# ---- inst_fetch_buffer ----
**inst_fetch_buffer: register map, names as in the netlist**

Scale: 2 px per um. Other sequential cells in the stronger gray, the rest of the logic in the fainter gray.
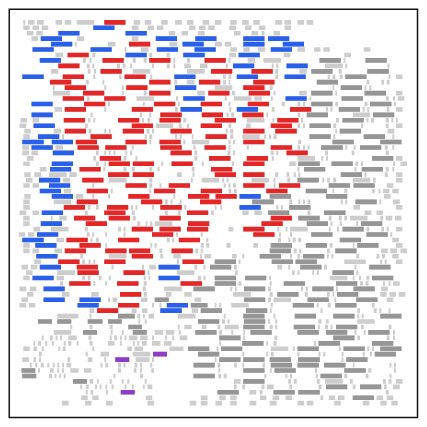

## src/rtl/inst_fetch_buffer.sv

```systemverilog
// ---------------------------------------------------------------------------
// inst_fetch_buffer
//
// Instruction-fetch stage sitting directly behind the PC register. It turns
// the pc/ce pair into in-order requests to a variable-latency instruction
// memory (req/gnt/rvalid). Returned words are buffered with their PC in a
// small FIFO and presented to the IF/ID stage over valid/ready.
//
// Parameters:
//   FIFO_DEPTH       entries of {pc, inst}; power of two, >= 2
//   MAX_OUTSTANDING  granted-but-unanswered requests allowed, 1..FIFO_DEPTH
//
// Ports:
//   clk, rst         clock; synchronous active-high reset
//   pc_i, ce_i       fetch address / fetch enable from the PC stage
//   pc_stall_o       PC stage must hold pc_i this cycle
//   imem_req_o       memory request, imem_addr_o request address
//   imem_gnt_i       request accepted this cycle
//   imem_rvalid_i    response valid (in request order), imem_rdata_i data
//   flush_i          drop all buffered and in-flight fetches
//   id_valid_o       FIFO head valid, id_ready_i head accepted
//   id_pc_o          PC of head, id_inst_o instruction of head
//   id_exc_o         head fetch exception (misaligned PC)
//
// Optional feature, macro IF_MISALIGN_EXC_EN: requests with pc_i[1:0] != 0
// are issued word-aligned, and their FIFO entry carries id_exc_o = 1 with a
// zeroed instruction. Without the macro the address passes through and
// id_exc_o is tied to 0.
// ---------------------------------------------------------------------------
module inst_fetch_buffer #(
  parameter int FIFO_DEPTH      = 4,
  parameter int MAX_OUTSTANDING = 2
) (
  input  logic        clk,
  input  logic        rst,
  input  logic [31:0] pc_i,
  input  logic        ce_i,
  output logic        pc_stall_o,
  output logic        imem_req_o,
  output logic [31:0] imem_addr_o,
  input  logic        imem_gnt_i,
  input  logic        imem_rvalid_i,
  input  logic [31:0] imem_rdata_i,
  input  logic        flush_i,
  output logic        id_valid_o,
  input  logic        id_ready_i,
  output logic [31:0] id_pc_o,
  output logic [31:0] id_inst_o,
  output logic        id_exc_o
);

  localparam int FAW = $clog2(FIFO_DEPTH);
  localparam int CW  = FAW + 1;
  localparam int OW  = $clog2(MAX_OUTSTANDING + 1);
  localparam int PW  = (MAX_OUTSTANDING > 1) ? $clog2(MAX_OUTSTANDING) : 1;
  localparam int SW  = CW + 1;

  logic [CW-1:0]  count_q, count_d;
  logic [OW-1:0]  outstanding_q, outstanding_d;
  logic [OW-1:0]  discard_q, discard_d;
  logic [FAW-1:0] fifo_wr_q, fifo_wr_d, fifo_rd_q, fifo_rd_d;
  logic [PW-1:0]  pq_wr_q, pq_wr_d, pq_rd_q, pq_rd_d;

  logic [31:0] fifo_pc_q   [FIFO_DEPTH];
  logic [31:0] fifo_inst_q [FIFO_DEPTH];
  logic [31:0] pq_pc_q     [MAX_OUTSTANDING];

  logic        credit, grant, resp, push, pop;
  logic [31:0] push_inst;
  logic        head_exc;

  // Pending-queue depth need not be a power of two, so wrap explicitly.
  function automatic logic [PW-1:0] pq_next(input logic [PW-1:0] p);
    return (p == PW'(MAX_OUTSTANDING - 1)) ? '0 : p + 1'b1;
  endfunction

  // In-flight requests reserve a FIFO slot, so a response can always land.
  assign credit = ((SW'(count_q) + SW'(outstanding_q)) < SW'(FIFO_DEPTH)) &&
                  (outstanding_q < OW'(MAX_OUTSTANDING));

  assign imem_req_o = ce_i & ~flush_i & credit & ~rst;
  assign grant      = imem_req_o & imem_gnt_i;
  assign pc_stall_o = ce_i & ~grant;

  // A response with nothing outstanding (e.g. left over from before reset)
  // is spurious and ignored.
  assign resp = imem_rvalid_i & (outstanding_q != '0);
  assign push = resp & ~flush_i & (discard_q == '0);

  assign id_valid_o = (count_q != '0);
  assign pop        = id_valid_o & id_ready_i;

  always_comb begin
    count_d       = count_q;
    fifo_wr_d     = fifo_wr_q;
    fifo_rd_d     = fifo_rd_q;
    outstanding_d = outstanding_q;
    discard_d     = discard_q;
    pq_wr_d       = pq_wr_q;
    pq_rd_d       = pq_rd_q;

    unique case ({grant, resp})
      2'b10:   outstanding_d = outstanding_q + 1'b1;
      2'b01:   outstanding_d = outstanding_q - 1'b1;
      default: outstanding_d = outstanding_q;
    endcase
    if (grant) pq_wr_d = pq_next(pq_wr_q);
    if (resp)  pq_rd_d = pq_next(pq_rd_q);

    if (flush_i) begin
      count_d   = '0;
      fifo_wr_d = '0;
      fifo_rd_d = '0;
      // Everything still in flight after this cycle belongs to the old stream.
      discard_d = outstanding_d;
    end else begin
      unique case ({push, pop})
        2'b10:   count_d = count_q + 1'b1;
        2'b01:   count_d = count_q - 1'b1;
        default: count_d = count_q;
      endcase
      if (push) fifo_wr_d = fifo_wr_q + 1'b1;
      if (pop)  fifo_rd_d = fifo_rd_q + 1'b1;
      if (resp && (discard_q != '0)) discard_d = discard_q - 1'b1;
    end
  end

  always_ff @(posedge clk) begin
    if (rst) begin
      count_q       <= '0;
      outstanding_q <= '0;
      discard_q     <= '0;
      fifo_wr_q     <= '0;
      fifo_rd_q     <= '0;
      pq_wr_q       <= '0;
      pq_rd_q       <= '0;
    end else begin
      count_q       <= count_d;
      outstanding_q <= outstanding_d;
      discard_q     <= discard_d;
      fifo_wr_q     <= fifo_wr_d;
      fifo_rd_q     <= fifo_rd_d;
      pq_wr_q       <= pq_wr_d;
      pq_rd_q       <= pq_rd_d;
    end
  end

  // Storage arrays need no reset: occupancy counters gate every read.
  always_ff @(posedge clk) begin
    if (grant) pq_pc_q[pq_wr_q] <= pc_i;
    if (push) begin
      fifo_pc_q[fifo_wr_q]   <= pq_pc_q[pq_rd_q];
      fifo_inst_q[fifo_wr_q] <= push_inst;
    end
  end

`ifdef IF_MISALIGN_EXC_EN
  logic pq_mis_q   [MAX_OUTSTANDING];
  logic fifo_exc_q [FIFO_DEPTH];
  logic req_mis, pop_mis;

  assign req_mis     = (pc_i[1:0] != 2'b00);
  assign imem_addr_o = {pc_i[31:2], 2'b00};
  assign pop_mis     = pq_mis_q[pq_rd_q];
  assign push_inst   = pop_mis ? 32'h0 : imem_rdata_i;
  assign head_exc    = fifo_exc_q[fifo_rd_q];

  always_ff @(posedge clk) begin
    if (grant) pq_mis_q[pq_wr_q] <= req_mis;
    if (push)  fifo_exc_q[fifo_wr_q] <= pop_mis;
  end
`else
  assign imem_addr_o = pc_i;
  assign push_inst   = imem_rdata_i;
  assign head_exc    = 1'b0;
`endif

  assign id_pc_o   = id_valid_o ? fifo_pc_q[fifo_rd_q]   : 32'h0;
  assign id_inst_o = id_valid_o ? fifo_inst_q[fifo_rd_q] : 32'h0;
  assign id_exc_o  = id_valid_o & head_exc;

endmodule
```

## config.mk

```make
export PLATFORM = sky130hd
export DESIGN_NAME = inst_fetch_buffer
export DESIGN_NICKNAME = d
export VERILOG_FILES = /design/src/rtl/inst_fetch_buffer.sv
export SDC_FILE = /design/constraint.sdc
export NUM_CORES = 1
export LEC_CHECK = 0
export ABC_AREA = 1
export CAP_MARGIN = 20
export CELL_PAD_IN_SITES_DETAIL_PLACEMENT = 1
export CELL_PAD_IN_SITES_GLOBAL_PLACEMENT = 2
export CORE_MARGIN = 4
export CORE_UTILIZATION = 35
export DETAILED_ROUTE_END_ITERATION = 12
export PLACE_DENSITY_LB_ADDON = 0.1
export SYNTH_ARGS = -nofsm -noshare
export SYNTH_HDL_FRONTEND = slang
export SYNTH_SLANG_ARGS = --single-unit
```

## constraint.sdc

```tcl
create_clock -name clk -period 7.4 [get_ports clk]
set_input_delay 1.48 -clock clk [delete_from_list [all_inputs] [get_ports clk]]
set_output_delay 1.48 -clock clk [all_outputs]
set_load 0.005 [all_outputs]
```

# ---- receiver_uart_fsm ----
<file path="config.mk">
export PLATFORM = sky130hd
export DESIGN_NAME = receiver_uart_fsm
export DESIGN_NICKNAME = d
export VERILOG_FILES = /design/src/rtl/receiver_uart_fsm.sv
export SDC_FILE = /design/constraint.sdc
export NUM_CORES = 1
export LEC_CHECK = 0
export CORE_ASPECT_RATIO = 0.7
export CORE_UTILIZATION = 52
export CTS_BUF_LIST = sky130_fd_sc_hd__clkbuf_4 sky130_fd_sc_hd__clkbuf_8 sky130_fd_sc_hd__clkbuf_16
export CTS_CLUSTER_SIZE = 20
export DETAILED_ROUTE_END_ITERATION = 10
export PLACE_DENSITY = 0.84
export RECOVER_POWER = 50
export SLEW_MARGIN = 20
export SYNTH_ARGS = -nofsm -noshare
export SYNTH_HDL_FRONTEND = slang
export SYNTH_SLANG_ARGS = --single-unit
export TNS_END_PERCENT = 50
</file>
<file path="constraint.sdc">
create_clock -name clk -period 1.9 [get_ports clk]
set_input_delay 0.38 -clock clk [delete_from_list [all_inputs] [get_ports clk]]
set_output_delay 0.38 -clock clk [all_outputs]
set_load 0.02 [all_outputs]
</file>
<file path="src/rtl/receiver_uart_fsm.sv">
// receiver_uart_fsm
//
// UART receiver: 8 data bits, LSB first, one low start bit, one high stop bit,
// no parity. It recovers bytes from an idle-high asynchronous line by
// oversampling with clk.
//
// Ports
//   clk        in   system clock, all logic on the rising edge
//   rst        in   synchronous, active-high reset
//   rx         in   asynchronous serial line, idle high
//   dout       out  [7:0] last correctly framed byte, held between frames
//   valid      out  one-cycle strobe, dout is new and stable in that cycle
//   frame_err  out  one-cycle strobe, stop bit sampled low, byte discarded
//   busy       out  high whenever the FSM is not idle (decoded, no latency)
//   state_dbg  out  [1:0] current FSM state, for observation only
//
// Output protocol: there is no back-pressure. valid and frame_err are
// registered, mutually exclusive and high for exactly one cycle. dout only
// changes in the cycle valid is high and then holds until the next good frame.
//
// Parameter
//   CLKS_PER_BIT  clock cycles per serial bit period N (N >= 4).

module receiver_uart_fsm #(
  parameter int CLKS_PER_BIT = 16
) (
  input  logic       clk,
  input  logic       rst,
  input  logic       rx,
  output logic [7:0] dout,
  output logic       valid,
  output logic       frame_err,
  output logic       busy,
  output logic [1:0] state_dbg
);

  localparam int CW = (CLKS_PER_BIT <= 2) ? 1 : $clog2(CLKS_PER_BIT);

  // START validates at the middle of the start bit; DATA and STOP then sample
  // one full bit period later each, which lands in the middle of every bit.
  localparam logic [CW-1:0] CNT_HALF = CW'(CLKS_PER_BIT / 2 - 1);
  localparam logic [CW-1:0] CNT_LAST = CW'(CLKS_PER_BIT - 1);
  localparam logic [CW-1:0] CNT_ONE  = CW'(1);

  localparam logic [1:0] IDLE  = 2'd0;
  localparam logic [1:0] START = 2'd1;
  localparam logic [1:0] DATA  = 2'd2;
  localparam logic [1:0] STOP  = 2'd3;

  logic          q1;
  logic          q2;
  logic          prev;
  logic          start_edge;
  logic [1:0]    state;
  logic [CW-1:0] cnt;
  logic [2:0]    bit_cnt;
  logic [7:0]    sh;

  // Two-flop synchronizer plus a history flop. All reset to the idle level,
  // so only a genuine high-to-low transition seen after reset starts a frame.
  always_ff @(posedge clk) begin
    if (rst) begin
      q1   <= 1'b1;
      q2   <= 1'b1;
      prev <= 1'b1;
    end else begin
      q1   <= rx;
      q2   <= q1;
      prev <= q2;
    end
  end

  // Edge-qualified start: a line that is merely low (e.g. still low after a
  // framing error) never starts a frame; it has to go high and fall again.
  assign start_edge = !q2 && prev;

  always_ff @(posedge clk) begin
    if (rst) begin
      state     <= IDLE;
      cnt       <= '0;
      bit_cnt   <= '0;
      sh        <= '0;
      dout      <= '0;
      valid     <= 1'b0;
      frame_err <= 1'b0;
    end else begin
      valid     <= 1'b0;
      frame_err <= 1'b0;
      case (state)
        IDLE: begin
          cnt     <= '0;
          bit_cnt <= '0;
          if (start_edge) begin
            state <= START;
          end
        end

        START: begin
          if (cnt == CNT_HALF) begin
            cnt <= '0;
            // Line back high at mid start bit: glitch, drop it silently.
            state <= q2 ? IDLE : DATA;
          end else begin
            cnt <= cnt + CNT_ONE;
          end
        end

        DATA: begin
          if (cnt == CNT_LAST) begin
            cnt     <= '0;
            // LSB arrives first, so shifting in from the top leaves bit 0
            // in sh[0] after the eighth sample.
            sh      <= {q2, sh[7:1]};
            bit_cnt <= bit_cnt + 3'd1;
            if (bit_cnt == 3'd7) begin
              state <= STOP;
            end
          end else begin
            cnt <= cnt + CNT_ONE;
          end
        end

        STOP: begin
          if (cnt == CNT_LAST) begin
            cnt <= '0;
            // Leaving at mid stop bit gives half a bit of slack so a start
            // bit that immediately follows the stop bit is still caught.
            state <= IDLE;
            if (q2) begin
              dout  <= sh;
              valid <= 1'b1;
            end else begin
              frame_err <= 1'b1;
            end
          end else begin
            cnt <= cnt + CNT_ONE;
          end
        end

        default: begin
          state <= IDLE;
        end
      endcase
    end
  end

  assign busy      = (state != IDLE);
  assign state_dbg = state;

endmodule

</file>
**receiver_uart_fsm: sizing map**

Scale: 8 px per um.
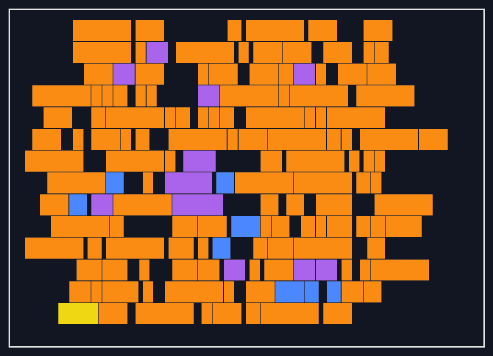
[x1 and smaller] orange | cells: 126 | share: 86%
[x3 and x4] purple | cells: 11 | share: 7.5%
[x6 and larger] yellow | cells: 1 | share: 0.68%
[x2] blue | cells: 8 | share: 5.5%

==> impl_metrics.py, receiver_uart_fsm <==
# Metrics from the implementation run
metrics = {
    "drt": {
        "routedWlPerCell_um": 12.5,
        "vias_per_cell": 5.19,
        "drc": 0,
    },
    "critical_path": {
        "critPathTopFamily": "buffers and inverters",
    },
    "finish": {
        "most-common-layout-cells": "dfxtp_1, nand2_1, clkdlybuf4s50_1, nor2_1, a21oi_1",
        "fin_util_pct": 66.6,
    },
    "grt": {
        "grt_max_degree": 28,
        "grt_util_met1_pct": 25.0,
        "antenna_found_initial": 0,
        "grt_use_total_pct": 20.3,
    },
    "pwr": {
        "power_frac_comb_pct": 3.5,
    },
    "place": {
        "dp_hpwl_mm": 1.59,
    },
    "floorplan": {
        "tap_cells": 32,
    },
    "clock_network": {
        "postCtsSetupBuffers": 0,
        "clk_pin_slew_worst_paths_ns": 0.09,
    },
    "outcome": {
        "outcome": "finished clean",
    },
    "synth": {
        "yosysChipArea_um2": 1190,
    },
    "sta": {
        "slew_headroom_pct": 66.7,
    },
}
==> receiver_uart_fsm: cell usage after synthesis, drive strengths merged (2+ instances only) <==
cell type and instances:
ha 3, nand3 7, nor2 14, nand2b 2, dfxtp 30, nand2 21
mux2i 8, or2 3, nor3 3, a21oi 10, xnor2 2, inv 3
a31oi 2, buf 3, clkbuf 2
==> receiver_uart_fsm: final timing paths <==
path                                   start      end  slack, ns  cells past startpoint
worst max-delay path            state_dbg[0]     busy       0.07                      3
worst min-delay path                      q1       q2       0.41                      1
worst max register to register        cnt[0]  dout[2]       0.27                      5
worst min register to register            q1       q2       0.41                      1
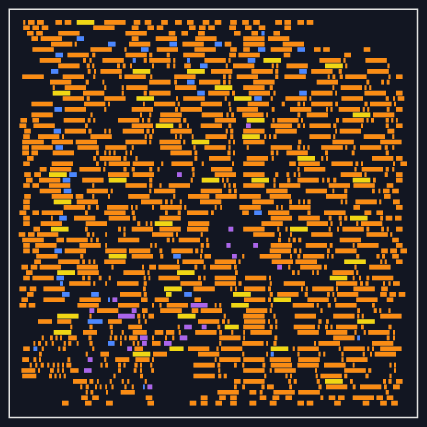
**Above:** inst_fetch_buffer (sizing map).
Scale: 2 px per um.
[x3 and x4] purple | cells: 22 | share: 1.9%
[x1 and smaller] orange | cells: 1076 | share: 91%
[x2] blue | cells: 41 | share: 3.5%
[x6 and larger] yellow | cells: 44 | share: 3.7%
worst setup margin: 2.60 ns
count of non-CTS buffers in the layout: 183
post-route cell area: 16500 um^2

Notes on 'register map, names as in the netlist' of inst_fetch_buffer above:
[count_q] purple | placed flops: 3
[fifo_pc_q] red | placed flops: 128
[pq_pc_q] blue | placed flops: 64
not colored: 141
Seq/total area: 60.4%
Seq. cell area: 9940 um^2
final core utilization: 43.7%
Seq. pwr: 2.11 mW

==> impl_metrics.py, inst_fetch_buffer <==
# Metrics from the implementation run
metrics = {
    "clock_network": {
        "insertion_delay_ns": 0.53,
        "clockBufferDepth": 3,
        "cts_hold_buf": 0,
    },
    "sta": {
        "finalCritPeriodShare_pct": 64.9,
        "fmax_mhz": 208,
    },
    "floorplan": {
        "die_x_um": 203,
        "io_pins": 171,
    },
    "synth": {
        "edf_count": 320,
        "synthTopCellsByArea": "edfxtp_1, nor2_1, o21ai_0, a21oi_1, mux2_2",
        "yosysTopAreaCell": "edfxtp_1",
        "yosys-top-cells-count": "edfxtp_1, nor2_1, o21ai_0",
        "yosysChipArea_um2": 13400,
        "ys_cells": 1016,
    },
    "place": {
        "dp_hpwl_mm": 17.9,
        "gp_congestion": 0.704,
        "numPortBuffers": 169,
        "pre_cts_slack_ns": 2.82,
        "postPlaceCellArea_um2": 15300,
    },
    "pwr": {
        "power.density_nw_per_um2": 245,
    },
    "critical_path": {
        "reg2reg_depth": 4,
        "crit_cells": 6,
        "slowest_delay_ns": 0.82,
        "critical_path_class": "reg -> out",
    },
    "grt": {
        "grt_use_total_pct": 15.4,
        "busiest_layer": "met2",
        "grt_util_met3_pct": 2.81,
    },
    "outcome": {
        "outcome": "finished clean",
    },
    "drt": {
        "vias_per_cell": 4.72,
    },
    "finish": {
        "layout.nonclk_buf_share_pct": 11.1,
    },
}
inst_fetch_buffer: report_power, final:
part           total [mW]  internal, mW  switching [mW]
registers            2.11          2.10          0.0124
clock network        1.76          1.03           0.735
logic               0.156        0.0798          0.0759
total                4.03          3.21           0.823
inst_fetch_buffer: registers in the layout, indices dropped and copies added, names as in the netlist, named ones only:
name	count
discard_q	2
outstanding_q	2
count_q	3
pq_pc_q	64
fifo_pc_q	128
fifo_rd_q	2
pq_rd_q	1
pq_wr_q	1
fifo_wr_q	2
fifo_inst_q	128

==> notes/layouts.md <==
Pictures saved along the way, in no particular order.

A small window of the routed layout.
Plate I
Region (17, 9) to (42, 34) um. Cells in gray, sequential cells in the stronger gray; small squares are vias.
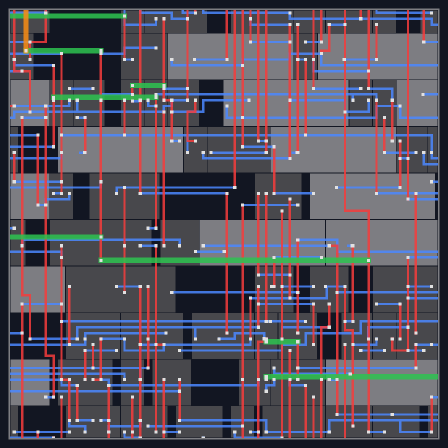
Plate II
Region (89, 89) to (114, 114) um. Cells in gray, sequential cells in the stronger gray; small squares are vias.
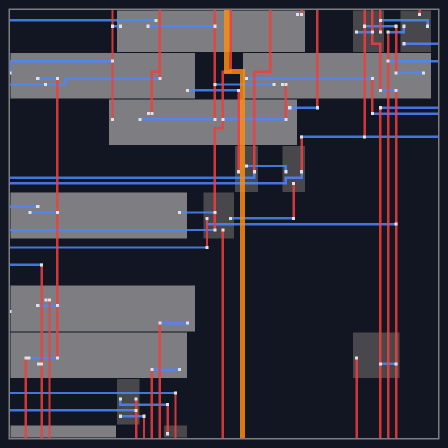
| from | picture |
|---|---|
| inst_fetch_buffer | Plate II |
| receiver_uart_fsm | Plate I |

Key to Plate I:
[M4] orange
[M1] blue
[M2] red
[M3] green
most frequent: nand2_1 (12), dfxtp_1 (9), a21oi_1 (4)
netlist names of flops here include: sh (4), dout (2)
sequential cells in the window: 9
cells with their middle in the window: 52


# ---- afe7225_spi_writer ----
**afe7225_spi_writer: register map, names as in the netlist**

Scale: 3 px per um. Other sequential cells in the stronger gray, the rest of the logic in the fainter gray.
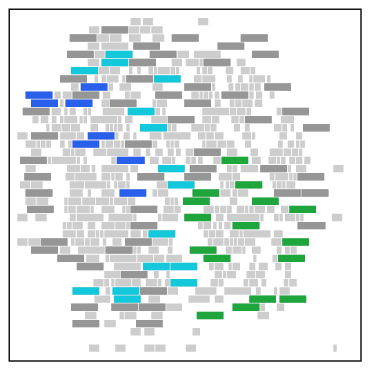

## config.mk

```make
export PLATFORM = sky130hd
export DESIGN_NAME = afe7225_spi_writer
export DESIGN_NICKNAME = d
export VERILOG_FILES = /design/src/rtl/afe7225_cfg_pkg.sv /design/src/rtl/afe7225_cfg_rom.sv /design/src/rtl/afe7225_spi_writer.sv
export SDC_FILE = /design/constraint.sdc
export NUM_CORES = 1
export LEC_CHECK = 0
export ABC_AREA = 0
export CORE_MARGIN = 2
export CORE_UTILIZATION = 40
export DETAILED_ROUTE_END_ITERATION = 6
export GPL_ROUTABILITY_DRIVEN = 0
export PLACE_DENSITY = 0.68
export SLEW_MARGIN = 20
export SYNTH_ARGS = -nofsm -noshare
export SYNTH_HDL_FRONTEND = slang
export SYNTH_SLANG_ARGS = --single-unit
```

## constraint.sdc

```tcl
create_clock -name clk -period 2.8 [get_ports clk]
set_input_delay 0.56 -clock clk [delete_from_list [all_inputs] [get_ports clk]]
set_output_delay 0.56 -clock clk [all_outputs]
set_load 0.01 [all_outputs]
```

## src/rtl/afe7225_cfg_pkg.sv

```systemverilog
// Shared constants for the AFE7225 SPI configuration writer: frame width, FSM
// encoding, timing defaults and the power-up register image.
package afe7225_cfg_pkg;

  localparam int FRAME_W       = 16;
  localparam int ADDR_MAX_DEF  = 43;
  localparam int SCLK_HALF_DEF = 8;
  localparam int GAP_CYC_DEF   = 32;

  localparam logic [7:0] CFG_DATA_MUL  = 8'h1D;
  localparam logic [7:0] CFG_DATA_SEED = 8'hA5;

  typedef enum logic [2:0] {
    ST_IDLE  = 3'd0,
    ST_LOAD  = 3'd1,
    ST_SHIFT = 3'd2,
    ST_GAP   = 3'd3,
    ST_NEXT  = 3'd4
  } state_t;

  // Register image: address = index, data derived from the index so every entry is distinct.
  function automatic logic [FRAME_W-1:0] cfg_word(input logic [7:0] idx);
    logic [7:0] data;
    data = (idx * CFG_DATA_MUL) ^ CFG_DATA_SEED;
    return {idx, data};
  endfunction

endpackage

```

## src/rtl/afe7225_cfg_rom.sv

```systemverilog
// Configuration table lookup with one cycle of read latency; out-of-range indices read as zero.
module afe7225_cfg_rom
  import afe7225_cfg_pkg::*;
#(
  parameter int ADDR_MAX = ADDR_MAX_DEF
) (
  input  logic               clk,
  input  logic               rst,
  input  logic [7:0]         index,
  output logic [FRAME_W-1:0] word
);

  localparam logic [7:0] IDX_LAST = 8'(ADDR_MAX - 1);

  always_ff @(posedge clk or posedge rst) begin
    if (rst)                    word <= '0;
    else if (index <= IDX_LAST) word <= cfg_word(index);
    else                        word <= '0;
  end

endmodule

```

## src/rtl/afe7225_spi_writer.sv

```systemverilog
// SPI writer for the AFE7225: streams the configuration table or a single word as 16-bit frames.
// Optional readback (o_rd_data/o_rd_vld) is built when AFE7225_SPI_READBACK_EN is defined.
//
//   state | meaning
//   IDLE  | waiting for i_config (table) or i_wr_rdy (single word)
//   LOAD  | wait one cycle for the ROM, then drop LE and present bit 15
//   SHIFT | 32 SCLK half-periods plus one trailing half-period before LE rises
//   GAP   | LE high, SCLK/MOSI low for GAP_CYC cycles
//   NEXT  | advance the table index or finish with o_done
module afe7225_spi_writer
  import afe7225_cfg_pkg::*;
#(
  parameter int ADDR_MAX  = ADDR_MAX_DEF,
  parameter int SCLK_HALF = SCLK_HALF_DEF,
  parameter int GAP_CYC   = GAP_CYC_DEF
) (
  input  logic        clk,
  input  logic        rst,
  input  logic        i_config,
  input  logic [15:0] i_wr_data,
  input  logic        i_wr_rdy,
  output logic        o_busy,
  output logic        o_done,
  output logic        o_spi_clk,
  output logic        o_spi_mosi,
  output logic        o_spi_le,
  input  logic        i_spi_miso,
  output logic        o_pd
`ifdef AFE7225_SPI_READBACK_EN
  ,
  output logic [7:0]  o_rd_data,
  output logic        o_rd_vld
`endif
);

  localparam logic [7:0]  DIV_RLD   = 8'(SCLK_HALF - 1);
  localparam logic [15:0] GAP_RLD   = 16'(GAP_CYC - 1);
  localparam logic [7:0]  IDX_LAST  = 8'(ADDR_MAX - 1);
  localparam logic [5:0]  EDGE_LAST = 6'(2 * FRAME_W);
  localparam logic [5:0]  RD_FIRST  = 6'(FRAME_W);

  state_t               state;
  logic [7:0]           index;
  logic                 tbl_mode;
  logic                 ld_wait;
  logic [FRAME_W-1:0]   word_lat;
  logic [FRAME_W-1:0]   shreg;
  logic [FRAME_W-1:0]   rom_q;
  logic [FRAME_W-1:0]   frame_word;
  logic [7:0]           div_cnt;
  logic [5:0]           edge_cnt;
  logic [15:0]          gap_cnt;

  afe7225_cfg_rom #(.ADDR_MAX(ADDR_MAX)) u_cfg_rom (
    .clk   (clk),
    .rst   (rst),
    .index (index),
    .word  (rom_q)
  );

  assign frame_word = tbl_mode ? rom_q : word_lat;
  assign o_pd       = 1'b0;

`ifdef AFE7225_SPI_READBACK_EN
  logic [7:0] rd_sh;
  logic       rd_op;
`else
  logic       unused_miso;
  assign unused_miso = i_spi_miso;
`endif

  always_ff @(posedge clk or posedge rst) begin
    if (rst) begin
      state      <= ST_IDLE;
      index      <= '0;
      tbl_mode   <= 1'b0;
      ld_wait    <= 1'b0;
      word_lat   <= '0;
      shreg      <= '0;
      div_cnt    <= '0;
      edge_cnt   <= '0;
      gap_cnt    <= '0;
      o_busy     <= 1'b0;
      o_done     <= 1'b0;
      o_spi_clk  <= 1'b0;
      o_spi_mosi <= 1'b0;
      o_spi_le   <= 1'b1;
`ifdef AFE7225_SPI_READBACK_EN
      rd_sh      <= '0;
      rd_op      <= 1'b0;
      o_rd_data  <= '0;
      o_rd_vld   <= 1'b0;
`endif
    end else begin
      o_done <= 1'b0;
`ifdef AFE7225_SPI_READBACK_EN
      o_rd_vld <= 1'b0;
`endif
      case (state)
        ST_IDLE: begin
          ld_wait <= 1'b0;
          if (i_config) begin
            tbl_mode <= 1'b1;
            index    <= '0;
            o_busy   <= 1'b1;
            state    <= ST_LOAD;
          end else if (i_wr_rdy) begin
            tbl_mode <= 1'b0;
            word_lat <= i_wr_data;
            o_busy   <= 1'b1;
            state    <= ST_LOAD;
          end
        end

        // First LOAD cycle only lets the ROM register the current index.
        ST_LOAD: begin
          if (!ld_wait) begin
            ld_wait <= 1'b1;
          end else begin
            ld_wait    <= 1'b0;
            shreg      <= frame_word;
            o_spi_le   <= 1'b0;
            o_spi_mosi <= frame_word[FRAME_W-1];
            div_cnt    <= DIV_RLD;
            edge_cnt   <= '0;
            state      <= ST_SHIFT;
`ifdef AFE7225_SPI_READBACK_EN
            rd_op      <= !tbl_mode && word_lat[FRAME_W-1];
`endif
          end
        end

        ST_SHIFT: begin
          if (div_cnt != 8'd0) begin
            div_cnt <= div_cnt - 8'd1;
          end else begin
            div_cnt <= DIV_RLD;
            if (edge_cnt == EDGE_LAST) begin
              o_spi_le <= 1'b1;
              gap_cnt  <= GAP_RLD;
              state    <= ST_GAP;
            end else begin
              edge_cnt  <= edge_cnt + 6'd1;
              o_spi_clk <= ~o_spi_clk;
              // Falling edge: next bit out; zeros trail in so MOSI ends low.
              if (o_spi_clk) begin
                shreg      <= {shreg[FRAME_W-2:0], 1'b0};
                o_spi_mosi <= shreg[FRAME_W-2];
              end
`ifdef AFE7225_SPI_READBACK_EN
              else if (edge_cnt >= RD_FIRST) begin
                rd_sh <= {rd_sh[6:0], i_spi_miso};
              end
`endif
            end
          end
        end

        ST_GAP: begin
          if (gap_cnt == 16'd0) state <= ST_NEXT;
          else                  gap_cnt <= gap_cnt - 16'd1;
        end

        ST_NEXT: begin
          if (tbl_mode && (index < IDX_LAST)) begin
            index <= index + 8'd1;
            state <= ST_LOAD;
          end else begin
            state  <= ST_IDLE;
            o_done <= 1'b1;
            o_busy <= 1'b0;
`ifdef AFE7225_SPI_READBACK_EN
            o_rd_vld  <= rd_op;
            o_rd_data <= rd_sh;
`endif
          end
        end

        default: state <= ST_IDLE;
      endcase
    end
  end

endmodule

```

# ---- vga_pmod_bridge ----
File: config.mk
export PLATFORM = sky130hd
export DESIGN_NAME = vga_pmod_bridge
export DESIGN_NICKNAME = d
export VERILOG_FILES = /design/src/rtl/vga_pmod_bridge.sv
export SDC_FILE = /design/constraint.sdc
export NUM_CORES = 1
export LEC_CHECK = 0
export CAP_MARGIN = 20
export CORE_MARGIN = 1.5
export CORE_UTILIZATION = 60
export CTS_CLUSTER_SIZE = 24
export DETAILED_ROUTE_END_ITERATION = 12
export HOLD_SLACK_MARGIN = 0.05
export PLACE_DENSITY = 0.82
export SLEW_MARGIN = 30
export SYNTH_ARGS = -nofsm -noshare
export SYNTH_HDL_FRONTEND = slang
export SYNTH_SLANG_ARGS = --single-unit
File: constraint.sdc
create_clock -name clk -period 3.4 [get_ports clk]
set_input_delay 0.68 -clock clk [delete_from_list [all_inputs] [get_ports clk]]
set_output_delay 0.68 -clock clk [all_outputs]
set_load 0.02 [all_outputs]
File: src/rtl/vga_pmod_bridge.sv
`default_nettype none
// ============================================================================
// Module   : vga_pmod_bridge
// Purpose  : PMOD VGA receiver with resync, per-frame colour mode and link watchdog
// Revision : 1.0
// ============================================================================
module vga_pmod_bridge #(
    parameter int          PIX_W       = 1,
    parameter int          SYNC_STAGES = 2,
    parameter int          TIMEOUT_CYC = 4_000_000,
    parameter logic [11:0] FG_COLOR    = 12'h0F0,
    parameter logic [11:0] BG_COLOR    = 12'h000,
    parameter int          BAR_SHIFT   = 6
) (
    input  logic             clk,
    input  logic             rst_n,
    input  logic [PIX_W-1:0] pix_in,
    input  logic             h_sync_in,
    input  logic             v_sync_in,
    input  logic [1:0]       colour_sel,
    output logic [11:0]      vga_out,
    output logic             h_sync_out,
    output logic             v_sync_out,
    output logic             led_h,
    output logic             led_v,
    output logic             led_link,
    output logic [7:0]       led_frame
);

    localparam int                c_in_w   = PIX_W + 4;
    localparam int                c_wd_w   = $clog2(TIMEOUT_CYC + 1);
    localparam logic [c_wd_w-1:0] c_wd_max = c_wd_w'(TIMEOUT_CYC);

    localparam logic [1:0] c_link_down = 2'd0;
    localparam logic [1:0] c_link_acq  = 2'd1;
    localparam logic [1:0] c_link_up   = 2'd2;

    logic [c_in_w-1:0] r_sync [SYNC_STAGES];
    logic [PIX_W-1:0]  w_p_s;
    logic              w_h_s;
    logic              w_v_s;
    logic [1:0]        w_c_s;
    logic              r_h_d;
    logic              r_v_d;
    logic              w_h_rise;
    logic              w_v_rise;
    logic [1:0]        r_mode;
    logic [11:0]       r_hcnt;
    logic [2:0]        w_bar;
    logic [3:0]        w_int;
    logic [11:0]       w_colour;
    logic [11:0]       r_vga;
    logic [c_wd_w-1:0] r_wd;
    logic              w_timeout;
    logic [1:0]        r_state;
    logic [1:0]        w_state_nxt;
    logic [7:0]        r_frame;

    // All asynchronous inputs share one synchroniser chain so they stay aligned.
    always_ff @(posedge clk or negedge rst_n) begin
        if (!rst_n) begin
            for (int k = 0; k < SYNC_STAGES; k++) r_sync[k] <= '0;
        end else begin
            r_sync[0] <= {colour_sel, v_sync_in, h_sync_in, pix_in};
            for (int k = 1; k < SYNC_STAGES; k++) r_sync[k] <= r_sync[k-1];
        end
    end

    assign w_p_s    = r_sync[SYNC_STAGES-1][PIX_W-1:0];
    assign w_h_s    = r_sync[SYNC_STAGES-1][PIX_W];
    assign w_v_s    = r_sync[SYNC_STAGES-1][PIX_W+1];
    assign w_c_s    = r_sync[SYNC_STAGES-1][PIX_W+3:PIX_W+2];
    assign w_h_rise = w_h_s & ~r_h_d;
    assign w_v_rise = w_v_s & ~r_v_d;

    generate
        if (PIX_W == 1) begin : g_int_w1
            assign w_int = {4{w_p_s[0]}};
        end else if (PIX_W == 2) begin : g_int_w2
            assign w_int = {w_p_s, w_p_s};
        end else if (PIX_W == 3) begin : g_int_w3
            assign w_int = {w_p_s, w_p_s[2]};
        end else begin : g_int_w4
            assign w_int = w_p_s[3:0];
        end
    endgenerate

    assign w_bar = r_hcnt[BAR_SHIFT+2:BAR_SHIFT];

    always_comb begin
        w_colour = BG_COLOR;
        case (r_mode)
            2'd0:    w_colour = (w_p_s != '0) ? FG_COLOR : BG_COLOR;
            2'd1:    w_colour = {w_int, w_int, w_int};
            2'd2:    w_colour = {4'h0, w_int, 4'h0};
            default: w_colour = {{4{w_bar[2]}}, {4{w_bar[1]}}, {4{w_bar[0]}}};
        endcase
    end

    // A V-sync rise in the saturation cycle counts as a live link.
    assign w_timeout = (r_wd == c_wd_max) & ~w_v_rise;

    always_comb begin
        w_state_nxt = r_state;
        case (r_state)
            c_link_down: if (w_v_rise) w_state_nxt = c_link_acq;
            c_link_acq: begin
                if (w_v_rise)       w_state_nxt = c_link_up;
                else if (w_timeout) w_state_nxt = c_link_down;
            end
            c_link_up:   if (w_timeout) w_state_nxt = c_link_down;
            default:     w_state_nxt = c_link_down;
        endcase
    end

    always_ff @(posedge clk or negedge rst_n) begin
        if (!rst_n) begin
            r_h_d   <= 1'b0;
            r_v_d   <= 1'b0;
            r_mode  <= 2'd2;
            r_hcnt  <= '0;
            r_wd    <= '0;
            r_state <= c_link_down;
            r_frame <= '0;
            r_vga   <= '0;
        end else begin
            r_h_d   <= w_h_s;
            r_v_d   <= w_v_s;
            r_state <= w_state_nxt;
            r_vga   <= (r_state == c_link_up) ? w_colour : 12'h000;

            if (w_v_rise) r_mode <= w_c_s;

            if (w_h_rise)                r_hcnt <= '0;
            else if (r_hcnt != 12'hFFF)  r_hcnt <= r_hcnt + 12'd1;

            if (w_v_rise)                r_wd <= '0;
            else if (r_wd != c_wd_max)   r_wd <= r_wd + c_wd_w'(1);

            if (w_state_nxt == c_link_down)
                r_frame <= '0;
            else if (r_state == c_link_up && w_v_rise)
                r_frame <= r_frame + 8'd1;
        end
    end

    // The edge-detect delay registers double as the sync output stage, keeping
    // syncs one clock behind the synchronisers exactly like the colour register.
    assign vga_out    = r_vga;
    assign h_sync_out = r_h_d;
    assign v_sync_out = r_v_d;
    assign led_h      = w_h_s;
    assign led_v      = w_v_s;
    assign led_link   = (r_state == c_link_up);
    assign led_frame  = r_frame;

endmodule
`default_nettype wire
# ---- cnt_frame_rx ----
$ cat config.mk
export PLATFORM = sky130hd
export DESIGN_NAME = cnt_frame_rx
export DESIGN_NICKNAME = d
export VERILOG_FILES = /design/src/rtl/cnt_frame_rx.sv
export SDC_FILE = /design/constraint.sdc
export NUM_CORES = 1
export LEC_CHECK = 0
export CORE_ASPECT_RATIO = 0.6
export CORE_UTILIZATION = 47
export CTS_CLUSTER_SIZE = 30
export DETAILED_ROUTE_END_ITERATION = 7
export PLACE_DENSITY = 0.75
export SLEW_MARGIN = 20
export SYNTH_ARGS = -nofsm -noshare
export SYNTH_HDL_FRONTEND = slang
export SYNTH_SLANG_ARGS = --single-unit
export TNS_END_PERCENT = 20
$ cat constraint.sdc
create_clock -name clk -period 1.69 [get_ports clk]
set_input_delay 0.169 -clock clk [delete_from_list [all_inputs] [get_ports clk]]
set_output_delay 0.169 -clock clk [all_outputs]
set_load 0.05 [all_outputs]
$ cat src/rtl/cnt_frame_rx.sv
// cnt_frame_rx: receiver for the two-byte counter telemetry stream.
// It rebuilds 10-bit counter values from a high byte {6'b0, cnt[9:8]}
// followed by a low byte cnt[7:0], and offers each value on a valid/ready
// output. Malformed high bytes, inter-byte timeouts and overwritten values
// are flagged and counted.
// Optional build macro CNT_FRAME_RX_DUP_CHECK_EN adds a dup_err port. With it,
// a frame that repeats the last accepted value is dropped as a duplicate.
module cnt_frame_rx #(
  parameter int CLK_FREQ      = 12_000_000,
  parameter int BAUD          = 115200,
  parameter int TIMEOUT_BYTES = 4
) (
  input  logic       clk,
  input  logic       rst_n,
  input  logic       rx_ready,
  input  logic [7:0] rx_data,
  output logic [9:0] cnt_value,
  output logic       cnt_valid,
  input  logic       cnt_ready,
  output logic       frame_err,
  output logic       overrun,
  output logic [7:0] err_count
`ifdef CNT_FRAME_RX_DUP_CHECK_EN
  ,
  output logic       dup_err
`endif
);

  // The product is formed in 64 bits so that faster clocks cannot overflow it.
  localparam longint TIMEOUT_L   = longint'(TIMEOUT_BYTES) * 64'd10 * longint'(CLK_FREQ)
                                   / longint'(BAUD);
  localparam int     TIMEOUT_CYC = int'(TIMEOUT_L);
  localparam int     TMR_W       = (TIMEOUT_CYC > 2) ? $clog2(TIMEOUT_CYC) : 1;
  localparam logic [TMR_W-1:0] TMR_LAST = TMR_W'(TIMEOUT_CYC - 1);

  typedef enum logic {
    IDLE    = 1'b0,
    WAIT_LO = 1'b1
  } state_t;

  state_t           state, state_nxt;
  logic [1:0]       hi_q, hi_nxt;
  logic [TMR_W-1:0] tmr_q, tmr_nxt;
  logic             frame_done;
  logic [9:0]       frame_val;
  logic             frame_err_nxt;
  logic             dup_evt;
  logic             load;
  logic             overrun_nxt;
  logic             valid_nxt;
  logic             err_evt;

  // Frame FSM: accept the high byte, then wait for the low byte or a timeout.
  always_comb begin
    state_nxt     = state;
    hi_nxt        = hi_q;
    tmr_nxt       = tmr_q;
    frame_done    = 1'b0;
    frame_val     = {hi_q, rx_data};
    frame_err_nxt = 1'b0;
    case (state)
      IDLE: begin
        if (rx_ready) begin
          if (rx_data[7:2] == 6'd0) begin
            hi_nxt    = rx_data[1:0];
            tmr_nxt   = '0;
            state_nxt = WAIT_LO;
          end else begin
            // A high byte with bits set above bit 1 is discarded so the
            // receiver can resynchronise on the next byte.
            frame_err_nxt = 1'b1;
          end
        end
      end
      WAIT_LO: begin
        if (rx_ready) begin
          // A low byte that arrives on the final timer cycle still completes
          // the frame.
          frame_done = 1'b1;
          hi_nxt     = 2'd0;
          state_nxt  = IDLE;
        end else if (tmr_q == TMR_LAST) begin
          frame_err_nxt = 1'b1;
          hi_nxt        = 2'd0;
          tmr_nxt       = '0;
          state_nxt     = IDLE;
        end else begin
          tmr_nxt = tmr_q + 1'b1;
        end
      end
      default: begin
        state_nxt = IDLE;
      end
    endcase
  end

`ifdef CNT_FRAME_RX_DUP_CHECK_EN
  logic seen_q;
  // Duplicate detection is active only after one value has been accepted.
  assign dup_evt = frame_done && seen_q && (frame_val == cnt_value);
`else
  assign dup_evt = 1'b0;
`endif

  // Output handshake: decide whether to load, overwrite or consume this cycle.
  always_comb begin
    load        = frame_done && !dup_evt;
    overrun_nxt = load && cnt_valid && !cnt_ready;
    valid_nxt   = cnt_valid;
    if (load) begin
      valid_nxt = 1'b1;
    end else if (cnt_valid && cnt_ready) begin
      valid_nxt = 1'b0;
    end
    // At most one of these events can occur in a cycle, so the count never
    // needs to step by more than one.
    err_evt = frame_err_nxt || overrun_nxt || dup_evt;
  end

  // FSM state, latched high bits and the inter-byte timer.
  always_ff @(posedge clk or negedge rst_n) begin
    if (!rst_n) begin
      state <= IDLE;
      hi_q  <= 2'd0;
      tmr_q <= '0;
    end else begin
      state <= state_nxt;
      hi_q  <= hi_nxt;
      tmr_q <= tmr_nxt;
    end
  end

  // Output value, valid flag, error pulses and the saturating error count.
  always_ff @(posedge clk or negedge rst_n) begin
    if (!rst_n) begin
      cnt_value <= 10'd0;
      cnt_valid <= 1'b0;
      frame_err <= 1'b0;
      overrun   <= 1'b0;
      err_count <= 8'd0;
    end else begin
      if (load) begin
        cnt_value <= frame_val;
      end
      cnt_valid <= valid_nxt;
      frame_err <= frame_err_nxt;
      overrun   <= overrun_nxt;
      if (err_evt && (err_count != 8'hFF)) begin
        err_count <= err_count + 8'd1;
      end
    end
  end

`ifdef CNT_FRAME_RX_DUP_CHECK_EN
  // Duplicate pulse, and a record that a first value has been accepted.
  always_ff @(posedge clk or negedge rst_n) begin
    if (!rst_n) begin
      dup_err <= 1'b0;
      seen_q  <= 1'b0;
    end else begin
      dup_err <= dup_evt;
      if (load) begin
        seen_q <= 1'b1;
      end
    end
  end
`endif

endmodule

**cnt_frame_rx: signal wires on met2**

Scale: 6 px per um.
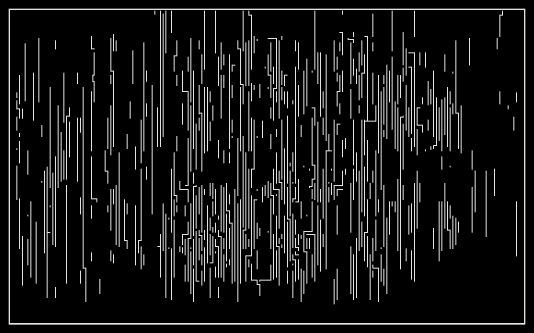
longest straight run: 30.1 um
nets with wire on the layer: 257
main direction: vertical
wire length on this layer: 2580 um
vias post-DR: 1955
final WL: 5.62 mm
met2 Usage GRT: 42.1%

==> impl_metrics.py, cnt_frame_rx <==
# Metrics from the implementation run
metrics = {
    "synth": {
        "syn_nets": 205,
        "synth-seq-area-share_pct": 46.9,
        "top_area_share_pct": 46.9,
        "synthesis.instances": 190,
        "most_common_cell": "dfrtp_1",
        "synth-simple-area-share_pct": 23.3,
        "edf_count": 0,
    },
    "sta": {
        "setup-tns-final_ns": -0.0699,
        "setup_viol": 5,
        "setup_ws_ns": -0.0340,
        "rsz0062_at_grt": "yes",
        "clock_skew_ns": 0.00983,
    },
    "finish": {
        "design.seq.count": 37,
        "sh_seq_area_pct": 32.3,
        "layout.nonclk_buf_share_pct": 23.4,
        "fin_cells": 327,
    },
    "drt": {
        "vias_per_cell": 5.98,
    },
    "floorplan": {
        "core-area_um2": 3850,
        "fp-row-count": 17,
        "initCoreUtil_pct": 51.3,
    },
    "clock_network": {
        "clockBufferDepth": 2,
        "cts_tree": "done",
    },
    "critical_path": {
        "worstSetupStartpoint": "tmr_q[1]",
        "reg2reg_depth": 6,
        "cp-start-kind": "register",
        "reg2reg_to": "err_count[2]",
    },
    "grt": {
        "grt_util_met3_pct": 9.92,
    },
    "place": {
        "dp_hpwl_mm": 4.12,
    },
    "outcome": {
        "outcome": "complete, but fails checks",
        "violations": "setup timing",
    },
}
cnt_frame_rx: cells by family (layout without fill, tap and decap cells):
family	count (synthesis)	in the layout
AOI/OAI and AO/OA	47	47
adders and majority gates	3	3
buffers and inverters	11	91
DFF	37	37
muxes	17	17
and+or+nand+nor	75	75
cnt_frame_rx: report_power, final:
group | internal, mW | switching [mW] | leakage, nW
Sequential | 1.04 | 0.194 | 0.481
Combinational | 0.467 | 0.725 | 0.752
Clock | 0.280 | 0.300 | 0.0410
Total | 1.79 | 1.22 | 1.27
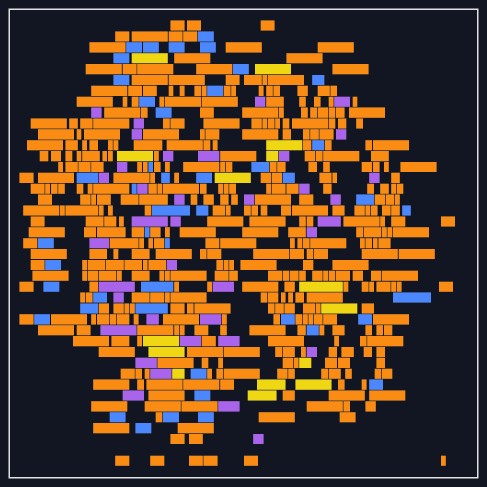
**Above:** afe7225_spi_writer (sizing map).
Scale: 4 px per um.
[x3 and x4] purple | cells: 37 | share: 7.1%
[x2] blue | cells: 45 | share: 8.6%
[x1 and smaller] orange | cells: 425 | share: 81%
[x6 and larger] yellow | cells: 15 | share: 2.9%

## Picture notes: 'register map, names as in the netlist' of afe7225_spi_writer
[index] blue | placed flops: 8
[shreg] cyan | placed flops: 15
[gap_cnt] green | placed flops: 16
not colored: 55

==> impl_metrics.py, afe7225_spi_writer <==
# Metrics from the implementation run
metrics = {
    "critical_path": {
        "regToRegStartpoint": "index[3]",
        "critical_path_class": "reg -> reg",
        "cp-end-kind": "register",
        "reg2reg_to": "u_cfg_rom.word[7]",
        "cp.required_ns": 3.06,
    },
    "drt": {
        "met1_length_mm": 4.82,
        "routed_wirelength_mm": 10.8,
        "met2_length_mm": 5.58,
        "routedWlPerCell_um": 15.6,
        "vias": 3711,
    },
    "place": {
        "pre_cts_slack_ns": -0.0300,
        "dp_cells": 677,
    },
    "finish": {
        "seqCellArea_um2": 2350,
        "antenna_cells": 0,
    },
    "grt": {
        "busiest_layer": "met2",
        "grt_use_total_pct": 17.2,
        "use_met2_pct": 29.1,
        "grt_pass1_vias": 3795,
    },
    "floorplan": {
        "initCoreUtil_pct": 40.6,
    },
    "flow_run": {
        "maxCapViolCount": 0,
    },
    "sta": {
        "whs_ns": 0.462,
    },
    "synth": {
        "ys_types": 67,
        "yosys-top-cells-count": "dfrtp_1, nand2_1, o21ai_0",
        "top_area_share_pct": 45.7,
    },
    "outcome": {
        "outcome": "finished clean",
    },
    "pwr": {
        "power_mw": 4.64,
    },
    "clock_network": {
        "cts_resized": 2,
        "cts_hold_buf": 0,
    },
    "worst_hold_path": {
        "hold_class": "reg -> reg",
    },
}
[afe7225_spi_writer: power by group through the flow]
stage | Combinational [mW] | Clock (mW) | Sequential (mW)
after floorplan | 1.12 | 0 | 1.89
after global placement | 1.36 | 0 | 1.98
after detailed placement | 1.41 | 0 | 1.99
after CTS | 1.42 | 1.29 | 1.97
after global routing | 1.56 | 1.36 | 2.02
final | 1.41 | 1.26 | 1.97
[afe7225_spi_writer: final cells by class]
class,instances,area share (%)
multi-input combinational,340,43.2
sequential,94,39.3
timing repair buffer,44,6.94
clock buffer,9,3.76
tap,172,3.59
inverter,28,1.82
clock inverter,7,1.34
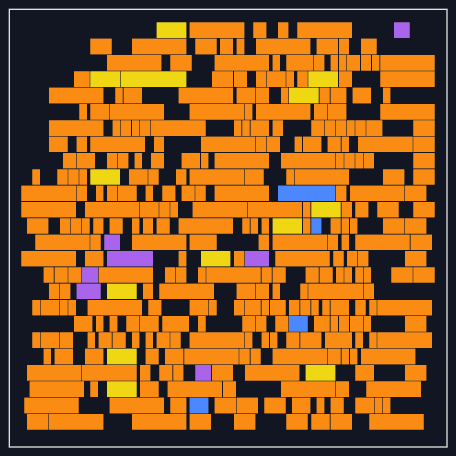
**Above:** vga_pmod_bridge (sizing map).
Scale: 6 px per um.
[x2] blue | cells: 4 | share: 1.2%
[x1 and smaller] orange | cells: 310 | share: 93%
[x6 and larger] yellow | cells: 13 | share: 3.9%
[x3 and x4] purple | cells: 7 | share: 2.1%

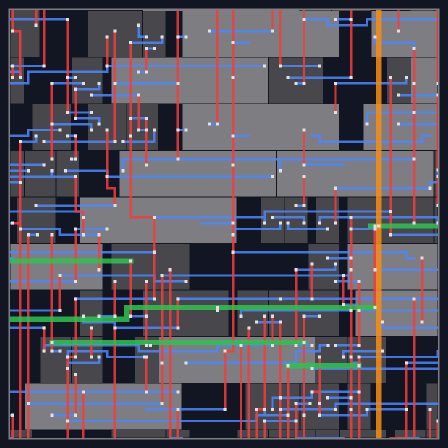
**Above:** vga_pmod_bridge (a small window of the routed layout).
Region (24, 24) to (49, 49) um. Cells in gray, sequential cells in the stronger gray; small squares are vias.
[M2] red
[M3] green
[M1] blue
[M4] orange
most frequent: dfrtp_1 (11), nand2_1 (6), nand3_1 (4)
cells with their middle in the window: 42
sequential cells in the window: 11
netlist names of flops here include: r_wd (4), r_sync (3), r_state (2)

==> impl_metrics.py, vga_pmod_bridge <==
# Metrics from the implementation run
metrics = {
    "pwr": {
        "power_frac_comb_pct": 15.5,
        "swShare_pct": 28.3,
        "power_leader": "sequential cells",
    },
    "clock_network": {
        "postCtsSetupBuffers": 0,
        "clk_pin_slew_worst_paths_ns": 0.07,
    },
    "synth": {
        "syn_nets": 314,
        "synth-seq-area-share_pct": 52.4,
        "yosysChipArea_um2": 2920,
        "synthTopCellsByArea": "dfrtp_1, nand2_1, nor2_1, nand3_1, xnor2_1",
        "synth-simple-area-share_pct": 24.8,
    },
    "drt": {
        "drc": 0,
        "routed_wirelength_mm": 5.63,
        "vias_per_cell": 5.72,
    },
    "finish": {
        "largest_cell_class": "flip-flops and latches",
        "fin_cells": 388,
        "area.growth.synth_to_final_pct": 17.2,
    },
    "worst_hold_path": {
        "hold_class": "in -> async",
    },
    "critical_path": {
        "path_cells": "nand2b_1, inv_1, clkdlybuf4s50_1",
    },
    "sta": {
        "fmax_mhz": 400,
        "setup-tns-final_ns": 0,
        "period_minus_slack_ns": 2.50,
        "rsz0062_at_grt": "no",
    },
    "floorplan": {
        "die_y_um": 72.7,
        "core-area_um2": 4690,
    },
    "outcome": {
        "outcome": "finished clean",
    },
}
[vga_pmod_bridge: per-stage QoR]
stage / hold slack [ns] / setup WS, ns
finish: 0.346 / 0.899
global route: 0.356 / 0.776
CTS: 0.355 / 0.895
detailed placement: 0.341 / 1.26
global placement: 0.332 / 1.30
floorplan: 0.331 / 1.56
[vga_pmod_bridge: cell families (layout without fill, tap and decap cells)]
kind of cell               Yosys count  count (layout)
adders and majority gates            4               4
muxes                                1               1
AOI/OAI and AO/OA                   45              45
and+or+nand+nor                    141             141
DFF                                 61              61
xor gates and xnor gates            23              23
buffers and inverters               28              59

==> layout pictures side by side <==
Track usage over the die.
picture 1
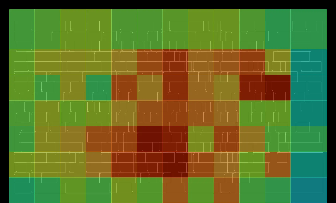
picture 2
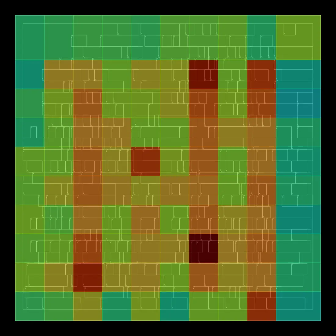
picture 3
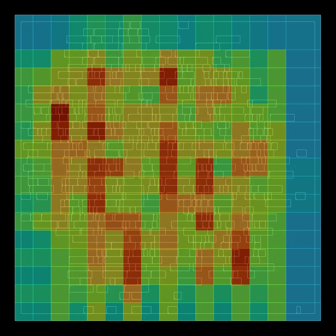
The one with the lowest utilization is picture 3.
The one with the highest track usage is picture 1.
| from | picture |
|---|---|
| afe7225_spi_writer | picture 3 |
| cnt_frame_rx | picture 1 |
| vga_pmod_bridge | picture 2 |


# ---- itof ----
**itof: sizing map**

Scale: 4 px per um.
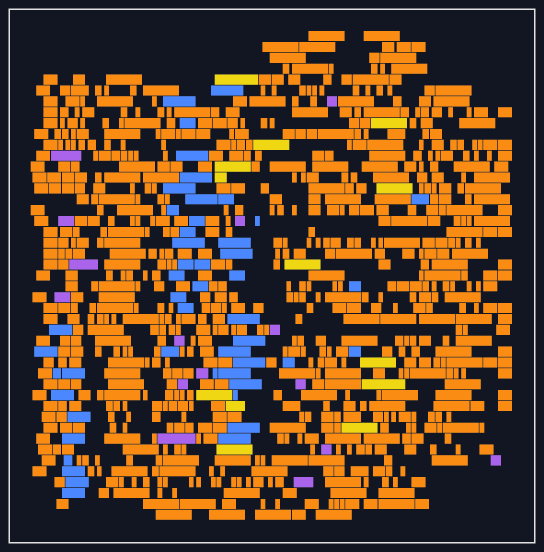

<file path="config.mk">
export PLATFORM = sky130hd
export DESIGN_NAME = itof
export DESIGN_NICKNAME = d
export VERILOG_FILES = /design/src/rtl/itof_pkg.sv /design/src/rtl/itof_lzc32.sv /design/src/rtl/itof.sv
export SDC_FILE = /design/constraint.sdc
export NUM_CORES = 1
export LEC_CHECK = 0
export CORE_AREA = 5 5 126 128
export DETAILED_ROUTE_END_ITERATION = 8
export DIE_AREA = 0 0 131 133
export PLACE_DENSITY = 0.7
export SETUP_SLACK_MARGIN = 0.4
export SYNTH_ARGS = -nofsm -noshare
export SYNTH_HDL_FRONTEND = slang
export SYNTH_HIERARCHICAL = 1
export SYNTH_SLANG_ARGS = --single-unit
</file>
<file path="constraint.sdc">
create_clock -name clk -period 6.1 [get_ports clk]
set_clock_uncertainty 0.15 [all_clocks]
set_input_delay 1.22 -clock clk [delete_from_list [all_inputs] [get_ports clk]]
set_output_delay 1.22 -clock clk [all_outputs]
set_load 0.02 [all_outputs]
</file>
<file path="src/rtl/itof_pkg.sv">
// itof_pkg: shared constants and stage record types for the integer-to-float converter.
package itof_pkg;
    localparam logic [7:0] BIAS    = 8'd127;
    localparam logic [7:0] EXP_TOP = BIAS + 8'd31;
    localparam int         STAGES  = 3;

    typedef struct packed {
        logic       sign;
        logic [7:0] exp;
        logic [22:0] frac;
    } float_t;

    typedef struct packed {
        logic        valid;
        logic        s;
        logic        zero;
        logic [31:0] mag;
    } s1_t;

    typedef struct packed {
        logic        valid;
        logic        s;
        logic        zero;
        logic [7:0]  e;
        logic [31:0] norm;
    } s2_t;
endpackage

</file>
<file path="src/rtl/itof_lzc32.sv">
// lzc32: combinational 32-bit leading-zero counter; all-zero input reports 31.
module lzc32 (
    input  logic [31:0] a,
    output logic [4:0]  lz
);
    always_comb begin
        lz = 5'd31;
        for (int i = 0; i < 32; i++)
            if (a[i]) lz = 5'(31 - i);
    end
endmodule

</file>
<file path="src/rtl/itof.sv">
// itof: 3-stage int32 -> IEEE-754 single converter, round-to-nearest-even.
// Optional ITOF_INEXACT_EN adds a pipelined inexact flag alongside y.
module itof
    import itof_pkg::*;
(
    input  logic        clk,
    input  logic        rstn,
    input  logic        stage1_valid,
    output logic        ready,
    input  logic [31:0] x,
    input  logic        out_ready,
    output logic        valid,
`ifdef ITOF_INEXACT_EN
    output logic        inexact,
`endif
    output logic [31:0] y
);
    s1_t         s1;
    s2_t         s2;
    logic [4:0]  lz;
    logic        adv;
    logic        g;
    logic        st;
    logic [23:0] m;
    float_t      f;

    lzc32 u_lzc (.a(s1.mag), .lz(lz));

    assign adv   = !valid || out_ready;
    assign ready = adv;
    assign g     = s2.norm[7];
    assign st    = |s2.norm[6:0];
    // hidden bit rides along; a wrap of the 24-bit sum to 0 marks mantissa carry
    assign m      = s2.norm[31:8] + {23'd0, g && (st || s2.norm[8])};
    assign f.sign = s2.s;
    assign f.exp  = s2.e + {7'd0, !m[23]};
    assign f.frac = m[22:0];

    always_ff @(posedge clk or negedge rstn) begin
        if (!rstn) begin
            s1    <= '0;
            s2    <= '0;
            valid <= 1'b0;
            y     <= 32'h0;
`ifdef ITOF_INEXACT_EN
            inexact <= 1'b0;
`endif
        end else if (adv) begin
            s1    <= '{valid: stage1_valid, s: x[31], zero: x == 32'h0,
                       mag: x[31] ? ~x + 32'd1 : x};
            s2    <= '{valid: s1.valid, s: s1.s, zero: s1.zero,
                       e: EXP_TOP - {3'd0, lz}, norm: s1.mag << lz};
            valid <= s2.valid;
            y     <= s2.zero ? 32'h0 : f;
`ifdef ITOF_INEXACT_EN
            inexact <= !s2.zero && (g || st);
`endif
        end
    end
endmodule

</file>
# ---- clb_bist ----
==> src/rtl/clb_bist.sv <==
// BIST for the CLB: walks all 16 {sel,a,b} vectors and checks each against the golden truth table.
// Latency: 16*(SETTLE_CYCLES+1) cycles from the start edge to done; each vector is held SETTLE_CYCLES+1 cycles.
// Backpressure: none; start is ignored while a run is in progress.
module clb_bist #(
    parameter int unsigned SETTLE_CYCLES = 1
) (
    input  logic        clk_i,
    input  logic        rst_ni,
    input  logic        start_i,
    output logic [3:0]  clb_in_o,
    input  logic        clb_out_i,
    output logic        busy_o,
    output logic        done_o,
    output logic        pass_o,
    output logic [4:0]  err_count_o,
    output logic [15:0] fail_vec_o
);

    typedef enum logic [1:0] {
        IDLE,
        DRIVE,
        DONE
    } state_t;

    localparam logic [3:0]  SETTLE      = 4'(SETTLE_CYCLES);
    // Vectors whose golden result is 1: AND@3, OR@5..7, XOR@9,10.
    localparam logic [15:0] GOLDEN_MASK = 16'h06E8;

    state_t      state;
    state_t      state_nxt;
    logic [3:0]  vec;
    logic [3:0]  vec_nxt;
    logic [3:0]  cnt;
    logic [3:0]  cnt_nxt;
    logic [4:0]  err_cnt;
    logic [4:0]  err_cnt_nxt;
    logic [15:0] fail_vec;
    logic [15:0] fail_vec_nxt;
    logic        mismatch;

    // Case inequality so an unresolved CLB output is reported as a failure.
    assign mismatch = (clb_out_i !== GOLDEN_MASK[vec]);

    always_ff @(posedge clk_i or negedge rst_ni) begin
        if (!rst_ni) begin
            state    <= IDLE;
            vec      <= 4'd0;
            cnt      <= 4'd0;
            err_cnt  <= 5'd0;
            fail_vec <= 16'd0;
        end else begin
            state    <= state_nxt;
            vec      <= vec_nxt;
            cnt      <= cnt_nxt;
            err_cnt  <= err_cnt_nxt;
            fail_vec <= fail_vec_nxt;
        end
    end

    always_comb begin
        state_nxt    = state;
        vec_nxt      = vec;
        cnt_nxt      = cnt;
        err_cnt_nxt  = err_cnt;
        fail_vec_nxt = fail_vec;
        case (state)
            IDLE, DONE: begin
                if (start_i) begin
                    state_nxt    = DRIVE;
                    vec_nxt      = 4'd0;
                    cnt_nxt      = SETTLE;
                    err_cnt_nxt  = 5'd0;
                    fail_vec_nxt = 16'd0;
                end
            end
            DRIVE: begin
                if (cnt != 4'd0) begin
                    cnt_nxt = cnt - 4'd1;
                end else begin
                    if (mismatch) begin
                        err_cnt_nxt       = err_cnt + 5'd1;
                        fail_vec_nxt[vec] = 1'b1;
                    end
                    if (vec == 4'd15) begin
                        state_nxt = DONE;
                    end else begin
                        vec_nxt = vec + 4'd1;
                        cnt_nxt = SETTLE;
                    end
                end
            end
            default: state_nxt = IDLE;
        endcase
    end

    assign clb_in_o    = vec;
    assign busy_o      = (state == DRIVE);
    assign done_o      = (state == DONE);
    assign pass_o      = (state == DONE) && (err_cnt == 5'd0);
    assign err_count_o = err_cnt;
    assign fail_vec_o  = fail_vec;

endmodule

==> config.mk <==
export PLATFORM = sky130hd
export DESIGN_NAME = clb_bist
export DESIGN_NICKNAME = d
export VERILOG_FILES = /design/src/rtl/clb_bist.sv
export SDC_FILE = /design/constraint.sdc
export NUM_CORES = 1
export LEC_CHECK = 0
export CORE_MARGIN = 2
export CORE_UTILIZATION = 47
export DETAILED_ROUTE_END_ITERATION = 12
export PLACE_DENSITY = 0.81
export SETUP_SLACK_MARGIN = 0.1
export SYNTH_ARGS = -nofsm -noshare
export SYNTH_HDL_FRONTEND = slang
export SYNTH_SLANG_ARGS = --single-unit
==> constraint.sdc <==
create_clock -name clk_i -period 2.25 [get_ports clk_i]
set_input_delay 0.3375 -clock clk_i [delete_from_list [all_inputs] [get_ports clk_i]]
set_output_delay 0.3375 -clock clk_i [all_outputs]
set_load 0.02 [all_outputs]
# ---- regfile_wb_arbiter_flat ----
**src/rtl/regfile_wb_arbiter_if.sv**
```systemverilog
// Write-back bus between the two register-file write requesters (ALU result
// path, memory-load return path), the register-file write port, and the
// hazard/status signals used by the issue logic.
//   alu_* / mem_*  : valid/ready request channels carrying {rd, data, ucode}
//   rf_*           : register-file write port (enable, destination, data, context)
//   pending        : any write still queued
//   q_rd, q_ucode  : hazard query; q_hit reports a queued match
//   drop_cnt       : saturating count of discarded R14 writes
// slave modport is taken by the arbiter, master by whatever drives it.
interface regfile_wb_arbiter_if #(
    parameter int DATA_W = 32
);
    logic              alu_valid;
    logic              alu_ready;
    logic [3:0]        alu_rd;
    logic [DATA_W-1:0] alu_data;
    logic              alu_ucode;

    logic              mem_valid;
    logic              mem_ready;
    logic [3:0]        mem_rd;
    logic [DATA_W-1:0] mem_data;
    logic              mem_ucode;

    logic              rf_write;
    logic [3:0]        rf_rd;
    logic [DATA_W-1:0] rf_data;
    logic              rf_ucode;

    logic              pending;
    logic [3:0]        q_rd;
    logic              q_ucode;
    logic              q_hit;
    logic [7:0]        drop_cnt;

    modport slave (
        input  alu_valid, alu_rd, alu_data, alu_ucode,
        input  mem_valid, mem_rd, mem_data, mem_ucode,
        input  q_rd, q_ucode,
        output alu_ready, mem_ready,
        output rf_write, rf_rd, rf_data, rf_ucode,
        output pending, q_hit, drop_cnt
    );

    modport master (
        output alu_valid, alu_rd, alu_data, alu_ucode,
        output mem_valid, mem_rd, mem_data, mem_ucode,
        output q_rd, q_ucode,
        input  alu_ready, mem_ready,
        input  rf_write, rf_rd, rf_data, rf_ucode,
        input  pending, q_hit, drop_cnt
    );
endinterface

```
**src/rtl/regfile_wb_arbiter.sv**
```systemverilog
// Write-back arbiter for the 16x32 register file. Owns the single write port
// and shares it between the ALU path (requester 0) and the memory-load path
// (requester 1), each buffered by a DEPTH-entry FIFO. Memory has fixed
// priority; after STARVE_MAX consecutive ALU losses the ALU is forced to win.
// Writes to the hard-wired zero register R14 are discarded and counted.
// Ports:
//   clk  : clock, all state updates on the rising edge
//   rst  : asynchronous active-high reset
//   bus  : regfile_wb_arbiter_if.slave (request channels, rf write port,
//          pending, hazard query, drop counter)
module regfile_wb_arbiter #(
    parameter int DATA_W     = 32,
    parameter int DEPTH      = 2,
    parameter int STARVE_MAX = 3
) (
    input logic               clk,
    input logic               rst,
    regfile_wb_arbiter_if.slave bus
);

    localparam logic [3:0] ZERO_REG = 4'd14;
    localparam int AW = (DEPTH > 1) ? $clog2(DEPTH) : 1;
    localparam int PW = AW + 1;
    localparam int SW = (STARVE_MAX > 0) ? $clog2(STARVE_MAX + 1) : 1;
    localparam logic [SW-1:0] STARVE_LIM = SW'(STARVE_MAX);

    // Index 0 = ALU, index 1 = memory load path.
    logic [1:0]        in_valid;
    logic [3:0]        in_rd    [2];
    logic [DATA_W-1:0] in_data  [2];
    logic              in_ucode [2];

    logic [3:0]        f_rd     [2][DEPTH];
    logic [DATA_W-1:0] f_data   [2][DEPTH];
    logic              f_ucode  [2][DEPTH];
    logic [PW-1:0]     wr_ptr   [2];
    logic [PW-1:0]     rd_ptr   [2];
    logic [PW-1:0]     count    [2];

    logic [1:0]        empty;
    logic [1:0]        full;
    logic [1:0]        take;
    logic [1:0]        drop;
    logic [1:0]        push;
    logic [1:0]        sel;
    logic [1:0]        hit;
    logic [AW-1:0]     idx;

    logic [SW-1:0]     starve_cnt;
    logic [7:0]        drop_q;
    logic [8:0]        drop_sum;

    logic              rf_write;
    logic [3:0]        rf_rd;
    logic [DATA_W-1:0] rf_data;
    logic              rf_ucode;

    assign in_valid = {bus.mem_valid, bus.alu_valid};
    assign in_rd    = '{bus.alu_rd, bus.mem_rd};
    assign in_data  = '{bus.alu_data, bus.mem_data};
    assign in_ucode = '{bus.alu_ucode, bus.mem_ucode};

    // FIFO status, push qualification and hazard search.
    always_comb begin
        count = '{default: '0};
        empty = '0;
        full  = '0;
        take  = '0;
        drop  = '0;
        push  = '0;
        hit   = '0;
        idx   = '0;
        for (int unsigned r = 0; r < 2; r++) begin
            count[r] = wr_ptr[r] - rd_ptr[r];
            empty[r] = (count[r] == '0);
            full[r]  = (count[r] == PW'(DEPTH));
            // Readiness ignores a same-cycle pop: a full FIFO never accepts.
            take[r]  = in_valid[r] && !full[r];
            drop[r]  = take[r] && (in_rd[r] == ZERO_REG);
            push[r]  = take[r] && (in_rd[r] != ZERO_REG);
            for (int unsigned k = 0; k < DEPTH; k++) begin
                idx = rd_ptr[r][AW-1:0] + AW'(k);
                if ((PW'(k) < count[r]) && (f_rd[r][idx] == bus.q_rd) &&
                    (f_ucode[r][idx] == bus.q_ucode)) begin
                    hit[r] = 1'b1;
                end
            end
        end
    end

    // Memory wins ties unless the ALU has lost STARVE_MAX times in a row.
    always_comb begin
        sel      = '0;
        rf_write = 1'b0;
        rf_rd    = '0;
        rf_data  = '0;
        rf_ucode = 1'b0;
        sel[0]   = !empty[0] && (empty[1] || (starve_cnt == STARVE_LIM));
        sel[1]   = !empty[1] && !sel[0];
        if (sel[0]) begin
            rf_write = 1'b1;
            rf_rd    = f_rd[0][rd_ptr[0][AW-1:0]];
            rf_data  = f_data[0][rd_ptr[0][AW-1:0]];
            rf_ucode = f_ucode[0][rd_ptr[0][AW-1:0]];
        end else if (sel[1]) begin
            rf_write = 1'b1;
            rf_rd    = f_rd[1][rd_ptr[1][AW-1:0]];
            rf_data  = f_data[1][rd_ptr[1][AW-1:0]];
            rf_ucode = f_ucode[1][rd_ptr[1][AW-1:0]];
        end
    end

    // Both requesters can drop R14 in one cycle; 255+2 still fits in 9 bits.
    always_comb begin
        drop_sum = {1'b0, drop_q} + 9'(drop[0]) + 9'(drop[1]);
    end

    always_ff @(posedge clk or posedge rst) begin
        if (rst) begin
            for (int unsigned r = 0; r < 2; r++) begin
                wr_ptr[r] <= '0;
                rd_ptr[r] <= '0;
            end
            starve_cnt <= '0;
            drop_q     <= '0;
        end else begin
            for (int unsigned r = 0; r < 2; r++) begin
                if (push[r]) begin
                    wr_ptr[r] <= wr_ptr[r] + PW'(1);
                end
                if (sel[r]) begin
                    rd_ptr[r] <= rd_ptr[r] + PW'(1);
                end
            end
            if (empty[0] || sel[0]) begin
                starve_cnt <= '0;
            end else if (sel[1] && (starve_cnt != STARVE_LIM)) begin
                starve_cnt <= starve_cnt + SW'(1);
            end
            drop_q <= drop_sum[8] ? 8'hFF : drop_sum[7:0];
        end
    end

    // Storage needs no reset: validity is carried entirely by the pointers.
    always_ff @(posedge clk) begin
        for (int unsigned r = 0; r < 2; r++) begin
            if (push[r]) begin
                f_rd[r][wr_ptr[r][AW-1:0]]    <= in_rd[r];
                f_data[r][wr_ptr[r][AW-1:0]]  <= in_data[r];
                f_ucode[r][wr_ptr[r][AW-1:0]] <= in_ucode[r];
            end
        end
    end

    assign bus.alu_ready = !full[0];
    assign bus.mem_ready = !full[1];
    assign bus.rf_write  = rf_write;
    assign bus.rf_rd     = rf_rd;
    assign bus.rf_data   = rf_data;
    assign bus.rf_ucode  = rf_ucode;
    assign bus.pending   = !(empty[0] && empty[1]);
    assign bus.q_hit     = (bus.q_rd != ZERO_REG) && (hit != 2'b00);
    assign bus.drop_cnt  = drop_q;

endmodule

```
**src/flat_wrapper.sv**
```systemverilog
// flat-port wrapper written by rule: the top's interface ports become plain ports
module regfile_wb_arbiter_flat 
#(
    parameter int DATA_W     = 32,
    parameter int DEPTH      = 2,
    parameter int STARVE_MAX = 3
)
  (clk, rst, bus_alu_valid, bus_alu_rd, bus_alu_data, bus_alu_ucode, bus_mem_valid, bus_mem_rd, bus_mem_data, bus_mem_ucode, bus_q_rd, bus_q_ucode, bus_alu_ready, bus_mem_ready, bus_rf_write, bus_rf_rd, bus_rf_data, bus_rf_ucode, bus_pending, bus_q_hit, bus_drop_cnt);
  regfile_wb_arbiter_if #(.DATA_W(DATA_W)) bus_i ();
  input logic clk;
  input logic rst;
  input wire logic [$bits(bus_i.alu_valid)-1:0] bus_alu_valid;
  input wire logic [$bits(bus_i.alu_rd)-1:0] bus_alu_rd;
  input wire logic [$bits(bus_i.alu_data)-1:0] bus_alu_data;
  input wire logic [$bits(bus_i.alu_ucode)-1:0] bus_alu_ucode;
  input wire logic [$bits(bus_i.mem_valid)-1:0] bus_mem_valid;
  input wire logic [$bits(bus_i.mem_rd)-1:0] bus_mem_rd;
  input wire logic [$bits(bus_i.mem_data)-1:0] bus_mem_data;
  input wire logic [$bits(bus_i.mem_ucode)-1:0] bus_mem_ucode;
  input wire logic [$bits(bus_i.q_rd)-1:0] bus_q_rd;
  input wire logic [$bits(bus_i.q_ucode)-1:0] bus_q_ucode;
  output wire logic [$bits(bus_i.alu_ready)-1:0] bus_alu_ready;
  output wire logic [$bits(bus_i.mem_ready)-1:0] bus_mem_ready;
  output wire logic [$bits(bus_i.rf_write)-1:0] bus_rf_write;
  output wire logic [$bits(bus_i.rf_rd)-1:0] bus_rf_rd;
  output wire logic [$bits(bus_i.rf_data)-1:0] bus_rf_data;
  output wire logic [$bits(bus_i.rf_ucode)-1:0] bus_rf_ucode;
  output wire logic [$bits(bus_i.pending)-1:0] bus_pending;
  output wire logic [$bits(bus_i.q_hit)-1:0] bus_q_hit;
  output wire logic [$bits(bus_i.drop_cnt)-1:0] bus_drop_cnt;
  assign bus_i.alu_valid = bus_alu_valid;
  assign bus_i.alu_rd = bus_alu_rd;
  assign bus_i.alu_data = bus_alu_data;
  assign bus_i.alu_ucode = bus_alu_ucode;
  assign bus_i.mem_valid = bus_mem_valid;
  assign bus_i.mem_rd = bus_mem_rd;
  assign bus_i.mem_data = bus_mem_data;
  assign bus_i.mem_ucode = bus_mem_ucode;
  assign bus_i.q_rd = bus_q_rd;
  assign bus_i.q_ucode = bus_q_ucode;
  assign bus_alu_ready = bus_i.alu_ready;
  assign bus_mem_ready = bus_i.mem_ready;
  assign bus_rf_write = bus_i.rf_write;
  assign bus_rf_rd = bus_i.rf_rd;
  assign bus_rf_data = bus_i.rf_data;
  assign bus_rf_ucode = bus_i.rf_ucode;
  assign bus_pending = bus_i.pending;
  assign bus_q_hit = bus_i.q_hit;
  assign bus_drop_cnt = bus_i.drop_cnt;
  regfile_wb_arbiter #(.DATA_W(DATA_W), .DEPTH(DEPTH), .STARVE_MAX(STARVE_MAX)) u_core (.clk(clk), .rst(rst), .bus(bus_i));
endmodule
```
**config.mk**
```make
export PLATFORM = sky130hd
export DESIGN_NAME = regfile_wb_arbiter_flat
export DESIGN_NICKNAME = d
export VERILOG_FILES = /design/src/rtl/regfile_wb_arbiter_if.sv /design/src/rtl/regfile_wb_arbiter.sv /design/src/flat_wrapper.sv
export SDC_FILE = /design/constraint.sdc
export NUM_CORES = 1
export LEC_CHECK = 0
export ABC_AREA = 1
export CORE_MARGIN = 1
export CORE_UTILIZATION = 53
export DETAILED_ROUTE_END_ITERATION = 7
export PLACE_DENSITY_LB_ADDON = 0.12
export SKIP_LAST_GASP = 1
export SLEW_MARGIN = 30
export SYNTH_ARGS = -nofsm -noshare
export SYNTH_HDL_FRONTEND = slang
export SYNTH_SLANG_ARGS = --single-unit
```
**constraint.sdc**
```tcl
create_clock -name clk -period 4.2 [get_ports clk]
set_clock_uncertainty 0.2 [all_clocks]
set_input_delay 0.84 -clock clk [delete_from_list [all_inputs] [get_ports clk]]
set_output_delay 0.84 -clock clk [all_outputs]
set_load 0.05 [all_outputs]
```

==> gallery <==
A small window of the routed layout.
image #1
Region (53, 54) to (78, 79) um. Cells in gray, sequential cells in the stronger gray; small squares are vias.
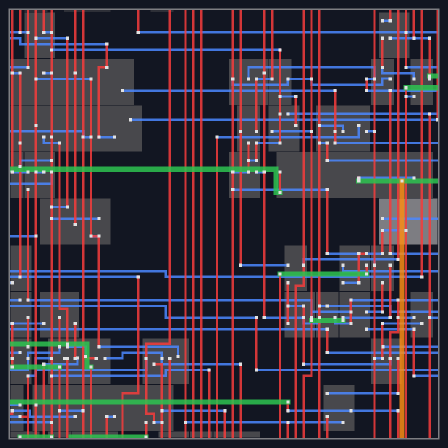
image #2
Region (19, 19) to (44, 44) um. Cells in gray, sequential cells in the stronger gray; small squares are vias.
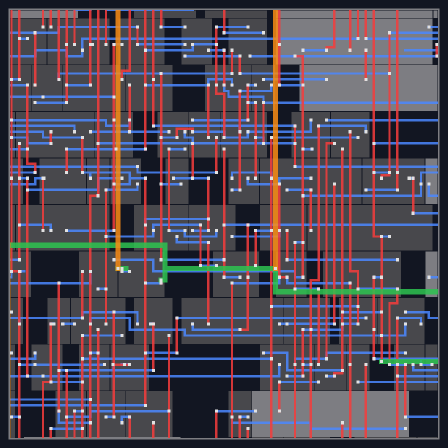
image #3
Region (48, 48) to (73, 73) um. Cells in gray, sequential cells in the stronger gray; small squares are vias.
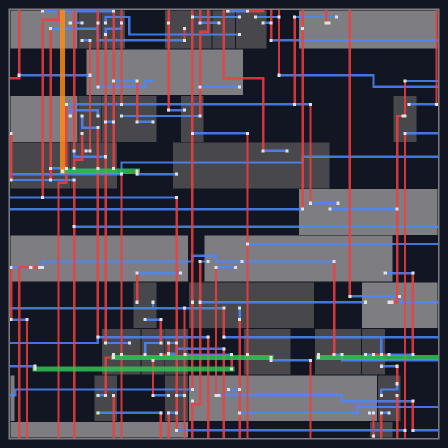
image #2 -> clb_bist
image #3 -> regfile_wb_arbiter_flat
image #1 -> itof

**itof: track usage over the die**

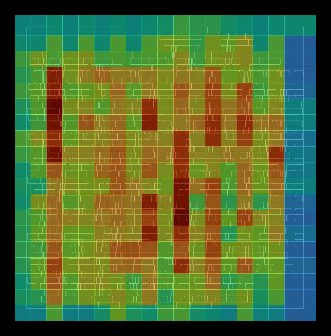
met2 Usage GRT: 35.6%
gr busiest metal: met2
final core utilization: 55.6%
Tot GR Track Use: 20.8%
M3 GR Usage: 2.62%

Notes on 'sizing map' of itof above:
[x1 and smaller] orange | cells: 729 | share: 91%
[x2] blue | cells: 48 | share: 6.0%
[x6 and larger] yellow | cells: 13 | share: 1.6%
[x3 and x4] purple | cells: 15 | share: 1.9%

==> impl_metrics.py, itof <==
# Metrics from the implementation run
metrics = {
    "outcome": {
        "outcome": "finished clean",
    },
    "finish": {
        "design.seq.count": 111,
        "comb_area_share_pct": 49.9,
        "finalInstanceArea_um2": 8210,
        "num-nonclk-inverters": 11,
    },
    "synth": {
        "synthFlopType": "dfrtp_1",
        "async_flop_share_pct": 100,
        "ys_cells": 757,
    },
    "critical_path": {
        "crit_cells": 5,
    },
    "drt": {
        "ant_nets": 0,
        "topRoutingLayerUsed": "met4",
        "met1_length_mm": 7.73,
        "vias": 5850,
    },
    "floorplan": {
        "fp-row-count": 45,
        "die_y_um": 133,
    },
    "sta": {
        "worstMarginPinSlew_ns": 1.18,
    },
    "clock_network": {
        "cts_resized": 0,
    },
}
==> itof: synth_stat cells (14+ instances only) <==
cell | instances | share of area (%)
a21oi_1 | 23 | 1.6
clkbuf_1 | 25 | 1.3
dfrtp_1 | 111 | 39
mux2i_1 | 38 | 5.4
mux4_2 | 17 | 5.4
nand2_1 | 125 | 6.6
nand3_1 | 15 | 1.1
nor2_1 | 54 | 2.9
nor3_1 | 16 | 1.1
o21ai_0 | 58 | 4.1
o31ai_1 | 14 | 1.5
xnor2_1 | 15 | 1.9
xor2_1 | 44 | 5.4
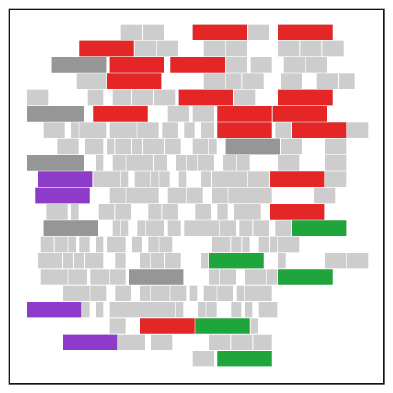
**Above:** clb_bist (register map, names as in the netlist).
Scale: 6 px per um. Other sequential cells in the stronger gray, the rest of the logic in the fainter gray.
[err_count_o] green | placed flops: 5
[cnt] purple | placed flops: 4
[fail_vec_o] red | placed flops: 16
not colored: 6

==> impl_metrics.py, clb_bist <==
# Metrics from the implementation run
metrics = {
    "outcome": {
        "outcome": "finished clean",
    },
    "critical_path": {
        "cp_slowest_cell": "dfrtp_2",
        "slowest_delay_ns": 0.45,
        "worstPathMaxFanout": 18,
    },
    "finish": {
        "seqCellArea_um2": 778,
        "clock_area_share_pct": 4.08,
        "clkbuf_count": 6,
        "finalInstanceArea_um2": 2120,
        "most-common-layout-cells": "dfrtp_1, clkdlybuf4s50_1, a32o_1, buf_4, inv_1",
        "design.seq.count": 31,
    },
    "sta": {
        "worstMarginPinSlew_ns": 0.547,
        "rsz0062_at_grt": "no",
        "setup_ws_ns": 0.173,
    },
    "synth": {
        "synthesis.instances": 146,
        "async_flop_share_pct": 100,
    },
    "grt": {
        "overflow": 0,
        "busiest_layer": "met2",
    },
    "worst_hold_path": {
        "hold_class": "in -> async",
    },
    "floorplan": {
        "die_area_um2": 3870,
    },
}
==> clb_bist: sequential cells by signal (all words and copies together), names as in the netlist <==
| signal | flops |
|---|---|
| fail_vec_o | 16 |
| err_count_o | 5 |
| clb_in_o | 4 |
| cnt | 4 |
| state | 2 |
==> clb_bist: metrics by stage <==
stage	utilization, %	hold slack (ns)
detailed placement	61.3	0.487
finish	64.5	0.365
CTS	64.2	0.380
global placement	61.3	0.473
global route	64.5	0.410
floorplan	-	0.0419
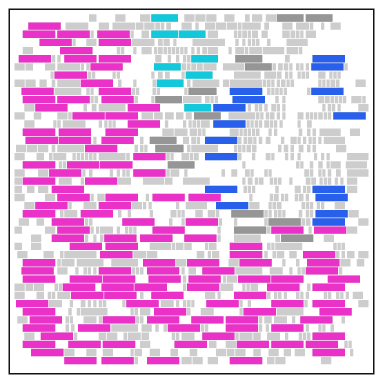
**Above:** regfile_wb_arbiter_flat (register map, names as in the netlist).
Scale: 3 px per um. Other sequential cells in the stronger gray, the rest of the logic in the fainter gray.
[u_core.f_rd] blue | placed flops: 16
[u_core.f_data] magenta | placed flops: 128 | where: spread over the die
[u_core.bus.drop_cnt] cyan | placed flops: 8 | where: top middle
not colored: 14

==> impl_metrics.py, regfile_wb_arbiter_flat <==
# Metrics from the implementation run
metrics = {
    "synth": {
        "synth-seq-area-share_pct": 65.2,
        "async_flop_share_pct": 10.8,
    },
    "sta": {
        "slew_violations": 0,
        "setup-tns-final_ns": 0,
        "hold_viol": 0,
    },
    "floorplan": {
        "die_x_um": 121,
    },
    "drt": {
        "routedWlPerCell_um": 16.3,
    },
    "critical_path": {
        "slowest_delay_ns": 0.40,
        "critPathTopFamily": "simple AND/OR/NAND/NOR gates",
        "worstPathMaxFanout": 37,
    },
    "finish": {
        "drive_above_1_share_pct": 14.0,
        "layout.nonclk_buf_share_pct": 14.6,
    },
    "place": {
        "gp_congestion": 0.851,
    },
    "outcome": {
        "outcome": "finished clean",
    },
    "clock_network": {
        "cts_resized": 0,
    },
}
-- regfile_wb_arbiter_flat: flip-flops by register name (all words and copies together) (netlist names) --
register	cells
u_core.bus.drop_cnt	8
u_core.f_data	128
u_core.starve_cnt	2
u_core.f_ucode	4
u_core.wr_ptr	4
u_core.f_rd	16
u_core.rd_ptr	4

# ---- demux_1xn_stream ----
**config.mk**
```make
export PLATFORM = sky130hd
export DESIGN_NAME = demux_1xn_stream
export DESIGN_NICKNAME = d
export VERILOG_FILES = /design/src/rtl/demux_1xn_stream.sv
export SDC_FILE = /design/constraint.sdc
export NUM_CORES = 1
export LEC_CHECK = 0
export CORE_MARGIN = 2
export CORE_UTILIZATION = 39
export DETAILED_ROUTE_END_ITERATION = 10
export PLACE_DENSITY_LB_ADDON = 0.2
export SYNTH_ARGS = -nofsm -noshare
export SYNTH_HDL_FRONTEND = slang
export SYNTH_SLANG_ARGS = --single-unit
```
**constraint.sdc**
```tcl
create_clock -name clk -period 3.1 [get_ports clk]
set_clock_uncertainty 0.05 [all_clocks]
set_input_delay 0.62 -clock clk [delete_from_list [all_inputs] [get_ports clk]]
set_output_delay 0.62 -clock clk [all_outputs]
set_load 0.05 [all_outputs]
```
**src/rtl/demux_1xn_stream.sv**
```systemverilog
// ---------------------------------------------------------------------------
// demux_1xn_stream
//
// Registered 1-to-CH stream demultiplexer. Each accepted input word is steered
// by `sel` into a one-entry holding register owned by the addressed channel.
// Every channel has its own valid/ready handshake, so a stalled consumer only
// blocks words addressed to that same channel. Words whose `sel` names a
// channel that does not exist (possible only when CH is not a power of two)
// are accepted, discarded, and flagged through the sticky `sel_err`.
//
// Optional feature macro: DEMUX_DROP_CNT_EN
//   When defined, adds the `drop_cnt` output: a saturating 16-bit count of
//   discarded out-of-range words, cleared by rst.
//
// Parameters
//   WIDTH   data word width
//   CH      number of output channels (2..64)
//   SEL_W   width of sel, derived as $clog2(CH)
//
// Ports
//   clk        rising-edge clock
//   rst        asynchronous active-high reset
//   din        input word
//   sel        destination channel of din
//   din_valid  din/sel valid
//   din_ready  input accepted this cycle (combinational from sel, y_ready,
//              channel state; never from din_valid)
//   y          channel k data at y[k*WIDTH +: WIDTH]
//   y_valid    channel k holds a word
//   y_ready    channel k consumer takes its word
//   drop_cnt   discarded-word count (DEMUX_DROP_CNT_EN only)
//   sel_err    sticky out-of-range select flag
// ---------------------------------------------------------------------------
module demux_1xn_stream #(
    parameter  int WIDTH = 8,
    parameter  int CH    = 8,
    localparam int SEL_W = $clog2(CH)
) (
    input  logic                clk,
    input  logic                rst,
    input  logic [WIDTH-1:0]    din,
    input  logic [SEL_W-1:0]    sel,
    input  logic                din_valid,
    output logic                din_ready,
    output logic [CH*WIDTH-1:0] y,
    output logic [CH-1:0]       y_valid,
    input  logic [CH-1:0]       y_ready,
`ifdef DEMUX_DROP_CNT_EN
    output logic [15:0]         drop_cnt,
`endif
    output logic                sel_err
);

    typedef enum logic {
        EMPTY = 1'b0,
        FULL  = 1'b1
    } ch_state_t;

    ch_state_t        state_p0  [CH];
    ch_state_t        state_nxt [CH];
    logic [WIDTH-1:0] data_p0   [CH];
    logic [CH-1:0]    vld_p0;
    logic [CH-1:0]    load;
    logic             in_range;
    logic             ready_sel;
    logic             acc;

`ifdef DEMUX_DROP_CNT_EN
    logic [15:0]      drop_p0;

    // Saturating increment: the count sticks at all-ones instead of wrapping.
    function automatic logic [15:0] sat_inc16(input logic [15:0] v);
        if (v == 16'hFFFF) begin
            return v;
        end
        return v + 16'd1;
    endfunction
`endif

    // Decode sel against the channels that actually exist. A select with no
    // matching channel leaves in_range low and the input always ready, so an
    // out-of-range word is swallowed in a single cycle.
    always_comb begin
        in_range  = 1'b0;
        ready_sel = 1'b1;
        for (int k = 0; k < CH; k++) begin
            if (sel == SEL_W'(k)) begin
                in_range  = 1'b1;
                ready_sel = ~vld_p0[k] | y_ready[k];
            end
        end
    end

    assign din_ready = ready_sel;
    assign acc       = din_valid & ready_sel;

    always_comb begin
        load = '0;
        for (int k = 0; k < CH; k++) begin
            load[k] = acc & in_range & (sel == SEL_W'(k));
        end
    end

    // Per-channel EMPTY/FULL control. A load into a FULL channel only happens
    // when its consumer is taking the current word, so it stays FULL with the
    // new word: one word per clock into a single channel.
    always_comb begin
        for (int k = 0; k < CH; k++) begin
            state_nxt[k] = state_p0[k];
            vld_p0[k]    = (state_p0[k] == FULL);
            case (state_p0[k])
                EMPTY: begin
                    if (load[k]) begin
                        state_nxt[k] = FULL;
                    end
                end
                FULL: begin
                    if (load[k]) begin
                        state_nxt[k] = FULL;
                    end else if (y_ready[k]) begin
                        state_nxt[k] = EMPTY;
                    end
                end
                default: state_nxt[k] = EMPTY;
            endcase
        end
    end

    // ---- stage p0: channel holding registers ----
    // Data only changes on a load; it keeps the last word after a drain.
    always_ff @(posedge clk or posedge rst) begin
        if (rst) begin
            for (int k = 0; k < CH; k++) begin
                state_p0[k] <= EMPTY;
                data_p0[k]  <= '0;
            end
        end else begin
            for (int k = 0; k < CH; k++) begin
                state_p0[k] <= state_nxt[k];
                if (load[k]) begin
                    data_p0[k] <= din;
                end
            end
        end
    end

    always_ff @(posedge clk or posedge rst) begin
        if (rst) begin
            sel_err <= 1'b0;
        end else if (acc & ~in_range) begin
            sel_err <= 1'b1;
        end
    end

`ifdef DEMUX_DROP_CNT_EN
    always_ff @(posedge clk or posedge rst) begin
        if (rst) begin
            drop_p0 <= '0;
        end else if (acc & ~in_range) begin
            drop_p0 <= sat_inc16(drop_p0);
        end
    end

    assign drop_cnt = drop_p0;
`endif

    always_comb begin
        y = '0;
        for (int k = 0; k < CH; k++) begin
            y[k*WIDTH +: WIDTH] = data_p0[k];
        end
    end

    assign y_valid = vld_p0;

endmodule

```
# ---- button_decoder ----
File: src/rtl/button_decoder.sv
// Debounces an encoded 3-bit button code into one-hot direction pulses and levels.
// Define BUTTON_AUTO_REPEAT_EN to add auto-repeat pulses while a direction is held.
module button_decoder #(
  parameter int unsigned DEBOUNCE_CYCLES = 4,
  parameter int unsigned REPEAT_DELAY    = 20,
  parameter int unsigned REPEAT_PERIOD   = 8
) (
  input  logic       clk,
  input  logic       reset,
  input  logic [2:0] button_code,
  output logic [3:0] move_pulse,
  output logic [3:0] held,
  output logic       code_err
);

  localparam int unsigned     DB_W   = 16;
  localparam int unsigned     SEEN_W = DB_W + 1;
  localparam logic [DB_W-1:0] DB_MAX = '1;

  function automatic logic is_dir(input logic [2:0] c);
    return (c >= 3'd1) && (c <= 3'd4);
  endfunction

  function automatic logic is_ill(input logic [2:0] c);
    return c >= 3'd5;
  endfunction

  function automatic logic [3:0] dir_onehot(input logic [2:0] c);
    logic [3:0] oh;
    case (c)
      3'd1:    oh = 4'b0001;
      3'd2:    oh = 4'b0010;
      3'd3:    oh = 4'b0100;
      3'd4:    oh = 4'b1000;
      default: oh = 4'b0000;
    endcase
    return oh;
  endfunction

`ifdef BUTTON_AUTO_REPEAT_EN
  localparam int unsigned      RPT_W       = 20;
  localparam logic [RPT_W-1:0] RPT_MAX     = '1;
  localparam logic [RPT_W-1:0] DELAY_LAST  = RPT_W'(REPEAT_DELAY - 1);
  localparam logic [RPT_W-1:0] PERIOD_LAST = RPT_W'(REPEAT_PERIOD - 1);

  typedef enum logic [1:0] {
    ST_IDLE    = 2'd0,
    ST_PRESSED = 2'd1,
    ST_REPEAT  = 2'd2
  } state_t;

  logic [RPT_W-1:0] rpt_cnt_q, rpt_cnt_d;
`else
  typedef enum logic [0:0] {
    ST_IDLE    = 1'b0,
    ST_PRESSED = 1'b1
  } state_t;
`endif

  state_t          state_q, state_d;
  logic [2:0]      cand_q, cand_d;
  logic [DB_W-1:0] db_cnt_q, db_cnt_d;
  logic [SEEN_W-1:0] seen;
  logic [2:0]      acc_q, acc_d;
  logic            acc_ill_q, acc_ill_d;
  logic [2:0]      dir_q, dir_d;
  logic [3:0]      ev_pulse_q, ev_pulse_d;
  logic            ev_err_q, ev_err_d;
  logic [3:0]      move_pulse_q;
  logic [3:0]      held_q, held_d;
  logic            code_err_q;

  // Input filter: db_cnt holds (run length - 1) of the current candidate.
  always_comb begin
    cand_d   = cand_q;
    db_cnt_d = db_cnt_q;
    acc_d    = acc_q;
    seen     = '0;
    if (button_code != cand_q) begin
      cand_d   = button_code;
      db_cnt_d = '0;
      seen     = SEEN_W'(1);
    end else begin
      if (db_cnt_q != DB_MAX) begin
        db_cnt_d = db_cnt_q + DB_W'(1);
      end
      seen = SEEN_W'(db_cnt_q) + SEEN_W'(2);
    end
    if (seen >= SEEN_W'(DEBOUNCE_CYCLES)) begin
      acc_d = button_code;
    end
  end

  // Press FSM; events are staged one cycle before they reach the outputs.
  always_comb begin
    state_d    = state_q;
    dir_d      = dir_q;
    ev_pulse_d = 4'b0000;
    ev_err_d   = is_ill(acc_q) && !acc_ill_q;
    acc_ill_d  = is_ill(acc_q);
`ifdef BUTTON_AUTO_REPEAT_EN
    rpt_cnt_d  = rpt_cnt_q;
`endif
    case (state_q)
      ST_IDLE: begin
        if (is_dir(acc_q)) begin
          state_d    = ST_PRESSED;
          dir_d      = acc_q;
          ev_pulse_d = dir_onehot(acc_q);
`ifdef BUTTON_AUTO_REPEAT_EN
          rpt_cnt_d  = '0;
`endif
        end
      end
      // Active states share release and direction-change handling.
      default: begin
        if (!is_dir(acc_q)) begin
          state_d = ST_IDLE;
          dir_d   = 3'd0;
        end else if (acc_q != dir_q) begin
          state_d    = ST_PRESSED;
          dir_d      = acc_q;
          ev_pulse_d = dir_onehot(acc_q);
`ifdef BUTTON_AUTO_REPEAT_EN
          rpt_cnt_d  = '0;
        end else if (rpt_cnt_q == ((state_q == ST_REPEAT) ? PERIOD_LAST : DELAY_LAST)) begin
          state_d    = ST_REPEAT;
          ev_pulse_d = dir_onehot(dir_q);
          rpt_cnt_d  = '0;
        end else if (rpt_cnt_q != RPT_MAX) begin
          rpt_cnt_d = rpt_cnt_q + RPT_W'(1);
`endif
        end
      end
    endcase
    held_d = (state_d == ST_IDLE) ? 4'b0000 : dir_onehot(dir_d);
  end

  always_ff @(posedge clk) begin
    if (reset) begin
      state_q      <= ST_IDLE;
      cand_q       <= 3'd0;
      db_cnt_q     <= '0;
      acc_q        <= 3'd0;
      acc_ill_q    <= 1'b0;
      dir_q        <= 3'd0;
      ev_pulse_q   <= 4'b0000;
      ev_err_q     <= 1'b0;
      move_pulse_q <= 4'b0000;
      held_q       <= 4'b0000;
      code_err_q   <= 1'b0;
`ifdef BUTTON_AUTO_REPEAT_EN
      rpt_cnt_q    <= '0;
`endif
    end else begin
      state_q      <= state_d;
      cand_q       <= cand_d;
      db_cnt_q     <= db_cnt_d;
      acc_q        <= acc_d;
      acc_ill_q    <= acc_ill_d;
      dir_q        <= dir_d;
      ev_pulse_q   <= ev_pulse_d;
      ev_err_q     <= ev_err_d;
      move_pulse_q <= ev_pulse_q;
      held_q       <= held_d;
      code_err_q   <= ev_err_q;
`ifdef BUTTON_AUTO_REPEAT_EN
      rpt_cnt_q    <= rpt_cnt_d;
`endif
    end
  end

  assign move_pulse = move_pulse_q;
  assign held       = held_q;
  assign code_err   = code_err_q;

endmodule

File: config.mk
export PLATFORM = sky130hd
export DESIGN_NAME = button_decoder
export DESIGN_NICKNAME = d
export VERILOG_FILES = /design/src/rtl/button_decoder.sv
export SDC_FILE = /design/constraint.sdc
export NUM_CORES = 1
export LEC_CHECK = 0
export CORE_MARGIN = 2
export CORE_UTILIZATION = 30
export DETAILED_ROUTE_END_ITERATION = 12
export GPL_ROUTABILITY_DRIVEN = 1
export SETUP_SLACK_MARGIN = 0.05
export SYNTH_ARGS = -nofsm -noshare
export SYNTH_HDL_FRONTEND = slang
export SYNTH_SLANG_ARGS = --single-unit
File: constraint.sdc
create_clock -name clk -period 2.7 [get_ports clk]
set_input_delay 0.675 -clock clk [delete_from_list [all_inputs] [get_ports clk]]
set_output_delay 0.675 -clock clk [all_outputs]
set_load 0.005 [all_outputs]
**demux_1xn_stream: track usage over the die**

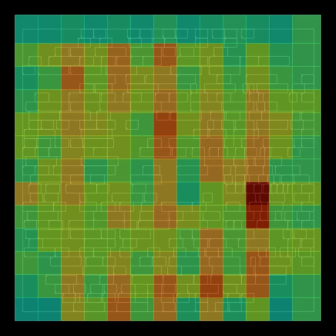
final core utilization: 58.3%
met2 Usage GRT: 27.8%
Tot GR Track Use: 17.0%
M3 GR Usage: 5.98%
wire per inst: 16.8 um

==> impl_metrics.py, demux_1xn_stream <==
# Metrics from the implementation run
metrics = {
    "outcome": {
        "outcome": "finished clean",
    },
    "critical_path": {
        "critical_path_class": "in -> out",
        "regToRegStartpoint": "y_valid[3]",
        "worstSetupStartpoint": "y_ready[5]",
    },
    "finish": {
        "clkbuf_count": 10,
    },
    "synth": {
        "postSynthAreaPerCell_um2": 15.2,
        "synthFlopType": "dfrtp_1",
        "synthesis.instances": 195,
    },
    "clock_network": {
        "cts_hold_buf": 0,
        "cts_max_level": 3,
    },
    "sta": {
        "fmax_mhz": 361,
        "setup_viol": 0,
    },
    "worst_hold_path": {
        "holdPathStages": 0,
    },
    "floorplan": {
        "fp-row-count": 31,
    },
    "pwr": {
        "clockPowerShare_pct": 21.1,
    },
    "drt": {
        "routed_wirelength_mm": 6.81,
    },
}
[demux_1xn_stream: worst max-delay path: cells and delay by family]
kind / cells / cell delay (ns)
AND/OR/NAND/NOR: 1 / 0.23
AND-OR/OR-AND: 3 / 0.60
buffers and inverters: 2 / 0.64
[demux_1xn_stream: logic make-up (layout without fill, tap and decap cells)]
logic type / Yosys count / after routing / share of synthesized area (%)
AND/OR/NAND/NOR: 32 / 32 / 7.50
multiplexers: 64 / 64 / 25.3
buffers and inverters: 12 / 123 / 2.28
AND-OR/OR-AND: 14 / 14 / 3.41
flip-flops: 73 / 73 / 61.5
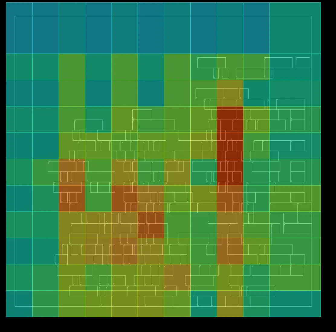
**Above:** button_decoder (track usage over the die).
wire per inst: 11.3 um
met2 Usage GRT: 17.3%
gr busiest metal: met2
GR Util met1: 14.0%
Tot GR Track Use: 11.1%

==> impl_metrics.py, button_decoder <==
# Metrics from the implementation run
metrics = {
    "critical_path": {
        "cp-end-kind": "register",
        "critical_path_class": "reg -> reg",
        "cp.required_ns": 2.89,
        "crit_arrival_ns": 2.47,
    },
    "synth": {
        "syn_nets": 211,
        "yosysChipArea_um2": 1840,
    },
    "finish": {
        "most-common-layout-cells": "dfxtp_1, nor2_1, nor3_1, nand2_1",
        "logic_area_um2": 957,
        "largest_register_ffs": 16,
        "nonClockBufferCount": 15,
        "lay_top_count": "dfxtp_1",
        "antenna_cells": 0,
    },
    "clock_network": {
        "cts_sinks": 41,
    },
    "outcome": {
        "outcome": "finished clean",
    },
    "sta": {
        "period_minus_slack_ns": 2.28,
        "slew_headroom_pct": 71.0,
    },
    "floorplan": {
        "die_x_um": 82.4,
    },
    "worst_hold_path": {
        "hold_class": "reg -> reg",
    },
    "drt": {
        "route.met3.wl_um": 116,
    },
    "grt": {
        "overflow": 0,
    },
}
==> button_decoder: kinds of logic after synthesis <==
kind of cell	Yosys count	share of synthesized area, %
xor gates and xnor gates	21	9.97
buffers and inverters	15	3.60
DFF	41	44.5
AOI/OAI and AO/OA	21	8.68
muxes	5	2.98
and+or+nand+nor	98	28.4
adders and majority gates	3	1.90
==> button_decoder: power by group through the flow <==
stage	clock network, mW	logic (mW)	registers [mW]
floorplan	0	0.0159	0.623
global placement	0	0.0294	0.623
detailed placement	0	0.0296	0.623
CTS	0.491	0.0298	0.609
global route	0.523	0.0328	0.610
finish	0.478	0.0289	0.609

# ---- mem_port_arbiter ----
**mem_port_arbiter: sizing map**

Scale: 4 px per um.
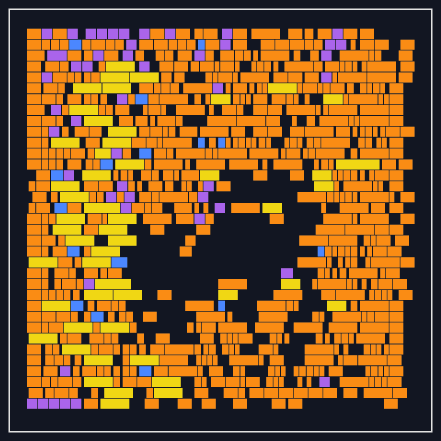

**config.mk**
```make
export PLATFORM = sky130hd
export DESIGN_NAME = mem_port_arbiter
export DESIGN_NICKNAME = d
export VERILOG_FILES = /design/src/rtl/mem_port_arbiter.sv
export SDC_FILE = /design/constraint.sdc
export NUM_CORES = 1
export LEC_CHECK = 0
export ABC_AREA = 0
export CAP_MARGIN = 10
export CORE_MARGIN = 4
export CORE_UTILIZATION = 37
export DETAILED_ROUTE_END_ITERATION = 7
export PLACE_DENSITY = 0.95
export SETUP_SLACK_MARGIN = 0.2
export SKIP_CTS_REPAIR_TIMING = 1
export SLEW_MARGIN = 20
export SYNTH_ARGS = -nofsm -noshare
export SYNTH_HDL_FRONTEND = slang
export SYNTH_SLANG_ARGS = --single-unit
```
**constraint.sdc**
```tcl
create_clock -name clk -period 3.6 [get_ports clk]
set_clock_uncertainty 0.05 [all_clocks]
set_input_delay 0.9 -clock clk [delete_from_list [all_inputs] [get_ports clk]]
set_output_delay 0.9 -clock clk [all_outputs]
set_load 0.05 [all_outputs]
```
**src/rtl/mem_port_arbiter.sv**
```systemverilog
// rtl/mem_port_arbiter.sv - shares one single-port memory between instruction fetch and data ports
// Data has fixed priority; a saturating counter hands a contended grant to fetch after STARVE_LIMIT data wins.
module mem_port_arbiter #(
  parameter int NBITS        = 32,
  parameter int STARVE_LIMIT = 4
) (
  input  logic             clk,
  input  logic             rst,
  input  logic             iproc_req,
  input  logic [NBITS-1:0] iaddr,
  output logic             imem_rdy,
  output logic             ivalid,
  output logic [NBITS-1:0] idata,
  input  logic             dproc_req,
  input  logic [NBITS-1:0] daddr,
  input  logic [NBITS-1:0] wdata2mem,
  input  logic             wenMem,
  output logic             dmem_rdy,
  output logic             dvalid,
  output logic [NBITS-1:0] ddata,
  output logic             mem_req,
  output logic [NBITS-1:0] mem_addr,
  output logic [NBITS-1:0] mem_wdata,
  output logic             mem_wen,
  input  logic             mem_rdy,
  input  logic             mem_valid,
  input  logic [NBITS-1:0] mem_rdata
);

  typedef enum logic [1:0] {IDLE, IBUSY, DBUSY} state_t;

  localparam logic [3:0] LIMIT = 4'(STARVE_LIMIT);

  state_t           state_q, state_d;
  logic [3:0]       cnt_q, cnt_d;
  logic             dwen_q, dwen_d;
  logic             ivalid_q, ivalid_d;
  logic             dvalid_q, dvalid_d;
  logic [NBITS-1:0] idata_q, idata_d;
  logic [NBITS-1:0] ddata_q, ddata_d;
  logic             gnt_i, gnt_d;

  always_ff @(posedge clk) begin
    if (rst) begin
      state_q  <= IDLE;
      cnt_q    <= '0;
      dwen_q   <= 1'b0;
      ivalid_q <= 1'b0;
      dvalid_q <= 1'b0;
      idata_q  <= '0;
      ddata_q  <= '0;
    end else begin
      state_q  <= state_d;
      cnt_q    <= cnt_d;
      dwen_q   <= dwen_d;
      ivalid_q <= ivalid_d;
      dvalid_q <= dvalid_d;
      idata_q  <= idata_d;
      ddata_q  <= ddata_d;
    end
  end

  always_comb begin
    state_d   = state_q;
    cnt_d     = cnt_q;
    dwen_d    = dwen_q;
    ivalid_d  = 1'b0;
    dvalid_d  = 1'b0;
    idata_d   = idata_q;
    ddata_d   = ddata_q;
    gnt_i     = 1'b0;
    gnt_d     = 1'b0;
    mem_req   = 1'b0;
    mem_addr  = '0;
    mem_wdata = '0;
    mem_wen   = 1'b0;
    imem_rdy  = 1'b0;
    dmem_rdy  = 1'b0;
    case (state_q)
      IDLE: begin
        gnt_d = dproc_req & (~iproc_req | (cnt_q != LIMIT));
        gnt_i = iproc_req & ~gnt_d;
        if (gnt_d | gnt_i) begin
          mem_req   = 1'b1;
          mem_addr  = gnt_d ? daddr : iaddr;
          mem_wdata = wdata2mem;
          mem_wen   = gnt_d & wenMem;
        end
        imem_rdy = gnt_i & mem_rdy;
        dmem_rdy = gnt_d & mem_rdy;
        if (dmem_rdy) begin
          state_d = DBUSY;
          // Remember load/store: the core may change wenMem once it sees dmem_rdy.
          dwen_d  = wenMem;
          if (iproc_req) cnt_d = (cnt_q == LIMIT) ? LIMIT : cnt_q + 4'd1;
          else           cnt_d = '0;
        end else if (imem_rdy) begin
          state_d = IBUSY;
          cnt_d   = '0;
        end
      end
      IBUSY: begin
        if (mem_valid) begin
          state_d  = IDLE;
          ivalid_d = 1'b1;
          idata_d  = mem_rdata;
        end
      end
      DBUSY: begin
        if (mem_valid) begin
          state_d  = IDLE;
          dvalid_d = 1'b1;
          if (!dwen_q) ddata_d = mem_rdata;
        end
      end
      default: state_d = IDLE;
    endcase
  end

  assign ivalid = ivalid_q;
  assign dvalid = dvalid_q;
  assign idata  = idata_q;
  assign ddata  = ddata_q;

endmodule

```
# ---- mdio_responder ----
**src/rtl/mdio_responder.sv**
```systemverilog
// mdio_responder: Clause 22 MDIO slave with a 32 x 16 register file.
// The station manager reads and writes registers over mdc/mdio. Local logic
// updates registers through upd_*. Registers 2 and 3 hold the PHY identifier
// and cannot be written.
//
// Ports:
//   clk, rst_n            system clock (>= 8x mdc), async active-low reset
//   mdc, mdio_in          MDIO clock and pad input (both async to clk)
//   mdio_out, mdio_oen    pad drive value and output disable (1 = released)
//   upd_en/addr/data      local register write port
//   wr_valid/addr/data    one-cycle notice of a completed MDIO write
//
// Build option: define MDIO_RESP_PREAMBLE_SUPPRESS_EN to accept a frame after a
// single preamble 1 instead of the full 32.
module mdio_responder #(
  parameter logic [4:0]  PHY_ADDR = 5'd1,
  parameter logic [15:0] PHY_ID1  = 16'h0141,
  parameter logic [15:0] PHY_ID2  = 16'h0CC2
) (
  input  logic        clk,
  input  logic        rst_n,
  input  logic        mdc,
  input  logic        mdio_in,
  output logic        mdio_out,
  output logic        mdio_oen,
  input  logic        upd_en,
  input  logic [4:0]  upd_addr,
  input  logic [15:0] upd_data,
  output logic        wr_valid,
  output logic [4:0]  wr_addr,
  output logic [15:0] wr_data
);

  localparam int unsigned NUM_REGS = 32;
  localparam int unsigned DATA_W   = 16;
  localparam int unsigned ADDR_W   = 5;
  localparam int unsigned PRE_W    = 6;
  localparam int unsigned BCNT_W   = 5;
  localparam logic [PRE_W-1:0] PRE_MAX = 6'd32;

  typedef enum logic [2:0] {
    S_PRE, S_ST, S_OP, S_PHYAD, S_REGAD, S_TA, S_DATA
  } state_t;

  state_t state_q, state_d;

  logic [2:0] mdc_s;
  logic [1:0] mdio_s;
  logic       sample_c;
  logic       bit_c;
  logic       pre_ok_c;

  logic [PRE_W-1:0]  pre_cnt_q, pre_cnt_d;
  logic [BCNT_W-1:0] bit_cnt_q, bit_cnt_d;
  logic              op_q, op_d;
  logic              rd_q, rd_d;
  logic              sel_q, sel_d;
  logic [3:0]        phy_sh_q, phy_sh_d;
  logic [3:0]        reg_sh_q, reg_sh_d;
  logic [ADDR_W-1:0] reg_addr_q, reg_addr_d;
  logic [DATA_W-1:0] shreg_q, shreg_d;

  logic              mdio_out_d, mdio_oen_d, wr_valid_d;
  logic [ADDR_W-1:0] wr_addr_d;
  logic [DATA_W-1:0] wr_data_d;
  logic              mdio_we_c;

  logic [DATA_W-1:0] regs_q [NUM_REGS];

  // Two-flop synchronizers; the third mdc flop detects the rising edge.
  always_ff @(posedge clk or negedge rst_n) begin
    if (!rst_n) begin
      mdc_s  <= 3'b000;
      mdio_s <= 2'b11;
    end else begin
      mdc_s  <= {mdc_s[1:0], mdc};
      mdio_s <= {mdio_s[0], mdio_in};
    end
  end

  assign sample_c = mdc_s[1] & ~mdc_s[2];
  assign bit_c    = mdio_s[1];

`ifdef MDIO_RESP_PREAMBLE_SUPPRESS_EN
  assign pre_ok_c = (pre_cnt_q != '0);
`else
  assign pre_ok_c = (pre_cnt_q == PRE_MAX);
`endif

  // State register.
  always_ff @(posedge clk or negedge rst_n) begin
    if (!rst_n) state_q <= S_PRE;
    else        state_q <= state_d;
  end

  // Frame sequencing; advances only on sampling events.
  always_comb begin
    state_d = state_q;
    if (sample_c) begin
      case (state_q)
        S_PRE:   if (!bit_c && pre_ok_c) state_d = S_ST;
        S_ST:    state_d = bit_c ? S_OP : S_PRE;
        S_OP:    if (bit_cnt_q == 5'd1) state_d = (op_q ^ bit_c) ? S_PHYAD : S_PRE;
        S_PHYAD: if (bit_cnt_q == 5'd4) state_d = S_REGAD;
        S_REGAD: if (bit_cnt_q == 5'd4) state_d = S_TA;
        // A read turns the bus after one TA event; a write samples both TA bits.
        S_TA:    if (rd_q || bit_cnt_q == 5'd1) state_d = S_DATA;
        // A read needs one extra event to release the pad after bit 0.
        S_DATA:  if (bit_cnt_q == (rd_q ? 5'd16 : 5'd15)) state_d = S_PRE;
        default: state_d = S_PRE;
      endcase
    end
  end

  // Field capture, pad drive and write completion.
  always_comb begin
    pre_cnt_d  = pre_cnt_q;
    bit_cnt_d  = bit_cnt_q;
    op_d       = op_q;
    rd_d       = rd_q;
    sel_d      = sel_q;
    phy_sh_d   = phy_sh_q;
    reg_sh_d   = reg_sh_q;
    reg_addr_d = reg_addr_q;
    shreg_d    = shreg_q;
    mdio_out_d = mdio_out;
    mdio_oen_d = mdio_oen;
    wr_valid_d = 1'b0;
    wr_addr_d  = wr_addr;
    wr_data_d  = wr_data;
    mdio_we_c  = 1'b0;
    if (sample_c) begin
      bit_cnt_d = (state_d != state_q) ? '0 : bit_cnt_q + 5'd1;
      if (state_q != S_PRE) pre_cnt_d = '0;
      case (state_q)
        S_PRE: begin
          if (!bit_c)                    pre_cnt_d = '0;
          else if (pre_cnt_q != PRE_MAX) pre_cnt_d = pre_cnt_q + 6'd1;
        end
        S_OP: begin
          op_d = bit_c;
          rd_d = op_q & ~bit_c;
        end
        S_PHYAD: begin
          phy_sh_d = {phy_sh_q[2:0], bit_c};
          if (bit_cnt_q == 5'd4) sel_d = ({phy_sh_q, bit_c} == PHY_ADDR);
        end
        S_REGAD: begin
          reg_sh_d = {reg_sh_q[2:0], bit_c};
          if (bit_cnt_q == 5'd4) begin
            reg_addr_d = {reg_sh_q, bit_c};
            shreg_d    = regs_q[{reg_sh_q, bit_c}];
          end
        end
        S_TA: begin
          if (rd_q && sel_q) begin
            mdio_oen_d = 1'b0;
            mdio_out_d = 1'b0;
          end
        end
        S_DATA: begin
          if (rd_q) begin
            if (bit_cnt_q == 5'd16) begin
              mdio_oen_d = 1'b1;
              mdio_out_d = 1'b1;
            end else begin
              if (sel_q) mdio_out_d = shreg_q[15];
              shreg_d = {shreg_q[14:0], 1'b0};
            end
          end else begin
            shreg_d = {shreg_q[14:0], bit_c};
            if (bit_cnt_q == 5'd15 && sel_q) begin
              mdio_we_c  = 1'b1;
              wr_valid_d = 1'b1;
              wr_addr_d  = reg_addr_q;
              wr_data_d  = {shreg_q[14:0], bit_c};
            end
          end
        end
        default: ;
      endcase
    end
  end

  // Datapath and output registers.
  always_ff @(posedge clk or negedge rst_n) begin
    if (!rst_n) begin
      pre_cnt_q  <= '0;
      bit_cnt_q  <= '0;
      op_q       <= 1'b0;
      rd_q       <= 1'b0;
      sel_q      <= 1'b0;
      phy_sh_q   <= '0;
      reg_sh_q   <= '0;
      reg_addr_q <= '0;
      shreg_q    <= '0;
      mdio_out   <= 1'b1;
      mdio_oen   <= 1'b1;
      wr_valid   <= 1'b0;
      wr_addr    <= '0;
      wr_data    <= '0;
    end else begin
      pre_cnt_q  <= pre_cnt_d;
      bit_cnt_q  <= bit_cnt_d;
      op_q       <= op_d;
      rd_q       <= rd_d;
      sel_q      <= sel_d;
      phy_sh_q   <= phy_sh_d;
      reg_sh_q   <= reg_sh_d;
      reg_addr_q <= reg_addr_d;
      shreg_q    <= shreg_d;
      mdio_out   <= mdio_out_d;
      mdio_oen   <= mdio_oen_d;
      wr_valid   <= wr_valid_d;
      wr_addr    <= wr_addr_d;
      wr_data    <= wr_data_d;
    end
  end

  // Register file; MDIO write has priority over a same-address local update.
  always_ff @(posedge clk or negedge rst_n) begin
    if (!rst_n) begin
      for (int unsigned i = 0; i < NUM_REGS; i++) regs_q[i] <= '0;
      regs_q[2] <= PHY_ID1;
      regs_q[3] <= PHY_ID2;
    end else begin
      for (int unsigned i = 0; i < NUM_REGS; i++) begin
        if (i != 2 && i != 3) begin
          if (mdio_we_c && wr_addr_d == 5'(i))   regs_q[i] <= wr_data_d;
          else if (upd_en && upd_addr == 5'(i))  regs_q[i] <= upd_data;
        end
      end
    end
  end

endmodule

```
**config.mk**
```make
export PLATFORM = sky130hd
export DESIGN_NAME = mdio_responder
export DESIGN_NICKNAME = d
export VERILOG_FILES = /design/src/rtl/mdio_responder.sv
export SDC_FILE = /design/constraint.sdc
export NUM_CORES = 1
export LEC_CHECK = 0
export CAP_MARGIN = 20
export CORE_UTILIZATION = 53
export CTS_CLUSTER_DIAMETER = 80
export DETAILED_ROUTE_END_ITERATION = 12
export GPL_ROUTABILITY_DRIVEN = 0
export PLACE_DENSITY = 0.74
export SYNTH_ARGS = -nofsm -noshare
export SYNTH_HDL_FRONTEND = slang
export SYNTH_SLANG_ARGS = --single-unit
```
**constraint.sdc**
```tcl
create_clock -name clk -period 3.75 [get_ports clk]
set_input_delay 0.75 -clock clk [delete_from_list [all_inputs] [get_ports clk]]
set_output_delay 0.75 -clock clk [all_outputs]
set_load 0.005 [all_outputs]
```

==> gallery <==
Register map, names as in the netlist.
(a)
Scale: 1.5 px per um. Other sequential cells in the stronger gray, the rest of the logic in the fainter gray.
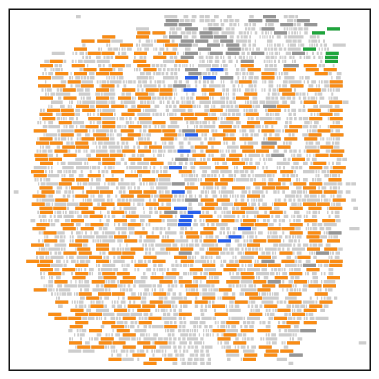
(b)
Scale: 4 px per um. Other sequential cells in the stronger gray, the rest of the logic in the fainter gray.
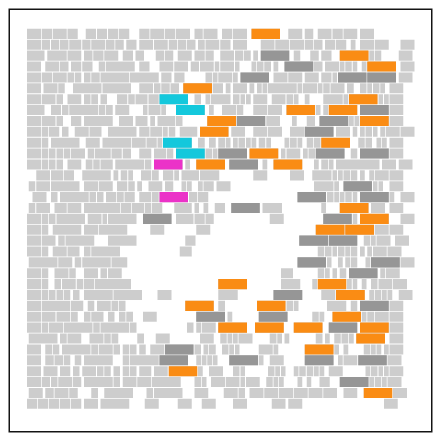
The one with the most cells is (a).
The one with the most sequential cells is (a).
(a) comes from mdio_responder.
(b) comes from mem_port_arbiter.

**mdio_responder: track usage over the die**

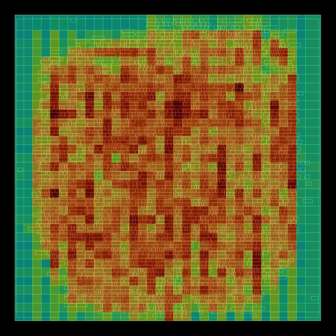
met2 Usage GRT: 51.2%
GR Util met1: 43.4%
wire per inst: 25.3 um

==> impl_metrics.py, mdio_responder <==
# Metrics from the implementation run
metrics = {
    "synth": {
        "xor_area_share_pct": 0.0878,
        "logic_family": "multiplexers",
    },
    "floorplan": {
        "io_pins": 50,
        "initCoreUtil_pct": 54.0,
    },
    "pwr": {
        "p_leak_nw": 14.5,
        "power.density_nw_per_um2": 504,
    },
    "finish": {
        "comb_area_share_pct": 44.5,
    },
    "outcome": {
        "outcome": "finished clean",
    },
    "sta": {
        "setup-tns-final_ns": 0,
        "hold_viol": 0,
    },
    "critical_path": {
        "critical_path_class": "reg -> reg",
    },
    "clock_network": {
        "cts_hold_buf": 0,
    },
    "drt": {
        "drc": 0,
    },
    "place": {
        "numPortBuffers": 49,
    },
    "grt": {
        "grt_max_degree": 109,
    },
}
## mdio_responder: power groups by stage
stage	Clock, mW	Combinational, mW	Sequential (mW)
global route	6.27	3.43	7.80
global placement	0	2.90	7.68
CTS	6.03	3.08	7.67
finish	6.01	3.12	7.71
floorplan	0	2.34	7.50
detailed placement	0	3.06	7.76
## mdio_responder: metal layers
layer  vias up  global-route usage (%)  share of wire, %
met5         -                       0                 0
met4         0                    15.1               4.6
met2      1289                    51.2                47
met3       268                    6.97               9.1
met1     12000                    43.4                40
li1      10300                       -                 -
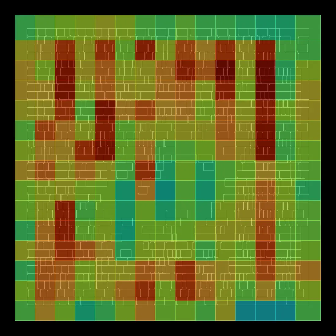
**Above:** mem_port_arbiter (track usage over the die).
gr busiest metal: met2
GR Util met1: 28.4%
met2 Usage GRT: 46.8%
wire per inst: 17.8 um
Tot GR Track Use: 25.9%

## Picture notes: 'sizing map' of mem_port_arbiter
[x3 and x4] purple | cells: 48 | share: 6.4%
[x2] blue | cells: 16 | share: 2.1%
[x6 and larger] yellow | cells: 51 | share: 6.8%
[x1 and smaller] orange | cells: 639 | share: 85%

==> impl_metrics.py, mem_port_arbiter <==
# Metrics from the implementation run
metrics = {
    "finish": {
        "lay_top_count": "clkdlybuf4s50_1",
        "most-common-layout-cells": "clkdlybuf4s50_1, nand2_1, a21oi_1, dfxtp_1, buf_4",
        "drive_above_1_share_pct": 15.3,
        "final_nets": 889,
    },
    "drt": {
        "route.met3.wl_mm": 1.43,
        "met1_length_mm": 5.56,
        "ant_nets": 0,
    },
    "floorplan": {
        "die_y_um": 105,
    },
    "flow_run": {
        "tool_warnings": 29,
    },
    "outcome": {
        "outcome": "finished clean",
    },
    "synth": {
        "top_area_share_pct": 41.8,
        "yosys-top-cells-count": "nand2_1, a21oi_1, dfxtp_1",
        "synthesis.instances": 492,
        "postSynthAreaPerCell_um2": 7.11,
    },
    "critical_path": {
        "regToRegStartpoint": "cnt_q[0]",
        "cp_slowest_cell": "a21oi_1",
    },
    "place": {
        "pre_cts_slack_ns": 0.103,
    },
    "clock_network": {
        "cts_buffers": 9,
    },
    "pwr": {
        "p_sw_mw": 0.882,
    },
    "grt": {
        "grt_max_degree": 45,
        "grt_pass1_vias": 4420,
    },
    "sta": {
        "finalCritPeriodShare_pct": 90.8,
        "setup_viol": 0,
    },
}
[mem_port_arbiter: state kept, by name, indices dropped and copies added (netlist names)]
name / flops
state_q: 2
ivalid: 1
dwen_q: 1
dvalid: 1
idata: 32
cnt_q: 4
ddata: 32
[mem_port_arbiter: area by class of cell]
class                   count  share of cell area [%]
clock buffers              10                    1.85
clock inverters             6                   0.854
inverters                   8                   0.436
multi-input cells         370                    27.3
flip-flops and latches     73                    21.2
well taps                 129                    2.34
repair buffers            287                    46.0

# ---- deserializer_1to16 ----
**deserializer_1to16: a small window of the routed layout**

Region (72, 72) to (97, 97) um. Cells in gray, sequential cells in the stronger gray; small squares are vias.
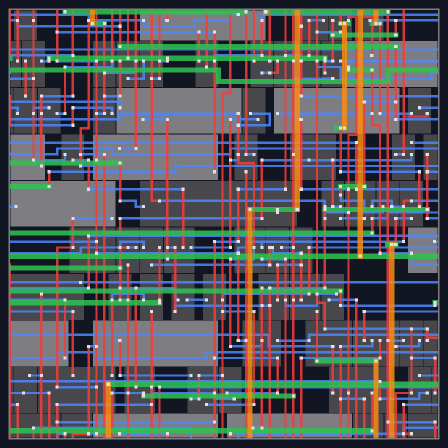

<file path="src/rtl/deserializer_1to16_pkg.sv">
// Shared constants and types for the 1:16 lane deserializer.
package deserializer_1to16_pkg;

  localparam int unsigned NUM_LANES  = 16;
  localparam int unsigned LANE_IDX_W = 4;

  typedef enum logic {
    FILL = 1'b0,
    HOLD = 1'b1
  } state_e;

  // One-hot lane select used to build the per-lane valid mask.
  function automatic logic [NUM_LANES-1:0] lane_bit(input logic [LANE_IDX_W-1:0] idx);
    return NUM_LANES'(1) << idx;
  endfunction

endpackage

</file>
<file path="src/rtl/deser_fill_buffer.sv">
// Frame assembly storage: 16 lane registers plus a written-lane mask,
// written one lane at a time and cleared in one cycle.
module deser_fill_buffer
  import deserializer_1to16_pkg::*;
#(
  parameter int unsigned M = 8
) (
  input  logic                    clk,
  input  logic                    rst,
  input  logic                    wr_en_i,
  input  logic [LANE_IDX_W-1:0]   wr_idx_i,
  input  logic [M-1:0]            wr_data_i,
  input  logic                    clr_i,
  output logic [NUM_LANES*M-1:0]  data_o,
  output logic [NUM_LANES-1:0]    mask_o
);

  logic [NUM_LANES-1:0][M-1:0] lanes_q, lanes_d;
  logic [NUM_LANES-1:0]        mask_q, mask_d;

  // Clear takes priority so a closing frame never leaks into the next one.
  always_comb begin
    lanes_d = lanes_q;
    mask_d  = mask_q;
    if (clr_i) begin
      lanes_d = '0;
      mask_d  = '0;
    end else if (wr_en_i) begin
      lanes_d[wr_idx_i] = wr_data_i;
      mask_d            = mask_q | lane_bit(wr_idx_i);
    end
  end

  always_ff @(posedge clk) begin
    if (rst) begin
      lanes_q <= '0;
      mask_q  <= '0;
    end else begin
      lanes_q <= lanes_d;
      mask_q  <= mask_d;
    end
  end

  assign data_o = lanes_q;
  assign mask_o = mask_q;

endmodule

</file>
<file path="src/rtl/deserializer_1to16.sv">
// Widens a valid/ready stream of M-bit words into 16-lane frames, with early
// close via in_last and a second frame buffered while the output is stalled.
module deserializer_1to16
  import deserializer_1to16_pkg::*;
#(
  parameter int unsigned M = 8
) (
  input  logic                    clk,
  input  logic                    rst,
  input  logic [M-1:0]            in_data_i,
  input  logic                    in_valid_i,
  input  logic                    in_last_i,
  output logic                    in_ready_o,
  output logic [NUM_LANES*M-1:0]  out_data_o,
  output logic [NUM_LANES-1:0]    out_mask_o,
  output logic                    out_valid_o,
  input  logic                    out_ready_i
);

  state_e                      state_q, state_d;
  logic [LANE_IDX_W-1:0]       cnt_q, cnt_d;
  logic [NUM_LANES*M-1:0]      out_data_q, out_data_d;
  logic [NUM_LANES-1:0]        out_mask_q, out_mask_d;
  logic                        out_valid_q, out_valid_d;

  logic                        fb_wr, fb_clr;
  logic [NUM_LANES*M-1:0]      fb_data;
  logic [NUM_LANES-1:0]        fb_mask;
  logic [NUM_LANES-1:0][M-1:0] merged_lanes;
  logic [NUM_LANES-1:0]        merged_mask;
  logic                        accept, emit, close;

  deser_fill_buffer #(.M(M)) u_fill (
    .clk       (clk),
    .rst       (rst),
    .wr_en_i   (fb_wr),
    .wr_idx_i  (cnt_q),
    .wr_data_i (in_data_i),
    .clr_i     (fb_clr),
    .data_o    (fb_data),
    .mask_o    (fb_mask)
  );

  assign in_ready_o = (state_q == FILL) && !rst;
  assign accept     = in_valid_i && in_ready_o;
  assign emit       = out_valid_q && out_ready_i;
  assign close      = accept && ((cnt_q == LANE_IDX_W'(NUM_LANES - 1)) || in_last_i);

  // Closing word bypasses the fill buffer straight into the output register.
  always_comb begin
    merged_lanes        = fb_data;
    merged_lanes[cnt_q] = in_data_i;
    merged_mask         = fb_mask | lane_bit(cnt_q);
  end

  always_comb begin
    state_d     = state_q;
    cnt_d       = cnt_q;
    out_data_d  = out_data_q;
    out_mask_d  = out_mask_q;
    out_valid_d = out_valid_q;
    fb_wr       = 1'b0;
    fb_clr      = 1'b0;
    if (emit) begin
      out_valid_d = 1'b0;
    end
    unique case (state_q)
      FILL: begin
        if (close) begin
          cnt_d = '0;
          if (!out_valid_q || emit) begin
            out_data_d  = merged_lanes;
            out_mask_d  = merged_mask;
            out_valid_d = 1'b1;
            fb_clr      = 1'b1;
          end else begin
            fb_wr   = 1'b1;
            state_d = HOLD;
          end
        end else if (accept) begin
          fb_wr = 1'b1;
          cnt_d = cnt_q + LANE_IDX_W'(1);
        end
      end
      HOLD: begin
        if (emit) begin
          out_data_d  = fb_data;
          out_mask_d  = fb_mask;
          out_valid_d = 1'b1;
          fb_clr      = 1'b1;
          cnt_d       = '0;
          state_d     = FILL;
        end
      end
      default: state_d = FILL;
    endcase
  end

  always_ff @(posedge clk) begin
    if (rst) begin
      state_q     <= FILL;
      cnt_q       <= '0;
      out_data_q  <= '0;
      out_mask_q  <= '0;
      out_valid_q <= 1'b0;
    end else begin
      state_q     <= state_d;
      cnt_q       <= cnt_d;
      out_data_q  <= out_data_d;
      out_mask_q  <= out_mask_d;
      out_valid_q <= out_valid_d;
    end
  end

  assign out_data_o  = out_data_q;
  assign out_mask_o  = out_mask_q;
  assign out_valid_o = out_valid_q;

endmodule

</file>
<file path="config.mk">
export PLATFORM = sky130hd
export DESIGN_NAME = deserializer_1to16
export DESIGN_NICKNAME = d
export VERILOG_FILES = /design/src/rtl/deserializer_1to16_pkg.sv /design/src/rtl/deser_fill_buffer.sv /design/src/rtl/deserializer_1to16.sv
export SDC_FILE = /design/constraint.sdc
export NUM_CORES = 1
export LEC_CHECK = 0
export ABC_AREA = 1
export CAP_MARGIN = 5
export CORE_UTILIZATION = 55
export DETAILED_ROUTE_END_ITERATION = 10
export GPL_TIMING_DRIVEN = 0
export PLACE_DENSITY_LB_ADDON = 0.12
export SLEW_MARGIN = 20
export SYNTH_ARGS = -nofsm -noshare
export SYNTH_HDL_FRONTEND = slang
export SYNTH_SLANG_ARGS = --single-unit
</file>
<file path="constraint.sdc">
create_clock -name clk -period 4.6 [get_ports clk]
set_input_delay 1.15 -clock clk [delete_from_list [all_inputs] [get_ports clk]]
set_output_delay 1.15 -clock clk [all_outputs]
set_load 0.01 [all_outputs]
</file>
# ---- temp_alarm_controller ----
[config.mk]
export PLATFORM = sky130hd
export DESIGN_NAME = temp_alarm_controller
export DESIGN_NICKNAME = d
export VERILOG_FILES = /design/src/rtl/temp_alarm_controller.sv
export SDC_FILE = /design/constraint.sdc
export NUM_CORES = 1
export LEC_CHECK = 0
export CORE_AREA = 2 2 69 71
export CTS_CLUSTER_DIAMETER = 100
export DETAILED_ROUTE_END_ITERATION = 12
export DIE_AREA = 0 0 71 73
export GPL_ROUTABILITY_DRIVEN = 0
export PLACE_DENSITY = 0.6
export SETUP_SLACK_MARGIN = 0.02
export SYNTH_ARGS = -nofsm -noshare
export SYNTH_HDL_FRONTEND = slang
export SYNTH_SLANG_ARGS = --single-unit
[constraint.sdc]
create_clock -name clk -period 2 [get_ports clk]
set_input_delay 0.3 -clock clk [delete_from_list [all_inputs] [get_ports clk]]
set_output_delay 0.3 -clock clk [all_outputs]
set_load 0.02 [all_outputs]
[src/rtl/temp_alarm_controller.sv]
// Temperature alarm controller: confirms detector abnormalities over several samples,
// drives the heater or cooler, and latches a fault until the operator acknowledges it.
module temp_alarm_controller #(
  parameter int CONFIRM_CYCLES = 4,
  parameter int RECOVER_CYCLES = 2,
  parameter int MAX_ACTIVE     = 16,
  parameter int CNT_W          = 5
) (
  input  logic       clk,
  input  logic       rst_n,
  input  logic       lowTempAbnormality,
  input  logic       highTempAbnormality,
  input  logic       alarmAck,
  output logic       heaterOn,
  output logic       coolerOn,
  output logic       alarmOut,
  output logic       faultOut,
  output logic [2:0] state
);

  typedef enum logic [2:0] {
    IDLE      = 3'd0,
    CONF_LOW  = 3'd1,
    CONF_HIGH = 3'd2,
    HEATING   = 3'd3,
    COOLING   = 3'd4,
    FAULT     = 3'd5
  } stateT;

  localparam logic [CNT_W-1:0] CNT_ONE   = CNT_W'(1);
  localparam logic [CNT_W-1:0] CONF_LAST = CNT_W'(CONFIRM_CYCLES - 1);
  localparam logic [CNT_W-1:0] REC_LAST  = CNT_W'(RECOVER_CYCLES - 1);
  localparam logic [CNT_W-1:0] ACT_LAST  = CNT_W'(MAX_ACTIVE - 1);

  stateT            stateReg, stateNext;
  logic [CNT_W-1:0] cnt, cntNext;
  logic [CNT_W-1:0] actCnt, actCntNext;
  logic [CNT_W-1:0] recCnt, recCntNext;
  logic             bothAbn;
  logic             ownAbn, otherAbn;

  function automatic logic [CNT_W-1:0] satInc(input logic [CNT_W-1:0] v);
    return (&v) ? v : v + 1'b1;
  endfunction

  assign bothAbn = lowTempAbnormality & highTempAbnormality;
  assign state   = stateReg;

  always_comb begin
    // NOTE: every combinational output gets a default first so no path infers a latch.
    stateNext  = stateReg;
    cntNext    = cnt;
    actCntNext = actCnt;
    recCntNext = recCnt;
    ownAbn     = 1'b0;
    otherAbn   = 1'b0;

    case (stateReg)
      IDLE: begin
        cntNext = '0;
        if (bothAbn) begin
          stateNext = FAULT;
        end else if (lowTempAbnormality) begin
          if (CONFIRM_CYCLES == 1) begin
            stateNext  = HEATING;
            actCntNext = '0;
            recCntNext = '0;
          end else begin
            stateNext = CONF_LOW;
            cntNext   = CNT_ONE;
          end
        end else if (highTempAbnormality) begin
          if (CONFIRM_CYCLES == 1) begin
            stateNext  = COOLING;
            actCntNext = '0;
            recCntNext = '0;
          end else begin
            stateNext = CONF_HIGH;
            cntNext   = CNT_ONE;
          end
        end
      end

      CONF_LOW, CONF_HIGH: begin
        ownAbn   = (stateReg == CONF_LOW) ? lowTempAbnormality : highTempAbnormality;
        otherAbn = (stateReg == CONF_LOW) ? highTempAbnormality : lowTempAbnormality;
        if (bothAbn) begin
          stateNext = FAULT;
          cntNext   = '0;
        end else if (ownAbn) begin
          // >= keeps a re-entry via overshoot safe when CONFIRM_CYCLES is 1.
          if (cnt >= CONF_LAST) begin
            if (stateReg == CONF_LOW) stateNext = HEATING;
            else                      stateNext = COOLING;
            cntNext    = '0;
            actCntNext = '0;
            recCntNext = '0;
          end else begin
            cntNext = satInc(cnt);
          end
        end else if (otherAbn) begin
          if (stateReg == CONF_LOW) stateNext = CONF_HIGH;
          else                      stateNext = CONF_LOW;
          cntNext = CNT_ONE;
        end else begin
          stateNext = IDLE;
          cntNext   = '0;
        end
      end

      HEATING, COOLING: begin
        ownAbn   = (stateReg == HEATING) ? lowTempAbnormality : highTempAbnormality;
        otherAbn = (stateReg == HEATING) ? highTempAbnormality : lowTempAbnormality;
        if (bothAbn) begin
          stateNext = FAULT;
        end else if (otherAbn) begin
          // Overshoot: start confirming the opposite condition from one sample.
          if (stateReg == HEATING) stateNext = CONF_HIGH;
          else                     stateNext = CONF_LOW;
          cntNext = CNT_ONE;
        end else begin
          recCntNext = ownAbn ? '0 : satInc(recCnt);
          if (!ownAbn && (recCnt >= REC_LAST)) begin
            stateNext  = IDLE;
            cntNext    = '0;
            actCntNext = '0;
            recCntNext = '0;
          end else if (actCnt >= ACT_LAST) begin
            stateNext = FAULT;
          end else begin
            actCntNext = satInc(actCnt);
          end
        end
      end

      FAULT: begin
        cntNext    = '0;
        actCntNext = '0;
        recCntNext = '0;
        if (alarmAck && !lowTempAbnormality && !highTempAbnormality) stateNext = IDLE;
      end

      default: begin
        stateNext  = IDLE;
        cntNext    = '0;
        actCntNext = '0;
        recCntNext = '0;
      end
    endcase
  end

  // Outputs are registered from the next state so they change together with stateReg.
  always_ff @(posedge clk or negedge rst_n) begin
    if (!rst_n) begin
      stateReg <= IDLE;
      cnt      <= '0;
      actCnt   <= '0;
      recCnt   <= '0;
      heaterOn <= 1'b0;
      coolerOn <= 1'b0;
      alarmOut <= 1'b0;
      faultOut <= 1'b0;
    end else begin
      // NOTE: non-blocking assignments so every register samples pre-edge values.
      stateReg <= stateNext;
      cnt      <= cntNext;
      actCnt   <= actCntNext;
      recCnt   <= recCntNext;
      heaterOn <= (stateNext == HEATING);
      coolerOn <= (stateNext == COOLING);
      alarmOut <= (stateNext == HEATING) || (stateNext == COOLING) || (stateNext == FAULT);
      faultOut <= (stateNext == FAULT);
    end
  end

endmodule

# ---- t0_generator ----
$ cat src/rtl/t0_generator.sv
// rtl/t0_generator.sv - t0 trigger generator with internal-period and external-trigger modes
// Ports:
//   clk, reset_n      system clock, asynchronous active-low reset
//   start, stop       one-clock pulses: arm/launch and abort a sequence
//   mode              0 = internal period, 1 = external trigger
//   ext_trig          asynchronous external trigger, rising-edge sensitive
//   interval          internal-mode period in cycles (0 and 1 behave as 2)
//   holdoff           external-mode minimum t0 spacing in cycles (0 behaves as 1)
//   count             t0 pulses per sequence, 0 = unlimited
//   t0, busy, done    t0 pulse, sequence running, normal-completion pulse
//   t0_count, missed  t0 pulses issued / external edges dropped since the last start
module t0_generator #(
   parameter int WIDTH       = 32,
   parameter int SYNC_STAGES = 2
) (
   input  logic             clk,
   input  logic             reset_n,
   input  logic             start,
   input  logic             stop,
   input  logic             mode,
   input  logic             ext_trig,
   input  logic [WIDTH-1:0] interval,
   input  logic [WIDTH-1:0] holdoff,
   input  logic [15:0]      count,
   output logic             t0,
   output logic             busy,
   output logic             done,
   output logic [15:0]      t0_count,
   output logic [15:0]      missed
);

   localparam logic [1:0] IDLE    = 2'd0;
   localparam logic [1:0] RUN_INT = 2'd1;
   localparam logic [1:0] RUN_EXT = 2'd2;
   localparam logic [1:0] FINISH  = 2'd3;

   localparam logic [WIDTH-1:0] ONE_W = WIDTH'(1);
   localparam logic [WIDTH-1:0] TWO_W = WIDTH'(2);

   logic [1:0]             state_q, state_d;
   logic [WIDTH-1:0]       len_m1_q, len_m1_d;
   logic [WIDTH-1:0]       tmr_q, tmr_d;
   logic [15:0]            count_q, count_d;
   logic [15:0]            t0_count_q, t0_count_d;
   logic [15:0]            missed_q, missed_d;
   logic                   t0_q, t0_d;
   logic                   busy_q, busy_d;
   logic                   done_q, done_d;
   logic [SYNC_STAGES-1:0] sync_q;
   logic                   trig_prev_q;

   logic                   edge_det;
   logic                   reached;
   logic [WIDTH-1:0]       int_len_m1;
   logic [WIDTH-1:0]       ext_len_m1;
   logic [15:0]            t0_count_inc;
   logic [15:0]            missed_inc;

   assign edge_det     = sync_q[SYNC_STAGES-1] & ~trig_prev_q;
   assign reached      = (count_q != 16'd0) && (t0_count_q == count_q);
   // One shared timer: period-1 in internal mode, holdoff-1 in external mode.
   assign int_len_m1   = (interval < TWO_W) ? ONE_W : interval - ONE_W;
   assign ext_len_m1   = (holdoff == '0) ? '0 : holdoff - ONE_W;
   assign t0_count_inc = (t0_count_q == 16'hFFFF) ? t0_count_q : t0_count_q + 16'd1;
   assign missed_inc   = (missed_q == 16'hFFFF) ? missed_q : missed_q + 16'd1;

   always_comb begin
      state_d    = state_q;
      len_m1_d   = len_m1_q;
      tmr_d      = tmr_q;
      count_d    = count_q;
      t0_count_d = t0_count_q;
      missed_d   = missed_q;
      t0_d       = 1'b0;
      busy_d     = 1'b0;
      done_d     = 1'b0;
      case (state_q)
         IDLE: begin
            // stop wins over a simultaneous start
            if (start && !stop) begin
               count_d  = count;
               missed_d = '0;
               busy_d   = 1'b1;
               if (!mode) begin
                  state_d    = RUN_INT;
                  len_m1_d   = int_len_m1;
                  tmr_d      = int_len_m1;
                  t0_d       = 1'b1;
                  t0_count_d = 16'd1;
               end else begin
                  state_d    = RUN_EXT;
                  len_m1_d   = ext_len_m1;
                  tmr_d      = '0;
                  t0_count_d = '0;
               end
            end
         end
         RUN_INT: begin
            if (stop) begin
               state_d = IDLE;
            end else if (reached) begin
               state_d = FINISH;
               done_d  = 1'b1;
            end else begin
               busy_d = 1'b1;
               // reload on expiry keeps the spacing exact with no drift
               if (tmr_q == '0) begin
                  t0_d       = 1'b1;
                  t0_count_d = t0_count_inc;
                  tmr_d      = len_m1_q;
               end else begin
                  tmr_d = tmr_q - ONE_W;
               end
            end
         end
         RUN_EXT: begin
            if (stop) begin
               state_d = IDLE;
            end else begin
               if (tmr_q != '0) begin
                  tmr_d = tmr_q - ONE_W;
               end
               if (reached) begin
                  state_d = FINISH;
                  done_d  = 1'b1;
                  if (edge_det) begin
                     missed_d = missed_inc;
                  end
               end else begin
                  busy_d = 1'b1;
                  if (edge_det) begin
                     if (tmr_q != '0) begin
                        missed_d = missed_inc;
                     end else begin
                        t0_d       = 1'b1;
                        t0_count_d = t0_count_inc;
                        tmr_d      = len_m1_q;
                     end
                  end
               end
            end
         end
         FINISH: begin
            state_d = IDLE;
         end
         default: begin
            state_d = IDLE;
         end
      endcase
   end

   always_ff @(posedge clk or negedge reset_n) begin
      if (!reset_n) begin
         state_q     <= IDLE;
         len_m1_q    <= '0;
         tmr_q       <= '0;
         count_q     <= '0;
         t0_count_q  <= '0;
         missed_q    <= '0;
         t0_q        <= 1'b0;
         busy_q      <= 1'b0;
         done_q      <= 1'b0;
         sync_q      <= '0;
         trig_prev_q <= 1'b0;
      end else begin
         state_q     <= state_d;
         len_m1_q    <= len_m1_d;
         tmr_q       <= tmr_d;
         count_q     <= count_d;
         t0_count_q  <= t0_count_d;
         missed_q    <= missed_d;
         t0_q        <= t0_d;
         busy_q      <= busy_d;
         done_q      <= done_d;
         // synchronizer runs in every state so a level already high at start is not an edge
         sync_q      <= {sync_q[SYNC_STAGES-2:0], ext_trig};
         trig_prev_q <= sync_q[SYNC_STAGES-1];
      end
   end

   assign t0       = t0_q;
   assign busy     = busy_q;
   assign done     = done_q;
   assign t0_count = t0_count_q;
   assign missed   = missed_q;

endmodule

$ cat config.mk
export PLATFORM = sky130hd
export DESIGN_NAME = t0_generator
export DESIGN_NICKNAME = d
export VERILOG_FILES = /design/src/rtl/t0_generator.sv
export SDC_FILE = /design/constraint.sdc
export NUM_CORES = 1
export LEC_CHECK = 0
export CAP_MARGIN = 40
export CORE_ASPECT_RATIO = 0.7
export CORE_MARGIN = 5
export CORE_UTILIZATION = 55
export DETAILED_ROUTE_END_ITERATION = 10
export GPL_TIMING_DRIVEN = 0
export HOLD_SLACK_MARGIN = 0.03
export PLACE_DENSITY = 0.83
export SLEW_MARGIN = 20
export SYNTH_ARGS = -nofsm -noshare
export SYNTH_HDL_FRONTEND = slang
export SYNTH_SLANG_ARGS = --single-unit
export TNS_END_PERCENT = 30
$ cat constraint.sdc
create_clock -name clk -period 3.6 [get_ports clk]
set_input_delay 0.54 -clock clk [delete_from_list [all_inputs] [get_ports clk]]
set_output_delay 0.54 -clock clk [all_outputs]
set_load 0.01 [all_outputs]
# ---- bin_to_bcd_serial_flat ----
$ cat config.mk
export PLATFORM = sky130hd
export DESIGN_NAME = bin_to_bcd_serial_flat
export DESIGN_NICKNAME = d
export VERILOG_FILES = /design/src/rtl/calc_pkg.sv /design/src/rtl/bin_to_bcd_serial_if.sv /design/src/rtl/bin_to_bcd_serial_digit_adj.sv /design/src/rtl/bin_to_bcd_serial.sv /design/src/flat_wrapper.sv
export SDC_FILE = /design/constraint.sdc
export NUM_CORES = 1
export LEC_CHECK = 0
export CAP_MARGIN = 20
export CORE_UTILIZATION = 40
export CTS_CLUSTER_DIAMETER = 120
export DETAILED_ROUTE_END_ITERATION = 12
export DONT_BUFFER_PORTS = 1
export PLACE_DENSITY = 0.57
export SYNTH_ARGS = -nofsm -noshare
export SYNTH_HDL_FRONTEND = slang
export SYNTH_SLANG_ARGS = --single-unit
$ cat constraint.sdc
create_clock -name clk -period 1.9 [get_ports clk]
set_input_delay 0.19 -clock clk [delete_from_list [all_inputs] [get_ports clk]]
set_output_delay 0.19 -clock clk [all_outputs]
set_load 0.05 [all_outputs]
$ cat src/rtl/calc_pkg.sv
// Shared types and constants for the calculator BCD display path.
// Holds the converter FSM encoding, the BCD digit geometry and a power-of-ten helper.
package calc_pkg;

  typedef enum logic [1:0] {
    ST_IDLE  = 2'd0,
    ST_SHIFT = 2'd1,
    ST_DONE  = 2'd2
  } state_e;

  localparam int BCD_DIGIT_W = 4;
  localparam int ADD3_THRESH = 5;

  function automatic longint unsigned pow10(input int n);
    longint unsigned r;
    r = 1;
    for (int i = 0; i < n; i++) r = r * 10;
    return r;
  endfunction

endpackage

$ cat src/rtl/bin_to_bcd_serial_if.sv
// Producer/consumer bundle of the serial binary-to-BCD converter.
// The master side drives din/in_valid/out_ready; the converter is the slave.
interface bin_to_bcd_serial_if
  import calc_pkg::*;
#(
  parameter int IN_WIDTH = 32,
  parameter int DIGITS   = 4
) ();

  logic [IN_WIDTH-1:0]           din;
  logic                          in_valid;
  logic                          in_ready;
  logic [BCD_DIGIT_W*DIGITS-1:0] bcd;
  logic                          neg;
  logic                          ovf;
  logic                          out_valid;
  logic                          out_ready;

  modport master (
    output din, in_valid, out_ready,
    input  in_ready, bcd, neg, ovf, out_valid
  );

  modport slave (
    input  din, in_valid, out_ready,
    output in_ready, bcd, neg, ovf, out_valid
  );

endinterface

$ cat src/rtl/bin_to_bcd_serial_digit_adj.sv
// Double-dabble digit correction: a BCD digit of 5 or more gets +3 before the next shift.
// Purely combinational.
module bcd_digit_adj
  import calc_pkg::*;
(
  input  logic [BCD_DIGIT_W-1:0] digit_i,
  output logic [BCD_DIGIT_W-1:0] digit_o
);

  assign digit_o = (digit_i >= BCD_DIGIT_W'(ADD3_THRESH)) ? digit_i + BCD_DIGIT_W'(3) : digit_i;

endmodule

$ cat src/rtl/bin_to_bcd_serial.sv
// Serial shift-add-3 binary-to-BCD converter, one input bit per clock; result IN_WIDTH cycles after accept.
// Accepts only in IDLE; DONE holds the result until out_ready, outputs change only on SHIFT->DONE.
module bin_to_bcd_serial
  import calc_pkg::*;
#(
  parameter int IN_WIDTH = 32,
  parameter int DIGITS   = 4,
  parameter int SIGNED   = 0
) (
  input logic               clk,
  input logic               reset,
  bin_to_bcd_serial_if.slave io
);

  localparam int BW = BCD_DIGIT_W * DIGITS;
  localparam int CW = (IN_WIDTH > 1) ? $clog2(IN_WIDTH) : 1;

  state_e              state_q;
  logic [IN_WIDTH-1:0] shreg_q;
  logic [BW-1:0]       work_q;
  logic [BW-1:0]       bcd_q;
  logic [CW-1:0]       cnt_q;
  logic                sign_q;
  logic                ovf_work_q;
  logic                in_ready_q;
  logic                out_valid_q;
  logic                neg_q;
  logic                ovf_q;

  logic [BW-1:0]       work_adj;
  logic [BW:0]         work_shift;
  logic [BW-1:0]       work_d;
  logic                carry_d;
  logic                is_neg;
  logic [IN_WIDTH-1:0] mag_d;

  for (genvar g = 0; g < DIGITS; g++) begin : g_adj
    bcd_digit_adj u_adj (
      .digit_i (work_q  [g*BCD_DIGIT_W +: BCD_DIGIT_W]),
      .digit_o (work_adj[g*BCD_DIGIT_W +: BCD_DIGIT_W])
    );
  end

  // The bit falling off the top digit is a multiple of 10^DIGITS, so it only feeds ovf.
  assign work_shift = {work_adj, shreg_q[IN_WIDTH-1]};
  assign work_d     = work_shift[BW-1:0];
  assign carry_d    = work_shift[BW];

  // Most-negative input negates to itself, which read unsigned is the correct magnitude.
  assign is_neg = (SIGNED != 0) && io.din[IN_WIDTH-1];
  assign mag_d  = is_neg ? -io.din : io.din;

  always_ff @(posedge clk) begin
    if (!reset) begin
      state_q     <= ST_IDLE;
      shreg_q     <= '0;
      work_q      <= '0;
      cnt_q       <= '0;
      sign_q      <= 1'b0;
      ovf_work_q  <= 1'b0;
      in_ready_q  <= 1'b1;
      out_valid_q <= 1'b0;
      bcd_q       <= '0;
      neg_q       <= 1'b0;
      ovf_q       <= 1'b0;
    end else begin
      case (state_q)
        ST_IDLE: begin
          if (io.in_valid && in_ready_q) begin
            shreg_q    <= mag_d;
            sign_q     <= is_neg;
            work_q     <= '0;
            ovf_work_q <= 1'b0;
            cnt_q      <= CW'(IN_WIDTH - 1);
            in_ready_q <= 1'b0;
            state_q    <= ST_SHIFT;
          end
        end
        ST_SHIFT: begin
          shreg_q    <= shreg_q << 1;
          work_q     <= work_d;
          ovf_work_q <= ovf_work_q | carry_d;
          if (cnt_q == '0) begin
            bcd_q       <= work_d;
            neg_q       <= sign_q;
            ovf_q       <= ovf_work_q | carry_d;
            out_valid_q <= 1'b1;
            state_q     <= ST_DONE;
          end else begin
            cnt_q <= cnt_q - CW'(1);
          end
        end
        ST_DONE: begin
          if (io.out_ready) begin
            out_valid_q <= 1'b0;
            in_ready_q  <= 1'b1;
            state_q     <= ST_IDLE;
          end
        end
        default: state_q <= ST_IDLE;
      endcase
    end
  end

  assign io.in_ready  = in_ready_q;
  assign io.out_valid = out_valid_q;
  assign io.bcd       = bcd_q;
  assign io.neg       = neg_q;
  assign io.ovf       = ovf_q;

endmodule
$ cat src/flat_wrapper.sv
// flat-port wrapper written by rule: the top's interface ports become plain ports
module bin_to_bcd_serial_flat import calc_pkg::*;
#(
  parameter int IN_WIDTH = 32,
  parameter int DIGITS   = 4,
  parameter int SIGNED   = 0
)
  (clk, reset, io_din, io_in_valid, io_out_ready, io_in_ready, io_bcd, io_neg, io_ovf, io_out_valid);
  bin_to_bcd_serial_if #(.IN_WIDTH(IN_WIDTH), .DIGITS(DIGITS)) io_i ();
  input logic clk;
  input logic reset;
  input wire logic [$bits(io_i.din)-1:0] io_din;
  input wire logic [$bits(io_i.in_valid)-1:0] io_in_valid;
  input wire logic [$bits(io_i.out_ready)-1:0] io_out_ready;
  output wire logic [$bits(io_i.in_ready)-1:0] io_in_ready;
  output wire logic [$bits(io_i.bcd)-1:0] io_bcd;
  output wire logic [$bits(io_i.neg)-1:0] io_neg;
  output wire logic [$bits(io_i.ovf)-1:0] io_ovf;
  output wire logic [$bits(io_i.out_valid)-1:0] io_out_valid;
  assign io_i.din = io_din;
  assign io_i.in_valid = io_in_valid;
  assign io_i.out_ready = io_out_ready;
  assign io_in_ready = io_i.in_ready;
  assign io_bcd = io_i.bcd;
  assign io_neg = io_i.neg;
  assign io_ovf = io_i.ovf;
  assign io_out_valid = io_i.out_valid;
  bin_to_bcd_serial #(.IN_WIDTH(IN_WIDTH), .DIGITS(DIGITS), .SIGNED(SIGNED)) u_core (.clk(clk), .reset(reset), .io(io_i));
endmodule
**temp_alarm_controller: track usage over the die**

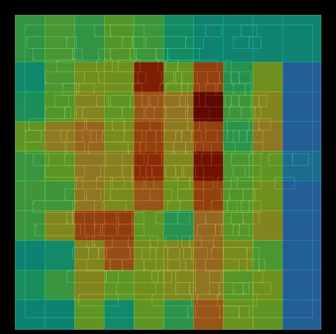
M3 GR Usage: 2.76%
final core utilization: 53.6%
GR Util met1: 26.3%
gr busiest metal: met1
Tot GR Track Use: 17.4%

==> impl_metrics.py, temp_alarm_controller <==
# Metrics from the implementation run
metrics = {
    "drt": {
        "drt_pre_antenna_iters": 5,
        "vias": 1644,
    },
    "pwr": {
        "power_mw": 3.06,
        "p_sw_mw": 1.29,
    },
    "synth": {
        "xor_area_share_pct": 0,
        "postSynthAreaPerCell_um2": 8.84,
        "top_area_share_pct": 32.4,
        "ys_ff": 22,
    },
    "floorplan": {
        "die_x_um": 71,
    },
    "finish": {
        "clock_area_share_pct": 2.26,
        "comb_cells": 145,
        "final_nets": 260,
    },
    "sta": {
        "setup_ws_ns": 0.0169,
        "hold_viol": 0,
    },
    "critical_path": {
        "r2r_slack_ns": 0.02,
        "cp.required_ns": 2.16,
    },
    "clock_network": {
        "insertion_delay_ns": 0.27,
    },
    "place": {
        "dp_cells": 293,
    },
    "grt": {
        "overflow": 0,
    },
    "outcome": {
        "outcome": "finished clean",
    },
}
## temp_alarm_controller: how the worst max path moves through the flow
stage                   startpoint         to  slack, ns
2_1_floorplan            actCnt[0]  actCnt[4]       0.03
3_3_place_gp   highTempAbnormality   coolerOn      -0.21
3_5_place_dp   highTempAbnormality   coolerOn      -0.26
4_1_cts                  recCnt[1]   coolerOn      0.003
5_1_grt                  actCnt[0]  actCnt[1]      -0.07
6_report                 recCnt[1]   coolerOn       0.02
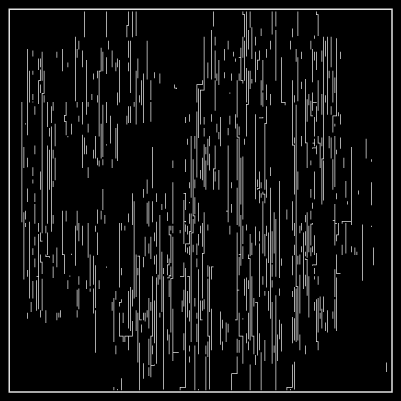
**Above:** bin_to_bcd_serial_flat (signal wires on met2).
Scale: 4 px per um.
share of all routed wire: 45%
nets with wire on the layer: 364
met2 Usage GRT: 27.8%
final WL: 7.60 mm
vias post-DR: 2802

==> impl_metrics.py, bin_to_bcd_serial_flat <==
# Metrics from the implementation run
metrics = {
    "outcome": {
        "outcome": "finished clean",
    },
    "synth": {
        "ys_ff": 75,
        "edf_count": 0,
        "yosysTopAreaCell": "dfxtp_1",
        "synth-seq-area-share_pct": 43.1,
    },
    "drt": {
        "met2_length_mm": 3.40,
    },
    "finish": {
        "clkbuf_count": 12,
        "fillCellCount": 850,
        "antenna_cells": 0,
        "largest_register_ffs": 32,
    },
    "pwr": {
        "power_leader": "sequential cells",
        "power_frac_comb_pct": 19.3,
        "power_mw": 3.61,
        "ir_worst_vdd_mv": 0.420,
    },
    "clock_network": {
        "cts_sinks": 75,
        "clk_pin_slew_worst_paths_ns": 0.07,
        "cts_tree": "done",
        "cts_max_level": 3,
    },
    "sta": {
        "finalCritPeriodShare_pct": 89.8,
    },
    "place": {
        "pre_cts_slack_ns": 0.142,
    },
    "floorplan": {
        "tap_cells": 105,
    },
    "flow_run": {
        "tool_warnings": 30,
        "maxCapViolCount": 0,
    },
    "grt": {
        "overflow": 0,
        "grt_util_met3_pct": 6.54,
    },
}
bin_to_bcd_serial_flat: logic make-up (layout without fill, tap and decap cells):
| logic type | Yosys count | in the layout | synth area share (%) |
|---|---|---|---|
| AOI/OAI and AO/OA | 116 | 116 | 23.6 |
| DFF | 75 | 75 | 43.1 |
| adders and majority gates | 9 | 9 | 3.23 |
| muxes | 6 | 6 | 1.90 |
| and+or+nand+nor | 154 | 154 | 21.4 |
| buffers and inverters | 44 | 42 | 5.71 |
| other | 1 | 1 | 0.108 |
| xor gates and xnor gates | 4 | 4 | 1.01 |
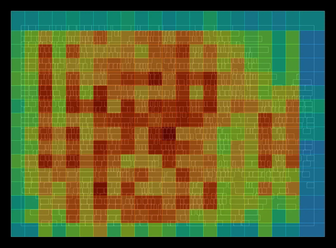
**Above:** t0_generator (track usage over the die).
gr busiest metal: met1
final core utilization: 70.9%
M3 GR Usage: 9.86%
met2 Usage GRT: 43.1%
wire per inst: 20.6 um

==> impl_metrics.py, t0_generator <==
# Metrics from the implementation run
metrics = {
    "outcome": {
        "outcome": "finished clean",
    },
    "sta": {
        "whs_ns": 0.0477,
        "clock_skew_ns": 0.00757,
    },
    "drt": {
        "vias": 8849,
        "topRoutingLayerUsed": "met4",
        "met1_length_mm": 12.3,
    },
    "flow_run": {
        "tool_warnings": 29,
    },
    "pwr": {
        "p_clk_mw": 1.82,
        "swShare_pct": 44.2,
    },
    "floorplan": {
        "io_pins": 121,
        "initCoreUtil_pct": 56.6,
    },
    "synth": {
        "edf_count": 0,
        "netlist_area_um2": 8380,
        "most_common_cell": "nand2_1",
    },
    "critical_path": {
        "reg2reg_depth": 11,
        "cp-end-kind": "register",
        "reg2reg_to": "tmr_q[26]",
    },
    "finish": {
        "finalInstanceArea_um2": 10500,
        "logic_area_um2": 5100,
        "drive_above_1_share_pct": 7.45,
    },
}
t0_generator: flip-flops by register name, summed over array words and instances (netlist names):
register / flops
done: 1
t0_count: 16
busy: 1
trig_prev_q: 1
missed: 16
len_m1_q: 32
tmr_q: 32
count_q: 16
state_q: 2
sync_q: 2
t0: 1
t0_generator: logic make-up (layout without fill, tap and decap cells):
group           count (synthesis)  after routing  synth area share [%]
mux                            26             26                  3.45
flops                         120            120                  35.8
simple gates                  437            437                  26.6
fa+ha+maj                       9              9                  1.34
buf+inv                        76            230                  3.55
compound gates                245            245                  20.1
xor+xnor                       88             88                  9.20
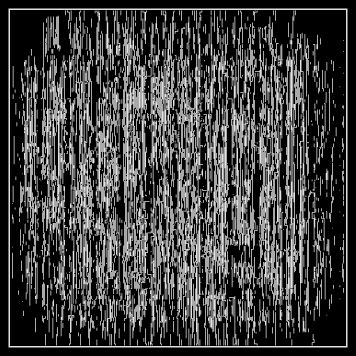
**Above:** deserializer_1to16 (signal wires on met2).
Scale: 2 px per um.
wire length on this layer: 22.7 mm
main direction: vertical
share of all routed wire: 45%
nets with wire on the layer: 2025
longest straight run: 73.4 um

About 'a small window of the routed layout' of deserializer_1to16:
[M4] orange
[M3] green
[M2] red
[M1] blue
netlist names of flops here include: u_fill.mask_o (5), u_fill.data_o (3)
sequential cells in the window: 9
most frequent: nand2_1 (29), dfxtp_1 (9), inv_1 (8)
cells with their middle in the window: 68

==> impl_metrics.py, deserializer_1to16 <==
# Metrics from the implementation run
metrics = {
    "pwr": {
        "internal-power_mw": 4.58,
        "powerComb_mw": 0.779,
    },
    "synth": {
        "yosysChipArea_um2": 15200,
        "most_common_cell": "nand2_1",
        "yosysTopAreaCell": "dfxtp_1",
        "synth-adder-area-share_pct": 0.495,
        "logic_family": "simple AND/OR/NAND/NOR gates",
    },
    "place": {
        "postPlaceCellArea_um2": 17100,
    },
    "clock_network": {
        "insertion_delay_ns": 0.52,
        "cts_tree": "done",
        "cts_max_level": 2,
    },
    "finish": {
        "nonClockBufferCount": 321,
        "sh_seq_area_pct": 32.3,
    },
    "grt": {
        "grt_max_degree": 15,
        "antenna_found_initial": 3,
    },
    "critical_path": {
        "regToRegStartpoint": "cnt_q[1]",
        "cp-start-kind": "primary input",
    },
    "sta": {
        "finalCritPeriodShare_pct": 78.4,
        "period_minus_slack_ns": 3.61,
    },
    "outcome": {
        "outcome": "finished clean",
    },
    "floorplan": {
        "die_y_um": 168,
    },
    "flow_run": {
        "tool_warnings": 30,
    },
    "drt": {
        "met2_length_mm": 22.7,
        "vias": 16300,
        "ant_nets": 0,
    },
}
-- deserializer_1to16: worst min-delay path by stage --
stage / from / to / slack, ns / cells after the start
floorplan: u_fill.mask_o[11] / u_fill.mask_o[11] / 0.43 / 2
global placement: u_fill.mask_o[7] / u_fill.mask_o[7] / 0.44 / 2
detailed placement: u_fill.mask_o[7] / u_fill.mask_o[7] / 0.44 / 2
CTS: u_fill.mask_o[7] / u_fill.mask_o[7] / 0.45 / 2
global route: u_fill.mask_o[0] / u_fill.mask_o[0] / 0.48 / 2
finish: u_fill.mask_o[7] / u_fill.mask_o[7] / 0.45 / 2


==> screenshots <==
Signal wires on met2.
shot_01.png
Scale: 6 px per um.
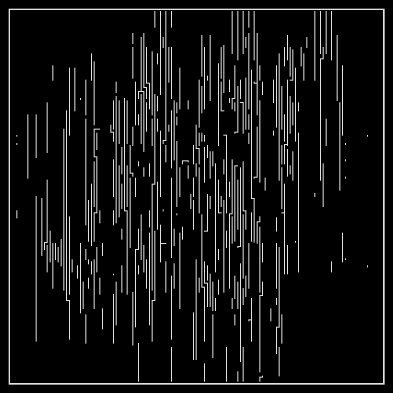
shot_02.png
Scale: 4 px per um.
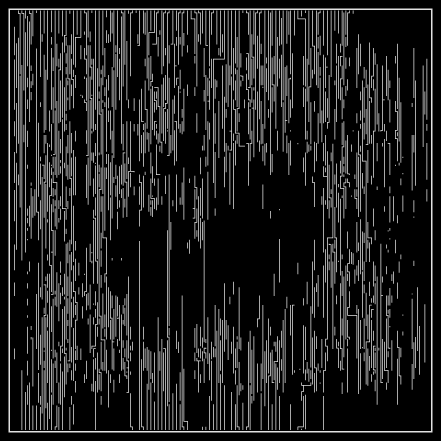
shot_03.png
Scale: 3 px per um.
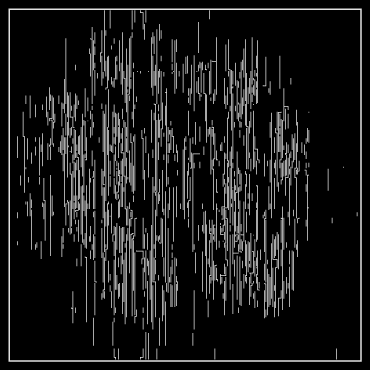
shot_04.png
Scale: 3 px per um.
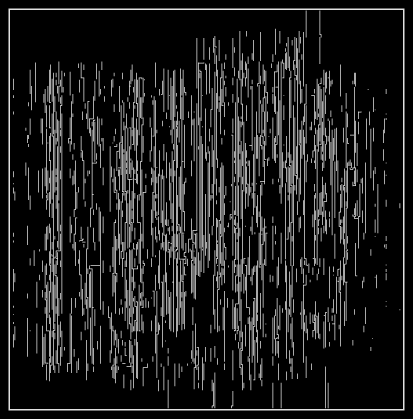
shot_05.png
Scale: 6 px per um.
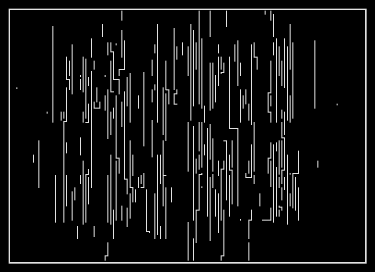
shot_06.png
Scale: 4 px per um.
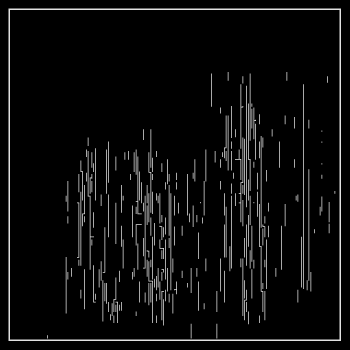
The one with the smallest die is shot_05.png.
| from | picture |
|---|---|
| clb_bist | shot_01.png |
| afe7225_spi_writer | shot_03.png |
| receiver_uart_fsm | shot_05.png |
| button_decoder | shot_06.png |
| itof | shot_04.png |
| mem_port_arbiter | shot_02.png |

Key to shot_04.png:
wire length on this layer: 8740 um
longest straight run: 66.6 um


## Gallery

Signal wires on met2.
panel A
Scale: 4 px per um.
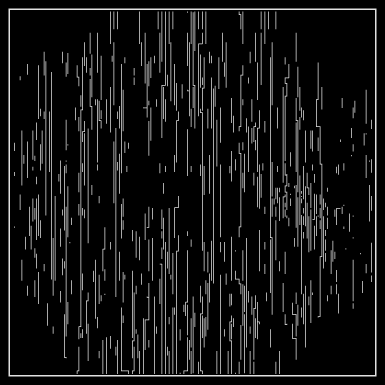
panel B
Scale: 2 px per um.
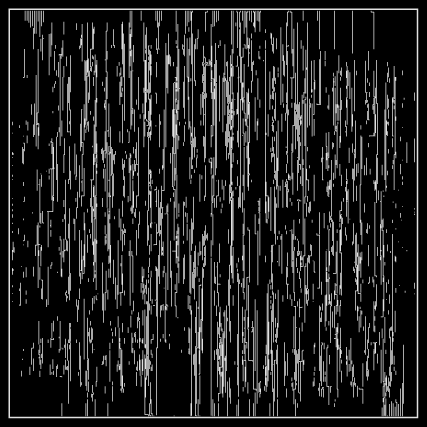
panel C
Scale: 2 px per um.
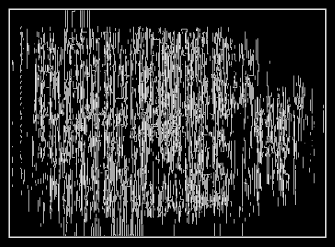
panel D
Scale: 3 px per um.
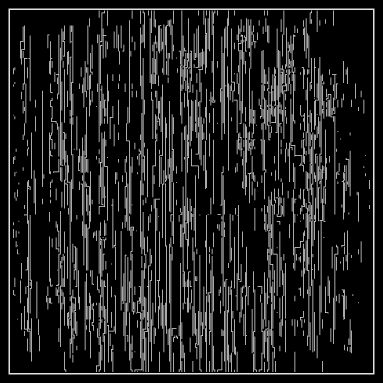
panel E
Scale: 4 px per um.
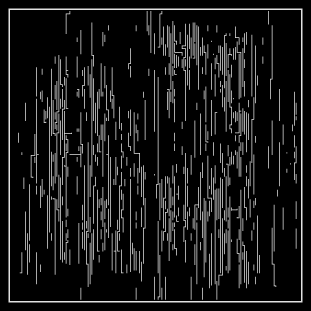
panel F
Scale: 4 px per um.
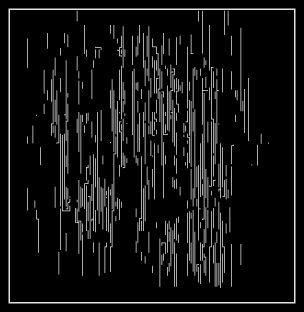
| picture | from |
|---|---|
| panel A | demux_1xn_stream |
| panel F | temp_alarm_controller |
| panel D | regfile_wb_arbiter_flat |
| panel C | t0_generator |
| panel E | vga_pmod_bridge |
| panel B | inst_fetch_buffer |

Power figures rest on the tool's default switching activity, not on a simulated workload.
